# ---- block 1 ----
**Block 1: layout detail**

Region (17, 4) to (57, 44) um. Cells in gray, sequential cells in the stronger gray; small squares are vias.
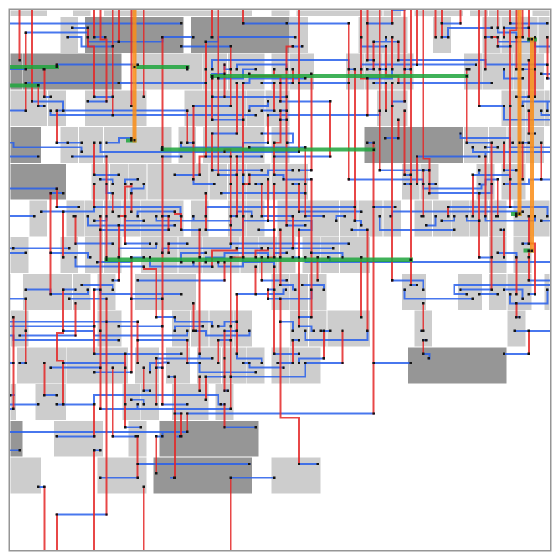

===== config.mk =====
export PLATFORM = sky130hd
export DESIGN_NAME = traffic_phase_scheduler
export DESIGN_NICKNAME = d
export VERILOG_FILES = /design/src/rtl/traffic_phase_scheduler_pkg.sv /design/src/rtl/traffic_phase_scheduler_arb.sv /design/src/rtl/traffic_phase_scheduler.sv
export SDC_FILE = /design/constraint.sdc
export NUM_CORES = 1
export LEC_CHECK = 0
export ABC_AREA = 1
export CORE_ASPECT_RATIO = 1.1
export CORE_MARGIN = 8
export CORE_UTILIZATION = 45
export DETAILED_ROUTE_END_ITERATION = 7
export PLACE_DENSITY = 0.72
export REMOVE_ABC_BUFFERS = 1
export SLEW_MARGIN = 20
export SYNTH_ARGS = -nofsm -noshare
export SYNTH_HDL_FRONTEND = slang
export SYNTH_SLANG_ARGS = --single-unit

===== constraint.sdc =====
create_clock -name clk -period 5.7 [get_ports clk]
set_clock_uncertainty 0.15 [all_clocks]
set_input_delay 1.425 -clock clk [delete_from_list [all_inputs] [get_ports clk]]
set_output_delay 1.425 -clock clk [all_outputs]
set_load 0.01 [all_outputs]

===== src/rtl/traffic_phase_scheduler_pkg.sv =====
// Shared constants for the four-way junction phase scheduler: lamp codes,
// phase encoding, direction indices and the default countdown width.
package traffic_pkg;

    localparam int CNT_W_DEF = 6;

    localparam logic [2:0] LAMP_RED    = 3'b100;
    localparam logic [2:0] LAMP_YELLOW = 3'b010;
    localparam logic [2:0] LAMP_GREEN  = 3'b001;

    localparam logic [1:0] DIR_N = 2'd0;
    localparam logic [1:0] DIR_E = 2'd1;
    localparam logic [1:0] DIR_S = 2'd2;
    localparam logic [1:0] DIR_W = 2'd3;

    typedef enum logic [1:0] {
        PH_IDLE    = 2'd0,
        PH_GREEN   = 2'd1,
        PH_YELLOW  = 2'd2,
        PH_ALL_RED = 2'd3
    } phase_e;

endpackage


===== src/rtl/traffic_phase_scheduler_arb.sv =====
// Combinational four-way rotating-priority arbiter: searches last+1 .. last+4
// and returns the first direction with demand.
module rr_arbiter_4 (
    input  logic [3:0] demand,
    input  logic [1:0] last,
    output logic       grant_valid,
    output logic [1:0] grant_dir
);

    always_comb begin
        grant_valid = 1'b0;
        grant_dir   = last;
        // Walk the far end first so the nearest candidate is written last and wins.
        for (int k = 4; k >= 1; k--) begin
            if (demand[2'(last + 2'(k))]) begin
                grant_valid = 1'b1;
                grant_dir   = 2'(last + 2'(k));
            end
        end
    end

endmodule


===== src/rtl/traffic_phase_scheduler.sv =====
// Demand-driven four-way junction sequencer: GREEN -> YELLOW -> ALL_RED per grant.
// Optional emergency preemption is enabled by defining EMERGENCY_PREEMPT_EN.
module traffic_phase_scheduler
    import traffic_pkg::*;
#(
    parameter int GREEN_T  = 10,
    parameter int YELLOW_T = 5,
    parameter int ALLRED_T = 2,
    parameter int CNT_W    = CNT_W_DEF
) (
    input  logic             clk,
    input  logic             reset,
    input  logic             tick,
    input  logic [3:0]       req,
    input  logic             emg_req,
    input  logic [1:0]       emg_dir,
    output logic [2:0]       north,
    output logic [2:0]       east,
    output logic [2:0]       south,
    output logic [2:0]       west,
    output logic [1:0]       active_dir,
    output logic [1:0]       phase,
    output logic [CNT_W-1:0] countdown,
    output logic [3:0]       pending
);

    phase_e           phase_q, phase_d;
    logic [CNT_W-1:0] cnt_q, cnt_d;
    logic [1:0]       active_q, active_d;
    logic [1:0]       last_q, last_d;
    logic [3:0]       pending_q, pending_d;
    logic [3:0][2:0]  lamp_q, lamp_d;

    logic [3:0] demand, other;
    logic       arb_valid;
    logic [1:0] arb_dir;
    logic       do_grant;
    logic [1:0] grant_sel;
    logic       emg_on;
    logic [1:0] emg_d;
    logic       emg_preempt, emg_hold;

`ifdef EMERGENCY_PREEMPT_EN
    assign emg_on = emg_req;
    assign emg_d  = emg_dir;
`else
    logic unused_emg;
    assign unused_emg = ^{emg_req, emg_dir};
    assign emg_on = 1'b0;
    assign emg_d  = DIR_N;
`endif

    assign demand      = pending_q | req;
    assign other       = demand & ~(4'b0001 << active_q);
    assign emg_preempt = emg_on && (phase_q == PH_GREEN) && (active_q != emg_d);
    assign emg_hold    = emg_on && (active_q == emg_d);

    rr_arbiter_4 u_arb (
        .demand      (demand),
        .last        (last_q),
        .grant_valid (arb_valid),
        .grant_dir   (arb_dir)
    );

    always_comb begin
        phase_d   = phase_q;
        cnt_d     = cnt_q;
        active_d  = active_q;
        last_d    = last_q;
        do_grant  = 1'b0;
        grant_sel = emg_on ? emg_d : arb_dir;
        // Demand of the direction already in green is being served, so it is not latched.
        pending_d = pending_q | req;
        if (phase_q == PH_GREEN) pending_d[active_q] = pending_q[active_q];

        if (tick) begin
            case (phase_q)
                PH_IDLE: do_grant = emg_on || arb_valid;
                PH_GREEN: begin
                    if (emg_preempt) begin
                        phase_d = PH_YELLOW;
                        cnt_d   = CNT_W'(YELLOW_T);
                    end else if (cnt_q == CNT_W'(1)) begin
                        if ((other != 4'b0) && !emg_hold) begin
                            phase_d = PH_YELLOW;
                            cnt_d   = CNT_W'(YELLOW_T);
                        end else begin
                            cnt_d = CNT_W'(GREEN_T);
                        end
                    end else begin
                        cnt_d = cnt_q - CNT_W'(1);
                    end
                end
                PH_YELLOW: begin
                    if (cnt_q == CNT_W'(1)) begin
                        phase_d = PH_ALL_RED;
                        cnt_d   = CNT_W'(ALLRED_T);
                    end else begin
                        cnt_d = cnt_q - CNT_W'(1);
                    end
                end
                PH_ALL_RED: begin
                    if (cnt_q == CNT_W'(1)) begin
                        if (emg_on || arb_valid) begin
                            do_grant = 1'b1;
                        end else begin
                            phase_d = PH_IDLE;
                            cnt_d   = '0;
                        end
                    end else begin
                        cnt_d = cnt_q - CNT_W'(1);
                    end
                end
                default: begin
                    phase_d = PH_IDLE;
                    cnt_d   = '0;
                end
            endcase
        end

        if (do_grant) begin
            phase_d              = PH_GREEN;
            cnt_d                = CNT_W'(GREEN_T);
            active_d             = grant_sel;
            last_d               = grant_sel;
            pending_d[grant_sel] = 1'b0;
        end

        for (int i = 0; i < 4; i++) begin
            lamp_d[i] = LAMP_RED;
            if (active_d == 2'(i)) begin
                if (phase_d == PH_GREEN)  lamp_d[i] = LAMP_GREEN;
                if (phase_d == PH_YELLOW) lamp_d[i] = LAMP_YELLOW;
            end
        end
    end

    always_ff @(posedge clk) begin
        if (reset) begin
            phase_q   <= PH_IDLE;
            cnt_q     <= '0;
            active_q  <= DIR_W;
            last_q    <= DIR_W;
            pending_q <= 4'b0;
            lamp_q    <= {4{LAMP_RED}};
        end else begin
            phase_q   <= phase_d;
            cnt_q     <= cnt_d;
            active_q  <= active_d;
            last_q    <= last_d;
            pending_q <= pending_d;
            lamp_q    <= lamp_d;
        end
    end

    assign north      = lamp_q[DIR_N];
    assign east       = lamp_q[DIR_E];
    assign south      = lamp_q[DIR_S];
    assign west       = lamp_q[DIR_W];
    assign active_dir = active_q;
    assign phase      = phase_q;
    assign countdown  = cnt_q;
    assign pending    = pending_q;

endmodule


# ---- block 2 ----
### src/rtl/alu_arbiter.sv
// Two-requester front end for the shared 16-bit saturating ALU: grants one requester per cycle,
// drives the ALU from the winner, buffers the result and keeps per-requester {zr,ov,ne} flags.
module alu_arbiter #(
    parameter bit FIXED_PRI = 1'b0
) (
    input  logic        clk,
    input  logic        rst_n,
    input  logic        req0_vld,
    input  logic [2:0]  req0_ctrl,
    input  logic [15:0] req0_src0,
    input  logic [15:0] req0_src1,
    input  logic [3:0]  req0_shamt,
    output logic        req0_gnt,
    input  logic        req1_vld,
    input  logic [2:0]  req1_ctrl,
    input  logic [15:0] req1_src0,
    input  logic [15:0] req1_src1,
    input  logic [3:0]  req1_shamt,
    output logic        req1_gnt,
    output logic [2:0]  alu_ctrl,
    output logic [15:0] alu_src0,
    output logic [15:0] alu_src1,
    output logic [3:0]  alu_shamt,
    input  logic [15:0] alu_result,
    input  logic        alu_ov,
    input  logic        alu_zr,
    input  logic        alu_ne,
    output logic        rsp_vld,
    output logic        rsp_id,
    output logic [15:0] rsp_result,
    input  logic        rsp_ready,
    output logic [2:0]  flags0,
    output logic [2:0]  flags1
);

    localparam int unsigned DW = 16;
    localparam int unsigned CW = 3;
    localparam int unsigned SW = 4;
    localparam int unsigned FW = 3;

    typedef enum logic {
        EMPTY = 1'b0,
        FULL  = 1'b1
    } buf_state_e;

    buf_state_e    state_q, state_d;
    logic          rsp_id_q, rsp_id_d;
    logic [DW-1:0] rsp_result_q, rsp_result_d;
    logic          last_q, last_d;
    logic [FW-1:0] flags0_q, flags0_d;
    logic [FW-1:0] flags1_q, flags1_d;

    logic          can_acc;
    logic          win1;
    logic          accept;
    logic          arith_op;
    logic [FW-1:0] win_flags;
    logic [FW-1:0] new_flags;

    // Grant: only one requester may win; ties go to ~last (round-robin) or to req0 (fixed).
    always_comb begin
        can_acc = (state_q == EMPTY) | rsp_ready;
        win1    = 1'b0;
        if (req0_vld && req1_vld) begin
            win1 = (FIXED_PRI == 1'b0) ? ~last_q : 1'b0;
        end else begin
            win1 = req1_vld;
        end
        req0_gnt = rst_n & can_acc & req0_vld & ~win1;
        req1_gnt = rst_n & can_acc & req1_vld & win1;
        accept   = req0_gnt | req1_gnt;
    end

    // ALU operand mux: zeros whenever nobody is granted.
    always_comb begin
        alu_ctrl  = CW'(0);
        alu_src0  = DW'(0);
        alu_src1  = DW'(0);
        alu_shamt = SW'(0);
        if (req0_gnt) begin
            alu_ctrl  = req0_ctrl;
            alu_src0  = req0_src0;
            alu_src1  = req0_src1;
            alu_shamt = req0_shamt;
        end else if (req1_gnt) begin
            alu_ctrl  = req1_ctrl;
            alu_src0  = req1_src0;
            alu_src1  = req1_src1;
            alu_shamt = req1_shamt;
        end
    end

    always_ff @(posedge clk or negedge rst_n) begin
        if (!rst_n) begin
            state_q      <= EMPTY;
            rsp_id_q     <= 1'b0;
            rsp_result_q <= DW'(0);
            last_q       <= 1'b1;
            flags0_q     <= FW'(0);
            flags1_q     <= FW'(0);
        end else begin
            state_q      <= state_d;
            rsp_id_q     <= rsp_id_d;
            rsp_result_q <= rsp_result_d;
            last_q       <= last_d;
            flags0_q     <= flags0_d;
            flags1_q     <= flags1_d;
        end
    end

    // Buffer next state; ov/ne only follow the ALU for add and sub, zr follows every op.
    always_comb begin
        state_d      = state_q;
        rsp_id_d     = rsp_id_q;
        rsp_result_d = rsp_result_q;
        last_d       = last_q;
        flags0_d     = flags0_q;
        flags1_d     = flags1_q;
        arith_op     = (alu_ctrl == 3'b000) || (alu_ctrl == 3'b010);
        win_flags    = win1 ? flags1_q : flags0_q;
        new_flags    = {alu_zr,
                        arith_op ? alu_ov : win_flags[1],
                        arith_op ? alu_ne : win_flags[0]};

        case (state_q)
            EMPTY:   if (accept) state_d = FULL;
            FULL:    if (rsp_ready && !accept) state_d = EMPTY;
            default: state_d = EMPTY;
        endcase

        if (accept) begin
            rsp_result_d = alu_result;
            rsp_id_d     = win1;
            if (FIXED_PRI == 1'b0) begin
                last_d = win1;
            end
            if (win1) begin
                flags1_d = new_flags;
            end else begin
                flags0_d = new_flags;
            end
        end
    end

    assign rsp_vld    = (state_q == FULL);
    assign rsp_id     = rsp_id_q;
    assign rsp_result = rsp_result_q;
    assign flags0     = flags0_q;
    assign flags1     = flags1_q;

endmodule

### config.mk
export PLATFORM = sky130hd
export DESIGN_NAME = alu_arbiter
export DESIGN_NICKNAME = d
export VERILOG_FILES = /design/src/rtl/alu_arbiter.sv
export SDC_FILE = /design/constraint.sdc
export NUM_CORES = 1
export LEC_CHECK = 0
export CORE_MARGIN = 10
export CORE_UTILIZATION = 29
export DETAILED_ROUTE_END_ITERATION = 7
export PLACE_DENSITY = 0.95
export SLEW_MARGIN = 20
export SYNTH_ARGS = -nofsm -noshare
export SYNTH_HDL_FRONTEND = slang
export SYNTH_SLANG_ARGS = --single-unit
### constraint.sdc
create_clock -name clk -period 5.65 [get_ports clk]
set_input_delay 1.695 -clock clk [delete_from_list [all_inputs] [get_ports clk]]
set_output_delay 1.695 -clock clk [all_outputs]
set_load 0.01 [all_outputs]

## Gallery

Metal layers overlaid.
picture 1
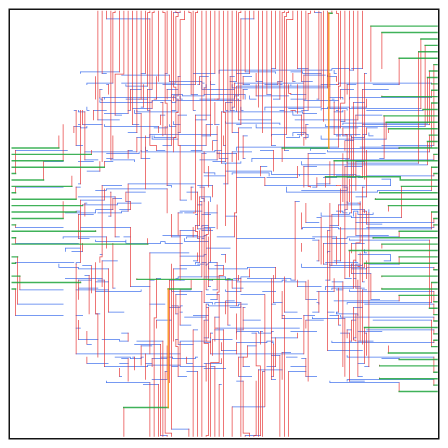
picture 2
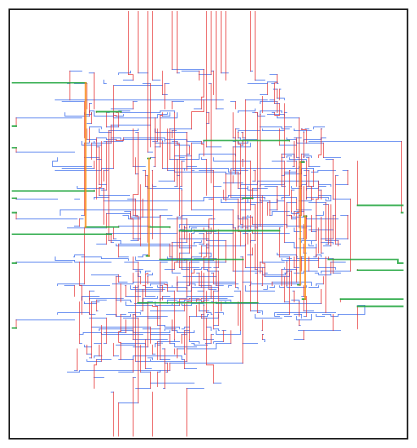
Block 1 is picture 2.
Block 2 is picture 1.

Key to picture 1:
Orange stands for met4, wire length 53.7 um. Blue stands for met1, wire length 2,580 um. Red stands for met2, wire length 3,680 um. Green stands for met3, wire length 630 um.

**Block 1: clock distribution**

The bar under the picture is 20 um long.
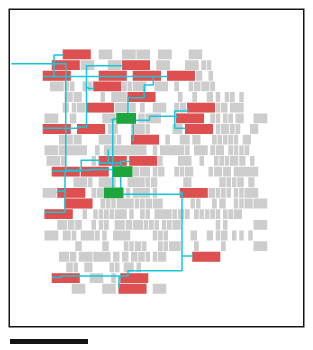
Cyan stands for clock wires, length 337 um. Red stands for flip-flops, count 28. Green stands for cells driving clock nets, count 3.
There are 4 routed clock nets.
share of power burned in the clock network: 18.7%
Power Clock: 156 uW
clock latency on the worst-skew pair: 0.27 ns

About 'layout detail' of block 1:
Red stands for met2. Green stands for met3. Blue stands for met1. Orange stands for met4.
133 logic cells have their middle in the window. Most frequent: nand2_1 (34), inv_1 (23), nor2_1 (16). Netlist names of flops here include countdown (3), pending (2), phase (2). Sequential cells in the window: 8.

==> flow_summary.yaml, block 1 <==
# physical design summary
global_route:
  initial_antenna_violation_count: 0
  first_global_vias: 1509
synth:
  post_synth_inst_count: 251
  synth.cellmix.compoundShare_pct: 11.5
finish:
  diodes: 0
  flops: 28
  num-fill-cells: 352
clock_tree:
  cts.path.max_buffers: 2
  clk_transition_reported_paths_ns: 0.10
routing:
  met3_length_um: 195
  topRoutingLayerUsed: "met4"
  detailroute.via_count: 1614
setup_path:
  worst_path_required_ns: 5.70
  critPathArrivalTime_ns: 3.42
  cpMaxStageDelayCell: "sky130_fd_sc_hd__clkdlybuf4s50_1"
  cpLargestDelayFamily: "buffers and inverters"
  timing.critical_path.depth: 13
flow_run:
  tool_warnings: 33
sta:
  fin_worst_setup_slack_ns: 2.27
worst_hold_path:
  hold_path_class: "reg -> reg"
run_status:
  status: "completed"
[block 1: through the flow]
step	instances	hold WS [ns]
global route	334	0.499
CTS	334	0.461
global placement	330	0.423
finish	334	0.456
detailed placement	330	0.445
floorplan	248	0.417
[block 1: state kept, by name (all words and copies together) (netlist names), 3 cells and up]
signal / cells
countdown: 6
pending: 4
east: 3
north: 3
south: 3
west: 3
[block 1: power breakdown]
| group | internal (mW) | switching (mW) | total (mW) |
|---|---|---|---|
| clock | 0.0940 | 0.0619 | 0.156 |
| combinational | 0.162 | 0.252 | 0.414 |
| sequential | 0.230 | 0.0338 | 0.264 |
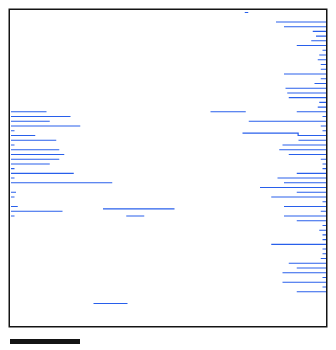
**Above:** block 2 (met3 routing).
The bar under the picture is 20 um long.
The wires run mostly horizontal. The longest straight run is 28.8 um. 82 nets have wire on it. The layer holds 9.1% of the routed length. The layer carries 630 um of wire.

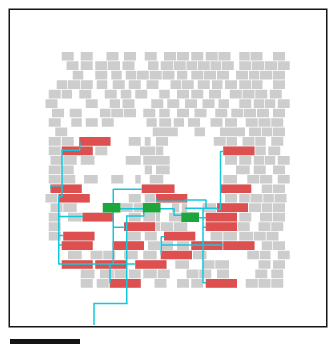
**Above:** block 2 (clock distribution).
The bar under the picture is 20 um long.
Cyan stands for clock wires, length 284 um. Green stands for cells driving clock nets, count 3. Red stands for flip-flops, count 25.
There are 4 routed clock nets.

==> flow_summary.yaml, block 2 <==
# physical design summary
placement:
  detailed_place_hpwl_um: 5920
routing:
  drtIter0Drc: 49
  totalWireLength_um: 6940
  antenna_violation_net_count_after_detailed_routing: 0
  met3_length_um: 629
setup_path:
  critical_path.endpoint_type: "output pin"
  worst-r2r-cell-count: 3
power_and_ir_drop:
  power.clock.total_uw: 101
  seqPwrFrac_pct: 35.6
  vdd_ir_drop_max_uv: 177
clock_tree:
  cts.path.max_buffers: 2
  post_cts_resize_count: 0
  post_cts_buffers: 0
sta:
  post-route-period-util_pct: 97.7
finish:
  fin_area_um2: 3180
  fin_nets: 376
  seq_area_um2: 627
run_status:
  status: "completed"
synth:
  post_synth_inst_count: 112
global_route:
  use_met1_pct: 16.4
  maximum_number_of_pins_on_one_net_before_global_route_repair: 43
## block 2: worst max-delay path: stages
cell,delay (ns)
sky130_fd_sc_hd__clkdlybuf4s50_1,0.45
sky130_fd_sc_hd__nand2b_1,0.31
sky130_fd_sc_hd__and4_4,0.59
sky130_fd_sc_hd__a22o_1,0.22
sky130_fd_sc_hd__clkdlybuf4s50_1,0.54
## block 2: cell families after synthesis
kind of cell | count (synthesis) | synth area share (%)
buf+inv | 12 | 7.83
flops | 25 | 43.1
compound gates | 43 | 26.7
simple gates | 10 | 5.34
mux | 22 | 17.0

# ---- block 3 ----
### src/rtl/xbus_arbiter_pkg.sv
// Shared types and defaults for the xbus arbiter.
//   XB_NMASTERS / XB_TIMEOUT : default master count and BUSY timeout
//   xb_state_e               : arbiter FSM states
//   xb_req_t                 : one latched bus request (addr/we/be/wdata)
package xbus_arbiter_pkg;
  localparam int XB_NMASTERS = 2;
  localparam int XB_TIMEOUT  = 16;

  typedef enum logic [1:0] {
    ST_IDLE = 2'd0,
    ST_BUSY = 2'd1,
    ST_DONE = 2'd2
  } xb_state_e;

  typedef struct packed {
    logic [31:0] addr;
    logic        we;
    logic [3:0]  be;
    logic [31:0] wdata;
  } xb_req_t;
endpackage

### src/rtl/xbus_arbiter_if.sv
// Master-side request/response lines plus the shared xbus lines.
//   m_req/m_addr/m_we/m_be/m_wdata : per-master request, master i in row i
//   m_ready/m_err/m_rdata          : completion back to the owning master
//   xbus_*                         : shared bus toward decoder and slaves
// Modports: slave = arbiter view, master = requesters + slaves (environment).
interface xbus_arbiter_if #(
  parameter int NMASTERS = 2
);
  logic [NMASTERS-1:0]       m_req;
  logic [NMASTERS-1:0][31:0] m_addr;
  logic [NMASTERS-1:0]       m_we;
  logic [NMASTERS-1:0][3:0]  m_be;
  logic [NMASTERS-1:0][31:0] m_wdata;
  logic [NMASTERS-1:0]       m_ready;
  logic                      m_err;
  logic [31:0]               m_rdata;
  logic                      xbus_as;
  logic [31:0]               xbus_addr;
  logic                      xbus_we;
  logic [3:0]                xbus_be;
  logic [31:0]               xbus_wdata;
  logic                      xbus_rdy;
  logic [31:0]               xbus_rdata;

  modport slave (
    input  m_req, m_addr, m_we, m_be, m_wdata, xbus_rdy, xbus_rdata,
    output m_ready, m_err, m_rdata,
           xbus_as, xbus_addr, xbus_we, xbus_be, xbus_wdata
  );

  modport master (
    output m_req, m_addr, m_we, m_be, m_wdata, xbus_rdy, xbus_rdata,
    input  m_ready, m_err, m_rdata,
           xbus_as, xbus_addr, xbus_we, xbus_be, xbus_wdata
  );
endinterface

### src/rtl/xbus_arbiter_rr_pick.sv
// Combinational round-robin pick.
//   req   : request vector
//   ptr   : last served index; search starts at ptr+1 and wraps
//   grant : index of the first requester found
//   valid : any request present
module xbus_arbiter_rr_pick #(
  parameter int NMASTERS = 2,
  parameter int PW       = $clog2(NMASTERS)
) (
  input  logic [NMASTERS-1:0] req,
  input  logic [PW-1:0]       ptr,
  output logic [PW-1:0]       grant,
  output logic                valid
);
  logic [PW-1:0] idx;

  always_comb begin
    grant = '0;
    valid = 1'b0;
    idx   = ptr;
    for (int k = 0; k < NMASTERS; k++) begin
      idx = (idx == PW'(NMASTERS - 1)) ? '0 : idx + 1'b1;
      if (!valid && req[idx]) begin
        grant = idx;
        valid = 1'b1;
      end
    end
  end
endmodule

### src/rtl/xbus_arbiter.sv
// Round-robin arbiter / sequencer sharing one xbus between NMASTERS masters.
//   clk, rst_n : clock, async active-low reset
//   bus        : request/response and xbus lines (slave modport)
// IDLE picks a winner and latches its request onto the bus registers, BUSY
// holds the strobe until xbus_rdy or timeout, DONE pulses m_ready[owner].
module xbus_arbiter
  import xbus_arbiter_pkg::*;
#(
  parameter int NMASTERS = XB_NMASTERS,
  parameter int TIMEOUT  = XB_TIMEOUT
) (
  input logic           clk,
  input logic           rst_n,
  xbus_arbiter_if.slave bus
);
  localparam int PW = $clog2(NMASTERS);
  localparam int CW = $clog2(TIMEOUT);

  xb_state_e           state_q, state_d;
  logic [PW-1:0]       ptr_q, ptr_d;
  logic [PW-1:0]       owner_q, owner_d;
  logic [CW-1:0]       cnt_q, cnt_d;
  xb_req_t             breq_q, breq_d;
  logic                as_q, as_d;
  logic [NMASTERS-1:0] ready_q, ready_d;
  logic                err_q, err_d;
  logic [31:0]         rdata_q, rdata_d;

  logic [PW-1:0]       pick;
  logic                pick_vld;

  xbus_arbiter_rr_pick #(.NMASTERS(NMASTERS), .PW(PW)) u_pick (
    .req   (bus.m_req),
    .ptr   (ptr_q),
    .grant (pick),
    .valid (pick_vld)
  );

  always_comb begin
    state_d = state_q;
    ptr_d   = ptr_q;
    owner_d = owner_q;
    cnt_d   = cnt_q;
    breq_d  = breq_q;
    as_d    = as_q;
    ready_d = '0;
    err_d   = err_q;
    rdata_d = rdata_q;
    case (state_q)
      ST_IDLE: begin
        if (pick_vld) begin
          owner_d = pick;
          breq_d  = '{addr:  bus.m_addr[pick],  we:    bus.m_we[pick],
                      be:    bus.m_be[pick],    wdata: bus.m_wdata[pick]};
          cnt_d   = '0;
          as_d    = 1'b1;
          state_d = ST_BUSY;
        end
      end
      ST_BUSY: begin
        // rdy is tested first so it wins a tie with the timeout
        if (bus.xbus_rdy) begin
          rdata_d          = breq_q.we ? '0 : bus.xbus_rdata;
          err_d            = 1'b0;
          ready_d[owner_q] = 1'b1;
          as_d             = 1'b0;
          state_d          = ST_DONE;
        end else if (cnt_q == CW'(TIMEOUT - 1)) begin
          rdata_d          = '0;
          err_d            = 1'b1;
          ready_d[owner_q] = 1'b1;
          as_d             = 1'b0;
          state_d          = ST_DONE;
        end else begin
          cnt_d = cnt_q + 1'b1;
        end
      end
      ST_DONE: begin
        // the master just served drops to lowest priority
        ptr_d   = owner_q;
        state_d = ST_IDLE;
      end
      default: state_d = ST_IDLE;
    endcase
  end

  always_ff @(posedge clk or negedge rst_n) begin
    if (!rst_n) begin
      state_q <= ST_IDLE;
      ptr_q   <= PW'(NMASTERS - 1);
      owner_q <= '0;
      cnt_q   <= '0;
      breq_q  <= '0;
      as_q    <= 1'b0;
      ready_q <= '0;
      err_q   <= 1'b0;
      rdata_q <= '0;
    end else begin
      state_q <= state_d;
      ptr_q   <= ptr_d;
      owner_q <= owner_d;
      cnt_q   <= cnt_d;
      breq_q  <= breq_d;
      as_q    <= as_d;
      ready_q <= ready_d;
      err_q   <= err_d;
      rdata_q <= rdata_d;
    end
  end

  assign bus.xbus_as    = as_q;
  assign bus.xbus_addr  = breq_q.addr;
  assign bus.xbus_we    = breq_q.we;
  assign bus.xbus_be    = breq_q.be;
  assign bus.xbus_wdata = breq_q.wdata;
  assign bus.m_ready    = ready_q;
  assign bus.m_err      = err_q;
  assign bus.m_rdata    = rdata_q;
endmodule

### src/flat_wrapper.sv
// flat-port wrapper written by rule: the top's interface ports become plain ports
module xbus_arbiter_flat import xbus_arbiter_pkg::*;
#(
  parameter int NMASTERS = XB_NMASTERS,
  parameter int TIMEOUT  = XB_TIMEOUT
)
  (clk, rst_n, bus_m_req, bus_m_addr, bus_m_we, bus_m_be, bus_m_wdata, bus_xbus_rdy, bus_xbus_rdata, bus_m_ready, bus_m_err, bus_m_rdata, bus_xbus_as, bus_xbus_addr, bus_xbus_we, bus_xbus_be, bus_xbus_wdata);
  xbus_arbiter_if #(.NMASTERS(NMASTERS)) bus_i ();
  input logic clk;
  input logic rst_n;
  input wire logic [$bits(bus_i.m_req)-1:0] bus_m_req;
  input wire logic [$bits(bus_i.m_addr)-1:0] bus_m_addr;
  input wire logic [$bits(bus_i.m_we)-1:0] bus_m_we;
  input wire logic [$bits(bus_i.m_be)-1:0] bus_m_be;
  input wire logic [$bits(bus_i.m_wdata)-1:0] bus_m_wdata;
  input wire logic [$bits(bus_i.xbus_rdy)-1:0] bus_xbus_rdy;
  input wire logic [$bits(bus_i.xbus_rdata)-1:0] bus_xbus_rdata;
  output wire logic [$bits(bus_i.m_ready)-1:0] bus_m_ready;
  output wire logic [$bits(bus_i.m_err)-1:0] bus_m_err;
  output wire logic [$bits(bus_i.m_rdata)-1:0] bus_m_rdata;
  output wire logic [$bits(bus_i.xbus_as)-1:0] bus_xbus_as;
  output wire logic [$bits(bus_i.xbus_addr)-1:0] bus_xbus_addr;
  output wire logic [$bits(bus_i.xbus_we)-1:0] bus_xbus_we;
  output wire logic [$bits(bus_i.xbus_be)-1:0] bus_xbus_be;
  output wire logic [$bits(bus_i.xbus_wdata)-1:0] bus_xbus_wdata;
  assign bus_i.m_req = bus_m_req;
  assign bus_i.m_addr = bus_m_addr;
  assign bus_i.m_we = bus_m_we;
  assign bus_i.m_be = bus_m_be;
  assign bus_i.m_wdata = bus_m_wdata;
  assign bus_i.xbus_rdy = bus_xbus_rdy;
  assign bus_i.xbus_rdata = bus_xbus_rdata;
  assign bus_m_ready = bus_i.m_ready;
  assign bus_m_err = bus_i.m_err;
  assign bus_m_rdata = bus_i.m_rdata;
  assign bus_xbus_as = bus_i.xbus_as;
  assign bus_xbus_addr = bus_i.xbus_addr;
  assign bus_xbus_we = bus_i.xbus_we;
  assign bus_xbus_be = bus_i.xbus_be;
  assign bus_xbus_wdata = bus_i.xbus_wdata;
  xbus_arbiter #(.NMASTERS(NMASTERS), .TIMEOUT(TIMEOUT)) u_core (.clk(clk), .rst_n(rst_n), .bus(bus_i));
endmodule
### config.mk
export PLATFORM = sky130hd
export DESIGN_NAME = xbus_arbiter_flat
export DESIGN_NICKNAME = d
export VERILOG_FILES = /design/src/rtl/xbus_arbiter_pkg.sv /design/src/rtl/xbus_arbiter_if.sv /design/src/rtl/xbus_arbiter_rr_pick.sv /design/src/rtl/xbus_arbiter.sv /design/src/flat_wrapper.sv
export SDC_FILE = /design/constraint.sdc
export NUM_CORES = 1
export LEC_CHECK = 0
export ABC_AREA = 1
export CELL_PAD_IN_SITES_DETAIL_PLACEMENT = 1
export CELL_PAD_IN_SITES_GLOBAL_PLACEMENT = 2
export CORE_UTILIZATION = 22
export CTS_CLUSTER_DIAMETER = 150
export DETAILED_ROUTE_END_ITERATION = 7
export PLACE_DENSITY_LB_ADDON = 0.1
export SLEW_MARGIN = 20
export SYNTH_ARGS = -nofsm -noshare
export SYNTH_HDL_FRONTEND = slang
export SYNTH_SLANG_ARGS = --single-unit
### constraint.sdc
create_clock -name clk -period 2.3 [get_ports clk]
set_input_delay 0.46 -clock clk [delete_from_list [all_inputs] [get_ports clk]]
set_output_delay 0.46 -clock clk [all_outputs]
set_load 0.01 [all_outputs]
# ---- block 4 ----
### src/rtl/arb3_rr_ctrl.sv
// Three-requester round-robin arbiter with a registered one-hot grant and a registered idle (NOR) flag.
// Optional hold-timeout pre-emption is enabled by defining ARB_TIMEOUT_EN.
module arb3_rr_ctrl #(
  parameter int MAX_HOLD = 8,
  parameter int HOLD_W   = 8
) (
  input  logic       CLK,
  input  logic       RST,
  input  logic [2:0] REQ,
  output logic [2:0] GNT,
  output logic [1:0] GNT_ID,
  output logic       BUSY,
  output logic       NOREQ,
  output logic       TIMEOUT
);

  typedef enum logic [1:0] {
    StIdle,
    StGrant,
    StGap
  } stateT;

  localparam logic [HOLD_W-1:0] HoldSat = '1;

  if ((MAX_HOLD < 2) || (MAX_HOLD > 255) || ((1 << HOLD_W) <= MAX_HOLD)) begin : gBadParams
    $error("arb3_rr_ctrl: MAX_HOLD must be 2..255 and below 2**HOLD_W");
  end

  stateT             stateQ, stateD;
  logic [2:0]        gntQ, gntD;
  logic [1:0]        lastQ, lastD;
  logic [HOLD_W-1:0] holdQ, holdD;
  logic              noreqQ;
  logic              timeoutQ, timeoutD;
  logic [1:0]        winner;
  logic [1:0]        gntId;
  logic              ownerReq;

  // Rotating priority: scan from the requester after the last winner.
  always_comb begin
    winner = 2'd0;
    case (lastQ)
      2'd0:    winner = REQ[1] ? 2'd1 : (REQ[2] ? 2'd2 : 2'd0);
      2'd1:    winner = REQ[2] ? 2'd2 : (REQ[0] ? 2'd0 : 2'd1);
      default: winner = REQ[0] ? 2'd0 : (REQ[1] ? 2'd1 : 2'd2);
    endcase
  end

  always_comb begin
    gntId = 2'b11;
    case (gntQ)
      3'b001:  gntId = 2'd0;
      3'b010:  gntId = 2'd1;
      3'b100:  gntId = 2'd2;
      default: gntId = 2'b11;
    endcase
  end

  assign ownerReq = |(REQ & gntQ);

  always_comb begin
    stateD   = stateQ;
    gntD     = gntQ;
    lastD    = lastQ;
    holdD    = holdQ;
    timeoutD = 1'b0;
    case (stateQ)
      StIdle: begin
        if (|REQ) begin
          gntD   = 3'b001 << winner;
          lastD  = winner;
          holdD  = HOLD_W'(1);
          stateD = StGrant;
        end
      end
      StGrant: begin
        if (!ownerReq) begin
          gntD   = 3'b000;
          stateD = StGap;
        end
`ifdef ARB_TIMEOUT_EN
        // Owner still requesting at the limit: pre-empt, keep LAST so the others win next.
        else if (holdQ == HOLD_W'(MAX_HOLD)) begin
          gntD     = 3'b000;
          timeoutD = 1'b1;
          stateD   = StGap;
        end
`endif
        else if (holdQ != HoldSat) begin
          holdD = holdQ + HOLD_W'(1);
        end
      end
      StGap: begin
        gntD   = 3'b000;
        stateD = StIdle;
      end
      default: begin
        gntD   = 3'b000;
        stateD = StIdle;
      end
    endcase
  end

  always_ff @(posedge CLK) begin
    if (RST) begin
      stateQ   <= StIdle;
      gntQ     <= 3'b000;
      lastQ    <= 2'd2;
      holdQ    <= '0;
      noreqQ   <= 1'b1;
      timeoutQ <= 1'b0;
    end else begin
      stateQ   <= stateD;
      gntQ     <= gntD;
      lastQ    <= lastD;
      holdQ    <= holdD;
      noreqQ   <= ~|REQ;
      timeoutQ <= timeoutD;
    end
  end

  assign GNT     = gntQ;
  assign GNT_ID  = gntId;
  assign BUSY    = |gntQ;
  assign NOREQ   = noreqQ;
  assign TIMEOUT = timeoutQ;

endmodule

### config.mk
export PLATFORM = sky130hd
export DESIGN_NAME = arb3_rr_ctrl
export DESIGN_NICKNAME = d
export VERILOG_FILES = /design/src/rtl/arb3_rr_ctrl.sv
export SDC_FILE = /design/constraint.sdc
export NUM_CORES = 1
export LEC_CHECK = 0
export ABC_AREA = 1
export CORE_AREA = 2 2 39 41
export DETAILED_ROUTE_END_ITERATION = 16
export DIE_AREA = 0 0 41 43
export RECOVER_POWER = 100
export SYNTH_ARGS = -nofsm -noshare
export SYNTH_HDL_FRONTEND = slang
export SYNTH_SLANG_ARGS = --single-unit
### constraint.sdc
create_clock -name CLK -period 1.86 [get_ports CLK]
set_input_delay 0.372 -clock CLK [delete_from_list [all_inputs] [get_ports CLK]]
set_output_delay 0.372 -clock CLK [all_outputs]
set_load 0.03 [all_outputs]

==> screenshots <==
Clock distribution.
panel A
The bar under the picture is 10 um long.
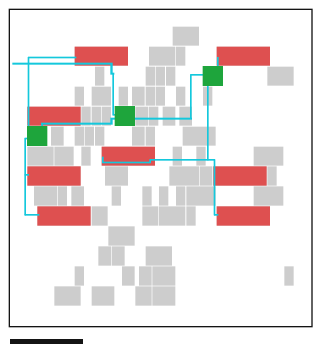
panel B
The bar under the picture is 50 um long.
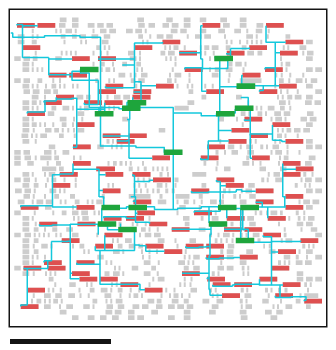
panel B -> block 3
panel A -> block 4

Key to panel A:
Red stands for flip-flops, count 8. Green stands for cells driving clock nets, count 3. Cyan stands for clock wires, length 123 um.
There are 4 routed clock nets.

**Block 3: metal layers overlaid**

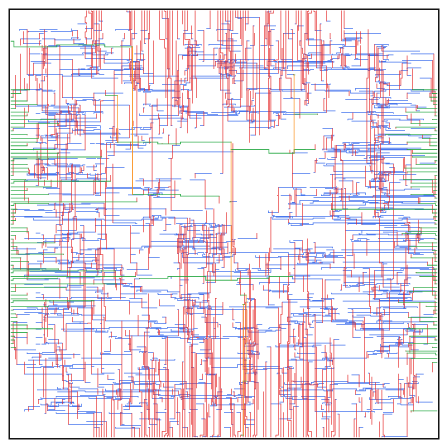
Green stands for met3, wire length 1,390 um. Red stands for met2, wire length 8,780 um. Blue stands for met1, wire length 8,500 um. Orange stands for met4, wire length 229 um.

==> flow_summary.yaml, block 3 <==
# physical design summary
finish:
  fin_nets: 1090
  seq_area_share_pct: 31.7
  final_layout_top_logic_cells: "sky130_fd_sc_hd__nand2_1 (288), sky130_fd_sc_hd__clkdlybuf4s50_1 (278), sky130_fd_sc_hd__dfrtp_1 (112)"
  dominant-cell-class: "non-clock buffers"
setup_path:
  critPathMaxStageDelay_ns: 0.61
  critical_path.endpoint_type: "output pin"
  critPathLaunchType: "register"
  worst-r2r-cell-count: 6
synth:
  synth.lib_cells_used.distinct: 19
  synthFlopType: "sky130_fd_sc_hd__dfrtp_1"
  synthDominantAreaCellType: "sky130_fd_sc_hd__dfrtp_1"
  post_synth_inst_count: 645
sta:
  maxClockFrequency_mhz: 540
  worst_slew_pin_slew_ns: 0.563
global_route:
  grt.met2_usage_pct: 26.3
  initial_antenna_violation_count: 1
  use_met1_pct: 20.1
clock_tree:
  clock_tree.htree_level_count: 4
power_and_ir_drop:
  powerComb_mw: 4.92
run_status:
  status: "completed"
placement:
  placed_cell_area_um2: 8360
routing:
  met2WireLength_um: 8780
  routed_via_density: 4.18
[block 3: state kept, by name, indices dropped and copies added, names as in the netlist, 2 cells and up]
| name | cells |
|---|---|
| u_core.bus.m_rdata | 32 |
| u_core.bus.m_ready | 2 |
| u_core.bus.xbus_addr | 32 |
| u_core.bus.xbus_be | 4 |
| u_core.bus.xbus_wdata | 32 |
| u_core.cnt_q | 4 |
| u_core.state_q | 2 |
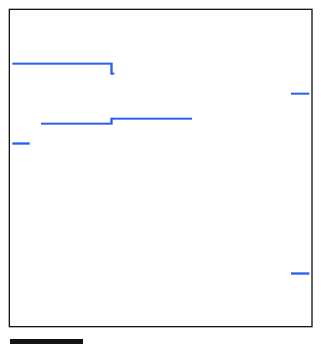
**Above:** block 4 (met3 routing).
The bar under the picture is 10 um long.
The longest straight run is 13.3 um. The wires run mostly horizontal. The layer carries 42.3 um of wire.
met3 layer usage reported by global route: 7.85%
final WL: 875 um

==> flow_summary.yaml, block 4 <==
# physical design summary
setup_path:
  worstReg2RegStart: "GNT[1]"
  worst-path-buf-inv: 1
  cpLargestDelayFamily: "buffers and inverters"
  timing.critical_path.fanout_max: 7
  regToRegEndpoint: "GNT[0]"
  endpoint: "GNT[2]"
clock_tree:
  cts.path.max_buffers: 2
  post_cts_buffers: 0
power_and_ir_drop:
  clock_power_share_pct: 25.8
  vdd_ir_drop_max_uv: 509
  power_switching_share_pct: 36.2
  seq_cell_power_uw: 211
synth:
  post_synth_instance_area_um2: 478
routing:
  met3_length_um: 42
  detailroute.via_count: 423
  antenna_violation_net_count_after_detailed_routing: 0
sta:
  maxClockFrequency_mhz: 563
  fin_hold_ws_ns: 0.470
global_route:
  first_global_vias: 372
run_status:
  status: "completed"
finish:
  finalNonFillerCells: 93
die:
  fp.dieArea_um2: 1760
  placement_rows: 14
block 4: registers in the layout, indices dropped and copies added (netlist names):
register,count
GNT,3
lastQ,2
stateQ,2
NOREQ,1
block 4: cell type report:
| type | count | share of cell area [%] |
|---|---|---|
| inverters | 9 | 5.68 |
| multi-input cells | 45 | 42.1 |
| repair buffers | 12 | 18.1 |
| clock buffers | 3 | 3.79 |
| flip-flops and latches | 8 | 26.9 |
| well taps | 16 | 3.37 |
block 4: cell usage after synthesis, drive strengths merged:
master,count
buf,1
o21ai,2
or3,1
a21oi,7
conb,1
nand2,19
inv,9
dfxtp,8
o211ai,1
nand4,1
nand3,6
nor2,7

# ---- block 5 ----
**Block 5: met3 routing**

The bar under the picture is 100 um long.
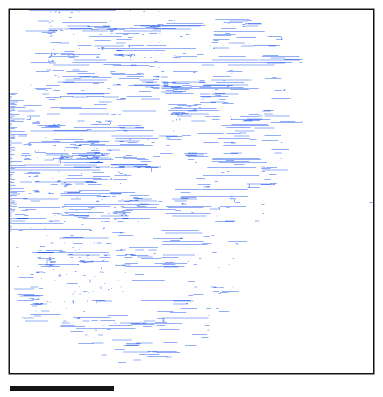

File: config.mk
export PLATFORM = sky130hd
export DESIGN_NAME = muldiv_hilo_ctrl_flat
export DESIGN_NICKNAME = d
export VERILOG_FILES = /design/src/rtl/muldiv_pkg.sv /design/src/rtl/muldiv_hilo_ctrl_if.sv /design/src/rtl/muldiv_hilo_ctrl_chk.sv /design/src/rtl/muldiv_mult.sv /design/src/rtl/muldiv_hilo_ctrl.sv /design/src/flat_wrapper.sv
export SDC_FILE = /design/constraint.sdc
export NUM_CORES = 2
export LEC_CHECK = 0
export ABC_AREA = 1
export CAP_MARGIN = 20
export CORE_MARGIN = 4
export CORE_UTILIZATION = 40
export CTS_BUF_LIST = sky130_fd_sc_hd__clkbuf_16
export DETAILED_ROUTE_END_ITERATION = 12
export HOLD_SLACK_MARGIN = 0.06
export PLACE_DENSITY = 0.68
export SKIP_LAST_GASP = 1
export SYNTH_ARGS = -nofsm -noshare
export SYNTH_HDL_FRONTEND = slang
export SYNTH_HIERARCHICAL = 1
export SYNTH_SLANG_ARGS = --single-unit
File: constraint.sdc
create_clock -name aclk -period 9.4 [get_ports aclk]
set_clock_uncertainty 0.1 [all_clocks]
set_input_delay 0.94 -clock aclk [delete_from_list [all_inputs] [get_ports aclk]]
set_output_delay 0.94 -clock aclk [all_outputs]
set_load 0.02 [all_outputs]
File: src/rtl/muldiv_pkg.sv
// Shared encodings for the HI/LO multiply/divide controller: op codes, FSM states, default width.
package muldiv_pkg;

    localparam int W_DEF = 32;

    typedef enum logic [2:0] {
        OP_MULT  = 3'd0,
        OP_MULTU = 3'd1,
        OP_DIV   = 3'd2,
        OP_DIVU  = 3'd3,
        OP_MTHI  = 3'd4,
        OP_MTLO  = 3'd5
    } op_e;

    typedef enum logic [2:0] {
        S_IDLE      = 3'd0,
        S_MUL       = 3'd1,
        S_DIV_SEND  = 3'd2,
        S_DIV_WAIT  = 3'd3,
        S_DIV_DRAIN = 3'd4
    } state_e;

    function automatic logic is_mul(input logic [2:0] op);
        return (op == OP_MULT) || (op == OP_MULTU);
    endfunction

    function automatic logic is_div(input logic [2:0] op);
        return (op == OP_DIV) || (op == OP_DIVU);
    endfunction

endpackage

File: src/rtl/muldiv_hilo_ctrl_if.sv
// EX-stage request, HI/LO result and external divider stream signals of the HI/LO controller.
interface muldiv_hilo_ctrl_if
    import muldiv_pkg::*;
#(
    parameter int W = W_DEF
);
    logic           req_valid;
    logic [2:0]     req_op;
    logic [W-1:0]   req_a;
    logic [W-1:0]   req_b;
    logic           flush;
    logic           stall;
    logic           busy;
    logic [W-1:0]   hi;
    logic [W-1:0]   lo;
    logic           div_s_valid;
    logic           div_s_ready;
    logic           div_signed;
    logic [W-1:0]   div_dividend;
    logic [W-1:0]   div_divisor;
    logic           div_m_valid;
    logic [2*W-1:0] div_m_data;

    modport slave (
        input  req_valid, req_op, req_a, req_b, flush,
        input  div_s_ready, div_m_valid, div_m_data,
        output stall, busy, hi, lo,
        output div_s_valid, div_signed, div_dividend, div_divisor
    );

    modport master (
        output req_valid, req_op, req_a, req_b, flush,
        output div_s_ready, div_m_valid, div_m_data,
        input  stall, busy, hi, lo,
        input  div_s_valid, div_signed, div_dividend, div_divisor
    );
endinterface

File: src/rtl/muldiv_hilo_ctrl_chk.sv
// Protocol checker: a divider result may only show up in IDLE/MUL if a divide is still outstanding.
module muldiv_hilo_ctrl_chk
    import muldiv_pkg::*;
(
    input logic   aclk,
    input state_e i_state,
    input logic   i_div_hs,
    input logic   i_m_valid
);
    // Deliberately not reset: a divide issued before a reset may still deliver its result.
    logic r_outstanding = 1'b0;

    // Track whether the divider owes a result.
    always_ff @(posedge aclk) begin
        if (i_div_hs) begin
            r_outstanding <= 1'b1;
        end else if (i_m_valid) begin
            r_outstanding <= 1'b0;
        end else begin
            r_outstanding <= r_outstanding;
        end
    end

    a_no_stray_result: assert property (@(posedge aclk)
        (i_m_valid && ((i_state == S_IDLE) || (i_state == S_MUL))) |-> r_outstanding)
        else $error("stray divider result with no divide outstanding");
endmodule

File: src/rtl/muldiv_mult.sv
// W x W -> 2W combinational multiplier; signed mode sign-extends both operands first.
module muldiv_mult #(
    parameter int W = 32
) (
    input  logic [W-1:0]   i_a,
    input  logic [W-1:0]   i_b,
    input  logic           i_signed,
    output logic [2*W-1:0] o_product
);
    logic [2*W-1:0] w_a_ext;
    logic [2*W-1:0] w_b_ext;

    // Truncating the 2W x 2W product of sign-extended operands yields the exact signed result.
    assign w_a_ext   = {{W{i_signed & i_a[W-1]}}, i_a};
    assign w_b_ext   = {{W{i_signed & i_b[W-1]}}, i_b};
    assign o_product = w_a_ext * w_b_ext;
endmodule

File: src/rtl/muldiv_hilo_ctrl.sv
// Sequences MULT/MULTU/DIV/DIVU/MTHI/MTLO, owns HI/LO and drives the external divider handshake.
module muldiv_hilo_ctrl
    import muldiv_pkg::*;
#(
    parameter int W         = W_DEF,
    parameter int DIVZ_SKIP = 1
) (
    input logic               aclk,
    input logic               aresetn,
    muldiv_hilo_ctrl_if.slave bus
);
    state_e         r_state;
    logic [W-1:0]   r_hi;
    logic [W-1:0]   r_lo;
    logic [W-1:0]   r_a;
    logic [W-1:0]   r_b;
    logic           r_signed;
    logic           r_div_s_valid;
    logic [2*W-1:0] w_product;
    logic           w_divz_skip;
    logic           w_div_hs;
    logic           w_stall;

    assign w_divz_skip = (DIVZ_SKIP != 0) && (bus.req_b == {W{1'b0}});
    assign w_div_hs    = r_div_s_valid && bus.div_s_ready;

    muldiv_mult #(.W(W)) u_mult (
        .i_a       (r_a),
        .i_b       (r_b),
        .i_signed  (r_signed),
        .o_product (w_product)
    );

    // Pipeline stall: held for any request while an operation owns HI/LO, released on completion.
    always_comb begin
        w_stall = 1'b0;
        case (r_state)
            S_IDLE: begin
                if (bus.req_valid && !bus.flush) begin
                    w_stall = is_mul(bus.req_op) || (is_div(bus.req_op) && !w_divz_skip);
                end else begin
                    w_stall = 1'b0;
                end
            end
            S_MUL:       w_stall = 1'b0;
            S_DIV_SEND:  w_stall = bus.req_valid;
            S_DIV_WAIT:  w_stall = bus.req_valid && !bus.div_m_valid;
            S_DIV_DRAIN: w_stall = bus.req_valid;
            default:     w_stall = 1'b0;
        endcase
    end

    // Controller FSM with HI/LO, latched operands and divider request valid.
    always_ff @(posedge aclk or posedge aresetn) begin
        if (aresetn) begin
            r_state       <= S_IDLE;
            r_hi          <= {W{1'b0}};
            r_lo          <= {W{1'b0}};
            r_a           <= {W{1'b0}};
            r_b           <= {W{1'b0}};
            r_signed      <= 1'b0;
            r_div_s_valid <= 1'b0;
        end else begin
            case (r_state)
                S_IDLE: begin
                    if (bus.req_valid && !bus.flush) begin
                        case (bus.req_op)
                            OP_MTHI: r_hi <= bus.req_a;
                            OP_MTLO: r_lo <= bus.req_a;
                            OP_MULT, OP_MULTU: begin
                                r_a      <= bus.req_a;
                                r_b      <= bus.req_b;
                                r_signed <= (bus.req_op == OP_MULT);
                                r_state  <= S_MUL;
                            end
                            OP_DIV, OP_DIVU: begin
                                if (!w_divz_skip) begin
                                    r_a           <= bus.req_a;
                                    r_b           <= bus.req_b;
                                    r_signed      <= (bus.req_op == OP_DIV);
                                    r_div_s_valid <= 1'b1;
                                    r_state       <= S_DIV_SEND;
                                end else begin
                                    r_state <= S_IDLE;
                                end
                            end
                            default: r_state <= S_IDLE;
                        endcase
                    end else begin
                        r_state <= S_IDLE;
                    end
                end
                S_MUL: begin
                    if (!bus.flush) begin
                        {r_hi, r_lo} <= w_product;
                    end else begin
                        r_state <= S_IDLE;
                    end
                    r_state <= S_IDLE;
                end
                S_DIV_SEND: begin
                    // A flush racing the handshake still leaves a result to drain.
                    if (w_div_hs) begin
                        r_div_s_valid <= 1'b0;
                        r_state       <= bus.flush ? S_DIV_DRAIN : S_DIV_WAIT;
                    end else if (bus.flush) begin
                        r_div_s_valid <= 1'b0;
                        r_state       <= S_IDLE;
                    end else begin
                        r_state <= S_DIV_SEND;
                    end
                end
                S_DIV_WAIT: begin
                    if (bus.div_m_valid) begin
                        if (!bus.flush) begin
                            r_hi <= bus.div_m_data[2*W-1:W];
                            r_lo <= bus.div_m_data[W-1:0];
                        end else begin
                            r_state <= S_IDLE;
                        end
                        r_state <= S_IDLE;
                    end else if (bus.flush) begin
                        r_state <= S_DIV_DRAIN;
                    end else begin
                        r_state <= S_DIV_WAIT;
                    end
                end
                S_DIV_DRAIN: begin
                    if (bus.div_m_valid) begin
                        r_state <= S_IDLE;
                    end else begin
                        r_state <= S_DIV_DRAIN;
                    end
                end
                default: r_state <= S_IDLE;
            endcase
        end
    end

    assign bus.stall        = w_stall;
    assign bus.busy         = (r_state != S_IDLE);
    assign bus.hi           = r_hi;
    assign bus.lo           = r_lo;
    assign bus.div_s_valid  = r_div_s_valid;
    assign bus.div_signed   = r_signed;
    assign bus.div_dividend = r_a;
    assign bus.div_divisor  = r_b;

    muldiv_hilo_ctrl_chk u_chk (
        .aclk      (aclk),
        .i_state   (r_state),
        .i_div_hs  (w_div_hs),
        .i_m_valid (bus.div_m_valid)
    );
endmodule

File: src/flat_wrapper.sv
// flat-port wrapper written by rule: the top's interface ports become plain ports
module muldiv_hilo_ctrl_flat import muldiv_pkg::*;
#(
    parameter int W         = W_DEF,
    parameter int DIVZ_SKIP = 1
)
  (aclk, aresetn, bus_req_valid, bus_req_op, bus_req_a, bus_req_b, bus_flush, bus_div_s_ready, bus_div_m_valid, bus_div_m_data, bus_stall, bus_busy, bus_hi, bus_lo, bus_div_s_valid, bus_div_signed, bus_div_dividend, bus_div_divisor);
  muldiv_hilo_ctrl_if #(.W(W)) bus_i ();
  input logic aclk;
  input logic aresetn;
  input wire logic [$bits(bus_i.req_valid)-1:0] bus_req_valid;
  input wire logic [$bits(bus_i.req_op)-1:0] bus_req_op;
  input wire logic [$bits(bus_i.req_a)-1:0] bus_req_a;
  input wire logic [$bits(bus_i.req_b)-1:0] bus_req_b;
  input wire logic [$bits(bus_i.flush)-1:0] bus_flush;
  input wire logic [$bits(bus_i.div_s_ready)-1:0] bus_div_s_ready;
  input wire logic [$bits(bus_i.div_m_valid)-1:0] bus_div_m_valid;
  input wire logic [$bits(bus_i.div_m_data)-1:0] bus_div_m_data;
  output wire logic [$bits(bus_i.stall)-1:0] bus_stall;
  output wire logic [$bits(bus_i.busy)-1:0] bus_busy;
  output wire logic [$bits(bus_i.hi)-1:0] bus_hi;
  output wire logic [$bits(bus_i.lo)-1:0] bus_lo;
  output wire logic [$bits(bus_i.div_s_valid)-1:0] bus_div_s_valid;
  output wire logic [$bits(bus_i.div_signed)-1:0] bus_div_signed;
  output wire logic [$bits(bus_i.div_dividend)-1:0] bus_div_dividend;
  output wire logic [$bits(bus_i.div_divisor)-1:0] bus_div_divisor;
  assign bus_i.req_valid = bus_req_valid;
  assign bus_i.req_op = bus_req_op;
  assign bus_i.req_a = bus_req_a;
  assign bus_i.req_b = bus_req_b;
  assign bus_i.flush = bus_flush;
  assign bus_i.div_s_ready = bus_div_s_ready;
  assign bus_i.div_m_valid = bus_div_m_valid;
  assign bus_i.div_m_data = bus_div_m_data;
  assign bus_stall = bus_i.stall;
  assign bus_busy = bus_i.busy;
  assign bus_hi = bus_i.hi;
  assign bus_lo = bus_i.lo;
  assign bus_div_s_valid = bus_i.div_s_valid;
  assign bus_div_signed = bus_i.div_signed;
  assign bus_div_dividend = bus_i.div_dividend;
  assign bus_div_divisor = bus_i.div_divisor;
  muldiv_hilo_ctrl #(.W(W), .DIVZ_SKIP(DIVZ_SKIP)) u_core (.aclk(aclk), .aresetn(aresetn), .bus(bus_i));
endmodule
# ---- block 6 ----
$ cat config.mk
export PLATFORM = sky130hd
export DESIGN_NAME = wam_round_ctrl
export DESIGN_NICKNAME = d
export VERILOG_FILES = /design/src/rtl/wam_pkg.sv /design/src/rtl/wam_debounce.sv /design/src/rtl/wam_round_ctrl.sv
export SDC_FILE = /design/constraint.sdc
export NUM_CORES = 1
export LEC_CHECK = 0
export CAP_MARGIN = 25
export CORE_MARGIN = 2
export CORE_UTILIZATION = 40
export DETAILED_ROUTE_END_ITERATION = 6
export GPL_ROUTABILITY_DRIVEN = 0
export HOLD_SLACK_MARGIN = 0.12
export MAX_ROUTING_LAYER = met4
export PLACE_DENSITY = 0.63
export SYNTH_ARGS = -nofsm -noshare
export SYNTH_HDL_FRONTEND = slang
export SYNTH_SLANG_ARGS = --single-unit
$ cat constraint.sdc
create_clock -name clk -period 3.6 [get_ports clk]
set_input_delay 0.72 -clock clk [delete_from_list [all_inputs] [get_ports clk]]
set_output_delay 0.72 -clock clk [all_outputs]
set_load 0.02 [all_outputs]
$ cat src/rtl/wam_pkg.sv
// Shared types for the whack-a-mole round controller: FSM state encoding, difficulty codes,
// BCD score width and the difficulty-cycling helper.
package wam_pkg;

  localparam int BCD_W = 12;

  typedef enum logic [1:0] {
    ST_IDLE   = 2'd0,
    ST_LAUNCH = 2'd1,
    ST_PLAY   = 2'd2,
    ST_OVER   = 2'd3
  } state_e;

  localparam logic [1:0] DIFF_EASY = 2'd0;
  localparam logic [1:0] DIFF_MED  = 2'd1;
  localparam logic [1:0] DIFF_HARD = 2'd2;

  function automatic logic [1:0] diff_next(input logic [1:0] d);
    case (d)
      DIFF_EASY: return DIFF_MED;
      DIFF_MED:  return DIFF_HARD;
      default:   return DIFF_EASY;
    endcase
  endfunction

endpackage

$ cat src/rtl/wam_debounce.sv
// Button conditioner: 2-flop synchroniser, level flips after DEB_CYC consecutive differing cycles,
// one-cycle rise pulse the cycle after the debounced level goes high. No backpressure.
module wam_debounce #(
  parameter int DEB_CYC = 500_000
) (
  input  logic clk,
  input  logic clr,
  input  logic raw_i,
  output logic level_o,
  output logic rise_o
);

  localparam int CW = $clog2(DEB_CYC + 1);

  logic          sync1_q, sync2_q;
  logic          level_q, level_d;
  logic          prev_q, rise_q;
  logic [CW-1:0] cnt_q, cnt_d;

  // Any cycle where the synchronised input agrees with the output restarts the stability count.
  always_comb begin
    level_d = level_q;
    cnt_d   = '0;
    if (sync2_q != level_q) begin
      if (cnt_q == CW'(DEB_CYC - 1)) level_d = sync2_q;
      else                           cnt_d   = cnt_q + 1'b1;
    end
  end

  always_ff @(posedge clk) begin
    if (clr) begin
      sync1_q <= 1'b0;
      sync2_q <= 1'b0;
      cnt_q   <= '0;
      level_q <= 1'b0;
      prev_q  <= 1'b0;
      rise_q  <= 1'b0;
    end else begin
      sync1_q <= raw_i;
      sync2_q <= sync1_q;
      cnt_q   <= cnt_d;
      level_q <= level_d;
      prev_q  <= level_q;
      rise_q  <= level_q & ~prev_q;
    end
  end

  assign level_o = level_q;
  assign rise_o  = rise_q;

endmodule

$ cat src/rtl/wam_round_ctrl.sv
// Round controller for the whack-a-mole core: debounced start/difficulty buttons, launch pulse,
// countdown, freeze and score latch at time-up. WAM_HISCORE_EN adds the best-score register.
module wam_round_ctrl
  import wam_pkg::*;
#(
  parameter int TICK_DIV  = 50_000_000,
  parameter int ROUND_SEC = 30,
  parameter int DEB_CYC   = 500_000,
  parameter int START_CYC = 4
) (
  input  logic             clk,
  input  logic             clr,
  input  logic             btn_start,
  input  logic             btn_diff,
  input  logic [BCD_W-1:0] score_in,
  output logic             game_start,
  output logic             game_pause,
  output logic [1:0]       difficulty,
  output logic [6:0]       time_left,
  output logic             game_over,
  output logic [BCD_W-1:0] final_score,
  output logic [BCD_W-1:0] best_score
);

  localparam int TW = $clog2(TICK_DIV + 1);
  localparam int LW = $clog2(START_CYC + 1);

  logic start_p, diff_p, start_lvl, diff_lvl;
  logic unused_lvl;

  state_e           state_q, state_d;
  logic [LW-1:0]    launch_cnt_q, launch_cnt_d;
  logic [TW-1:0]    tick_q, tick_d;
  logic [6:0]       time_left_q, time_left_d;
  logic [1:0]       diff_q, diff_d;
  logic [BCD_W-1:0] final_q, final_d;
  logic             start_q, pause_q, over_q;

  wam_debounce #(.DEB_CYC(DEB_CYC)) u_deb_start (
    .clk     (clk),
    .clr     (clr),
    .raw_i   (btn_start),
    .level_o (start_lvl),
    .rise_o  (start_p)
  );

  wam_debounce #(.DEB_CYC(DEB_CYC)) u_deb_diff (
    .clk     (clk),
    .clr     (clr),
    .raw_i   (btn_diff),
    .level_o (diff_lvl),
    .rise_o  (diff_p)
  );

  assign unused_lvl = start_lvl ^ diff_lvl;

  always_comb begin
    state_d      = state_q;
    launch_cnt_d = launch_cnt_q;
    tick_d       = tick_q;
    time_left_d  = time_left_q;
    diff_d       = diff_q;
    final_d      = final_q;

    unique case (state_q)
      ST_IDLE, ST_OVER: begin
        if (diff_p)  diff_d  = diff_next(diff_q);
        if (start_p) state_d = ST_LAUNCH;
      end
      ST_LAUNCH: begin
        if (launch_cnt_q == LW'(START_CYC - 1)) state_d = ST_PLAY;
        else                                    launch_cnt_d = launch_cnt_q + 1'b1;
      end
      ST_PLAY: begin
        if (start_p) begin
          state_d = ST_LAUNCH;
        end else if (tick_q == TW'(TICK_DIV - 1)) begin
          tick_d      = '0;
          time_left_d = time_left_q - 7'd1;
          if (time_left_q == 7'd1) begin
            final_d = score_in;
            state_d = ST_OVER;
          end
        end else begin
          tick_d = tick_q + 1'b1;
        end
      end
    endcase

    // Everything a round needs is reset on the entry edge so LAUNCH shows a full clock at once.
    if (state_d == ST_LAUNCH && state_q != ST_LAUNCH) begin
      launch_cnt_d = '0;
      tick_d       = '0;
      time_left_d  = 7'(ROUND_SEC);
    end
  end

  always_ff @(posedge clk) begin
    if (clr) begin
      state_q      <= ST_IDLE;
      launch_cnt_q <= '0;
      tick_q       <= '0;
      time_left_q  <= 7'(ROUND_SEC);
      diff_q       <= DIFF_EASY;
      final_q      <= '0;
      start_q      <= 1'b0;
      pause_q      <= 1'b1;
      over_q       <= 1'b0;
    end else begin
      state_q      <= state_d;
      launch_cnt_q <= launch_cnt_d;
      tick_q       <= tick_d;
      time_left_q  <= time_left_d;
      diff_q       <= diff_d;
      final_q      <= final_d;
      start_q      <= (state_d == ST_LAUNCH);
      pause_q      <= (state_d != ST_PLAY);
      over_q       <= (state_d == ST_OVER);
    end
  end

`ifdef WAM_HISCORE_EN
  logic [BCD_W-1:0] best_q;
  logic             over_ent_q;

  // BCD digits order the same way as binary, so a plain unsigned compare ranks scores.
  always_ff @(posedge clk) begin
    if (clr) begin
      best_q     <= '0;
      over_ent_q <= 1'b0;
    end else begin
      over_ent_q <= (state_d == ST_OVER) && (state_q != ST_OVER);
      if (over_ent_q && (final_q > best_q)) best_q <= final_q;
    end
  end

  assign best_score = best_q;
`else
  assign best_score = '0;
`endif

  assign game_start  = start_q;
  assign game_pause  = pause_q;
  assign game_over   = over_q;
  assign difficulty  = diff_q;
  assign time_left   = time_left_q;
  assign final_score = final_q;

endmodule

# ---- block 7 ----
### src/rtl/mem_stage.sv
// rtl/mem_stage.sv - EX/MEM pipeline register, data-memory access FSM and write-back register
module mem_stage #(
    parameter int STALL_CNT_W = 16
) (
    input  logic                   clk,
    input  logic                   rst,
    input  logic                   EX_valid,
    input  logic [31:0]            EX_pc,
    input  logic [31:0]            EX_pc_plus4,
    input  logic [31:0]            EX_ALUresult,
    input  logic [31:0]            EX_store_data,
    input  logic [4:0]             EX_Rw,
    input  logic                   EX_RegWrite,
    input  logic                   EX_MemtoReg,
    input  logic                   EX_Memwrite,
    input  logic                   EX_lb,
    input  logic                   EX_lbu,
    input  logic                   EX_sb,
    input  logic                   EX_jal,
    output logic                   mem_stall,
    output logic                   dmem_req,
    output logic                   dmem_we,
    output logic [31:0]            dmem_addr,
    output logic [31:0]            dmem_wdata,
    output logic [3:0]             dmem_be,
    input  logic [31:0]            dmem_rdata,
    input  logic                   dmem_ready,
    output logic                   WB_valid,
    output logic                   WB_RegWrite,
    output logic [4:0]             WB_Rw,
    output logic [31:0]            WB_data,
    output logic                   align_err,
    output logic [STALL_CNT_W-1:0] stall_cycles
);

    typedef enum logic [1:0] {S_IDLE, S_ALU, S_ACC} state_t;

    state_t      state;
    logic [31:0] m_pc_plus4;
    logic [31:0] m_alu;
    logic [31:0] m_store;
    logic [4:0]  m_rw;
    logic        m_regwrite;
    logic        m_memtoreg;
    logic        m_memwrite;
    logic        m_lb;
    logic        m_lbu;
    logic        m_sb;
    logic        m_jal;

    logic        ex_mem_op;
    logic        ex_word_op;
    logic        ex_misaligned;
    logic [1:0]  lane;
    logic [7:0]  rbyte;
    logic [31:0] load_data;
    logic [31:0] wb_next_data;
    logic        m_valid;

    // The instruction PC travels with the bundle for debug only; nothing downstream consumes it.
    logic        unused_pc;
    assign unused_pc = ^EX_pc;

    assign ex_mem_op     = EX_MemtoReg | EX_Memwrite;
    assign ex_word_op    = ex_mem_op & ~(EX_lb | EX_lbu | EX_sb);
    assign ex_misaligned = ex_word_op & (EX_ALUresult[1:0] != 2'b00);

    assign m_valid   = (state != S_IDLE);
    assign lane      = m_alu[1:0];
    assign dmem_req  = (state == S_ACC);
    assign dmem_we   = (state == S_ACC) & m_memwrite;
    assign mem_stall = (state == S_ACC) & ~dmem_ready;
    assign dmem_addr = {m_alu[31:2], 2'b00};
    assign dmem_be   = m_sb ? (4'b0001 << lane) : 4'b1111;
    assign dmem_wdata = m_sb ? {4{m_store[7:0]}} : m_store;

    // Pick the addressed byte lane out of the little-endian read word and extend it.
    always_comb begin
        rbyte = dmem_rdata[7:0];
        case (lane)
            2'd0: rbyte = dmem_rdata[7:0];
            2'd1: rbyte = dmem_rdata[15:8];
            2'd2: rbyte = dmem_rdata[23:16];
            2'd3: rbyte = dmem_rdata[31:24];
            default: rbyte = dmem_rdata[7:0];
        endcase
        if (m_lb)
            load_data = {{24{rbyte[7]}}, rbyte};
        else if (m_lbu)
            load_data = {24'h000000, rbyte};
        else
            load_data = dmem_rdata;
        if (m_memtoreg)
            wb_next_data = load_data;
        else if (m_jal)
            wb_next_data = m_pc_plus4;
        else
            wb_next_data = m_alu;
    end

    // EX/MEM register and access FSM; a misaligned word op is demoted to a harmless ALU slot.
    always_ff @(posedge clk or posedge rst) begin
        if (rst) begin
            state      <= S_IDLE;
            m_pc_plus4 <= 32'h0;
            m_alu      <= 32'h0;
            m_store    <= 32'h0;
            m_rw       <= 5'd0;
            m_regwrite <= 1'b0;
            m_memtoreg <= 1'b0;
            m_memwrite <= 1'b0;
            m_lb       <= 1'b0;
            m_lbu      <= 1'b0;
            m_sb       <= 1'b0;
            m_jal      <= 1'b0;
            align_err  <= 1'b0;
        end else if (!mem_stall) begin
            m_pc_plus4 <= EX_pc_plus4;
            m_alu      <= EX_ALUresult;
            m_store    <= EX_store_data;
            m_rw       <= EX_Rw;
            m_regwrite <= EX_RegWrite & ~ex_misaligned;
            m_memtoreg <= EX_MemtoReg;
            m_memwrite <= EX_Memwrite & ~ex_misaligned;
            m_lb       <= EX_lb;
            m_lbu      <= EX_lbu;
            m_sb       <= EX_sb;
            m_jal      <= EX_jal;
            if (!EX_valid)
                state <= S_IDLE;
            else if (ex_mem_op && !ex_misaligned)
                state <= S_ACC;
            else
                state <= S_ALU;
            if (EX_valid && ex_misaligned)
                align_err <= 1'b1;
        end
    end

    // Write-back register: a bubble while the access is outstanding, otherwise the finished M slot.
    always_ff @(posedge clk or posedge rst) begin
        if (rst) begin
            WB_valid    <= 1'b0;
            WB_RegWrite <= 1'b0;
            WB_Rw       <= 5'd0;
            WB_data     <= 32'h0;
        end else if (mem_stall) begin
            WB_valid    <= 1'b0;
            WB_RegWrite <= 1'b0;
        end else begin
            WB_valid    <= m_valid;
            WB_RegWrite <= m_valid & m_regwrite & (m_rw != 5'd0);
            WB_Rw       <= m_rw;
            WB_data     <= wb_next_data;
        end
    end

    // Saturating count of cycles spent stalled on memory.
    always_ff @(posedge clk or posedge rst) begin
        if (rst)
            stall_cycles <= '0;
        else if (mem_stall && (stall_cycles != {STALL_CNT_W{1'b1}}))
            stall_cycles <= stall_cycles + 1'b1;
    end

endmodule

### config.mk
export PLATFORM = sky130hd
export DESIGN_NAME = mem_stage
export DESIGN_NICKNAME = d
export VERILOG_FILES = /design/src/rtl/mem_stage.sv
export SDC_FILE = /design/constraint.sdc
export NUM_CORES = 1
export LEC_CHECK = 0
export ABC_AREA = 1
export CORE_ASPECT_RATIO = 1.25
export CORE_MARGIN = 2
export CORE_UTILIZATION = 49
export CTS_CLUSTER_DIAMETER = 50
export DETAILED_ROUTE_END_ITERATION = 10
export PLACE_DENSITY = 0.9
export SETUP_SLACK_MARGIN = 0.05
export SYNTH_ARGS = -nofsm -noshare
export SYNTH_HDL_FRONTEND = slang
export SYNTH_SLANG_ARGS = --single-unit
### constraint.sdc
create_clock -name clk -period 13.8 [get_ports clk]
set_clock_uncertainty 0.05 [all_clocks]
set_input_delay 4.14 -clock clk [delete_from_list [all_inputs] [get_ports clk]]
set_output_delay 4.14 -clock clk [all_outputs]
set_load 0.02 [all_outputs]
# ---- block 8 ----
[src/rtl/clock_pkg.sv]
// ----------------------------------------------------------------------------
// clock_pkg
// Shared constants for the wall-clock time-set controller.
//   - State encodings, which are also the values reported on the field output.
//   - Field limits and widths for the minute/second counters and hour width.
//   - next_set_state(): the field order stepped by a short MODE press.
// No ports (package).
// ----------------------------------------------------------------------------
package clock_pkg;

    localparam logic [1:0] STATE_RUN      = 2'd0;
    localparam logic [1:0] STATE_SET_HOUR = 2'd1;
    localparam logic [1:0] STATE_SET_MIN  = 2'd2;
    localparam logic [1:0] STATE_SET_SEC  = 2'd3;

    localparam int unsigned MIN_MODULO = 60;
    localparam int unsigned SEC_MODULO = 60;

    localparam int unsigned HOUR_W = 5;
    localparam int unsigned MIN_W  = 6;

    // Short MODE press walks hour -> minute -> second -> back to running.
    function automatic logic [1:0] next_set_state(input logic [1:0] state);
        logic [1:0] next;
        case (state)
            STATE_SET_HOUR: next = STATE_SET_MIN;
            STATE_SET_MIN:  next = STATE_SET_SEC;
            default:        next = STATE_RUN;
        endcase
        return next;
    endfunction

endpackage

[src/rtl/wrap_counter.sv]
// ----------------------------------------------------------------------------
// wrap_counter
// Modulo-N up counter with synchronous clear and load-zero.
// Ports:
//   i_clock      system clock
//   i_clear      synchronous clear (wired to the block reset)
//   i_load_zero  functional load of zero (e.g. seconds cleared while editing)
//   i_inc        count up by one, wrapping MODULO-1 -> 0
//   o_value      registered count
//   o_carry      high in the cycle an increment wraps (combinational, feeds
//                the next counter so a full roll-over lands in one cycle)
// ----------------------------------------------------------------------------
module wrap_counter #(
    parameter int unsigned WIDTH  = 6,
    parameter int unsigned MODULO = 60
) (
    input  logic             i_clock,
    input  logic             i_clear,
    input  logic             i_load_zero,
    input  logic             i_inc,
    output logic [WIDTH-1:0] o_value,
    output logic             o_carry
);

    localparam logic [WIDTH-1:0] LAST = WIDTH'(MODULO - 1);

    logic [WIDTH-1:0] r_value;
    logic             w_at_last;

    assign w_at_last = (r_value == LAST);
    assign o_carry   = i_inc & w_at_last;
    assign o_value   = r_value;

    always_ff @(posedge i_clock) begin
        if (i_clear || i_load_zero) begin
            r_value <= '0;
        end else if (i_inc) begin
            r_value <= w_at_last ? '0 : r_value + WIDTH'(1);
        end
    end

endmodule

[src/rtl/time_set_controller.sv]
// ----------------------------------------------------------------------------
// time_set_controller
// Wall-clock hours/minutes/seconds with a MODE/ADJ button edit mode.
// Ports:
//   i_clock          system clock
//   i_reset          synchronous, active-high reset
//   i_tick           1 Hz pulse, advances time while running
//   i_repeat_tick    auto-repeat / blink pulse
//   i_mode_press     MODE short press: step to the next field (edit only)
//   i_mode_long      MODE long press: enter edit / return to run
//   i_adj_press      ADJ short press: increment field (seconds: clear)
//   i_adj_long       ADJ long press: start auto-repeat (hour/minute)
//   i_adj_debounced  ADJ level, 0 = held, 1 = released
//   o_hours          current hours
//   o_minutes        current minutes
//   o_seconds        current seconds
//   o_field          0 run, 1 hour, 2 minute, 3 second under edit
//   o_blank          display driver blanks the selected field
// ----------------------------------------------------------------------------
module time_set_controller
    import clock_pkg::*;
#(
    parameter int unsigned HOUR_MODULO = 24,
    parameter int unsigned BLINK_DIV   = 4
) (
    input  logic              i_clock,
    input  logic              i_reset,
    input  logic              i_tick,
    input  logic              i_repeat_tick,
    input  logic              i_mode_press,
    input  logic              i_mode_long,
    input  logic              i_adj_press,
    input  logic              i_adj_long,
    input  logic              i_adj_debounced,
    output logic [HOUR_W-1:0] o_hours,
    output logic [MIN_W-1:0]  o_minutes,
    output logic [MIN_W-1:0]  o_seconds,
    output logic [1:0]        o_field,
    output logic              o_blank
);

    localparam int unsigned BLINK_W = (BLINK_DIV > 1) ? $clog2(BLINK_DIV) : 1;
    localparam logic [BLINK_W-1:0] BLINK_LAST = BLINK_W'(BLINK_DIV - 1);

    logic [1:0]         r_state, w_state_d;
    logic               r_repeat, w_repeat_d;
    logic [BLINK_W-1:0] r_blink_cnt, w_blink_cnt_d;
    logic               r_phase, w_phase_d;
    logic               r_blank, w_blank_d;

    logic w_run, w_in_hm, w_mode_evt, w_adj_inc;
    logic w_sec_inc, w_sec_zero, w_min_inc, w_hour_inc;
    logic w_sec_carry, w_min_carry;
    logic w_hour_carry_unused;  // nothing sits above hours

    assign w_run      = (r_state == STATE_RUN);
    assign w_in_hm    = (r_state == STATE_SET_HOUR) || (r_state == STATE_SET_MIN);
    assign w_mode_evt = i_mode_press | i_mode_long;

    // Press and repeat share one increment; any MODE event masks ADJ.
    assign w_adj_inc = w_in_hm & ~w_mode_evt
                     & (i_adj_press | (r_repeat & ~i_adj_debounced & i_repeat_tick));

    // Carry chain only runs in RUN; in edit each field wraps on its own.
    assign w_sec_inc  = w_run & i_tick;
    assign w_sec_zero = (r_state == STATE_SET_SEC) & i_adj_press & ~w_mode_evt;
    assign w_min_inc  = w_run ? w_sec_carry : ((r_state == STATE_SET_MIN) & w_adj_inc);
    assign w_hour_inc = w_run ? w_min_carry : ((r_state == STATE_SET_HOUR) & w_adj_inc);

    wrap_counter #(.WIDTH(MIN_W), .MODULO(SEC_MODULO)) u_sec (
        .i_clock     (i_clock),
        .i_clear     (i_reset),
        .i_load_zero (w_sec_zero),
        .i_inc       (w_sec_inc),
        .o_value     (o_seconds),
        .o_carry     (w_sec_carry)
    );

    wrap_counter #(.WIDTH(MIN_W), .MODULO(MIN_MODULO)) u_min (
        .i_clock     (i_clock),
        .i_clear     (i_reset),
        .i_load_zero (1'b0),
        .i_inc       (w_min_inc),
        .o_value     (o_minutes),
        .o_carry     (w_min_carry)
    );

    wrap_counter #(.WIDTH(HOUR_W), .MODULO(HOUR_MODULO)) u_hour (
        .i_clock     (i_clock),
        .i_clear     (i_reset),
        .i_load_zero (1'b0),
        .i_inc       (w_hour_inc),
        .o_value     (o_hours),
        .o_carry     (w_hour_carry_unused)
    );

    always_comb begin
        w_state_d = r_state;
        if (i_mode_long) begin
            w_state_d = w_run ? STATE_SET_HOUR : STATE_RUN;
        end else if (i_mode_press && !w_run) begin
            w_state_d = next_set_state(r_state);
        end
    end

    always_comb begin
        w_repeat_d = r_repeat;
        if ((w_state_d != r_state) || !w_in_hm || i_adj_debounced) begin
            w_repeat_d = 1'b0;
        end else if (i_adj_long) begin
            w_repeat_d = 1'b1;
        end
    end

    // Blink restarts from a visible phase on every entry into an edit state.
    always_comb begin
        w_blink_cnt_d = r_blink_cnt;
        w_phase_d     = r_phase;
        if ((w_state_d == STATE_RUN) || (w_state_d != r_state)) begin
            w_blink_cnt_d = '0;
            w_phase_d     = 1'b0;
        end else if (i_repeat_tick) begin
            if (r_blink_cnt == BLINK_LAST) begin
                w_blink_cnt_d = '0;
                w_phase_d     = ~r_phase;
            end else begin
                w_blink_cnt_d = r_blink_cnt + BLINK_W'(1);
            end
        end
    end

    // Keep the field visible while it is being auto-repeated.
    assign w_blank_d = (w_state_d != STATE_RUN) & w_phase_d & ~w_repeat_d;

    always_ff @(posedge i_clock) begin
        if (i_reset) begin
            r_state     <= STATE_RUN;
            r_repeat    <= 1'b0;
            r_blink_cnt <= '0;
            r_phase     <= 1'b0;
            r_blank     <= 1'b0;
        end else begin
            r_state     <= w_state_d;
            r_repeat    <= w_repeat_d;
            r_blink_cnt <= w_blink_cnt_d;
            r_phase     <= w_phase_d;
            r_blank     <= w_blank_d;
        end
    end

    assign o_field = r_state;
    assign o_blank = r_blank;

endmodule

[config.mk]
export PLATFORM = sky130hd
export DESIGN_NAME = time_set_controller
export DESIGN_NICKNAME = d
export VERILOG_FILES = /design/src/rtl/clock_pkg.sv /design/src/rtl/wrap_counter.sv /design/src/rtl/time_set_controller.sv
export SDC_FILE = /design/constraint.sdc
export NUM_CORES = 1
export LEC_CHECK = 0
export CAP_MARGIN = 30
export CELL_PAD_IN_SITES_DETAIL_PLACEMENT = 2
export CELL_PAD_IN_SITES_GLOBAL_PLACEMENT = 2
export CORE_MARGIN = 1
export CORE_UTILIZATION = 30
export DETAILED_ROUTE_END_ITERATION = 10
export PLACE_DENSITY = 0.87
export SLEW_MARGIN = 20
export SYNTH_ARGS = -nofsm -noshare
export SYNTH_HDL_FRONTEND = slang
export SYNTH_SLANG_ARGS = --single-unit
[constraint.sdc]
create_clock -name i_clock -period 2.6 [get_ports i_clock]
set_input_delay 0.52 -clock i_clock [delete_from_list [all_inputs] [get_ports i_clock]]
set_output_delay 0.52 -clock i_clock [all_outputs]
set_load 0.02 [all_outputs]

==> gallery <==
Cell placement.
Plate I
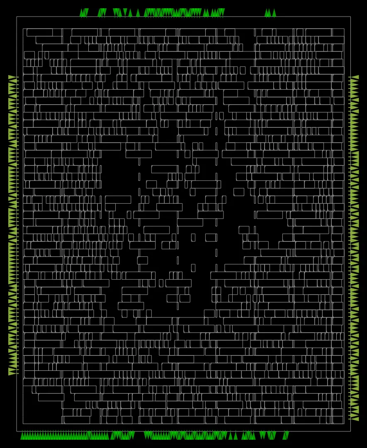
Plate II
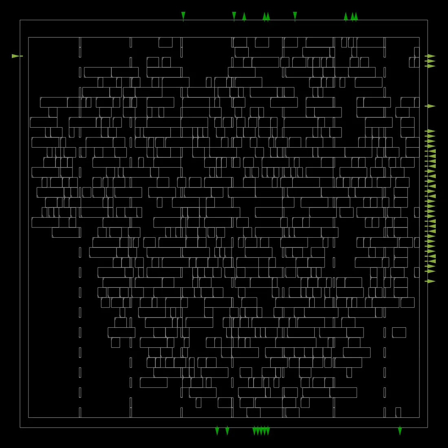
Plate III
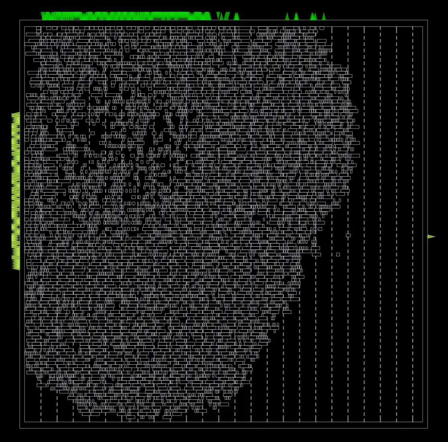
Plate IV
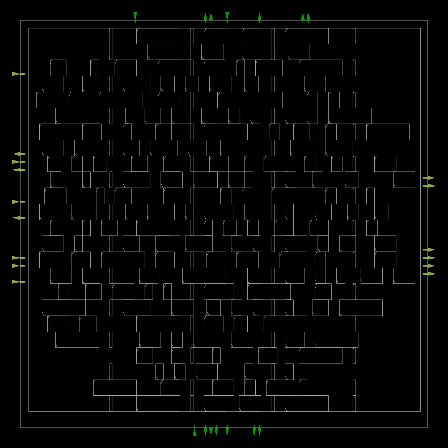
- highest utilization: Plate I
- most cells: Plate III
- block 6 = Plate II
- block 8 = Plate IV
- block 5 = Plate III
- block 7 = Plate I

**Block 8: layout detail**

Region (15, 1) to (55, 41) um. Cells in gray, sequential cells in the stronger gray; small squares are vias.
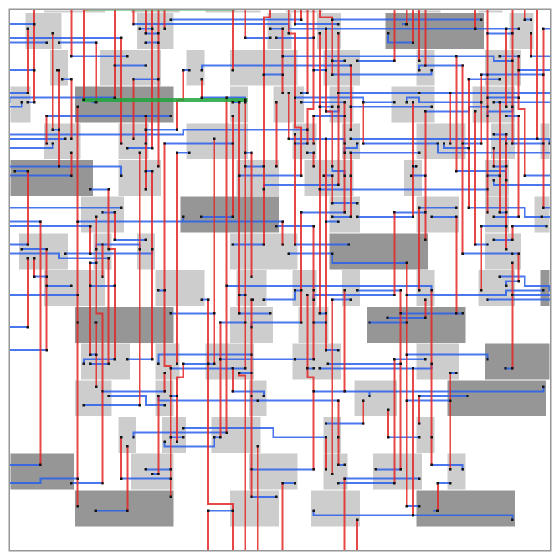
Blue stands for met1. Orange stands for met4. Red stands for met2. Green stands for met3.
Sequential cells in the window: 12. Netlist names of flops here include u_sec.o_value (6), u_min.o_value (2). 82 logic cells have their middle in the window. Most frequent: dfxtp_1 (12), nor2_1 (8), clkdlybuf4s50_1 (7).

==> flow_summary.yaml, block 8 <==
# physical design summary
die:
  core_util_floorplan_pct: 31.2
  num_tap_cells: 52
  core_region_area_um2: 4350
synth:
  synth.area.mux_share_pct: 5.34
  synth-cells-yosys: 154
  async_set_reset_flop_share_out_of_synthesis_pct: 0
  synthDominantAreaCellType: "sky130_fd_sc_hd__dfxtp_1"
run_status:
  status: "completed"
global_route:
  initial_antenna_violation_count: 0
  global_route.peak_usage_layer: "met2"
finish:
  seq_area_share_pct: 26.6
  layout.comb_gates.multi_input: 120
  flops: 24
  num-fill-cells: 468
routing:
  first_pass_iters: 4
  detailroute.via_count: 1295
  wirelength_per_cell_um: 17.1
  met3_length_um: 101
  totalWireLength_um: 4120
setup_path:
  cpLargestDelayFamily: "AND-OR/OR-AND gates"
  worst-path-buf-inv: 3
  critical_path.endpoint_type: "register"
  cpMaxStageDelayCell: "sky130_fd_sc_hd__ha_1"
  timing.critical_path.fanout_max: 5
sta:
  final-setup-viol-count: 0
  fin_worst_setup_slack_ns: 0.465
  final_layout_setup_total_negative_slack_ns: 0
placement:
  gpl.final_weighted_congestion: 0.756
==> block 8: path summary, 6_finish.rpt <==
kind / start / end / slack (ns) / cells after the start
worst max-delay path: o_field[1] / u_hour.o_value[0] / 0.46 / 8
worst min-delay path: u_min.o_value[5] / u_min.o_value[5] / 0.51 / 2
worst max register to register: o_field[1] / u_hour.o_value[0] / 0.46 / 8
worst min register to register: u_min.o_value[5] / u_min.o_value[5] / 0.51 / 2
==> block 8: worst min-delay path, delay by kind of cell, from the launching register on <==
kind | cells | cell delay, ns
AOI/OAI and AO/OA | 1 | 0.06
buffers and inverters | 1 | 0.06
DFF | 1 | 0.35
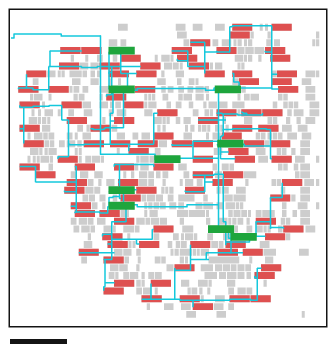
**Above:** block 6 (clock distribution).
The bar under the picture is 20 um long.
Green stands for cells driving clock nets, count 9. Cyan stands for clock wires, length 1,180 um. Red stands for flip-flops, count 103.
Position of the flops: all over the die. There are 10 routed clock nets.
clock latency on the worst-skew pair: 0.34 ns
Worst Skew: 0.00553 ns

==> flow_summary.yaml, block 6 <==
# physical design summary
setup_path:
  critPathMaxStageDelay_ns: 0.67
  crit_type: "reg -> reg"
  cpMaxStageDelayCell: "sky130_fd_sc_hd__nor4_1"
  worst-path-buf-inv: 0
  timing.critical_path.fanout_max: 16
finish:
  diodes: 0
  final_layout_top_logic_cell: "sky130_fd_sc_hd__dfxtp_1"
synth:
  netlist.area_leader.share_pct: 45.2
  ys_sh_xor_pct: 11.9
  synth.area.mux_share_pct: 0.878
sta:
  fin_worst_setup_slack_ns: 0.901
  timing_hold_violations_final: 0
clock_tree:
  clock_tree.htree_level_count: 3
  cts.hold.buffers_added: 0
die:
  fp.dieArea_um2: 12300
  die_width_um: 111
run_status:
  status: "completed"
==> block 6: routing by layer <==
metal  wire, um  share of wire [%]
met5          0                  0
met4         89               0.99
met3        359                4.0
met2       4250                 47
met1       4310                 48
==> block 6: cell type report <==
cell class              count  area [um^2]  share of cell area, %
well taps                 140          175                   3.29
repair buffers             42          413                   7.76
inverters                  12         45.0                  0.846
multi-input cells         383         2340                   43.9
clock inverters             5         57.6                   1.08
flip-flops and latches    103         2060                   38.7
clock buffers              11          233                   4.37
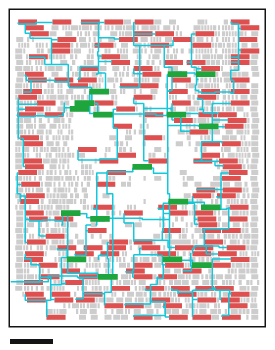
**Above:** block 7 (clock distribution).
The bar under the picture is 20 um long.
Green stands for cells driving clock nets, count 17. Cyan stands for clock wires, length 1,970 um. Red stands for flip-flops, count 166.
There are 18 routed clock nets.

==> flow_summary.yaml, block 7 <==
# physical design summary
global_route:
  first_global_vias: 7718
  gr-usage-all-layers_pct: 27.4
  grt.met2_usage_pct: 47.2
clock_tree:
  cts.hold.buffers_added: 0
  clock_tree.htree_level_count: 4
  clock_tree_from_tritoncts: "done"
routing:
  topRoutingLayerUsed: "met4"
  met2WireLength_um: 11700
  routed_via_density: 5.12
synth:
  synth.area.mux_share_pct: 0
  post_synth_inst_count: 1078
  adder_share_pct: 0.153
  synth.cellmix.compoundShare_pct: 11.3
  synth.lib_cells_used.distinct: 29
  ys_sh_xor_pct: 0.963
placement:
  dp_slack_ns: 4.07
finish:
  fin_area_um2: 11200
  n_clock_buffer: 23
  non_clock_buffer_share_pct: 24.5
  num-nonclk-buffers: 275
  dominant-cell-class: "registers"
  layout.comb_gates.multi_input: 756
setup_path:
  regToRegEndpoint: "stall_cycles[12]"
  critPathArrivalTime_ns: 5.53
  critPathLaunchType: "input pin"
die:
  core_util_floorplan_pct: 50.3
sta:
  maxClockFrequency_mhz: 103
  post-route-period-util_pct: 70.4
run_status:
  status: "completed"
[block 7: registers in the layout, summed over array words and instances, names as in the netlist, 2 cells and up]
register	flops
stall_cycles	16
WB_data	32
state	2
m_store	32
m_rw	5
m_pc_plus4	32
WB_Rw	5
m_alu	32
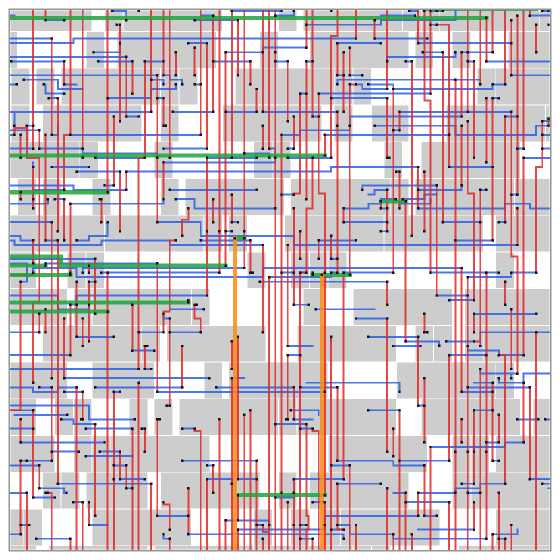
**Above:** block 5 (layout detail).
Region (154, 84) to (194, 124) um. Cells in gray, sequential cells in the stronger gray; small squares are vias.
Green stands for met3. Orange stands for met4. Blue stands for met1. Red stands for met2.
Sequential cells in the window: 0. 113 logic cells have their middle in the window. Most frequent: fa_1 (45), nand2_1 (36), inv_1 (29).

About 'met3 routing' of block 5:
The layer carries 12,000 um of wire. The layer holds 7.8% of the routed length. The longest straight run is 211 um.

==> flow_summary.yaml, block 5 <==
# physical design summary
run_status:
  status: "completed"
worst_hold_path:
  hold_path_class: "reg -> reg"
  worst_hold_path.endpoint: "u_core/bus.div_s_valid"
finish:
  area_delta_synth_final_pct: 11.1
  final_layout_top_logic_cell: "sky130_fd_sc_hd__inv_1"
routing:
  met1_length_um: 61200
  totalWireLength_um: 155000
sta:
  final-setup-viol-count: 0
  fin_hold_ws_ns: 0.412
  fin_worst_setup_slack_ns: 0.519
placement:
  gpl.final_weighted_congestion: 1.02
  dp_slack_ns: 0.752
global_route:
  use_met1_pct: 34.1
  grt.met2_usage_pct: 43.5
  met3_usage_pct: 3.77
setup_path:
  crit_type: "reg -> reg"
  regToRegEndpoint: "u_core/bus.hi[7]"
  critPathMaxStageDelay_ns: 1.13
clock_tree:
  cts.path.max_buffers: 2
flow_run:
  drv.max_cap_violation_count: 0
synth:
  post_synth_inst_count: 5872
  synth.cells.most_frequent: "sky130_fd_sc_hd__inv_1 (1,662), sky130_fd_sc_hd__nand2_1 (1,644), sky130_fd_sc_hd__fa_1 (1,125)"
  top_cells_by_area: "sky130_fd_sc_hd__fa_1 (49%), sky130_fd_sc_hd__inv_1 (13%), sky130_fd_sc_hd__nand2_1 (13%)"
die:
  core_region_area_um2: 115000
[block 5: state kept, by name (all words and copies together) (netlist names)]
signal                   flops
u_core/bus.lo               32
u_core/bus.hi               32
u_core/bus.div_dividend     32
u_core/bus.div_signed        1
u_core/r_state               3
u_core/bus.div_s_valid       1
u_core/bus.div_divisor      32
[block 5: final cells by class]
type                       count  share of cell area (%)
antenna                        6                  0.0292
clock inverter                14                   0.297
timing repair buffer         399                    7.47
inverter                    1668                    12.2
sequential                   133                    6.47
clock buffer                  17                   0.827
multi-input combinational   3762                    69.0
tap                         1512                    3.68

# ---- block 9 ----
**Block 9: met3 routing**

The bar under the picture is 20 um long.
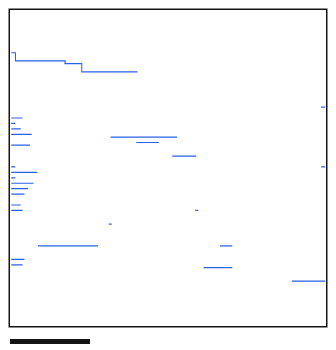

## src/rtl/led_matrix_column_scanner_if.sv

```systemverilog
// Signal bundle between the image decoders and the LED matrix column scanner.
// The blink request only exists when LED_MATRIX_SCAN_BLINK_EN is defined.
interface led_matrix_column_scanner_if;
  logic       enable;
  logic [6:0] col_2_in;
  logic [6:0] col_1_in;
  logic [6:0] col_0_in;
  logic [4:0] column_n;
  logic [6:0] row;
  logic       frame_start;
`ifdef LED_MATRIX_SCAN_BLINK_EN
  logic       blink;

  modport master (
    output enable, col_2_in, col_1_in, col_0_in, blink,
    input  column_n, row, frame_start
  );
  modport slave (
    input  enable, col_2_in, col_1_in, col_0_in, blink,
    output column_n, row, frame_start
  );
`else
  modport master (
    output enable, col_2_in, col_1_in, col_0_in,
    input  column_n, row, frame_start
  );
  modport slave (
    input  enable, col_2_in, col_1_in, col_0_in,
    output column_n, row, frame_start
  );
`endif
endinterface

```

## src/rtl/led_matrix_column_scanner.sv

```systemverilog
// Scans three mirrored column images onto a 5x7 LED matrix, one column per DIV-cycle slot.
// Optional blinking is compiled in with LED_MATRIX_SCAN_BLINK_EN.
module led_matrix_column_scanner #(
  parameter int DIV          = 1000,
  parameter int BLANK        = 1,
  parameter int BLINK_FRAMES = 50
) (
  input  logic                         clock,
  input  logic                         reset_n,
  led_matrix_column_scanner_if.slave   bus
);

  localparam int            CW       = (DIV > 1) ? $clog2(DIV) : 1;
  localparam logic [CW-1:0] CNT_LAST = CW'(DIV - 1);
  // An illegal configuration keeps the matrix dark rather than scanning garbage.
  localparam bit            CFG_OK   = (DIV >= 2) && (BLANK >= 0) && (BLANK < DIV) && (BLINK_FRAMES >= 1);

  logic [CW-1:0] cnt_q, cnt_d;
  logic [2:0]    idx_q, idx_d;
  logic [6:0]    shadow_2_q, shadow_2_d;
  logic [6:0]    shadow_1_q, shadow_1_d;
  logic [6:0]    shadow_0_q, shadow_0_d;
  logic          tick_s, wrap_s, blank_s, dark_s, on_s;
  logic [4:0]    column_n_s;
  logic [6:0]    row_s;

  assign tick_s = (cnt_q == CNT_LAST);
  assign wrap_s = tick_s && (idx_q == 3'd4);
  assign on_s   = reset_n && bus.enable && CFG_OK;

  generate
    if (BLANK == 0) begin : g_no_blank
      assign blank_s = 1'b0;
    end else begin : g_blank
      assign blank_s = (cnt_q < CW'(BLANK));
    end
  endgenerate

  // Prescaler, column index and frame-latched shadow image
  always_comb begin
    cnt_d      = cnt_q;
    idx_d      = idx_q;
    shadow_2_d = shadow_2_q;
    shadow_1_d = shadow_1_q;
    shadow_0_d = shadow_0_q;
    if (!bus.enable) begin
      cnt_d      = {CW{1'b0}};
      idx_d      = 3'd0;
      shadow_2_d = bus.col_2_in;
      shadow_1_d = bus.col_1_in;
      shadow_0_d = bus.col_0_in;
    end else if (tick_s) begin
      cnt_d = {CW{1'b0}};
      if (wrap_s) begin
        idx_d      = 3'd0;
        shadow_2_d = bus.col_2_in;
        shadow_1_d = bus.col_1_in;
        shadow_0_d = bus.col_0_in;
      end else begin
        idx_d = idx_q + 3'd1;
      end
    end else begin
      cnt_d = cnt_q + CW'(1);
    end
  end

  // Scan state registers
  always_ff @(posedge clock or negedge reset_n) begin
    if (!reset_n) begin
      cnt_q      <= {CW{1'b0}};
      idx_q      <= 3'd0;
      shadow_2_q <= 7'h00;
      shadow_1_q <= 7'h00;
      shadow_0_q <= 7'h00;
    end else begin
      cnt_q      <= cnt_d;
      idx_q      <= idx_d;
      shadow_2_q <= shadow_2_d;
      shadow_1_q <= shadow_1_d;
      shadow_0_q <= shadow_0_d;
    end
  end

`ifdef LED_MATRIX_SCAN_BLINK_EN
  localparam int            FW         = (BLINK_FRAMES > 1) ? $clog2(BLINK_FRAMES) : 1;
  localparam logic [FW-1:0] FRAME_LAST = FW'(BLINK_FRAMES - 1);

  logic [FW-1:0] frame_cnt_q, frame_cnt_d;
  logic          blink_phase_q, blink_phase_d;

  // Blink half-period frame counter and phase
  always_comb begin
    frame_cnt_d   = frame_cnt_q;
    blink_phase_d = blink_phase_q;
    if (!bus.enable) begin
      frame_cnt_d   = {FW{1'b0}};
      blink_phase_d = 1'b0;
    end else if (wrap_s) begin
      if (frame_cnt_q == FRAME_LAST) begin
        frame_cnt_d   = {FW{1'b0}};
        blink_phase_d = ~blink_phase_q;
      end else begin
        frame_cnt_d = frame_cnt_q + FW'(1);
      end
    end else begin
      frame_cnt_d = frame_cnt_q;
    end
  end

  // Blink state registers
  always_ff @(posedge clock or negedge reset_n) begin
    if (!reset_n) begin
      frame_cnt_q   <= {FW{1'b0}};
      blink_phase_q <= 1'b0;
    end else begin
      frame_cnt_q   <= frame_cnt_d;
      blink_phase_q <= blink_phase_d;
    end
  end

  assign dark_s = bus.blink && blink_phase_q;
`else
  assign dark_s = 1'b0;
`endif

  // Column select and mirrored row decode
  always_comb begin
    column_n_s = 5'b11111;
    row_s      = 7'h00;
    if (on_s && !blank_s && !dark_s) begin
      case (idx_q)
        3'd0:    begin column_n_s = 5'b11110; row_s = shadow_2_q; end
        3'd1:    begin column_n_s = 5'b11101; row_s = shadow_1_q; end
        3'd2:    begin column_n_s = 5'b11011; row_s = shadow_0_q; end
        3'd3:    begin column_n_s = 5'b10111; row_s = shadow_1_q; end
        3'd4:    begin column_n_s = 5'b01111; row_s = shadow_2_q; end
        default: begin column_n_s = 5'b11111; row_s = 7'h00;      end
      endcase
    end else begin
      column_n_s = 5'b11111;
      row_s      = 7'h00;
    end
  end

  assign bus.column_n    = column_n_s;
  assign bus.row         = row_s;
  assign bus.frame_start = on_s && (idx_q == 3'd0) && (cnt_q == {CW{1'b0}});

endmodule
```

## src/flat_wrapper.sv

```systemverilog
// flat-port wrapper written by rule: the top's interface ports become plain ports
module led_matrix_column_scanner_flat 
#(
  parameter int DIV          = 1000,
  parameter int BLANK        = 1,
  parameter int BLINK_FRAMES = 50
)
  (clock, reset_n, bus_enable, bus_col_2_in, bus_col_1_in, bus_col_0_in, bus_column_n, bus_row, bus_frame_start);
  led_matrix_column_scanner_if bus_i ();
  input  logic clock;
  input  logic reset_n;
  input wire logic [$bits(bus_i.enable)-1:0] bus_enable;
  input wire logic [$bits(bus_i.col_2_in)-1:0] bus_col_2_in;
  input wire logic [$bits(bus_i.col_1_in)-1:0] bus_col_1_in;
  input wire logic [$bits(bus_i.col_0_in)-1:0] bus_col_0_in;
  output wire logic [$bits(bus_i.column_n)-1:0] bus_column_n;
  output wire logic [$bits(bus_i.row)-1:0] bus_row;
  output wire logic [$bits(bus_i.frame_start)-1:0] bus_frame_start;
  assign bus_i.enable = bus_enable;
  assign bus_i.col_2_in = bus_col_2_in;
  assign bus_i.col_1_in = bus_col_1_in;
  assign bus_i.col_0_in = bus_col_0_in;
  assign bus_column_n = bus_i.column_n;
  assign bus_row = bus_i.row;
  assign bus_frame_start = bus_i.frame_start;
  led_matrix_column_scanner #(.DIV(DIV), .BLANK(BLANK), .BLINK_FRAMES(BLINK_FRAMES)) u_core (.clock(clock), .reset_n(reset_n), .bus(bus_i));
endmodule
```

## config.mk

```make
export PLATFORM = sky130hd
export DESIGN_NAME = led_matrix_column_scanner_flat
export DESIGN_NICKNAME = d
export VERILOG_FILES = /design/src/rtl/led_matrix_column_scanner_if.sv /design/src/rtl/led_matrix_column_scanner.sv /design/src/flat_wrapper.sv
export SDC_FILE = /design/constraint.sdc
export NUM_CORES = 1
export LEC_CHECK = 0
export CORE_MARGIN = 2
export CORE_UTILIZATION = 35
export CTS_CLUSTER_DIAMETER = 40
export CTS_CLUSTER_SIZE = 28
export DETAILED_ROUTE_END_ITERATION = 10
export GPL_TIMING_DRIVEN = 0
export HOLD_SLACK_MARGIN = 0.05
export PLACE_DENSITY_LB_ADDON = 0.05
export SYNTH_ARGS = -nofsm -noshare
export SYNTH_HDL_FRONTEND = slang
export SYNTH_SLANG_ARGS = --single-unit
export TNS_END_PERCENT = 5
```

## constraint.sdc

```tcl
create_clock -name clock -period 5.8 [get_ports clock]
set_input_delay 0.58 -clock clock [delete_from_list [all_inputs] [get_ports clock]]
set_output_delay 0.58 -clock clock [all_outputs]
set_load 0.01 [all_outputs]
```

# ---- block 10 ----
[src/rtl/enc_dec_pkg.sv]
// Shared types and golden decode function for the 3-to-8 encoder/decoder family.
package enc_dec_pkg;

  localparam int unsigned CODE_W   = 3;
  localparam int unsigned ONEHOT_W = 8;

  typedef logic [CODE_W-1:0]   code_t;
  typedef logic [ONEHOT_W-1:0] onehot_t;

  // Output-stage occupancy: OUT_FULL means the one-hot register holds an entry.
  typedef enum logic {
    OUT_EMPTY = 1'b0,
    OUT_FULL  = 1'b1
  } out_state_e;

  function automatic onehot_t code2onehot(input code_t code);
    return ONEHOT_W'(1) << code;
  endfunction

endpackage

[src/rtl/onehot_decoder_seq_if.sv]
// Code-in / one-hot-out handshake bundle; master drives codes and consumes one-hot.
interface onehot_decoder_seq_if;
  import enc_dec_pkg::*;

  logic    in_valid;
  logic    in_ready;
  code_t   in_code;
  logic    out_valid;
  logic    out_ready;
  onehot_t out_onehot;

  modport master (
    output in_valid,
    output in_code,
    input  in_ready,
    input  out_valid,
    input  out_onehot,
    output out_ready
  );

  modport slave (
    input  in_valid,
    input  in_code,
    output in_ready,
    output out_valid,
    output out_onehot,
    input  out_ready
  );

endinterface

[src/rtl/sync_fifo_simple.sv]
// Single-clock FIFO with combinational read port; pointers wrap at DEPTH (power of 2).
module sync_fifo_simple #(
  parameter  int unsigned DEPTH = 4,
  parameter  int unsigned WIDTH = 8,
  localparam int unsigned PTR_W = $clog2(DEPTH),
  localparam int unsigned CNT_W = PTR_W + 1
) (
  input  logic             clk,
  input  logic             rst,
  input  logic             push_i,
  input  logic             pop_i,
  input  logic [WIDTH-1:0] wdata_i,
  output logic [WIDTH-1:0] rdata_o,
  output logic [CNT_W-1:0] count_o,
  output logic             full_o,
  output logic             empty_o
);

  logic [WIDTH-1:0] mem_q [DEPTH];
  logic [PTR_W-1:0] wr_ptr_q, wr_ptr_d;
  logic [PTR_W-1:0] rd_ptr_q, rd_ptr_d;
  logic [CNT_W-1:0] count_q,  count_d;
  logic             push_ok;
  logic             pop_ok;

  assign full_o  = (count_q == CNT_W'(DEPTH));
  assign empty_o = (count_q == '0);
  assign count_o = count_q;
  assign rdata_o = mem_q[rd_ptr_q];

  // Guard against misuse so count never leaves 0..DEPTH.
  assign push_ok = push_i && !full_o;
  assign pop_ok  = pop_i && !empty_o;

  always_comb begin
    wr_ptr_d = wr_ptr_q;
    rd_ptr_d = rd_ptr_q;
    count_d  = count_q;
    if (push_ok) wr_ptr_d = wr_ptr_q + PTR_W'(1);
    if (pop_ok)  rd_ptr_d = rd_ptr_q + PTR_W'(1);
    case ({push_ok, pop_ok})
      2'b10:   count_d = count_q + CNT_W'(1);
      2'b01:   count_d = count_q - CNT_W'(1);
      default: count_d = count_q;
    endcase
  end

  always_ff @(posedge clk) begin
    if (rst) begin
      wr_ptr_q <= '0;
      rd_ptr_q <= '0;
      count_q  <= '0;
      for (int i = 0; i < int'(DEPTH); i++) mem_q[i] <= '0;
    end else begin
      wr_ptr_q <= wr_ptr_d;
      rd_ptr_q <= rd_ptr_d;
      count_q  <= count_d;
      if (push_ok) mem_q[wr_ptr_q] <= wdata_i;
    end
  end

endmodule

[src/rtl/onehot_decoder_seq.sv]
// Sequential 3-to-8 decoder: FIFO-buffered codes presented as a registered one-hot
// vector, with an enable that stalls and masks the output stage.
module onehot_decoder_seq
  import enc_dec_pkg::*;
#(
  parameter int unsigned DEPTH = 4,
  parameter int unsigned LVL_W = $clog2(DEPTH) + 1
) (
  input  logic                 clk,
  input  logic                 rst,
  input  logic                 en,
  onehot_decoder_seq_if.slave  bus,
  output logic [LVL_W-1:0]     level,
  output logic                 overflow
);

  localparam int unsigned CNT_W = $clog2(DEPTH) + 1;

  code_t            fifo_rdata;
  logic [CNT_W-1:0] fifo_count;
  logic             fifo_full;
  logic             fifo_empty;
  logic             push_c;
  logic             load_c;

  out_state_e       state_q;
  onehot_t          onehot_q;
  logic             overflow_q;

  // Ready depends on stored state only, so a full FIFO refuses a push even on a pop cycle.
  assign bus.in_ready = !fifo_full;
  assign push_c       = bus.in_valid && !fifo_full;
  assign load_c       = en && !fifo_empty && ((state_q == OUT_EMPTY) || bus.out_ready);

  sync_fifo_simple #(
    .DEPTH (DEPTH),
    .WIDTH (CODE_W)
  ) u_fifo (
    .clk     (clk),
    .rst     (rst),
    .push_i  (push_c),
    .pop_i   (load_c),
    .wdata_i (bus.in_code),
    .rdata_o (fifo_rdata),
    .count_o (fifo_count),
    .full_o  (fifo_full),
    .empty_o (fifo_empty)
  );

  // Output-stage FSM; the one-hot register is cleared whenever the stage empties.
  always_ff @(posedge clk) begin
    if (rst) begin
      state_q    <= OUT_EMPTY;
      onehot_q   <= '0;
      overflow_q <= 1'b0;
    end else begin
      if (bus.in_valid && fifo_full) overflow_q <= 1'b1;
      case (state_q)
        OUT_EMPTY: begin
          if (load_c) begin
            onehot_q <= code2onehot(fifo_rdata);
            state_q  <= OUT_FULL;
          end
        end
        OUT_FULL: begin
          if (load_c) begin
            onehot_q <= code2onehot(fifo_rdata);
            state_q  <= OUT_FULL;
          end else if (en && bus.out_ready) begin
            onehot_q <= '0;
            state_q  <= OUT_EMPTY;
          end
        end
        default: begin
          onehot_q <= '0;
          state_q  <= OUT_EMPTY;
        end
      endcase
    end
  end

  assign bus.out_valid  = en && (state_q == OUT_FULL);
  assign bus.out_onehot = en ? onehot_q : '0;
  assign level          = LVL_W'(fifo_count);
  assign overflow       = overflow_q;

endmodule
[src/flat_wrapper.sv]
// flat-port wrapper written by rule: the top's interface ports become plain ports
module onehot_decoder_seq_flat import enc_dec_pkg::*;
#(
  parameter int unsigned DEPTH = 4,
  parameter int unsigned LVL_W = $clog2(DEPTH) + 1
)
  (clk, rst, en, level, overflow, bus_in_valid, bus_in_code, bus_in_ready, bus_out_valid, bus_out_onehot, bus_out_ready);
  onehot_decoder_seq_if bus_i ();
  input  logic clk;
  input  logic rst;
  input  logic en;
  output logic [LVL_W-1:0] level;
  output logic overflow;
  input wire logic [$bits(bus_i.in_valid)-1:0] bus_in_valid;
  input wire logic [$bits(bus_i.in_code)-1:0] bus_in_code;
  output wire logic [$bits(bus_i.in_ready)-1:0] bus_in_ready;
  output wire logic [$bits(bus_i.out_valid)-1:0] bus_out_valid;
  output wire logic [$bits(bus_i.out_onehot)-1:0] bus_out_onehot;
  input wire logic [$bits(bus_i.out_ready)-1:0] bus_out_ready;
  assign bus_i.in_valid = bus_in_valid;
  assign bus_i.in_code = bus_in_code;
  assign bus_in_ready = bus_i.in_ready;
  assign bus_out_valid = bus_i.out_valid;
  assign bus_out_onehot = bus_i.out_onehot;
  assign bus_i.out_ready = bus_out_ready;
  onehot_decoder_seq #(.DEPTH(DEPTH), .LVL_W(LVL_W)) u_core (.clk(clk), .rst(rst), .en(en), .bus(bus_i), .level(level), .overflow(overflow));
endmodule
[config.mk]
export PLATFORM = sky130hd
export DESIGN_NAME = onehot_decoder_seq_flat
export DESIGN_NICKNAME = d
export VERILOG_FILES = /design/src/rtl/enc_dec_pkg.sv /design/src/rtl/onehot_decoder_seq_if.sv /design/src/rtl/sync_fifo_simple.sv /design/src/rtl/onehot_decoder_seq.sv /design/src/flat_wrapper.sv
export SDC_FILE = /design/constraint.sdc
export NUM_CORES = 1
export LEC_CHECK = 0
export CAP_MARGIN = 30
export CORE_UTILIZATION = 55
export DETAILED_ROUTE_END_ITERATION = 7
export PLACE_DENSITY = 0.93
export SLEW_MARGIN = 40
export SYNTH_ARGS = -nofsm -noshare
export SYNTH_HDL_FRONTEND = slang
export SYNTH_SLANG_ARGS = --single-unit
[constraint.sdc]
create_clock -name clk -period 4.1 [get_ports clk]
set_clock_uncertainty 0.1 [all_clocks]
set_input_delay 0.82 -clock clk [delete_from_list [all_inputs] [get_ports clk]]
set_output_delay 0.82 -clock clk [all_outputs]
set_load 0.03 [all_outputs]
**Block 10: cell placement**

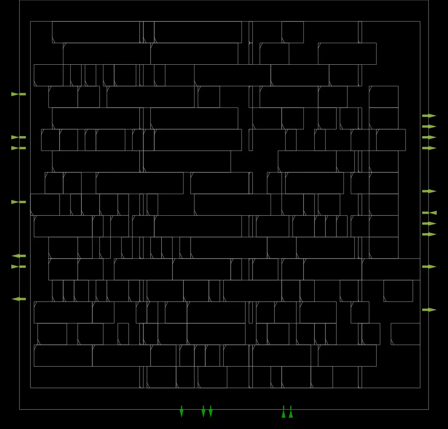
Core Region: 2280 um^2
sequential cell count of the final layout: 31
fillers: 177

==> flow_summary.yaml, block 10 <==
# physical design summary
run_status:
  status: "completed"
sta:
  timing.slew.headroom_pct: 53.8
  rsz0062_at_grt: "no"
  min_period_ns: 3.29
setup_path:
  endpoint: "bus_out_onehot[2]"
  regToRegEndpoint: "u_core.u_fifo.count_o[2]"
  critPathMaxStageDelay_ns: 0.69
  timing.critical_path.mode_cell: "sky130_fd_sc_hd__clkdlybuf4s50_1"
  timing.critical_path.depth: 3
routing:
  met1_length_um: 961
  detailroute.via_count: 998
finish:
  diodes: 0
  layout.comb_gates.multi_input: 80
  largest_register_ff_count: 12
  area_delta_synth_final_pct: 21.1
  fin_area_um2: 1640
  nonClockInverterCount: 10
  fin_nets: 159
  final_layout_top_logic_cell: "sky130_fd_sc_hd__clkdlybuf4s50_1"
clock_tree:
  tritoncts.num_buffers: 5
  clkSinkCount: 31
synth:
  synth-seq-area-share_pct: 54.6
  adder_share_pct: 2.40
  syn_nets: 134
power_and_ir_drop:
  power_switching_share_pct: 37.1
die:
  placement_rows: 17
  core_util_floorplan_pct: 59.6
global_route:
  met3_usage_pct: 8.77
  first_global_vias: 1004
  grt_remaining_overflow: 0
==> block 10: power groups by stage <==
stage	Combinational, mW	Clock (mW)	Sequential (mW)
finish	0.327	0.170	0.423
global route	0.360	0.183	0.430
CTS	0.329	0.170	0.422
detailed placement	0.325	0	0.429
global placement	0.310	0	0.424
floorplan	0.209	0	0.443
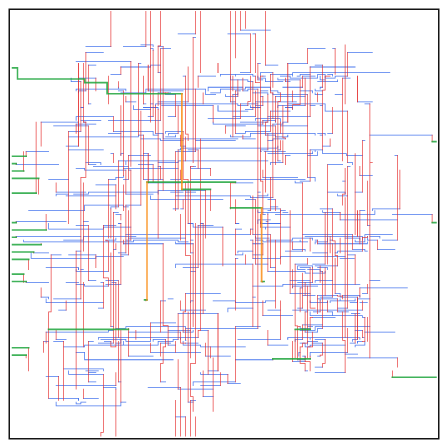
**Above:** block 9 (metal layers overlaid).
Orange stands for met4, wire length 53.0 um. Red stands for met2, wire length 2,230 um. Green stands for met3, wire length 142 um. Blue stands for met1, wire length 2,010 um.

Notes on 'met3 routing' of block 9 above:
The longest straight run is 16.3 um. The layer carries 142 um of wire.

==> flow_summary.yaml, block 9 <==
# physical design summary
run_status:
  status: "completed"
synth:
  synthFlopType: "sky130_fd_sc_hd__dfrtp_1"
  netlist_logic_family_top: "multiplexers"
  netlist.area_leader.share_pct: 43.2
  synth.cellmix.compoundShare_pct: 14.5
  syn-mean-instance-area_um2: 11.5
  syn_nets: 203
  synthDominantAreaCellType: "sky130_fd_sc_hd__dfrtp_1"
clock_tree:
  tritoncts.num_buffers: 5
  clock_tree_from_tritoncts: "done"
  clkSinkCount: 34
global_route:
  use_met1_pct: 21.1
  first_global_vias: 1528
power_and_ir_drop:
  power.density_nw_per_um2: 223
  seq_cell_power_uw: 265
setup_path:
  cpMaxStageDelayCell: "sky130_fd_sc_hd__clkdlybuf4s50_1"
  timing.critical_path.depth: 7
  regToRegEndpoint: "u_core.shadow_0_q[6]"
  worstReg2RegStart: "u_core.idx_q[0]"
finish:
  clk_cell_area_share_pct: 4.23
  fin_nets: 245
  finalNonFillerCells: 286
  nonClockInverterCount: 7
  comb_area_share_pct: 40.6
routing:
  totalWireLength_um: 4430
  antenna_violation_net_count_after_detailed_routing: 0
  detailroute.via_count: 1458
die:
  core_region_area_um2: 5470
==> block 9: metrics by stage <==
stage	utilization (%)	total power, mW	setup slack, ns	instance area [um^2]
2_1_floorplan	-	0.313	3.41	1970
3_3_place_gp	44.1	0.348	1.46	2410
3_5_place_dp	44.0	0.350	2.52	2410
4_1_cts	45.9	0.566	2.45	2510
5_1_grt	45.9	0.585	2.25	2510
6_report	45.9	0.559	2.44	2510

# ---- block 11 ----
**src/rtl/spi_display_arb_pkg.sv**
```systemverilog
// Shared types and constants for the spi_display command-stream arbiter.
package spi_display_arb_pkg;

   localparam int unsigned SPI_WORD_W = 9;
   localparam int unsigned BYTE_W     = SPI_WORD_W - 1;

   typedef enum logic {
      ST_IDLE = 1'b0,
      ST_BUSY = 1'b1
   } arb_state_t;

   typedef struct packed {
      logic              dc;
      logic [BYTE_W-1:0] data;
   } spi_word_t;

   // Index width for an N-way selector, never narrower than one bit.
   function automatic int unsigned idx_w(input int unsigned n);
      return (n > 1) ? $clog2(n) : 1;
   endfunction

endpackage

```
**src/rtl/spi_display_arb_rr_pick.sv**
```systemverilog
// Combinational round-robin picker: first asserted req after pointer p, wrapping modulo N.
module spi_display_arb_rr_pick
   import spi_display_arb_pkg::*;
#(
   parameter  int unsigned N  = 2,
   localparam int unsigned IW = idx_w(N)
) (
   input  logic [N-1:0]  req,
   input  logic [IW-1:0] p,
   output logic          valid,
   output logic [IW-1:0] index
);

   int unsigned cand;

   // Scan from the farthest candidate down so the nearest one after p wins.
   always_comb begin
      valid = 1'b0;
      index = '0;
      cand  = 0;
      for (int k = N; k >= 1; k--) begin
         cand = (int'(p) + k) % N;
         if (req[cand]) begin
            valid = 1'b1;
            index = IW'(cand);
         end
      end
   end

endmodule

```
**src/rtl/spi_display_arb.sv**
```systemverilog
// Transaction-locked round-robin arbiter sharing one spi_display source stream among N requesters.
// Optional stall-release watchdog enabled with `define SPI_ARB_TIMEOUT_EN.
module spi_display_arb
   import spi_display_arb_pkg::*;
#(
   parameter int unsigned N       = 2,
   parameter int unsigned TIMEOUT = 255
) (
   input  logic                clock,
   input  logic                reset,
   input  logic [N-1:0]        req_dc,
   input  logic [BYTE_W*N-1:0] req_data,
   input  logic [N-1:0]        req_last,
   input  logic [N-1:0]        req_empty,
   output logic [N-1:0]        req_get,
   output logic                out_dc,
   output logic [BYTE_W-1:0]   out_data,
   output logic                out_empty,
   input  logic                out_get,
   output logic [N-1:0]        grant,
   output logic                timeout
);

   localparam int unsigned IW = idx_w(N);

   if (N < 2 || N > 8 || TIMEOUT < 1) begin : g_param_check
      $error("spi_display_arb: N must be 2..8 and TIMEOUT at least 1");
   end

   arb_state_t        state;
   logic [IW-1:0]     g;
   logic [IW-1:0]     p;
   logic              pick_valid;
   logic [IW-1:0]     pick_idx;
   logic              pop;
   spi_word_t         word;
   logic [BYTE_W-1:0] data_arr [N];

   spi_display_arb_rr_pick #(.N(N)) u_rr_pick (
      .req   (~req_empty),
      .p     (p),
      .valid (pick_valid),
      .index (pick_idx)
   );

   always_comb begin
      for (int i = 0; i < N; i++) begin
         data_arr[i] = req_data[BYTE_W*i +: BYTE_W];
      end
   end

   // Owner's source is forwarded straight through; idle looks like an empty FIFO.
   always_comb begin
      word      = '0;
      out_empty = 1'b1;
      req_get   = '0;
      if (state == ST_BUSY) begin
         word.dc    = req_dc[g];
         word.data  = data_arr[g];
         out_empty  = req_empty[g];
         req_get[g] = out_get & ~req_empty[g];
      end
   end

   assign out_dc   = word.dc;
   assign out_data = word.data;
   assign pop      = (state == ST_BUSY) & out_get & ~req_empty[g];

`ifdef SPI_ARB_TIMEOUT_EN
   localparam int unsigned CNT_W = $clog2(TIMEOUT + 1);

   logic [CNT_W-1:0] stall_cnt;
   logic             owner_empty;
   logic             stall_release;

   assign owner_empty   = (state == ST_BUSY) & req_empty[g];
   assign stall_release = owner_empty & (stall_cnt == CNT_W'(TIMEOUT - 1));
`else
   assign timeout = 1'b0;
`endif

   // Grant is held from the first pop until the word flagged last leaves.
   always_ff @(posedge clock) begin
      if (reset) begin
         state <= ST_IDLE;
         g     <= '0;
         p     <= IW'(N - 1);
         grant <= '0;
`ifdef SPI_ARB_TIMEOUT_EN
         stall_cnt <= '0;
         timeout   <= 1'b0;
`endif
      end else begin
         case (state)
            ST_IDLE: begin
               if (pick_valid) begin
                  state <= ST_BUSY;
                  g     <= pick_idx;
                  grant <= N'(1) << pick_idx;
               end
            end
            ST_BUSY: begin
               if (pop && req_last[g]) begin
                  state <= ST_IDLE;
                  p     <= g;
                  grant <= '0;
               end
`ifdef SPI_ARB_TIMEOUT_EN
               else if (stall_release) begin
                  state   <= ST_IDLE;
                  p       <= g;
                  grant   <= '0;
                  timeout <= 1'b1;
               end
`endif
            end
            default: state <= ST_IDLE;
         endcase
`ifdef SPI_ARB_TIMEOUT_EN
         if (state != ST_BUSY || pop || stall_release) begin
            stall_cnt <= '0;
         end else if (owner_empty) begin
            stall_cnt <= stall_cnt + 1'b1;
         end
`endif
      end
   end

endmodule

```
**config.mk**
```make
export PLATFORM = sky130hd
export DESIGN_NAME = spi_display_arb
export DESIGN_NICKNAME = d
export VERILOG_FILES = /design/src/rtl/spi_display_arb_pkg.sv /design/src/rtl/spi_display_arb_rr_pick.sv /design/src/rtl/spi_display_arb.sv
export SDC_FILE = /design/constraint.sdc
export NUM_CORES = 1
export LEC_CHECK = 0
export CORE_UTILIZATION = 32
export CTS_CLUSTER_DIAMETER = 150
export DETAILED_ROUTE_END_ITERATION = 10
export GPL_ROUTABILITY_DRIVEN = 0
export PLACE_DENSITY = 0.92
export SLEW_MARGIN = 20
export SYNTH_ARGS = -nofsm -noshare
export SYNTH_HDL_FRONTEND = slang
export SYNTH_SLANG_ARGS = --single-unit
```
**constraint.sdc**
```tcl
create_clock -name clock -period 2.9 [get_ports clock]
set_input_delay 0.87 -clock clock [delete_from_list [all_inputs] [get_ports clock]]
set_output_delay 0.87 -clock clock [all_outputs]
set_load 0.005 [all_outputs]
```
# ---- block 12 ----
<file path="config.mk">
export PLATFORM = sky130hd
export DESIGN_NAME = pong_match_ctrl
export DESIGN_NICKNAME = d
export VERILOG_FILES = /design/src/rtl/pong_pkg.sv /design/src/rtl/paddle_hit_check.sv /design/src/rtl/pong_match_ctrl.sv
export SDC_FILE = /design/constraint.sdc
export NUM_CORES = 1
export LEC_CHECK = 0
export CORE_UTILIZATION = 40
export CTS_CLUSTER_SIZE = 16
export DETAILED_ROUTE_END_ITERATION = 12
export GPL_ROUTABILITY_DRIVEN = 0
export PLACE_DENSITY_LB_ADDON = 0.1
export REMOVE_ABC_BUFFERS = 1
export SYNTH_ARGS = -nofsm -noshare
export SYNTH_HDL_FRONTEND = slang
export SYNTH_SLANG_ARGS = --single-unit
</file>
<file path="constraint.sdc">
create_clock -name clock -period 3.3 [get_ports clock]
set_input_delay 0.495 -clock clock [delete_from_list [all_inputs] [get_ports clock]]
set_output_delay 0.495 -clock clock [all_outputs]
set_load 0.05 [all_outputs]
</file>
<file path="src/rtl/pong_pkg.sv">
// Shared definitions for the Pong match logic.
//   - Screen goal columns (MIN_H / MAX_H), also used by the ball and paddle units.
//   - Match state encodings as plain localparams (for display/debug consumers)
//     and as an enum type for the controller FSM.
package pong_pkg;

  // Goal columns: player 1 defends MIN_H, player 2 defends MAX_H.
  localparam logic [8:0] MIN_H = 9'd0;
  localparam logic [8:0] MAX_H = 9'd320;

  // Match state encodings.
  localparam logic [2:0] IDLE  = 3'd0;
  localparam logic [2:0] SERVE = 3'd1;
  localparam logic [2:0] PLAY  = 3'd2;
  localparam logic [2:0] POINT = 3'd3;
  localparam logic [2:0] OVER  = 3'd4;

  typedef enum logic [2:0] {
    ST_IDLE  = IDLE,
    ST_SERVE = SERVE,
    ST_PLAY  = PLAY,
    ST_POINT = POINT,
    ST_OVER  = OVER
  } state_t;

endpackage

</file>
<file path="src/rtl/paddle_hit_check.sv">
// Combinational paddle coverage test.
// Reports whether the ball row lies within the rows covered by a paddle,
// i.e. paddle_y <= ball_y <= paddle_y + PADDLE_LEN - 1.
// Ports:
//   ball_y   (in,  9) current ball row
//   paddle_y (in,  9) top row of the paddle
//   in_span  (out, 1) high when the ball row is covered by the paddle
module paddle_hit_check #(
  parameter int PADDLE_LEN = 16
) (
  input  logic [8:0] ball_y,
  input  logic [8:0] paddle_y,
  output logic       in_span
);

  // Bounds are computed in 10 bits so a paddle near the bottom of the
  // 9-bit range cannot wrap its last row back to the top.
  logic [9:0] top_row;
  logic [9:0] bottom_row;
  logic [9:0] ball_row;

  assign top_row    = {1'b0, paddle_y};
  assign bottom_row = top_row + 10'(PADDLE_LEN) - 10'd1;
  assign ball_row   = {1'b0, ball_y};
  assign in_span    = (ball_row >= top_row) && (ball_row <= bottom_row);

endmodule

</file>
<file path="src/rtl/pong_match_ctrl.sv">
// Pong match sequencer.
// Holds the ball at its start position during serves, issues one ball step
// per frame during play, detects missed returns at either goal column,
// keeps both scores and declares the winner.
// Ports:
//   clock       (in)     system clock
//   reset       (in)     synchronous, active-low
//   frame_tick  (in)     one-cycle strobe per game frame
//   start       (in)     level button, rising edge detected internally
//   ball_x/y    (in, 9)  current ball column / row
//   player_1_y  (in, 9)  top row of paddle 1 (left goal)
//   player_2_y  (in, 9)  top row of paddle 2 (right goal)
//   ball_rst    (out)    registered; holds the ball unit at start position
//   ball_step   (out)    registered; one-cycle advance strobe
//   score_1/2   (out, 4) player scores
//   game_over   (out)    high while the match is over
//   winner      (out)    0 = player 1, 1 = player 2; valid with game_over
//   state_o     (out, 3) current state encoding
module pong_match_ctrl
  import pong_pkg::*;
#(
  parameter int PADDLE_LEN   = 16,
  parameter int SERVE_FRAMES = 60,
  parameter int WIN_SCORE    = 9
) (
  input  logic       clock,
  input  logic       reset,
  input  logic       frame_tick,
  input  logic       start,
  input  logic [8:0] ball_x,
  input  logic [8:0] ball_y,
  input  logic [8:0] player_1_y,
  input  logic [8:0] player_2_y,
  output logic       ball_rst,
  output logic       ball_step,
  output logic [3:0] score_1,
  output logic [3:0] score_2,
  output logic       game_over,
  output logic       winner,
  output logic [2:0] state_o
);

  localparam int         CNT_W      = $clog2(SERVE_FRAMES + 1);
  localparam logic [CNT_W-1:0] SERVE_LAST = CNT_W'(SERVE_FRAMES - 1);
  localparam logic [3:0] WIN_VAL    = 4'(WIN_SCORE);

  state_t           state_reg, state_next;
  logic [CNT_W-1:0] serve_cnt_reg, serve_cnt_next;
  logic [3:0]       score_1_reg, score_1_next;
  logic [3:0]       score_2_reg, score_2_next;
  logic             scorer_reg, scorer_next;    // who scored the point being judged
  logic             winner_reg, winner_next;
  logic             ball_rst_reg, ball_rst_next;
  logic             ball_step_reg, ball_step_next;
  logic             game_over_reg, game_over_next;
  logic             start_q_reg;
  logic             start_edge;

  // Paddle coverage, index 0 = player 1, index 1 = player 2.
  logic [8:0] paddle_y_arr [2];
  logic [1:0] in_span;
  logic       miss_1;
  logic       miss_2;

  assign paddle_y_arr[0] = player_1_y;
  assign paddle_y_arr[1] = player_2_y;

  genvar gi;
  generate
    for (gi = 0; gi < 2; gi++) begin : g_hit
      paddle_hit_check #(
        .PADDLE_LEN(PADDLE_LEN)
      ) u_hit (
        .ball_y  (ball_y),
        .paddle_y(paddle_y_arr[gi]),
        .in_span (in_span[gi])
      );
    end
  endgenerate

  assign miss_1     = (ball_x == MIN_H) && !in_span[0];
  assign miss_2     = (ball_x == MAX_H) && !in_span[1];
  assign start_edge = start & ~start_q_reg;

  always_comb begin
    state_next     = state_reg;
    serve_cnt_next = serve_cnt_reg;
    score_1_next   = score_1_reg;
    score_2_next   = score_2_reg;
    scorer_next    = scorer_reg;
    winner_next    = winner_reg;
    ball_step_next = 1'b0;

    case (state_reg)
      ST_IDLE: begin
        if (start_edge) begin
          score_1_next   = 4'd0;
          score_2_next   = 4'd0;
          serve_cnt_next = '0;
          state_next     = ST_SERVE;
        end
      end
      ST_SERVE: begin
        if (frame_tick) begin
          if (serve_cnt_reg == SERVE_LAST) begin
            serve_cnt_next = '0;
            state_next     = ST_PLAY;
          end else begin
            serve_cnt_next = serve_cnt_reg + CNT_W'(1);
          end
        end
      end
      ST_PLAY: begin
        // A miss on this frame suppresses the step so the ball never
        // advances past the goal column.
        if (frame_tick) begin
          if (miss_1) begin
            score_2_next = score_2_reg + 4'd1;
            scorer_next  = 1'b1;
            state_next   = ST_POINT;
          end else if (miss_2) begin
            score_1_next = score_1_reg + 4'd1;
            scorer_next  = 1'b0;
            state_next   = ST_POINT;
          end else begin
            ball_step_next = 1'b1;
          end
        end
      end
      ST_POINT: begin
        if ((scorer_reg ? score_2_reg : score_1_reg) == WIN_VAL) begin
          winner_next = scorer_reg;
          state_next  = ST_OVER;
        end else begin
          serve_cnt_next = '0;
          state_next     = ST_SERVE;
        end
      end
      ST_OVER: begin
        if (start_edge) begin
          score_1_next   = 4'd0;
          score_2_next   = 4'd0;
          serve_cnt_next = '0;
          state_next     = ST_SERVE;
        end
      end
      default: begin
        state_next = ST_IDLE;
      end
    endcase

    // Registered outputs follow the state being entered so they line up
    // with state_o on the same cycle.
    ball_rst_next  = (state_next != ST_PLAY);
    game_over_next = (state_next == ST_OVER);
  end

  always_ff @(posedge clock) begin
    if (!reset) begin
      state_reg     <= ST_IDLE;
      serve_cnt_reg <= '0;
      score_1_reg   <= 4'd0;
      score_2_reg   <= 4'd0;
      scorer_reg    <= 1'b0;
      winner_reg    <= 1'b0;
      ball_rst_reg  <= 1'b1;
      ball_step_reg <= 1'b0;
      game_over_reg <= 1'b0;
      start_q_reg   <= 1'b0;
    end else begin
      state_reg     <= state_next;
      serve_cnt_reg <= serve_cnt_next;
      score_1_reg   <= score_1_next;
      score_2_reg   <= score_2_next;
      scorer_reg    <= scorer_next;
      winner_reg    <= winner_next;
      ball_rst_reg  <= ball_rst_next;
      ball_step_reg <= ball_step_next;
      game_over_reg <= game_over_next;
      start_q_reg   <= start;
    end
  end

  assign ball_rst  = ball_rst_reg;
  assign ball_step = ball_step_reg;
  assign score_1   = score_1_reg;
  assign score_2   = score_2_reg;
  assign game_over = game_over_reg;
  assign winner    = winner_reg;
  assign state_o   = state_reg;

endmodule

</file>
# ---- block 13 ----
<file path="config.mk">
export PLATFORM = sky130hd
export DESIGN_NAME = memory_based_fifo
export DESIGN_NICKNAME = d
export VERILOG_FILES = /design/src/rtl/memory_based_fifo_pkg.sv /design/src/rtl/memory_based_fifo_mem.sv /design/src/rtl/memory_based_fifo.sv
export SDC_FILE = /design/constraint.sdc
export NUM_CORES = 1
export LEC_CHECK = 0
export ABC_AREA = 0
export CELL_PAD_IN_SITES_DETAIL_PLACEMENT = 0
export CELL_PAD_IN_SITES_GLOBAL_PLACEMENT = 1
export CORE_MARGIN = 1
export CORE_UTILIZATION = 45
export DETAILED_ROUTE_END_ITERATION = 10
export HOLD_SLACK_MARGIN = 0.12
export PLACE_DENSITY_LB_ADDON = 0.1
export SETUP_SLACK_MARGIN = 0.2
export SLEW_MARGIN = 20
export SYNTH_ARGS = -nofsm -noshare
export SYNTH_HDL_FRONTEND = slang
export SYNTH_SLANG_ARGS = --single-unit
</file>
<file path="constraint.sdc">
create_clock -name clk -period 2.6 [get_ports clk]
set_input_delay 0.52 -clock clk [delete_from_list [all_inputs] [get_ports clk]]
set_output_delay 0.52 -clock clk [all_outputs]
set_load 0.05 [all_outputs]
</file>
<file path="src/rtl/memory_based_fifo_pkg.sv">
// Shared constants, operation encoding and sizing helper for memory_based_fifo.
// Optional error flags are enabled by defining MEMORY_BASED_FIFO_ERR_EN.
package memory_based_fifo_pkg;

   localparam int unsigned DEF_DATA_WIDTH = 8;
   localparam int unsigned DEF_FIFO_DEPTH = 8;

   // Accepted-operation encoding: {write accepted, read accepted}
   typedef enum logic [1:0] {
      OP_IDLE = 2'b00,
      OP_RD   = 2'b01,
      OP_WR   = 2'b10,
      OP_RW   = 2'b11
   } fifo_op_e;

   function automatic int unsigned ptr_width(input int unsigned depth);
      return (depth <= 2) ? 1 : $clog2(depth);
   endfunction

endpackage

</file>
<file path="src/rtl/memory_based_fifo_mem.sv">
// FIFO storage: register array with one write port and a registered read port.
// Ports: clk_i, rst_i (async, clears read register only), we_i/waddr_i/wdata_i,
//        re_i/raddr_i, rdata_o (holds value when re_i is low).
module memory_based_fifo_mem
   import memory_based_fifo_pkg::*;
#(
   parameter int unsigned DW    = DEF_DATA_WIDTH,
   parameter int unsigned DEPTH = DEF_FIFO_DEPTH,
   parameter int unsigned AW    = ptr_width(DEPTH)
) (
   input  logic          clk_i,
   input  logic          rst_i,
   input  logic          we_i,
   input  logic [AW-1:0] waddr_i,
   input  logic [DW-1:0] wdata_i,
   input  logic          re_i,
   input  logic [AW-1:0] raddr_i,
   output logic [DW-1:0] rdata_o
);

   logic [DW-1:0] mem_q [DEPTH];
   logic [DW-1:0] rdata_q;

   // Storage is deliberately not reset; the control logic never reads
   // a word that has not been written since the last reset.
   always_ff @(posedge clk_i) begin
      if (we_i) begin
         mem_q[waddr_i] <= wdata_i;
      end
   end

   always_ff @(posedge clk_i or posedge rst_i) begin
      if (rst_i) begin
         rdata_q <= '0;
      end else if (re_i) begin
         rdata_q <= mem_q[raddr_i];
      end
   end

   assign rdata_o = rdata_q;

endmodule

</file>
<file path="src/rtl/memory_based_fifo.sv">
// Synchronous FIFO over a register array; one-cycle registered read data.
// Ports: clk, rst (async active-high), wr_en/din, rd_en/dout, full, empty;
//        overflow/underflow pulses exist only with MEMORY_BASED_FIFO_ERR_EN.
module memory_based_fifo
   import memory_based_fifo_pkg::*;
#(
   parameter int unsigned DATA_WIDTH = DEF_DATA_WIDTH,
   parameter int unsigned FIFO_DEPTH = DEF_FIFO_DEPTH
) (
   input  logic                  clk,
   input  logic                  rst,
   input  logic                  wr_en,
   input  logic                  rd_en,
   input  logic [DATA_WIDTH-1:0] din,
   output logic [DATA_WIDTH-1:0] dout,
   output logic                  full,
   output logic                  empty
`ifdef MEMORY_BASED_FIFO_ERR_EN
   ,
   output logic                  overflow,
   output logic                  underflow
`endif
);

   localparam int unsigned AW = ptr_width(FIFO_DEPTH);
   localparam int unsigned CW = AW + 1;
   localparam logic [CW-1:0] CNT_FULL = CW'(FIFO_DEPTH);

   logic [AW-1:0] wr_ptr_q, wr_ptr_d;
   logic [AW-1:0] rd_ptr_q, rd_ptr_d;
   logic [CW-1:0] cnt_q, cnt_d;
   logic          wr_acc, rd_acc;
   fifo_op_e      op;

   assign full   = (cnt_q == CNT_FULL);
   assign empty  = (cnt_q == '0);

   // A request is only honoured when the matching flag allows it, so a
   // simultaneous request on an empty/full FIFO degrades to one operation.
   assign wr_acc = wr_en & ~full;
   assign rd_acc = rd_en & ~empty;
   assign op     = fifo_op_e'({wr_acc, rd_acc});

   always_comb begin
      wr_ptr_d = wr_ptr_q;
      rd_ptr_d = rd_ptr_q;
      cnt_d    = cnt_q;
      unique case (op)
         OP_WR: begin
            wr_ptr_d = wr_ptr_q + AW'(1);
            cnt_d    = cnt_q + CW'(1);
         end
         OP_RD: begin
            rd_ptr_d = rd_ptr_q + AW'(1);
            cnt_d    = cnt_q - CW'(1);
         end
         OP_RW: begin
            wr_ptr_d = wr_ptr_q + AW'(1);
            rd_ptr_d = rd_ptr_q + AW'(1);
         end
         default: begin
         end
      endcase
   end

   always_ff @(posedge clk or posedge rst) begin
      if (rst) begin
         wr_ptr_q <= '0;
         rd_ptr_q <= '0;
         cnt_q    <= '0;
      end else begin
         wr_ptr_q <= wr_ptr_d;
         rd_ptr_q <= rd_ptr_d;
         cnt_q    <= cnt_d;
      end
   end

   memory_based_fifo_mem #(
      .DW    (DATA_WIDTH),
      .DEPTH (FIFO_DEPTH),
      .AW    (AW)
   ) u_mem (
      .clk_i   (clk),
      .rst_i   (rst),
      .we_i    (wr_acc),
      .waddr_i (wr_ptr_q),
      .wdata_i (din),
      .re_i    (rd_acc),
      .raddr_i (rd_ptr_q),
      .rdata_o (dout)
   );

`ifdef MEMORY_BASED_FIFO_ERR_EN
   logic ovf_q, ovf_d;
   logic unf_q, unf_d;

   assign ovf_d = wr_en & full;
   assign unf_d = rd_en & empty;

   always_ff @(posedge clk or posedge rst) begin
      if (rst) begin
         ovf_q <= 1'b0;
         unf_q <= 1'b0;
      end else begin
         ovf_q <= ovf_d;
         unf_q <= unf_d;
      end
   end

   assign overflow  = ovf_q;
   assign underflow = unf_q;
`endif

endmodule

</file>
# ---- block 14 ----
===== src/rtl/fb_window_fetch_if.sv =====
// ============================================================================
//  Module   : fb_window_fetch_if
//  Purpose  : Bundles the VGA, frame-buffer read port and classifier fetch
//             signals used by fb_window_fetch.
//             slave  - the scheduler side; master - its environment.
//  Revision : 1.0 - initial release
// ============================================================================
`default_nettype none

interface fb_window_fetch_if #(
  parameter int ADDR_W = 19,
  parameter int PIX_W  = 4
);
  logic              vga_active;
  logic [ADDR_W-1:0] vga_addr;
  logic [PIX_W-1:0]  vga_pixel;
  logic [ADDR_W-1:0] fb_addr;
  logic [PIX_W-1:0]  fb_data;
  logic              cl_start;
  logic [ADDR_W-1:0] cl_base;
  logic              cl_busy;
  logic              cl_valid;
  logic [PIX_W-1:0]  cl_data;
  logic              cl_done;

  modport slave (
    input  vga_active, vga_addr, fb_data, cl_start, cl_base,
    output vga_pixel, fb_addr, cl_busy, cl_valid, cl_data, cl_done
  );

  modport master (
    output vga_active, vga_addr, fb_data, cl_start, cl_base,
    input  vga_pixel, fb_addr, cl_busy, cl_valid, cl_data, cl_done
  );
endinterface

`default_nettype wire


===== src/rtl/fb_window_fetch.sv =====
// ============================================================================
//  Module   : fb_window_fetch
//  Purpose  : Shares the frame-buffer read port between VGA scan-out (absolute
//             priority while visible) and a strided WIN_W x WIN_H window fetch
//             for the classifier, issued only in blanking cycles.
//  Option   : FB_WINDOW_FETCH_STALL_CNT_EN adds a 16-bit saturating stall_cnt
//             output counting FETCH cycles blocked by vga_active.
//  Revision : 1.0 - initial release
// ============================================================================
`default_nettype none

module fb_window_fetch #(
  parameter int ADDR_W = 19,
  parameter int PIX_W  = 4,
  parameter int H_REZ  = 640,
  parameter int RD_LAT = 1,
  parameter int WIN_W  = 28,
  parameter int WIN_H  = 28,
  parameter int STEP   = 16
) (
  input  logic             clk24,
  input  logic             rst,
  fb_window_fetch_if.slave bus
`ifdef FB_WINDOW_FETCH_STALL_CNT_EN
  ,
  output logic [15:0]      stall_cnt
`endif
);

  localparam int COL_W = (WIN_W > 1) ? $clog2(WIN_W) : 1;
  localparam int ROW_W = (WIN_H > 1) ? $clog2(WIN_H) : 1;

  localparam logic [ADDR_W-1:0] c_col_step = ADDR_W'(STEP);
  localparam logic [ADDR_W-1:0] c_row_step = ADDR_W'(H_REZ * STEP);
  localparam logic [COL_W-1:0]  c_col_last = COL_W'(WIN_W - 1);
  localparam logic [ROW_W-1:0]  c_row_last = ROW_W'(WIN_H - 1);

  typedef enum logic [1:0] {
    IDLE  = 2'd0,
    FETCH = 2'd1,
    DRAIN = 2'd2
  } state_t;

  state_t            r_state;
  state_t            w_next;
  logic              w_busy;
  logic              w_issue;
  logic              w_accept;
  logic              w_drain_done;
  logic              w_last_pos;
  logic [RD_LAT-1:0] r_tag;
  logic [ADDR_W-1:0] r_row_base;
  logic [ADDR_W-1:0] r_col_addr;
  logic [COL_W-1:0]  r_col;
  logic [ROW_W-1:0]  r_row;
  logic              r_cl_valid;
  logic [PIX_W-1:0]  r_cl_data;
  logic              r_cl_done;

  assign w_last_pos = (r_col == c_col_last) && (r_row == c_row_last);

  // State register
  always_ff @(posedge clk24 or posedge rst) begin
    if (rst) r_state <= IDLE;
    else     r_state <= w_next;
  end

  // Next-state decode; a fetch read only goes out when VGA leaves the port free
  always_comb begin
    w_next       = r_state;
    w_busy       = 1'b0;
    w_issue      = 1'b0;
    w_accept     = 1'b0;
    w_drain_done = 1'b0;
    case (r_state)
      IDLE: begin
        if (bus.cl_start) begin
          w_accept = 1'b1;
          w_next   = FETCH;
        end
      end
      FETCH: begin
        w_busy = 1'b1;
        if (!bus.vga_active) begin
          w_issue = 1'b1;
          if (w_last_pos) w_next = DRAIN;
        end
      end
      DRAIN: begin
        w_busy = 1'b1;
        // Tag pipe empty means the final pixel is being presented this cycle
        if (r_tag == '0) begin
          w_drain_done = 1'b1;
          w_next       = IDLE;
        end
      end
      default: w_next = IDLE;
    endcase
  end

  // Window walk: column stride within a row, row pitch times stride between rows
  always_ff @(posedge clk24 or posedge rst) begin
    if (rst) begin
      r_row_base <= '0;
      r_col_addr <= '0;
      r_col      <= '0;
      r_row      <= '0;
    end else if (w_accept) begin
      r_row_base <= bus.cl_base;
      r_col_addr <= bus.cl_base;
      r_col      <= '0;
      r_row      <= '0;
    end else if (w_issue) begin
      if (r_col != c_col_last) begin
        r_col      <= r_col + 1'b1;
        r_col_addr <= r_col_addr + c_col_step;
      end else begin
        r_col      <= '0;
        r_row      <= r_row + 1'b1;
        r_row_base <= r_row_base + c_row_step;
        r_col_addr <= r_row_base + c_row_step;
      end
    end
  end

  // Tag pipeline marks which returning read words belong to the fetch
  generate
    if (RD_LAT == 1) begin : g_tag_lat1
      always_ff @(posedge clk24 or posedge rst) begin
        if (rst) r_tag <= '0;
        else     r_tag <= w_issue;
      end
    end else begin : g_tag_latn
      always_ff @(posedge clk24 or posedge rst) begin
        if (rst) r_tag <= '0;
        else     r_tag <= {r_tag[RD_LAT-2:0], w_issue};
      end
    end
  endgenerate

  // Capture fetched pixels as the tag emerges; done follows the last valid
  always_ff @(posedge clk24 or posedge rst) begin
    if (rst) begin
      r_cl_valid <= 1'b0;
      r_cl_data  <= '0;
      r_cl_done  <= 1'b0;
    end else begin
      r_cl_valid <= r_tag[RD_LAT-1];
      if (r_tag[RD_LAT-1]) r_cl_data <= bus.fb_data;
      r_cl_done  <= w_drain_done;
    end
  end

`ifdef FB_WINDOW_FETCH_STALL_CNT_EN
  logic [15:0] r_stall_cnt;

  // Saturating count of fetch cycles lost to VGA scan-out
  always_ff @(posedge clk24 or posedge rst) begin
    if (rst)                                 r_stall_cnt <= '0;
    else if (w_accept)                       r_stall_cnt <= '0;
    else if ((r_state == FETCH) && bus.vga_active && (r_stall_cnt != 16'hFFFF))
                                             r_stall_cnt <= r_stall_cnt + 16'd1;
  end

  assign stall_cnt = r_stall_cnt;
`endif

  assign bus.fb_addr   = ((r_state == FETCH) && !bus.vga_active) ? r_col_addr : bus.vga_addr;
  assign bus.vga_pixel = bus.fb_data;
  assign bus.cl_busy   = w_busy;
  assign bus.cl_valid  = r_cl_valid;
  assign bus.cl_data   = r_cl_data;
  assign bus.cl_done   = r_cl_done;

endmodule

`default_nettype wire


===== src/flat_wrapper.sv =====
// flat-port wrapper written by rule: the top's interface ports become plain ports
module fb_window_fetch_flat 
#(
  parameter int ADDR_W = 19,
  parameter int PIX_W  = 4,
  parameter int H_REZ  = 640,
  parameter int RD_LAT = 1,
  parameter int WIN_W  = 28,
  parameter int WIN_H  = 28,
  parameter int STEP   = 16
)
  (clk24, rst, bus_vga_active, bus_vga_addr, bus_fb_data, bus_cl_start, bus_cl_base, bus_vga_pixel, bus_fb_addr, bus_cl_busy, bus_cl_valid, bus_cl_data, bus_cl_done);
  fb_window_fetch_if #(.ADDR_W(ADDR_W), .PIX_W(PIX_W)) bus_i ();
  input  logic clk24;
  input  logic rst;
  input wire logic [$bits(bus_i.vga_active)-1:0] bus_vga_active;
  input wire logic [$bits(bus_i.vga_addr)-1:0] bus_vga_addr;
  input wire logic [$bits(bus_i.fb_data)-1:0] bus_fb_data;
  input wire logic [$bits(bus_i.cl_start)-1:0] bus_cl_start;
  input wire logic [$bits(bus_i.cl_base)-1:0] bus_cl_base;
  output wire logic [$bits(bus_i.vga_pixel)-1:0] bus_vga_pixel;
  output wire logic [$bits(bus_i.fb_addr)-1:0] bus_fb_addr;
  output wire logic [$bits(bus_i.cl_busy)-1:0] bus_cl_busy;
  output wire logic [$bits(bus_i.cl_valid)-1:0] bus_cl_valid;
  output wire logic [$bits(bus_i.cl_data)-1:0] bus_cl_data;
  output wire logic [$bits(bus_i.cl_done)-1:0] bus_cl_done;
  assign bus_i.vga_active = bus_vga_active;
  assign bus_i.vga_addr = bus_vga_addr;
  assign bus_i.fb_data = bus_fb_data;
  assign bus_i.cl_start = bus_cl_start;
  assign bus_i.cl_base = bus_cl_base;
  assign bus_vga_pixel = bus_i.vga_pixel;
  assign bus_fb_addr = bus_i.fb_addr;
  assign bus_cl_busy = bus_i.cl_busy;
  assign bus_cl_valid = bus_i.cl_valid;
  assign bus_cl_data = bus_i.cl_data;
  assign bus_cl_done = bus_i.cl_done;
  fb_window_fetch #(.ADDR_W(ADDR_W), .PIX_W(PIX_W), .H_REZ(H_REZ), .RD_LAT(RD_LAT), .WIN_W(WIN_W), .WIN_H(WIN_H), .STEP(STEP)) u_core (.clk24(clk24), .rst(rst), .bus(bus_i));
endmodule

===== config.mk =====
export PLATFORM = sky130hd
export DESIGN_NAME = fb_window_fetch_flat
export DESIGN_NICKNAME = d
export VERILOG_FILES = /design/src/rtl/fb_window_fetch_if.sv /design/src/rtl/fb_window_fetch.sv /design/src/flat_wrapper.sv
export SDC_FILE = /design/constraint.sdc
export NUM_CORES = 1
export LEC_CHECK = 0
export CAP_MARGIN = 10
export CORE_UTILIZATION = 50
export CTS_CLUSTER_SIZE = 20
export DETAILED_ROUTE_END_ITERATION = 8
export GPL_TIMING_DRIVEN = 0
export PLACE_DENSITY = 0.8
export SETUP_SLACK_MARGIN = 0.3
export SLEW_MARGIN = 10
export SYNTH_ARGS = -nofsm -noshare
export SYNTH_HDL_FRONTEND = slang
export SYNTH_SLANG_ARGS = --single-unit

===== constraint.sdc =====
create_clock -name clk24 -period 2.65 [get_ports clk24]
set_input_delay 0.53 -clock clk24 [delete_from_list [all_inputs] [get_ports clk24]]
set_output_delay 0.53 -clock clk24 [all_outputs]
set_load 0.02 [all_outputs]


==> gallery <==
Met3 routing.
image #1
The bar under the picture is 20 um long.
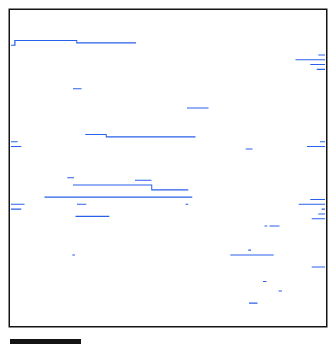
image #2
The bar under the picture is 20 um long.
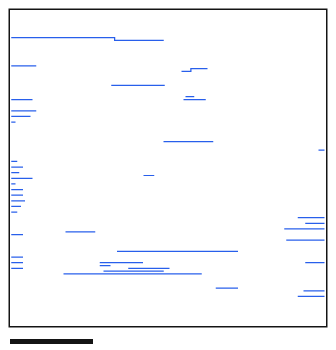
image #3
The bar under the picture is 20 um long.
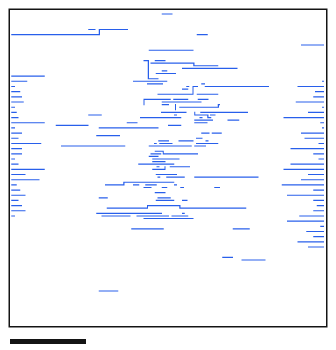
image #4
The bar under the picture is 10 um long.
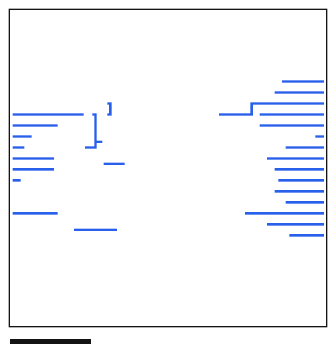
image #3 -> block 14
image #4 -> block 11
image #1 -> block 13
image #2 -> block 12

**Block 12: cell placement**

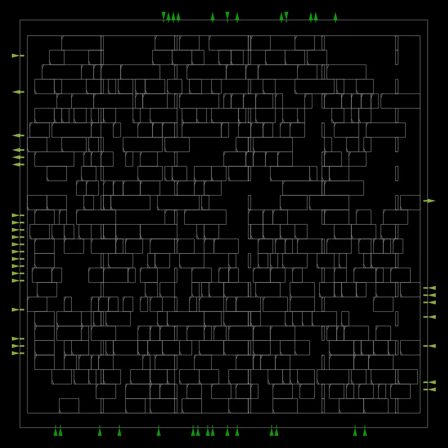
number of standard-cell rows in the floorplan: 26
Seq area share: 14.5%
fillers: 488
Layout Utilization: 61.2%
sequential cell count of the final layout: 23

==> flow_summary.yaml, block 12 <==
# physical design summary
sta:
  worst_slew_pin_slew_ns: 0.499
  timing_hold_violations_final: 0
  post-route-period-util_pct: 94.8
  fin_skew_ns: 0.00823
synth:
  registers_synthesis: 23
  synthSimpleGateAreaFrac_pct: 28.1
  synth.cells.most_frequent: "sky130_fd_sc_hd__ha_1 (41), sky130_fd_sc_hd__nand2_1 (25), sky130_fd_sc_hd__dfxtp_1 (23), sky130_fd_sc_hd__inv_1 (23), sky130_fd_sc_hd__nor2_1 (19)"
  synthFlopType: "sky130_fd_sc_hd__dfxtp_1"
  syn-mean-instance-area_um2: 8.17
  synth_top_cell_by_count: "sky130_fd_sc_hd__ha_1"
  synth.lib_cells_used.distinct: 49
  netlist.area_leader.share_pct: 23.2
global_route:
  met3_usage_pct: 4.07
  grt_remaining_overflow: 0
  use_met1_pct: 29.1
  maximum_number_of_pins_on_one_net_before_global_route_repair: 15
  grt_first_pass_wirelength_um: 9740
run_status:
  status: "completed"
finish:
  fin_nets: 443
clock_tree:
  cts_root_buf: "sky130_fd_sc_hd__clkbuf_8"
  clkLatencyLatePin_ns: 0.27
  cts.hold.buffers_added: 0
  post_cts_resize_count: 0
routing:
  met1_length_um: 2870
  drtIter0Drc: 76
die:
  core_region_area_um2: 5200
setup_path:
  timing_startpoint_of_the_critical_path: "player_2_y[0]"
  worst_path_required_ns: 3.47
power_and_ir_drop:
  power.density_nw_per_um2: 236
## block 12: layout make-up
class	count	area (um^2)	area share [%]
Multi-Input combinational cell	224	1700	53.5
Sequential cell	23	460	14.5
Timing Repair Buffer	87	800	25.1
Tap cell	70	87.6	2.75
Inverter	23	86.3	2.71
Clock inverter	1	5.00	0.157
Clock buffer	3	41.3	1.30
## block 12: worst paths after layout
check,end,cells past startpoint,slack (ns)
setup reg to reg,serve_cnt_reg[5],8,1.40
hold reg to reg,serve_cnt_reg[5],2,0.50
hold / removal,serve_cnt_reg[5],2,0.50
setup / recovery,score_1[2],16,0.17
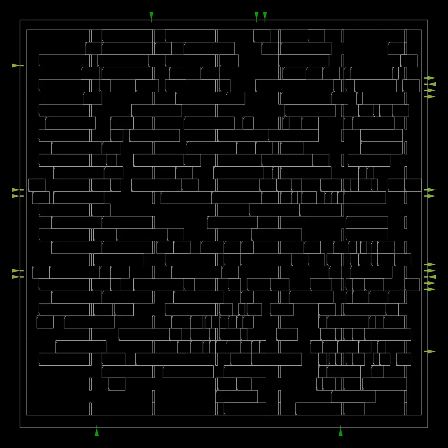
**Above:** block 13 (cell placement).
fillers: 608
Well-Tap Cells: 99
Layout Utilization: 56.1%
Core Region: 7290 um^2
Seq area share: 58.1%

==> flow_summary.yaml, block 13 <==
# physical design summary
setup_path:
  regToRegEndpoint: "cnt_q[3]"
  critical_path.endpoint_type: "register"
  endpoint: "cnt_q[3]"
die:
  core_util_floorplan_pct: 46.9
  ioPinCount: 22
clock_tree:
  clkLatencyLatePin_ns: 0.35
  cts.hold.buffers_added: 0
  clock_tree.htree_level_count: 3
  post_cts_resize_count: 7
  clk_transition_reported_paths_ns: 0.09
power_and_ir_drop:
  total_power_mw: 4.79
  combPwrFrac_pct: 38.8
  power.density_nw_per_um2: 1170
finish:
  finalNonFillerCells: 363
synth:
  synth-cells-yosys: 218
  synth.cellmix.compoundShare_pct: 6.69
  netlist_logic_family_top: "multiplexers"
worst_hold_path:
  hold_path_class: "reg -> reg"
  hold_path_startpoint: "u_mem.rdata_o[2]"
placement:
  placed_cell_area_um2: 3790
  detailed_place_hpwl_um: 4300
routing:
  drtIter0Drc: 117
run_status:
  status: "completed"
sta:
  timing.final.max_slew_violations: 0
block 13: area by class of cell:
| cell class | count | area, um^2 |
|---|---|---|
| Clock buffer | 9 | 124 |
| Timing Repair Buffer | 39 | 347 |
| Multi-Input combinational cell | 121 | 1000 |
| Tap cell | 99 | 124 |
| Clock inverter | 7 | 100 |
| Inverter | 6 | 22.5 |
| Sequential cell | 82 | 2380 |
| Fill cell | 608 | 3200 |
block 13: registers in the layout (all words and copies together), names as in the netlist:
signal / count
cnt_q: 4
rd_ptr_q: 3
u_mem.mem_q: 64
u_mem.rdata_o: 8
wr_ptr_q: 3
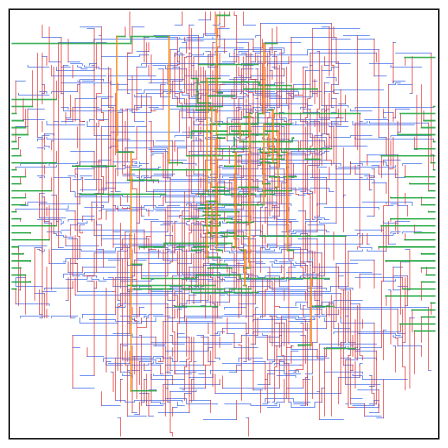
**Above:** block 14 (metal layers overlaid).
Red stands for met2, wire length 4,590 um. Blue stands for met1, wire length 3,970 um. Orange stands for met4, wire length 334 um. Green stands for met3, wire length 792 um.

==> flow_summary.yaml, block 14 <==
# physical design summary
setup_path:
  critical_path.endpoint_type: "output pin"
  endpoint: "bus_fb_addr[8]"
  ff_to_ff_setup_slack_ns: 0.46
  critPathArrivalTime_ns: 1.77
  timing.critical_path.cells: "inv_2 > ha_4 > nand2b_4 > inv_4 > buf_12 > buf_8 > nand2_1 > nand2_1 > buf_2"
global_route:
  met3_usage_pct: 7.36
  use_met1_pct: 36.4
sta:
  final_layout_setup_total_negative_slack_ns: 0
  fin_worst_setup_slack_ns: 0.345
  post-route-period-util_pct: 87.0
power_and_ir_drop:
  clock_power_share_pct: 17.9
die:
  core_region_area_um2: 6350
  die_width_um: 83.0
  fp.dieArea_um2: 6890
clock_tree:
  post_cts_buffers: 4
synth:
  synth.lib_cells_used.distinct: 52
  syn_nets: 440
  synthSimpleGateAreaFrac_pct: 24.5
  netlist.area_leader.share_pct: 43.5
worst_hold_path:
  min_delay_path_depth: 2
  hold_path_class: "reg -> reg"
  hold_path_startpoint: "u_core.r_row_base[7]"
finish:
  fin_nets: 534
  drive_above_1_share_pct: 14.5
routing:
  detailroute.via_count: 3343
  antenna_violation_net_count_after_detailed_routing: 0
flow_run:
  tool_warnings: 31
run_status:
  status: "completed"
[block 14: cell type report]
cell class,instances,area [um^2]
Inverter,7,28.8
Fill cell,518,1920
Multi-Input combinational cell,296,1730
Clock inverter,3,40.0
Clock buffer,13,149
Tap cell,77,96.3
Timing Repair Buffer,83,747
Buffer,25,208
Sequential cell,57,1430
[block 14: state kept, by name, summed over array words and instances (netlist names)]
name	count
u_core.r_col_addr	19
u_core.r_tag	1
u_core.bus.cl_valid	1
u_core.r_col	5
u_core.r_row_base	19
u_core.bus.cl_done	1
u_core.r_row	5
u_core.r_state	2
u_core.bus.cl_data	4
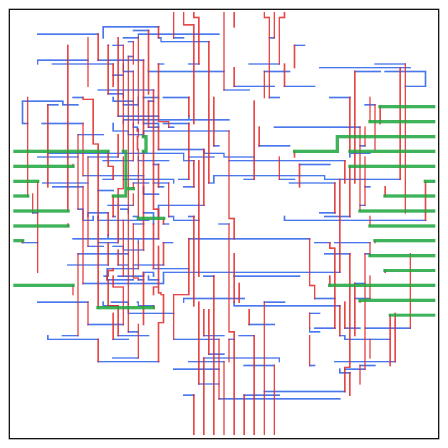
**Above:** block 11 (metal layers overlaid).
Red stands for met2, wire length 724 um. Blue stands for met1, wire length 551 um. Green stands for met3, wire length 142 um.

==> flow_summary.yaml, block 11 <==
# physical design summary
flow_run:
  drv.max_cap_violation_count: 0
  tool_warnings: 26
routing:
  topRoutingLayerUsed: "met3"
  met3_length_um: 141
  drtIter0Drc: 13
  first_pass_iters: 4
  drt_drc_violations_left: 0
  totalWireLength_um: 1420
  met1_length_um: 551
finish:
  comb_area_um2: 312
  layout.comb_gates.multi_input: 43
  final_core_util_pct: 70.0
  num-nonclk-buffers: 44
setup_path:
  cpMaxStageDelayCell: "sky130_fd_sc_hd__clkdlybuf4s50_1"
  timing.critical_path.cells: "clkdlybuf4s50_1 > nand2_1 > nor3_2 > dlygate4sd2_1"
  endpoint: "req_get[0]"
  worst_path_required_ns: 2.03
synth:
  netlist.area_leader.share_pct: 25.0
  post_synth_inst_count: 53
  synth.cellmix.compoundShare_pct: 13.9
  post_synth_instance_area_um2: 440
  ys_sh_xor_pct: 0
sta:
  timing_hold_violations_final: 0
  timing.final.max_slew_violations: 0
run_status:
  status: "completed"
global_route:
  grt_first_pass_wirelength_um: 1860
die:
  die_width_um: 39.1
block 11: where the power goes:
part / leakage (nW) / switching [mW] / internal [mW]
Combinational: 0.414 / 0.0459 / 0.0900
Clock: 0.0150 / 0.0287 / 0.0520
Sequential: 0.0414 / 0.0126 / 0.0775
block 11: state kept, by name, indices dropped and copies added, names as in the netlist:
name	cells
state	1
grant	2
g	1
p	1
block 11: timing repair:
action	CTS	global route
gates resized	6	8
setup endpoints to repair	4	8
gates cloned	0	0
pin swaps	0	0

# ---- block 15 ----
**Block 15: met3 routing**

The bar under the picture is 20 um long.
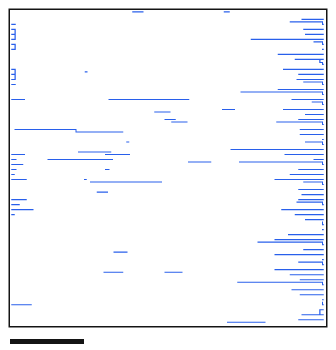

[config.mk]
export PLATFORM = sky130hd
export DESIGN_NAME = mem_boot_arbiter
export DESIGN_NICKNAME = d
export VERILOG_FILES = /design/src/rtl/mem_boot_arbiter_pkg.sv /design/src/rtl/mem_boot_arbiter_mem_port_mux.sv /design/src/rtl/mem_boot_arbiter.sv
export SDC_FILE = /design/constraint.sdc
export NUM_CORES = 1
export LEC_CHECK = 0
export CORE_MARGIN = 2
export CORE_UTILIZATION = 34
export CTS_CLUSTER_SIZE = 25
export DETAILED_ROUTE_END_ITERATION = 8
export PLACE_DENSITY = 0.82
export SYNTH_ARGS = -nofsm -noshare
export SYNTH_HDL_FRONTEND = slang
export SYNTH_SLANG_ARGS = --single-unit
[constraint.sdc]
create_clock -name clk -period 1.9 [get_ports clk]
set_clock_uncertainty 0.1 [all_clocks]
set_input_delay 0.19 -clock clk [delete_from_list [all_inputs] [get_ports clk]]
set_output_delay 0.19 -clock clk [all_outputs]
set_load 0.05 [all_outputs]
[src/rtl/mem_boot_arbiter_pkg.sv]
`default_nettype none
// ============================================================================
// Module : mem_boot_arbiter_pkg
// Brief  : Shared types and defaults for the boot loader / memory arbiter.
// Rev    : 1.0  initial release
// ============================================================================
package mem_boot_arbiter_pkg;

  localparam int DATA_W_DEF = 16;
  localparam int ADDR_W_DEF = 16;

  // Boot sequencing: stream image, zero-fill remainder, then normal run.
  typedef enum logic [1:0] {
    ST_LOAD = 2'd0,
    ST_FILL = 2'd1,
    ST_RUN  = 2'd2
  } state_t;

  // Bit positions of the one-hot memory port source select.
  localparam int SEL_LD   = 0;
  localparam int SEL_FILL = 1;
  localparam int SEL_CPU  = 2;
  localparam int SEL_DBG  = 3;
  localparam int SEL_W    = 4;

endpackage
`default_nettype wire

[src/rtl/mem_boot_arbiter_mem_port_mux.sv]
`default_nettype none
// ============================================================================
// Module : mem_boot_arbiter_mem_port_mux
// Brief  : One-hot AND-OR select of loader / fill / cpu / debug onto the
//          single memory port. With no source selected the port idles on the
//          cpu address with write enable low.
// Rev    : 1.0  initial release
// ============================================================================
module mem_boot_arbiter_mem_port_mux
  import mem_boot_arbiter_pkg::*;
#(
  parameter int DATA_W = DATA_W_DEF,
  parameter int ADDR_W = ADDR_W_DEF
) (
  input  logic [SEL_W-1:0]  sel,
  input  logic [ADDR_W-1:0] ptr_addr,
  input  logic [DATA_W-1:0] ld_data,
  input  logic              cpu_we,
  input  logic [ADDR_W-1:0] cpu_addr,
  input  logic [DATA_W-1:0] cpu_wdata,
  input  logic              dbg_we,
  input  logic [ADDR_W-1:0] dbg_addr,
  input  logic [DATA_W-1:0] dbg_wdata,
  output logic              mem_we,
  output logic [ADDR_W-1:0] mem_addr,
  output logic [DATA_W-1:0] mem_wdata
);

  // Loader and fill always write; cpu/debug write only when they ask to.
  always_comb begin
    mem_we    = (sel[SEL_LD] | sel[SEL_FILL])
              | (sel[SEL_CPU] & cpu_we)
              | (sel[SEL_DBG] & dbg_we);
    mem_wdata = ({DATA_W{sel[SEL_LD]}}  & ld_data)
              | ({DATA_W{sel[SEL_CPU]}} & cpu_wdata)
              | ({DATA_W{sel[SEL_DBG]}} & dbg_wdata);
    if (sel == '0) begin
      mem_addr = cpu_addr;
    end else begin
      mem_addr = ({ADDR_W{sel[SEL_LD] | sel[SEL_FILL]}} & ptr_addr)
               | ({ADDR_W{sel[SEL_CPU]}} & cpu_addr)
               | ({ADDR_W{sel[SEL_DBG]}} & dbg_addr);
    end
  end

endmodule
`default_nettype wire

[src/rtl/mem_boot_arbiter.sv]
`default_nettype none
// ============================================================================
// Module : mem_boot_arbiter
// Brief  : Owns the unified memory port. Streams a boot image from word 0,
//          optionally zero-fills the rest, then releases the cpu and
//          arbitrates each cycle between cpu and debug/DMA with an
//          anti-starvation counter for debug.
// Rev    : 1.0  initial release
// ============================================================================
module mem_boot_arbiter
  import mem_boot_arbiter_pkg::*;
#(
  parameter int DATA_W     = DATA_W_DEF,
  parameter int ADDR_W     = ADDR_W_DEF,
  parameter int DEPTH      = 1024,
  parameter int STARVE_MAX = 8,
  parameter bit FILL_ZERO  = 1'b1
) (
  input  logic              clk,
  input  logic              rst,
  input  logic              ld_valid,
  input  logic [DATA_W-1:0] ld_data,
  input  logic              ld_last,
  output logic              ld_ready,
  input  logic              cpu_req,
  input  logic              cpu_we,
  input  logic [ADDR_W-1:0] cpu_addr,
  input  logic [DATA_W-1:0] cpu_wdata,
  output logic [DATA_W-1:0] cpu_rdata,
  output logic              cpu_run,
  output logic              cpu_stall,
  input  logic              dbg_req,
  input  logic              dbg_we,
  input  logic [ADDR_W-1:0] dbg_addr,
  input  logic [DATA_W-1:0] dbg_wdata,
  output logic              dbg_gnt,
  output logic [DATA_W-1:0] dbg_rdata,
  output logic              dbg_rvalid,
  output logic              mem_we,
  output logic [ADDR_W-1:0] mem_addr,
  output logic [DATA_W-1:0] mem_wdata,
  input  logic [DATA_W-1:0] mem_rdata,
  output logic              boot_done,
  output logic              load_ovf
);

  localparam int              STARVE_W   = $clog2(STARVE_MAX + 1);
  localparam logic [STARVE_W-1:0] STARVE_LIM = STARVE_W'(STARVE_MAX);
  // ptr carries one extra bit so it can reach DEPTH without wrapping.
  localparam logic [ADDR_W:0] LAST_PTR   = (ADDR_W+1)'(DEPTH - 1);

  state_t              state;
  logic [ADDR_W:0]     ptr;
  logic [STARVE_W-1:0] starve;

  logic             in_load;
  logic             in_fill;
  logic             in_run;
  logic             beat;
  logic             ptr_last;
  logic             starve_full;
  logic [SEL_W-1:0] sel;

  assign in_load     = (state == ST_LOAD);
  assign in_fill     = (state == ST_FILL);
  assign in_run      = (state == ST_RUN);
  assign ptr_last    = (ptr == LAST_PTR);
  assign starve_full = (starve == STARVE_LIM);

  // A beat needs reset released so nothing reaches memory while held in reset.
  assign beat      = rst & in_load & ld_valid;
  assign ld_ready  = in_load;
  assign dbg_gnt   = in_run & dbg_req & (starve_full | ~cpu_req);
  assign cpu_stall = in_run & cpu_req & dbg_gnt;
  assign cpu_rdata = mem_rdata;
  assign dbg_rdata = mem_rdata;
  assign boot_done = cpu_run;

  // Choose which source owns the memory port this cycle.
  always_comb begin
    sel = '0;
    case (state)
      ST_LOAD: sel[SEL_LD]   = beat;
      ST_FILL: sel[SEL_FILL] = 1'b1;
      ST_RUN: begin
        if (dbg_gnt) begin
          sel[SEL_DBG] = 1'b1;
        end else if (cpu_req) begin
          sel[SEL_CPU] = 1'b1;
        end
      end
      default: sel = '0;
    endcase
  end

  mem_boot_arbiter_mem_port_mux #(
    .DATA_W (DATA_W),
    .ADDR_W (ADDR_W)
  ) u_mux (
    .sel       (sel),
    .ptr_addr  (ptr[ADDR_W-1:0]),
    .ld_data   (ld_data),
    .cpu_we    (cpu_we),
    .cpu_addr  (cpu_addr),
    .cpu_wdata (cpu_wdata),
    .dbg_we    (dbg_we),
    .dbg_addr  (dbg_addr),
    .dbg_wdata (dbg_wdata),
    .mem_we    (mem_we),
    .mem_addr  (mem_addr),
    .mem_wdata (mem_wdata)
  );

  // Boot FSM, write pointer, starvation counter and registered flags.
  always_ff @(posedge clk or negedge rst) begin
    if (!rst) begin
      state      <= ST_LOAD;
      ptr        <= '0;
      starve     <= '0;
      cpu_run    <= 1'b0;
      load_ovf   <= 1'b0;
      dbg_rvalid <= 1'b0;
    end else begin
      dbg_rvalid <= dbg_gnt & ~dbg_we;
      if (ld_valid && !in_load) begin
        load_ovf <= 1'b1;
      end
      case (state)
        ST_LOAD: begin
          if (beat) begin
            ptr <= ptr + 1'b1;
            if (ld_last || ptr_last) begin
              if (FILL_ZERO && (ptr < LAST_PTR)) begin
                state <= ST_FILL;
              end else begin
                state   <= ST_RUN;
                cpu_run <= 1'b1;
              end
            end
          end
        end
        ST_FILL: begin
          ptr <= ptr + 1'b1;
          if (ptr_last) begin
            state   <= ST_RUN;
            cpu_run <= 1'b1;
          end
        end
        ST_RUN: begin
          if (dbg_gnt) begin
            starve <= '0;
          end else if (dbg_req && cpu_req && !starve_full) begin
            starve <= starve + 1'b1;
          end
        end
        default: state <= ST_LOAD;
      endcase
    end
  end

endmodule
`default_nettype wire
# ---- block 16 ----
`src/rtl/mic3_sample_sched.sv`:
```
// mic3_sample_sched: periodic CS_N/SCLK sequencer and 12-bit sample capture for a PmodMIC3 ADC
//   sysclk/sysrst            : system clock, async active-high reset
//   enable                   : level run request; a started frame always completes
//   spi_cs_n/spi_sclk        : ADC chip select (active low) and serial clock (idles high)
//   spi_sdata                : ADC serial data, asynchronous, synchronised internally
//   sample_data/valid/ready  : valid/ready sample handoff, newest sample wins
//   overrun                  : pulse when an unconsumed sample is overwritten
//   frame_err                : pulse with a sample load whose leading 4 bits are not zero
//   busy                     : high whenever the sequencer is outside ST_IDLE
module mic3_sample_sched #(
  parameter int CLK_DIVIDE    = 16,
  parameter int SAMPLE_PERIOD = 2500,
  parameter int CSN_SETUP     = 3
) (
  input  logic        sysclk,
  input  logic        sysrst,
  input  logic        enable,
  output logic        spi_cs_n,
  output logic        spi_sclk,
  input  logic        spi_sdata,
  output logic [11:0] sample_data,
  output logic        sample_valid,
  input  logic        sample_ready,
  output logic        overrun,
  output logic        frame_err,
  output logic        busy
);
  typedef enum logic [1:0] {ST_IDLE, ST_SETUP, ST_SHIFT, ST_QUIET} state_t;
  localparam int PW = $clog2(SAMPLE_PERIOD);
  localparam logic [PW-1:0] PER_LAST = PW'(SAMPLE_PERIOD - 1);
  localparam logic [15:0] SETUP_LAST = 16'(CSN_SETUP - 1);
  localparam logic [15:0] HALF_LAST = 16'(CLK_DIVIDE / 2 - 1);
  state_t state_q, state_d;
  logic [15:0] cnt_q, cnt_d, sr_q, sr_d;
  logic [PW-1:0] per_q, per_d;
  logic [4:0] bits_q, bits_d;
  logic [1:0] sync_q;
  logic [11:0] data_q, data_d;
  logic dummy_q, dummy_d, cs_q, cs_d, sclk_q, sclk_d;
  logic valid_q, valid_d, ovr_q, ovr_d, ferr_q, ferr_d, busy_q, busy_d;
  logic setup_done, tick, rise, frame_end, period_end, start, load;
  assign setup_done = state_q == ST_SETUP && cnt_q == SETUP_LAST;
  assign tick       = state_q == ST_SHIFT && cnt_q == HALF_LAST;
  assign rise       = tick && !sclk_q;
  // the half-period after the 16th rising edge closes the frame instead of dropping sclk
  assign frame_end  = tick && sclk_q && bits_q == 5'd16;
  assign period_end = state_q == ST_QUIET && per_q == PER_LAST;
  assign load       = frame_end && !dummy_q;
  always_ff @(posedge sysclk or posedge sysrst) begin
    if (sysrst) begin
      state_q <= ST_IDLE;
      cnt_q   <= '0;
      per_q   <= '0;
      bits_q  <= '0;
      sr_q    <= '0;
      sync_q  <= '0;
      data_q  <= '0;
      dummy_q <= 1'b1;
      cs_q    <= 1'b1;
      sclk_q  <= 1'b1;
      valid_q <= 1'b0;
      ovr_q   <= 1'b0;
      ferr_q  <= 1'b0;
      busy_q  <= 1'b0;
    end else begin
      state_q <= state_d;
      cnt_q   <= cnt_d;
      per_q   <= per_d;
      bits_q  <= bits_d;
      sr_q    <= sr_d;
      sync_q  <= {sync_q[0], spi_sdata};
      data_q  <= data_d;
      dummy_q <= dummy_d;
      cs_q    <= cs_d;
      sclk_q  <= sclk_d;
      valid_q <= valid_d;
      ovr_q   <= ovr_d;
      ferr_q  <= ferr_d;
      busy_q  <= busy_d;
    end
  end
  always_comb begin
    state_d = state_q;
    unique case (state_q)
      ST_IDLE:  state_d = enable ? ST_SETUP : ST_IDLE;
      ST_SETUP: state_d = setup_done ? ST_SHIFT : ST_SETUP;
      ST_SHIFT: state_d = frame_end ? ST_QUIET : ST_SHIFT;
      default:  state_d = period_end ? (enable ? ST_SETUP : ST_IDLE) : ST_QUIET;
    endcase
  end
  // start marks the edge on which cs_n falls, which also anchors the sample period
  assign start = state_d == ST_SETUP && state_q != ST_SETUP;
  always_comb begin
    cs_d    = state_d == ST_IDLE || state_d == ST_QUIET;
    sclk_d  = state_d != ST_SHIFT ? 1'b1 : state_q == ST_SETUP ? 1'b0 : tick ? ~sclk_q : sclk_q;
    cnt_d   = (start || setup_done || tick) ? 16'd0 : cnt_q + 16'd1;
    per_d   = start ? '0 : per_q + PW'(1);
    bits_d  = start ? 5'd0 : bits_q + {4'd0, rise};
    sr_d    = rise ? {sr_q[14:0], sync_q[1]} : sr_q;
    dummy_d = (state_q == ST_IDLE && enable) ? 1'b1 : frame_end ? 1'b0 : dummy_q;
    data_d  = load ? sr_q[11:0] : data_q;
    valid_d = load || (valid_q && !sample_ready);
    ovr_d   = load && valid_q && !sample_ready;
    ferr_d  = load && |sr_q[15:12];
    busy_d  = state_d != ST_IDLE;
  end
  assign spi_cs_n     = cs_q;
  assign spi_sclk     = sclk_q;
  assign sample_data  = data_q;
  assign sample_valid = valid_q;
  assign overrun      = ovr_q;
  assign frame_err    = ferr_q;
  assign busy         = busy_q;
endmodule

```
`config.mk`:
```
export PLATFORM = sky130hd
export DESIGN_NAME = mic3_sample_sched
export DESIGN_NICKNAME = d
export VERILOG_FILES = /design/src/rtl/mic3_sample_sched.sv
export SDC_FILE = /design/constraint.sdc
export NUM_CORES = 1
export LEC_CHECK = 0
export ABC_AREA = 1
export CAP_MARGIN = 20
export CORE_MARGIN = 8
export CORE_UTILIZATION = 63
export DETAILED_ROUTE_END_ITERATION = 8
export PLACE_DENSITY = 0.84
export SYNTH_ARGS = -nofsm -noshare
export SYNTH_HDL_FRONTEND = slang
export SYNTH_SLANG_ARGS = --single-unit
```
`constraint.sdc`:
```
create_clock -name sysclk -period 5.4 [get_ports sysclk]
set_input_delay 1.35 -clock sysclk [delete_from_list [all_inputs] [get_ports sysclk]]
set_output_delay 1.35 -clock sysclk [all_outputs]
set_load 0.01 [all_outputs]
```
# ---- block 17 ----
**src/rtl/sync_fifo_param_if.sv**
```systemverilog
// Handshake and status bundle between a producer/consumer and sync_fifo_param.
// The master drives requests; the slave (the FIFO) drives data and status.
interface sync_fifo_param_if #(
  parameter int DATA_WIDTH = 8,
  parameter int ADDR_WIDTH = 4
);

  logic                  wr_en;
  logic [DATA_WIDTH-1:0] data_in;
  logic                  rd_en;
  logic [DATA_WIDTH-1:0] data_out;
  logic                  flush;
  logic                  clr_err;
  logic                  full;
  logic                  empty;
  logic                  almost_full;
  logic                  almost_empty;
  logic [ADDR_WIDTH:0]   count;
  logic                  overflow;
  logic                  underflow;

  modport master (
    output wr_en, data_in, rd_en, flush, clr_err,
    input  data_out, full, empty, almost_full, almost_empty, count, overflow, underflow
  );

  modport slave (
    input  wr_en, data_in, rd_en, flush, clr_err,
    output data_out, full, empty, almost_full, almost_empty, count, overflow, underflow
  );

endinterface

```
**src/rtl/sync_fifo_param.sv**
```systemverilog
// Single-clock parametrised FIFO with occupancy count, almost-full/empty thresholds,
// synchronous flush, sticky overflow/underflow flags and standard or FWFT read mode.
module sync_fifo_param #(
  parameter int DATA_WIDTH = 8,
  parameter int ADDR_WIDTH = 4,
  parameter int AF_LEVEL   = 14,
  parameter int AE_LEVEL   = 2,
  parameter int FWFT       = 0
) (
  input logic              clk,
  input logic              rst,
  sync_fifo_param_if.slave bus
);

  localparam int DEPTH = 1 << ADDR_WIDTH;
  localparam int PW    = ADDR_WIDTH + 1;

  localparam logic [PW-1:0] DEPTH_C = PW'(DEPTH);
  localparam logic [PW-1:0] AF_C    = PW'(AF_LEVEL);
  localparam logic [PW-1:0] AE_C    = PW'(AE_LEVEL);
  localparam logic [PW-1:0] ONE_C   = PW'(1);

  if ((AF_LEVEL < 1) || (AF_LEVEL > DEPTH)) begin : g_bad_af
    $fatal(1, "sync_fifo_param: AF_LEVEL must lie in 1..DEPTH");
  end
  if ((AE_LEVEL < 0) || (AE_LEVEL > DEPTH - 1)) begin : g_bad_ae
    $fatal(1, "sync_fifo_param: AE_LEVEL must lie in 0..DEPTH-1");
  end
  if ((FWFT != 0) && (FWFT != 1)) begin : g_bad_fwft
    $fatal(1, "sync_fifo_param: FWFT must be 0 or 1");
  end

  logic [DATA_WIDTH-1:0] mem_q [DEPTH];

  logic [PW-1:0] wptr_q, wptr_d;
  logic [PW-1:0] rptr_q, rptr_d;
  logic [PW-1:0] count_q, count_d;
  logic          full_q, full_d;
  logic          empty_q, empty_d;
  logic          af_q, af_d;
  logic          ae_q, ae_d;
  logic          ovf_q, ovf_d;
  logic          udf_q, udf_d;
  logic          wr_acc_s;
  logic          rd_acc_s;

  logic [ADDR_WIDTH-1:0] waddr_s;
  logic [ADDR_WIDTH-1:0] raddr_s;

  assign waddr_s = wptr_q[ADDR_WIDTH-1:0];
  assign raddr_s = rptr_q[ADDR_WIDTH-1:0];

  // Acceptance is judged on the registered flags only; flush suppresses both sides.
  always_comb begin
    wr_acc_s = 1'b0;
    rd_acc_s = 1'b0;
    if (bus.flush) begin
      wr_acc_s = 1'b0;
      rd_acc_s = 1'b0;
    end else begin
      wr_acc_s = bus.wr_en && !full_q;
      rd_acc_s = bus.rd_en && !empty_q;
    end
  end

  // Next-state for pointers, occupancy, status flags and sticky errors.
  always_comb begin
    wptr_d = wptr_q;
    rptr_d = rptr_q;
    ovf_d  = ovf_q;
    udf_d  = udf_q;

    if (bus.flush) begin
      wptr_d = '0;
      rptr_d = '0;
    end else begin
      if (wr_acc_s) begin
        wptr_d = wptr_q + ONE_C;
      end else begin
        wptr_d = wptr_q;
      end
      if (rd_acc_s) begin
        rptr_d = rptr_q + ONE_C;
      end else begin
        rptr_d = rptr_q;
      end
    end

    // Pointers carry a wrap bit, so their difference is exactly the occupancy 0..DEPTH.
    count_d = wptr_d - rptr_d;
    full_d  = (count_d == DEPTH_C);
    empty_d = (count_d == '0);
    af_d    = (count_d >= AF_C);
    ae_d    = (count_d <= AE_C);

    if (!bus.flush && bus.wr_en && full_q) begin
      ovf_d = 1'b1;
    end else if (bus.clr_err) begin
      ovf_d = 1'b0;
    end else begin
      ovf_d = ovf_q;
    end

    if (!bus.flush && bus.rd_en && empty_q) begin
      udf_d = 1'b1;
    end else if (bus.clr_err) begin
      udf_d = 1'b0;
    end else begin
      udf_d = udf_q;
    end
  end

  // Control and status state register.
  always_ff @(posedge clk or posedge rst) begin
    if (rst) begin
      wptr_q  <= '0;
      rptr_q  <= '0;
      count_q <= '0;
      full_q  <= 1'b0;
      empty_q <= 1'b1;
      af_q    <= 1'b0;
      ae_q    <= 1'b1;
      ovf_q   <= 1'b0;
      udf_q   <= 1'b0;
    end else begin
      wptr_q  <= wptr_d;
      rptr_q  <= rptr_d;
      count_q <= count_d;
      full_q  <= full_d;
      empty_q <= empty_d;
      af_q    <= af_d;
      ae_q    <= ae_d;
      ovf_q   <= ovf_d;
      udf_q   <= udf_d;
    end
  end

  // Storage array; contents survive reset and flush.
  always_ff @(posedge clk) begin
    if (wr_acc_s) begin
      mem_q[waddr_s] <= bus.data_in;
    end
  end

  if (FWFT == 0) begin : g_std
    logic [DATA_WIDTH-1:0] dout_q;

    // Registered read port: updates only on an accepted pop.
    always_ff @(posedge clk or posedge rst) begin
      if (rst) begin
        dout_q <= '0;
      end else if (rd_acc_s) begin
        dout_q <= mem_q[raddr_s];
      end else begin
        dout_q <= dout_q;
      end
    end

    assign bus.data_out = dout_q;
  end else begin : g_fwft
    // Head of queue is presented directly; meaningless while empty.
    assign bus.data_out = mem_q[raddr_s];
  end

  assign bus.full         = full_q;
  assign bus.empty        = empty_q;
  assign bus.almost_full  = af_q;
  assign bus.almost_empty = ae_q;
  assign bus.count        = count_q;
  assign bus.overflow     = ovf_q;
  assign bus.underflow    = udf_q;

endmodule

```
**src/flat_wrapper.sv**
```systemverilog
// flat-port wrapper written by rule: the top's interface ports become plain ports
module sync_fifo_param_flat 
#(
  parameter int DATA_WIDTH = 8,
  parameter int ADDR_WIDTH = 4,
  parameter int AF_LEVEL   = 14,
  parameter int AE_LEVEL   = 2,
  parameter int FWFT       = 0
)
  (clk, rst, bus_wr_en, bus_data_in, bus_rd_en, bus_flush, bus_clr_err, bus_data_out, bus_full, bus_empty, bus_almost_full, bus_almost_empty, bus_count, bus_overflow, bus_underflow);
  sync_fifo_param_if #(.DATA_WIDTH(DATA_WIDTH), .ADDR_WIDTH(ADDR_WIDTH)) bus_i ();
  input logic clk;
  input logic rst;
  input wire logic [$bits(bus_i.wr_en)-1:0] bus_wr_en;
  input wire logic [$bits(bus_i.data_in)-1:0] bus_data_in;
  input wire logic [$bits(bus_i.rd_en)-1:0] bus_rd_en;
  input wire logic [$bits(bus_i.flush)-1:0] bus_flush;
  input wire logic [$bits(bus_i.clr_err)-1:0] bus_clr_err;
  output wire logic [$bits(bus_i.data_out)-1:0] bus_data_out;
  output wire logic [$bits(bus_i.full)-1:0] bus_full;
  output wire logic [$bits(bus_i.empty)-1:0] bus_empty;
  output wire logic [$bits(bus_i.almost_full)-1:0] bus_almost_full;
  output wire logic [$bits(bus_i.almost_empty)-1:0] bus_almost_empty;
  output wire logic [$bits(bus_i.count)-1:0] bus_count;
  output wire logic [$bits(bus_i.overflow)-1:0] bus_overflow;
  output wire logic [$bits(bus_i.underflow)-1:0] bus_underflow;
  assign bus_i.wr_en = bus_wr_en;
  assign bus_i.data_in = bus_data_in;
  assign bus_i.rd_en = bus_rd_en;
  assign bus_i.flush = bus_flush;
  assign bus_i.clr_err = bus_clr_err;
  assign bus_data_out = bus_i.data_out;
  assign bus_full = bus_i.full;
  assign bus_empty = bus_i.empty;
  assign bus_almost_full = bus_i.almost_full;
  assign bus_almost_empty = bus_i.almost_empty;
  assign bus_count = bus_i.count;
  assign bus_overflow = bus_i.overflow;
  assign bus_underflow = bus_i.underflow;
  sync_fifo_param #(.DATA_WIDTH(DATA_WIDTH), .ADDR_WIDTH(ADDR_WIDTH), .AF_LEVEL(AF_LEVEL), .AE_LEVEL(AE_LEVEL), .FWFT(FWFT)) u_core (.clk(clk), .rst(rst), .bus(bus_i));
endmodule
```
**config.mk**
```make
export PLATFORM = sky130hd
export DESIGN_NAME = sync_fifo_param_flat
export DESIGN_NICKNAME = d
export VERILOG_FILES = /design/src/rtl/sync_fifo_param_if.sv /design/src/rtl/sync_fifo_param.sv /design/src/flat_wrapper.sv
export SDC_FILE = /design/constraint.sdc
export NUM_CORES = 1
export LEC_CHECK = 0
export CORE_ASPECT_RATIO = 2
export CORE_MARGIN = 8
export CORE_UTILIZATION = 60
export CTS_BUF_LIST = sky130_fd_sc_hd__clkbuf_4
export CTS_CLUSTER_DIAMETER = 30
export DETAILED_ROUTE_END_ITERATION = 16
export HOLD_SLACK_MARGIN = 0.03
export PLACE_DENSITY = 0.85
export SKIP_LAST_GASP = 1
export SLEW_MARGIN = 40
export SYNTH_ARGS = -nofsm -noshare
export SYNTH_HDL_FRONTEND = slang
export SYNTH_SLANG_ARGS = --single-unit
```
**constraint.sdc**
```tcl
create_clock -name clk -period 5.63 [get_ports clk]
set_clock_uncertainty 0.05 [all_clocks]
set_input_delay 1.4075 -clock clk [delete_from_list [all_inputs] [get_ports clk]]
set_output_delay 1.4075 -clock clk [all_outputs]
set_load 0.02 [all_outputs]
```
# ---- block 18 ----
--- src/rtl/time_counters.sv ---
// Packed-BCD hours/minutes/seconds datapath with internal 1 s and set-mode
// increment prescalers, controlled by the clock FSM's reset/mode/enable lines.
module time_counters #(
  parameter int unsigned TICK_DIV = 12000000,
  parameter int unsigned INC_DIV  = 6000000
) (
  input  logic       i_Clock,
  input  logic       i_Reset_n,
  input  logic       i_Counters_Reset,
  input  logic       i_Counters_Enable_Increment,
  input  logic [2:0] i_Counters_Enable_Count,
  output logic [7:0] o_Hours,
  output logic [7:0] o_Minutes,
  output logic [7:0] o_Seconds,
  output logic       o_Second_Pulse
);

  localparam int unsigned SW = $clog2(TICK_DIV);
  localparam int unsigned IW = $clog2(INC_DIV);
  localparam logic [SW-1:0] SP_MAX = SW'(TICK_DIV - 1);
  localparam logic [IW-1:0] IP_MAX = IW'(INC_DIV - 1);

  logic [SW-1:0] sp;
  logic [IW-1:0] ip;
  logic          sp_adv;
  logic          tick_s;
  logic          tick_i;
  logic [7:0]    sec_n;
  logic [7:0]    min_n;
  logic [7:0]    hr_n;
  logic          pulse_n;

  function automatic logic [7:0] bcd_inc(input logic [7:0] v, input logic [7:0] top);
    if (v == top)
      return 8'h00;
    else if (v[3:0] == 4'd9)
      return {v[7:4] + 4'd1, 4'h0};
    else
      return {v[7:4], v[3:0] + 4'd1};
  endfunction

  assign sp_adv = !i_Counters_Enable_Increment && i_Counters_Enable_Count[0];
  assign tick_s = sp_adv && (sp == SP_MAX);
  assign tick_i = i_Counters_Enable_Increment && (ip == IP_MAX);

  // Run mode ripples carries through enabled units; set mode bumps each
  // enabled unit on its own. Counters_Reset overrides seconds last.
  always_comb begin
    sec_n   = o_Seconds;
    min_n   = o_Minutes;
    hr_n    = o_Hours;
    pulse_n = 1'b0;
    if (!i_Counters_Enable_Increment) begin
      if (tick_s && !i_Counters_Reset) begin
        sec_n   = bcd_inc(o_Seconds, 8'h59);
        pulse_n = 1'b1;
        if (o_Seconds == 8'h59 && i_Counters_Enable_Count[1]) begin
          min_n = bcd_inc(o_Minutes, 8'h59);
          if (o_Minutes == 8'h59 && i_Counters_Enable_Count[2])
            hr_n = bcd_inc(o_Hours, 8'h23);
        end
      end
    end else if (tick_i) begin
      if (i_Counters_Enable_Count[0]) sec_n = bcd_inc(o_Seconds, 8'h59);
      if (i_Counters_Enable_Count[1]) min_n = bcd_inc(o_Minutes, 8'h59);
      if (i_Counters_Enable_Count[2]) hr_n  = bcd_inc(o_Hours, 8'h23);
    end
    if (i_Counters_Reset) sec_n = 8'h00;
  end

  always_ff @(posedge i_Clock or negedge i_Reset_n) begin
    if (!i_Reset_n) begin
      sp             <= '0;
      ip             <= '0;
      o_Hours        <= '0;
      o_Minutes      <= '0;
      o_Seconds      <= '0;
      o_Second_Pulse <= 1'b0;
    end else begin
      if (i_Counters_Reset)
        sp <= '0;
      else if (sp_adv)
        sp <= tick_s ? '0 : sp + 1'b1;

      if (!i_Counters_Enable_Increment)
        ip <= '0;
      else
        ip <= tick_i ? '0 : ip + 1'b1;

      o_Hours        <= hr_n;
      o_Minutes      <= min_n;
      o_Seconds      <= sec_n;
      o_Second_Pulse <= pulse_n;
    end
  end

endmodule

--- config.mk ---
export PLATFORM = sky130hd
export DESIGN_NAME = time_counters
export DESIGN_NICKNAME = d
export VERILOG_FILES = /design/src/rtl/time_counters.sv
export SDC_FILE = /design/constraint.sdc
export NUM_CORES = 1
export LEC_CHECK = 0
export CORE_MARGIN = 2
export CORE_UTILIZATION = 30
export DETAILED_ROUTE_END_ITERATION = 16
export SKIP_LAST_GASP = 1
export SLEW_MARGIN = 20
export SYNTH_ARGS = -nofsm -noshare
export SYNTH_HDL_FRONTEND = slang
export SYNTH_SLANG_ARGS = --single-unit
--- constraint.sdc ---
create_clock -name i_Clock -period 2.6 [get_ports i_Clock]
set_input_delay 0.26 -clock i_Clock [delete_from_list [all_inputs] [get_ports i_Clock]]
set_output_delay 0.26 -clock i_Clock [all_outputs]
set_load 0.03 [all_outputs]
**Block 15: cell placement**

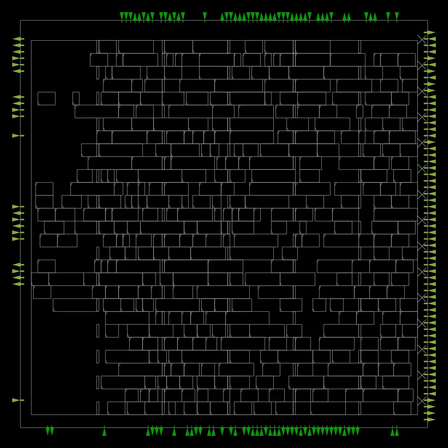
Well-Tap Cells: 77
fillers: 435
number of standard-cell rows in the floorplan: 29
final non-filler cell total: 463

## Picture notes: 'met3 routing' of block 15
The layer holds 8.2% of the routed length. The layer carries 706 um of wire. The wires run mostly horizontal.

==> flow_summary.yaml, block 15 <==
# physical design summary
run_status:
  status: "finished with violations"
  violations: "design-rule violations, negative setup slack"
die:
  fp.dieArea_um2: 7370
routing:
  drt_drc_violations_left: 15
  antenna_violation_net_count_after_detailed_routing: 0
finish:
  diodes: 0
  seq_area_um2: 651
synth:
  synth-seq-area-share_pct: 28.6
  synth.cells.most_frequent: "sky130_fd_sc_hd__buf_4 (39), sky130_fd_sc_hd__dfrtp_1 (26), sky130_fd_sc_hd__a21o_1 (19)"
  synth.cellmix.compoundShare_pct: 25.5
  netlist.area_leader.share_pct: 28.6
clock_tree:
  cts.path.max_buffers: 2
  cts.hold.buffers_added: 0
  clkLatencyLatePin_ns: 0.28
sta:
  final_layout_setup_total_negative_slack_ns: -13.53
  rsz0062_at_grt: "yes"
  fin_worst_setup_slack_ns: -0.443
  final-setup-viol-count: 36
power_and_ir_drop:
  total_leakage_power_nw: 1.95
placement:
  gpl.final_weighted_congestion: 0.859
  numPortBuffers: 127
setup_path:
  endpoint: "mem_wdata[8]"
  critPathLaunchType: "register"
  worstReg2RegStart: "starve[0]"
  critPathArrivalTime_ns: 2.05
## block 15: metrics by stage
step	setup WS, ns	hold slack (ns)	total power [mW]
final	-0.443	0.273	2.57
after global routing	-0.492	0.280	2.68
after CTS	-0.373	0.273	2.55
after detailed placement	-0.122	0.280	2.05
after global placement	-0.0994	0.280	2.02
after floorplan	-0.205	-0.206	1.55
## block 15: report_power, final
part / total [mW] / internal [mW] / switching, mW
Clock: 0.470 / 0.282 / 0.188
Combinational: 1.33 / 0.685 / 0.646
Sequential: 0.770 / 0.634 / 0.136
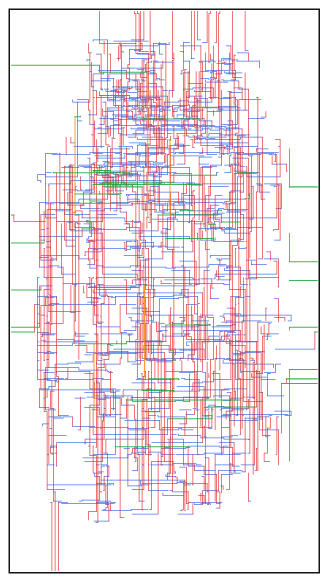
**Above:** block 17 (metal layers overlaid).
Orange stands for met4, wire length 138 um. Green stands for met3, wire length 585 um. Red stands for met2, wire length 6,580 um. Blue stands for met1, wire length 4,440 um.
final WL: 11,700 um
Wirelength per Cell: 22.1 um

==> flow_summary.yaml, block 17 <==
# physical design summary
run_status:
  status: "completed"
placement:
  detailed_place_hpwl_um: 8190
global_route:
  use_met1_pct: 21.5
  met3_usage_pct: 3.68
synth:
  netlist.area_leader.share_pct: 59.1
  syn-mean-instance-area_um2: 19.3
  synthFlopType: "sky130_fd_sc_hd__edfxtp_1"
  synthDominantAreaCellType: "sky130_fd_sc_hd__edfxtp_1"
  count_of_library_flops_with_an_enable_pin: 128
clock_tree:
  clock_tree.htree_level_count: 4
finish:
  final_layout_top_logic_cell: "sky130_fd_sc_hd__edfxtp_1"
  finalNonFillerCells: 532
  final_layout_top_logic_cells: "sky130_fd_sc_hd__edfxtp_1 (128), sky130_fd_sc_hd__mux4_2 (40), sky130_fd_sc_hd__clkdlybuf4s50_1 (32)"
  final_core_util_pct: 67.4
  num-fill-cells: 646
sta:
  post-route-period-util_pct: 71.9
  timing.slew.headroom_pct: 53.8
routing:
  drt_drc_violations_left: 0
  met2WireLength_um: 6580
  met3_length_um: 584
power_and_ir_drop:
  total_power_mw: 2.61
  net-switching-power_uw: 699
  powerComb_uw: 585
die:
  core_region_area_um2: 10700
  die_width_um: 89.6
setup_path:
  crit_type: "in -> reg"
  worst_path_required_ns: 5.99
  ff_to_ff_setup_slack_ns: 2.18
-- block 17: worst max-delay path, cell delays in order --
cell	delay (ns)
sky130_fd_sc_hd__clkdlybuf4s50_1	0.50
sky130_fd_sc_hd__nand4bb_4	0.25
sky130_fd_sc_hd__or3_4	0.41
sky130_fd_sc_hd__and2_0	0.16
sky130_fd_sc_hd__or2_2	0.28
sky130_fd_sc_hd__ha_1	0.33
sky130_fd_sc_hd__a21oi_1	0.46
sky130_fd_sc_hd__and2_1	0.28
sky130_fd_sc_hd__a2111oi_4	0.08
sky130_fd_sc_hd__o211a_1	0.26
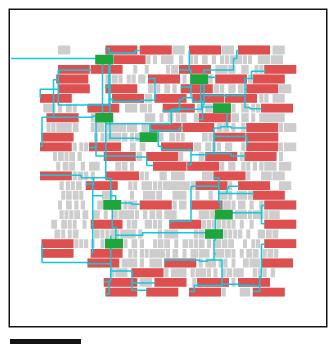
**Above:** block 16 (clock distribution).
The bar under the picture is 20 um long.
Red stands for flip-flops, count 72. Green stands for cells driving clock nets, count 9. Cyan stands for clock wires, length 831 um.
Position of the flops: all over the die. There are 10 routed clock nets.

==> flow_summary.yaml, block 16 <==
# physical design summary
finish:
  num-fill-cells: 387
  seq_area_um2: 1810
  num-nonclk-buffers: 24
  drive_above_1_share_pct: 10.5
  seq_area_share_pct: 47.8
sta:
  final_layout_setup_total_negative_slack_ns: 0
power_and_ir_drop:
  powerComb_uw: 215
die:
  ioPinCount: 23
setup_path:
  cpMaxStageDelayCell: "sky130_fd_sc_hd__clkdlybuf4s50_1"
  critPathArrivalTime_ns: 3.05
  critical_path.endpoint_type: "register"
  worstReg2RegStart: "cnt_q[0]"
run_status:
  status: "completed"
global_route:
  use_met1_pct: 22.0
routing:
  met1_length_um: 2940
clock_tree:
  clock_tree.htree_level_count: 3
synth:
  post_synth_instance_area_um2: 3330
  synthFlopType: "sky130_fd_sc_hd__dfrtp_1"
-- block 16: logic make-up after synthesis --
| kind of cell | count (synthesis) |
|---|---|
| flops | 72 |
| buf+inv | 52 |
| xor+xnor | 14 |
| simple gates | 198 |
| compound gates | 33 |
| fa+ha+maj | 8 |
-- block 16: flip-flops by register name (all words and copies together), names as in the netlist --
name	count
bits_q	5
busy	1
cnt_q	16
dummy_q	1
frame_err	1
overrun	1
per_q	12
sample_data	12
sample_valid	1
spi_cs_n	1
spi_sclk	1
sr_q	16
state_q	2
sync_q	2
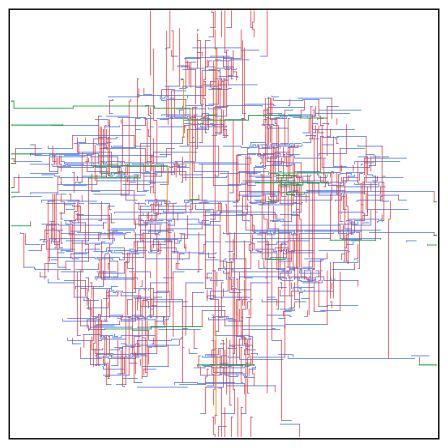
**Above:** block 18 (metal layers overlaid).
Orange stands for met4, wire length 95.9 um. Green stands for met3, wire length 317 um. Blue stands for met1, wire length 4,400 um. Red stands for met2, wire length 4,660 um.

==> flow_summary.yaml, block 18 <==
# physical design summary
die:
  dieHeight_um: 121
  fp.dieArea_um2: 14700
routing:
  antenna_violation_net_count_after_detailed_routing: 0
  routed_via_density: 5.09
power_and_ir_drop:
  cellInternalPower_mw: 2.05
  power.clock.total_mw: 1.38
  combPwrFrac_pct: 3.6
finish:
  num-fill-cells: 1345
  layout.comb_gates.multi_input: 332
  flops: 72
global_route:
  maximum_number_of_pins_on_one_net_before_global_route_repair: 51
  met3_usage_pct: 4.37
setup_path:
  worst-r2r-cell-count: 5
  timing.critical_path.fanout_max: 5
synth:
  top_cells_by_area: "sky130_fd_sc_hd__dfrtp_1 (44%), sky130_fd_sc_hd__nor2_1 (5.4%), sky130_fd_sc_hd__xor2_1 (4.7%)"
run_status:
  status: "completed"
clock_tree:
  clkLatencyLatePin_ns: 0.35
placement:
  gpl.final_weighted_congestion: 0.895
sta:
  fin_skew_ns: 0.0123
flow_run:
  drv.max_cap_violation_count: 0
-- block 18: state kept, by name, summed over array words and instances (netlist names) --
name and cells:
o_Hours 8, o_Minutes 8, sp 24, o_Second_Pulse 1
o_Seconds 8, ip 23
-- block 18: cells by family (layout without fill, tap and decap cells) --
group | count (synthesis) | after routing | share of synthesized area [%]
flops | 72 | 72 | 43.6
xor+xnor | 37 | 37 | 7.84
fa+ha+maj | 14 | 14 | 4.24
simple gates | 211 | 211 | 28.5
buf+inv | 25 | 74 | 2.48
mux | 10 | 10 | 2.72
compound gates | 60 | 60 | 10.6


==> layout pictures side by side <==
Layout detail.
shot_01.png
Region (35, 13) to (75, 53) um. Cells in gray, sequential cells in the stronger gray; small squares are vias.
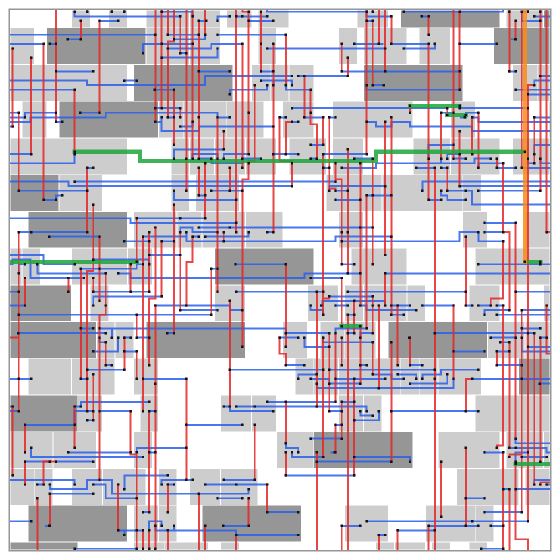
shot_02.png
Region (41, 16) to (81, 56) um. Cells in gray, sequential cells in the stronger gray; small squares are vias.
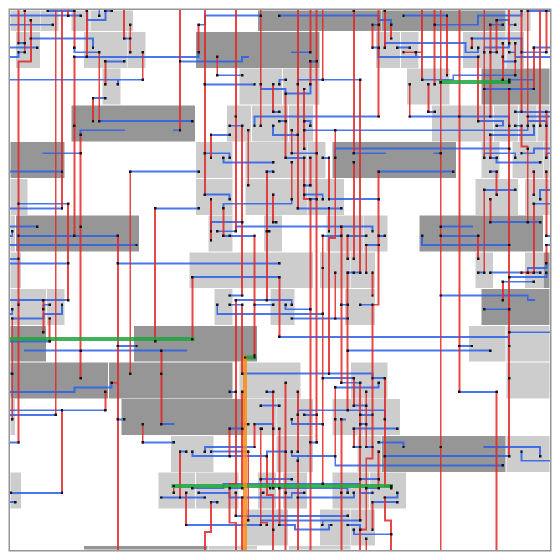
shot_03.png
Region (25, 7) to (65, 47) um. Cells in gray, sequential cells in the stronger gray; small squares are vias.
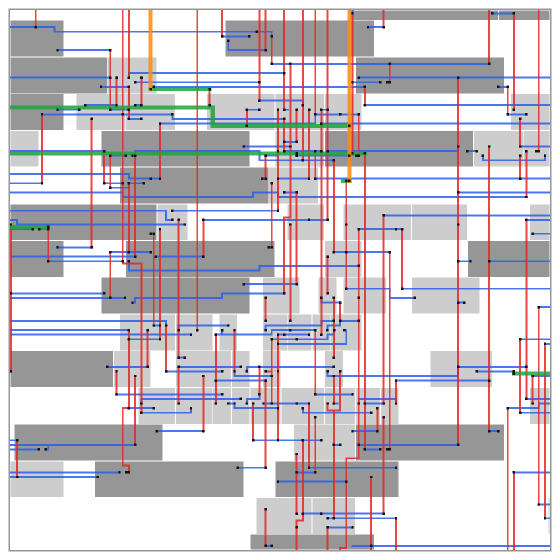
shot_04.png
Region (25, 7) to (65, 47) um. Cells in gray, sequential cells in the stronger gray; small squares are vias.
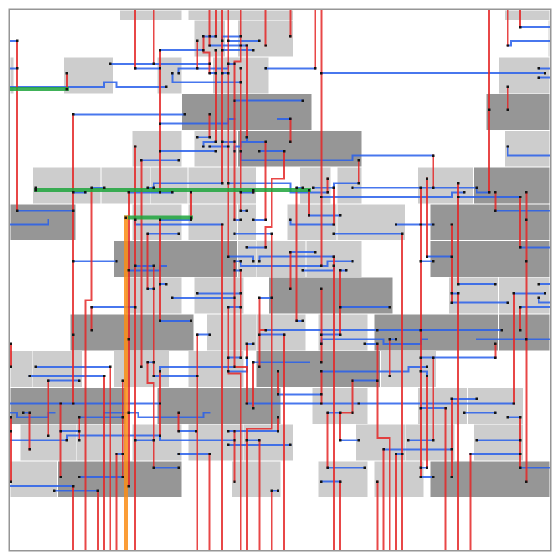
shot_05.png
Region (25, 29) to (65, 69) um. Cells in gray, sequential cells in the stronger gray; small squares are vias.
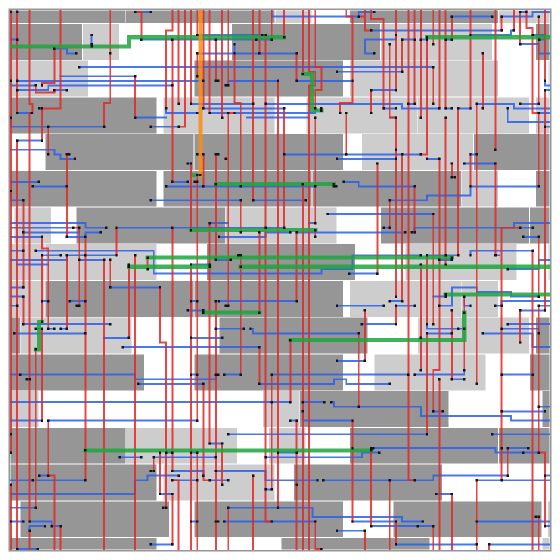
shot_06.png
Region (21, 5) to (61, 45) um. Cells in gray, sequential cells in the stronger gray; small squares are vias.
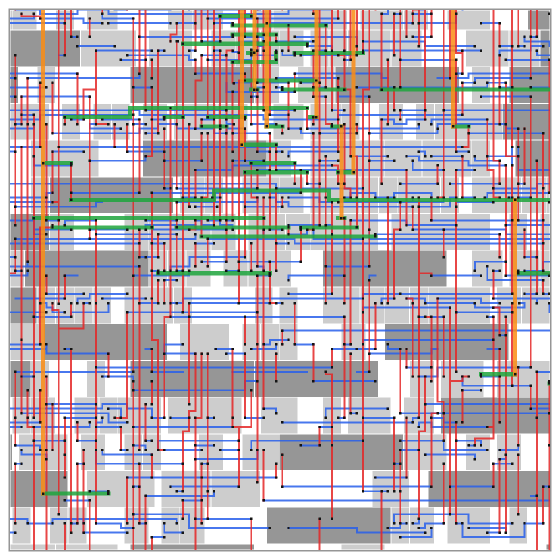
For block 17, see shot_05.png.
For block 13, see shot_03.png.
For block 6, see shot_01.png.
For block 14, see shot_06.png.
For block 2, see shot_04.png.
For block 18, see shot_02.png.

Key to shot_04.png:
Orange stands for met4. Red stands for met2. Green stands for met3. Blue stands for met1.
Netlist names of flops here include rsp_result (12). Most frequent: clkdlybuf4s50_1 (25), dfrtp_1 (15), mux2_2 (12). 66 logic cells have their middle in the window. Sequential cells in the window: 16.


## Gallery

Layout detail.
(a)
Region (18, 3) to (58, 43) um. Cells in gray, sequential cells in the stronger gray; small squares are vias.
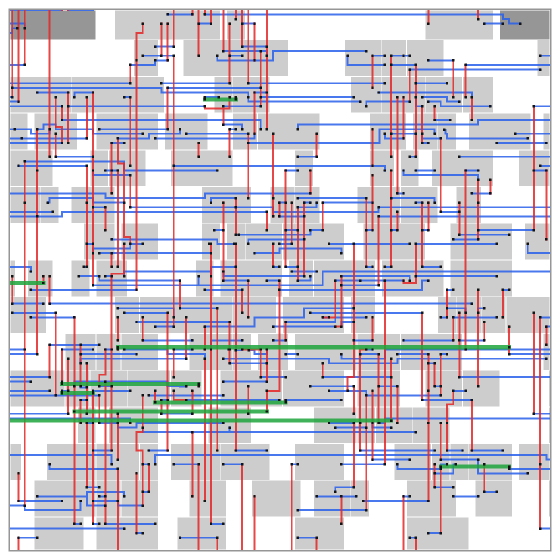
(b)
Region (20, 4) to (60, 44) um. Cells in gray, sequential cells in the stronger gray; small squares are vias.
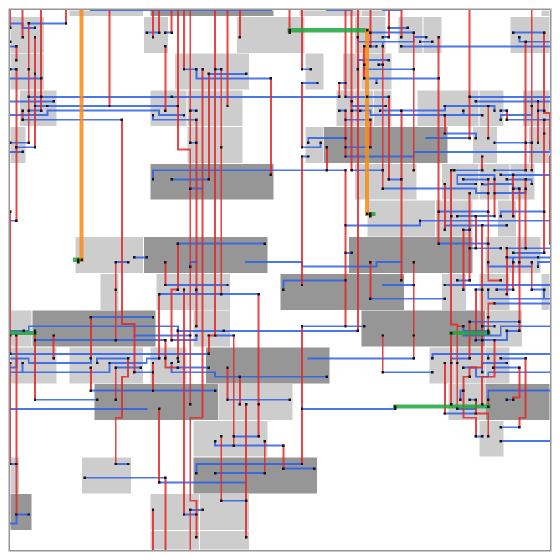
(c)
Region (23, 6) to (63, 46) um. Cells in gray, sequential cells in the stronger gray; small squares are vias.
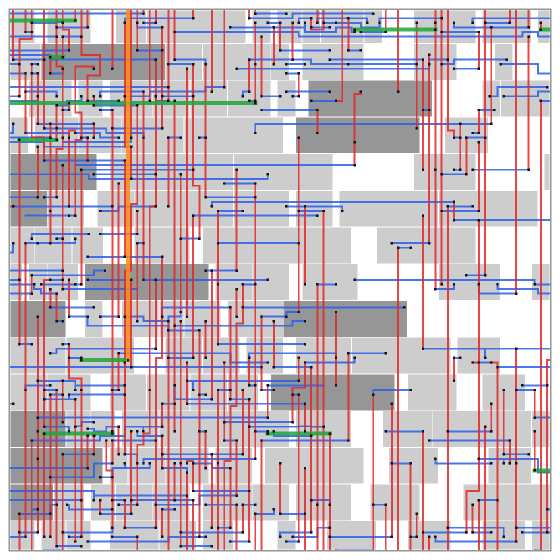
(d)
Region (24, 7) to (64, 47) um. Cells in gray, sequential cells in the stronger gray; small squares are vias.
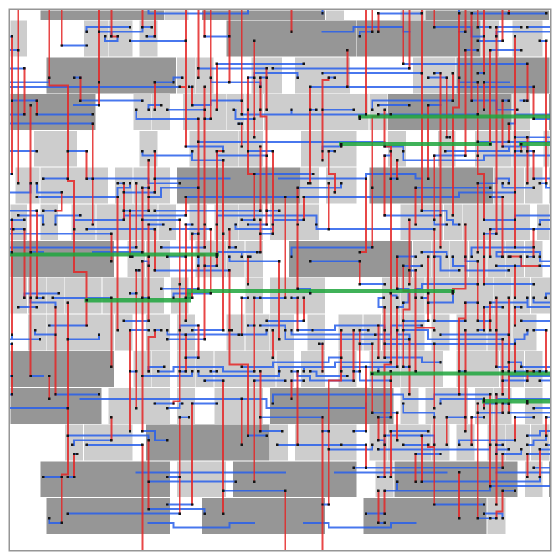
(e)
Region (40, 25) to (80, 65) um. Cells in gray, sequential cells in the stronger gray; small squares are vias.
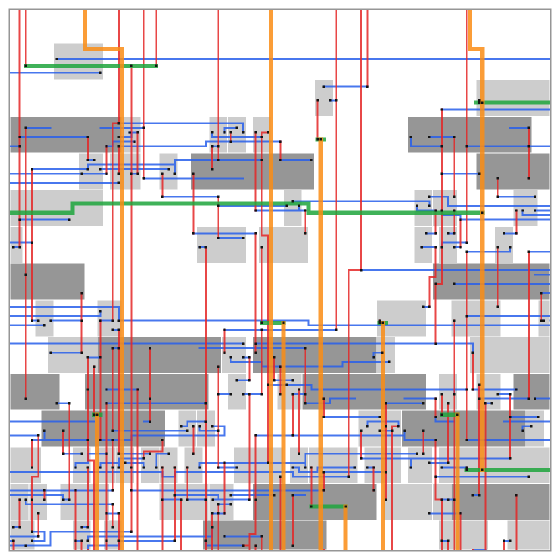
(f)
Region (58, 27) to (98, 67) um. Cells in gray, sequential cells in the stronger gray; small squares are vias.
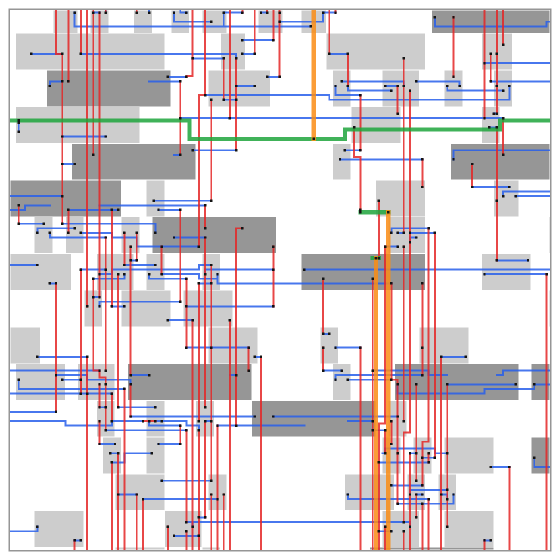
Block 15 is (c).
Block 12 is (a).
Block 3 is (f).
Block 7 is (e).
Block 16 is (d).
Block 9 is (b).

Power is estimated from default activity; no workload was simulated.
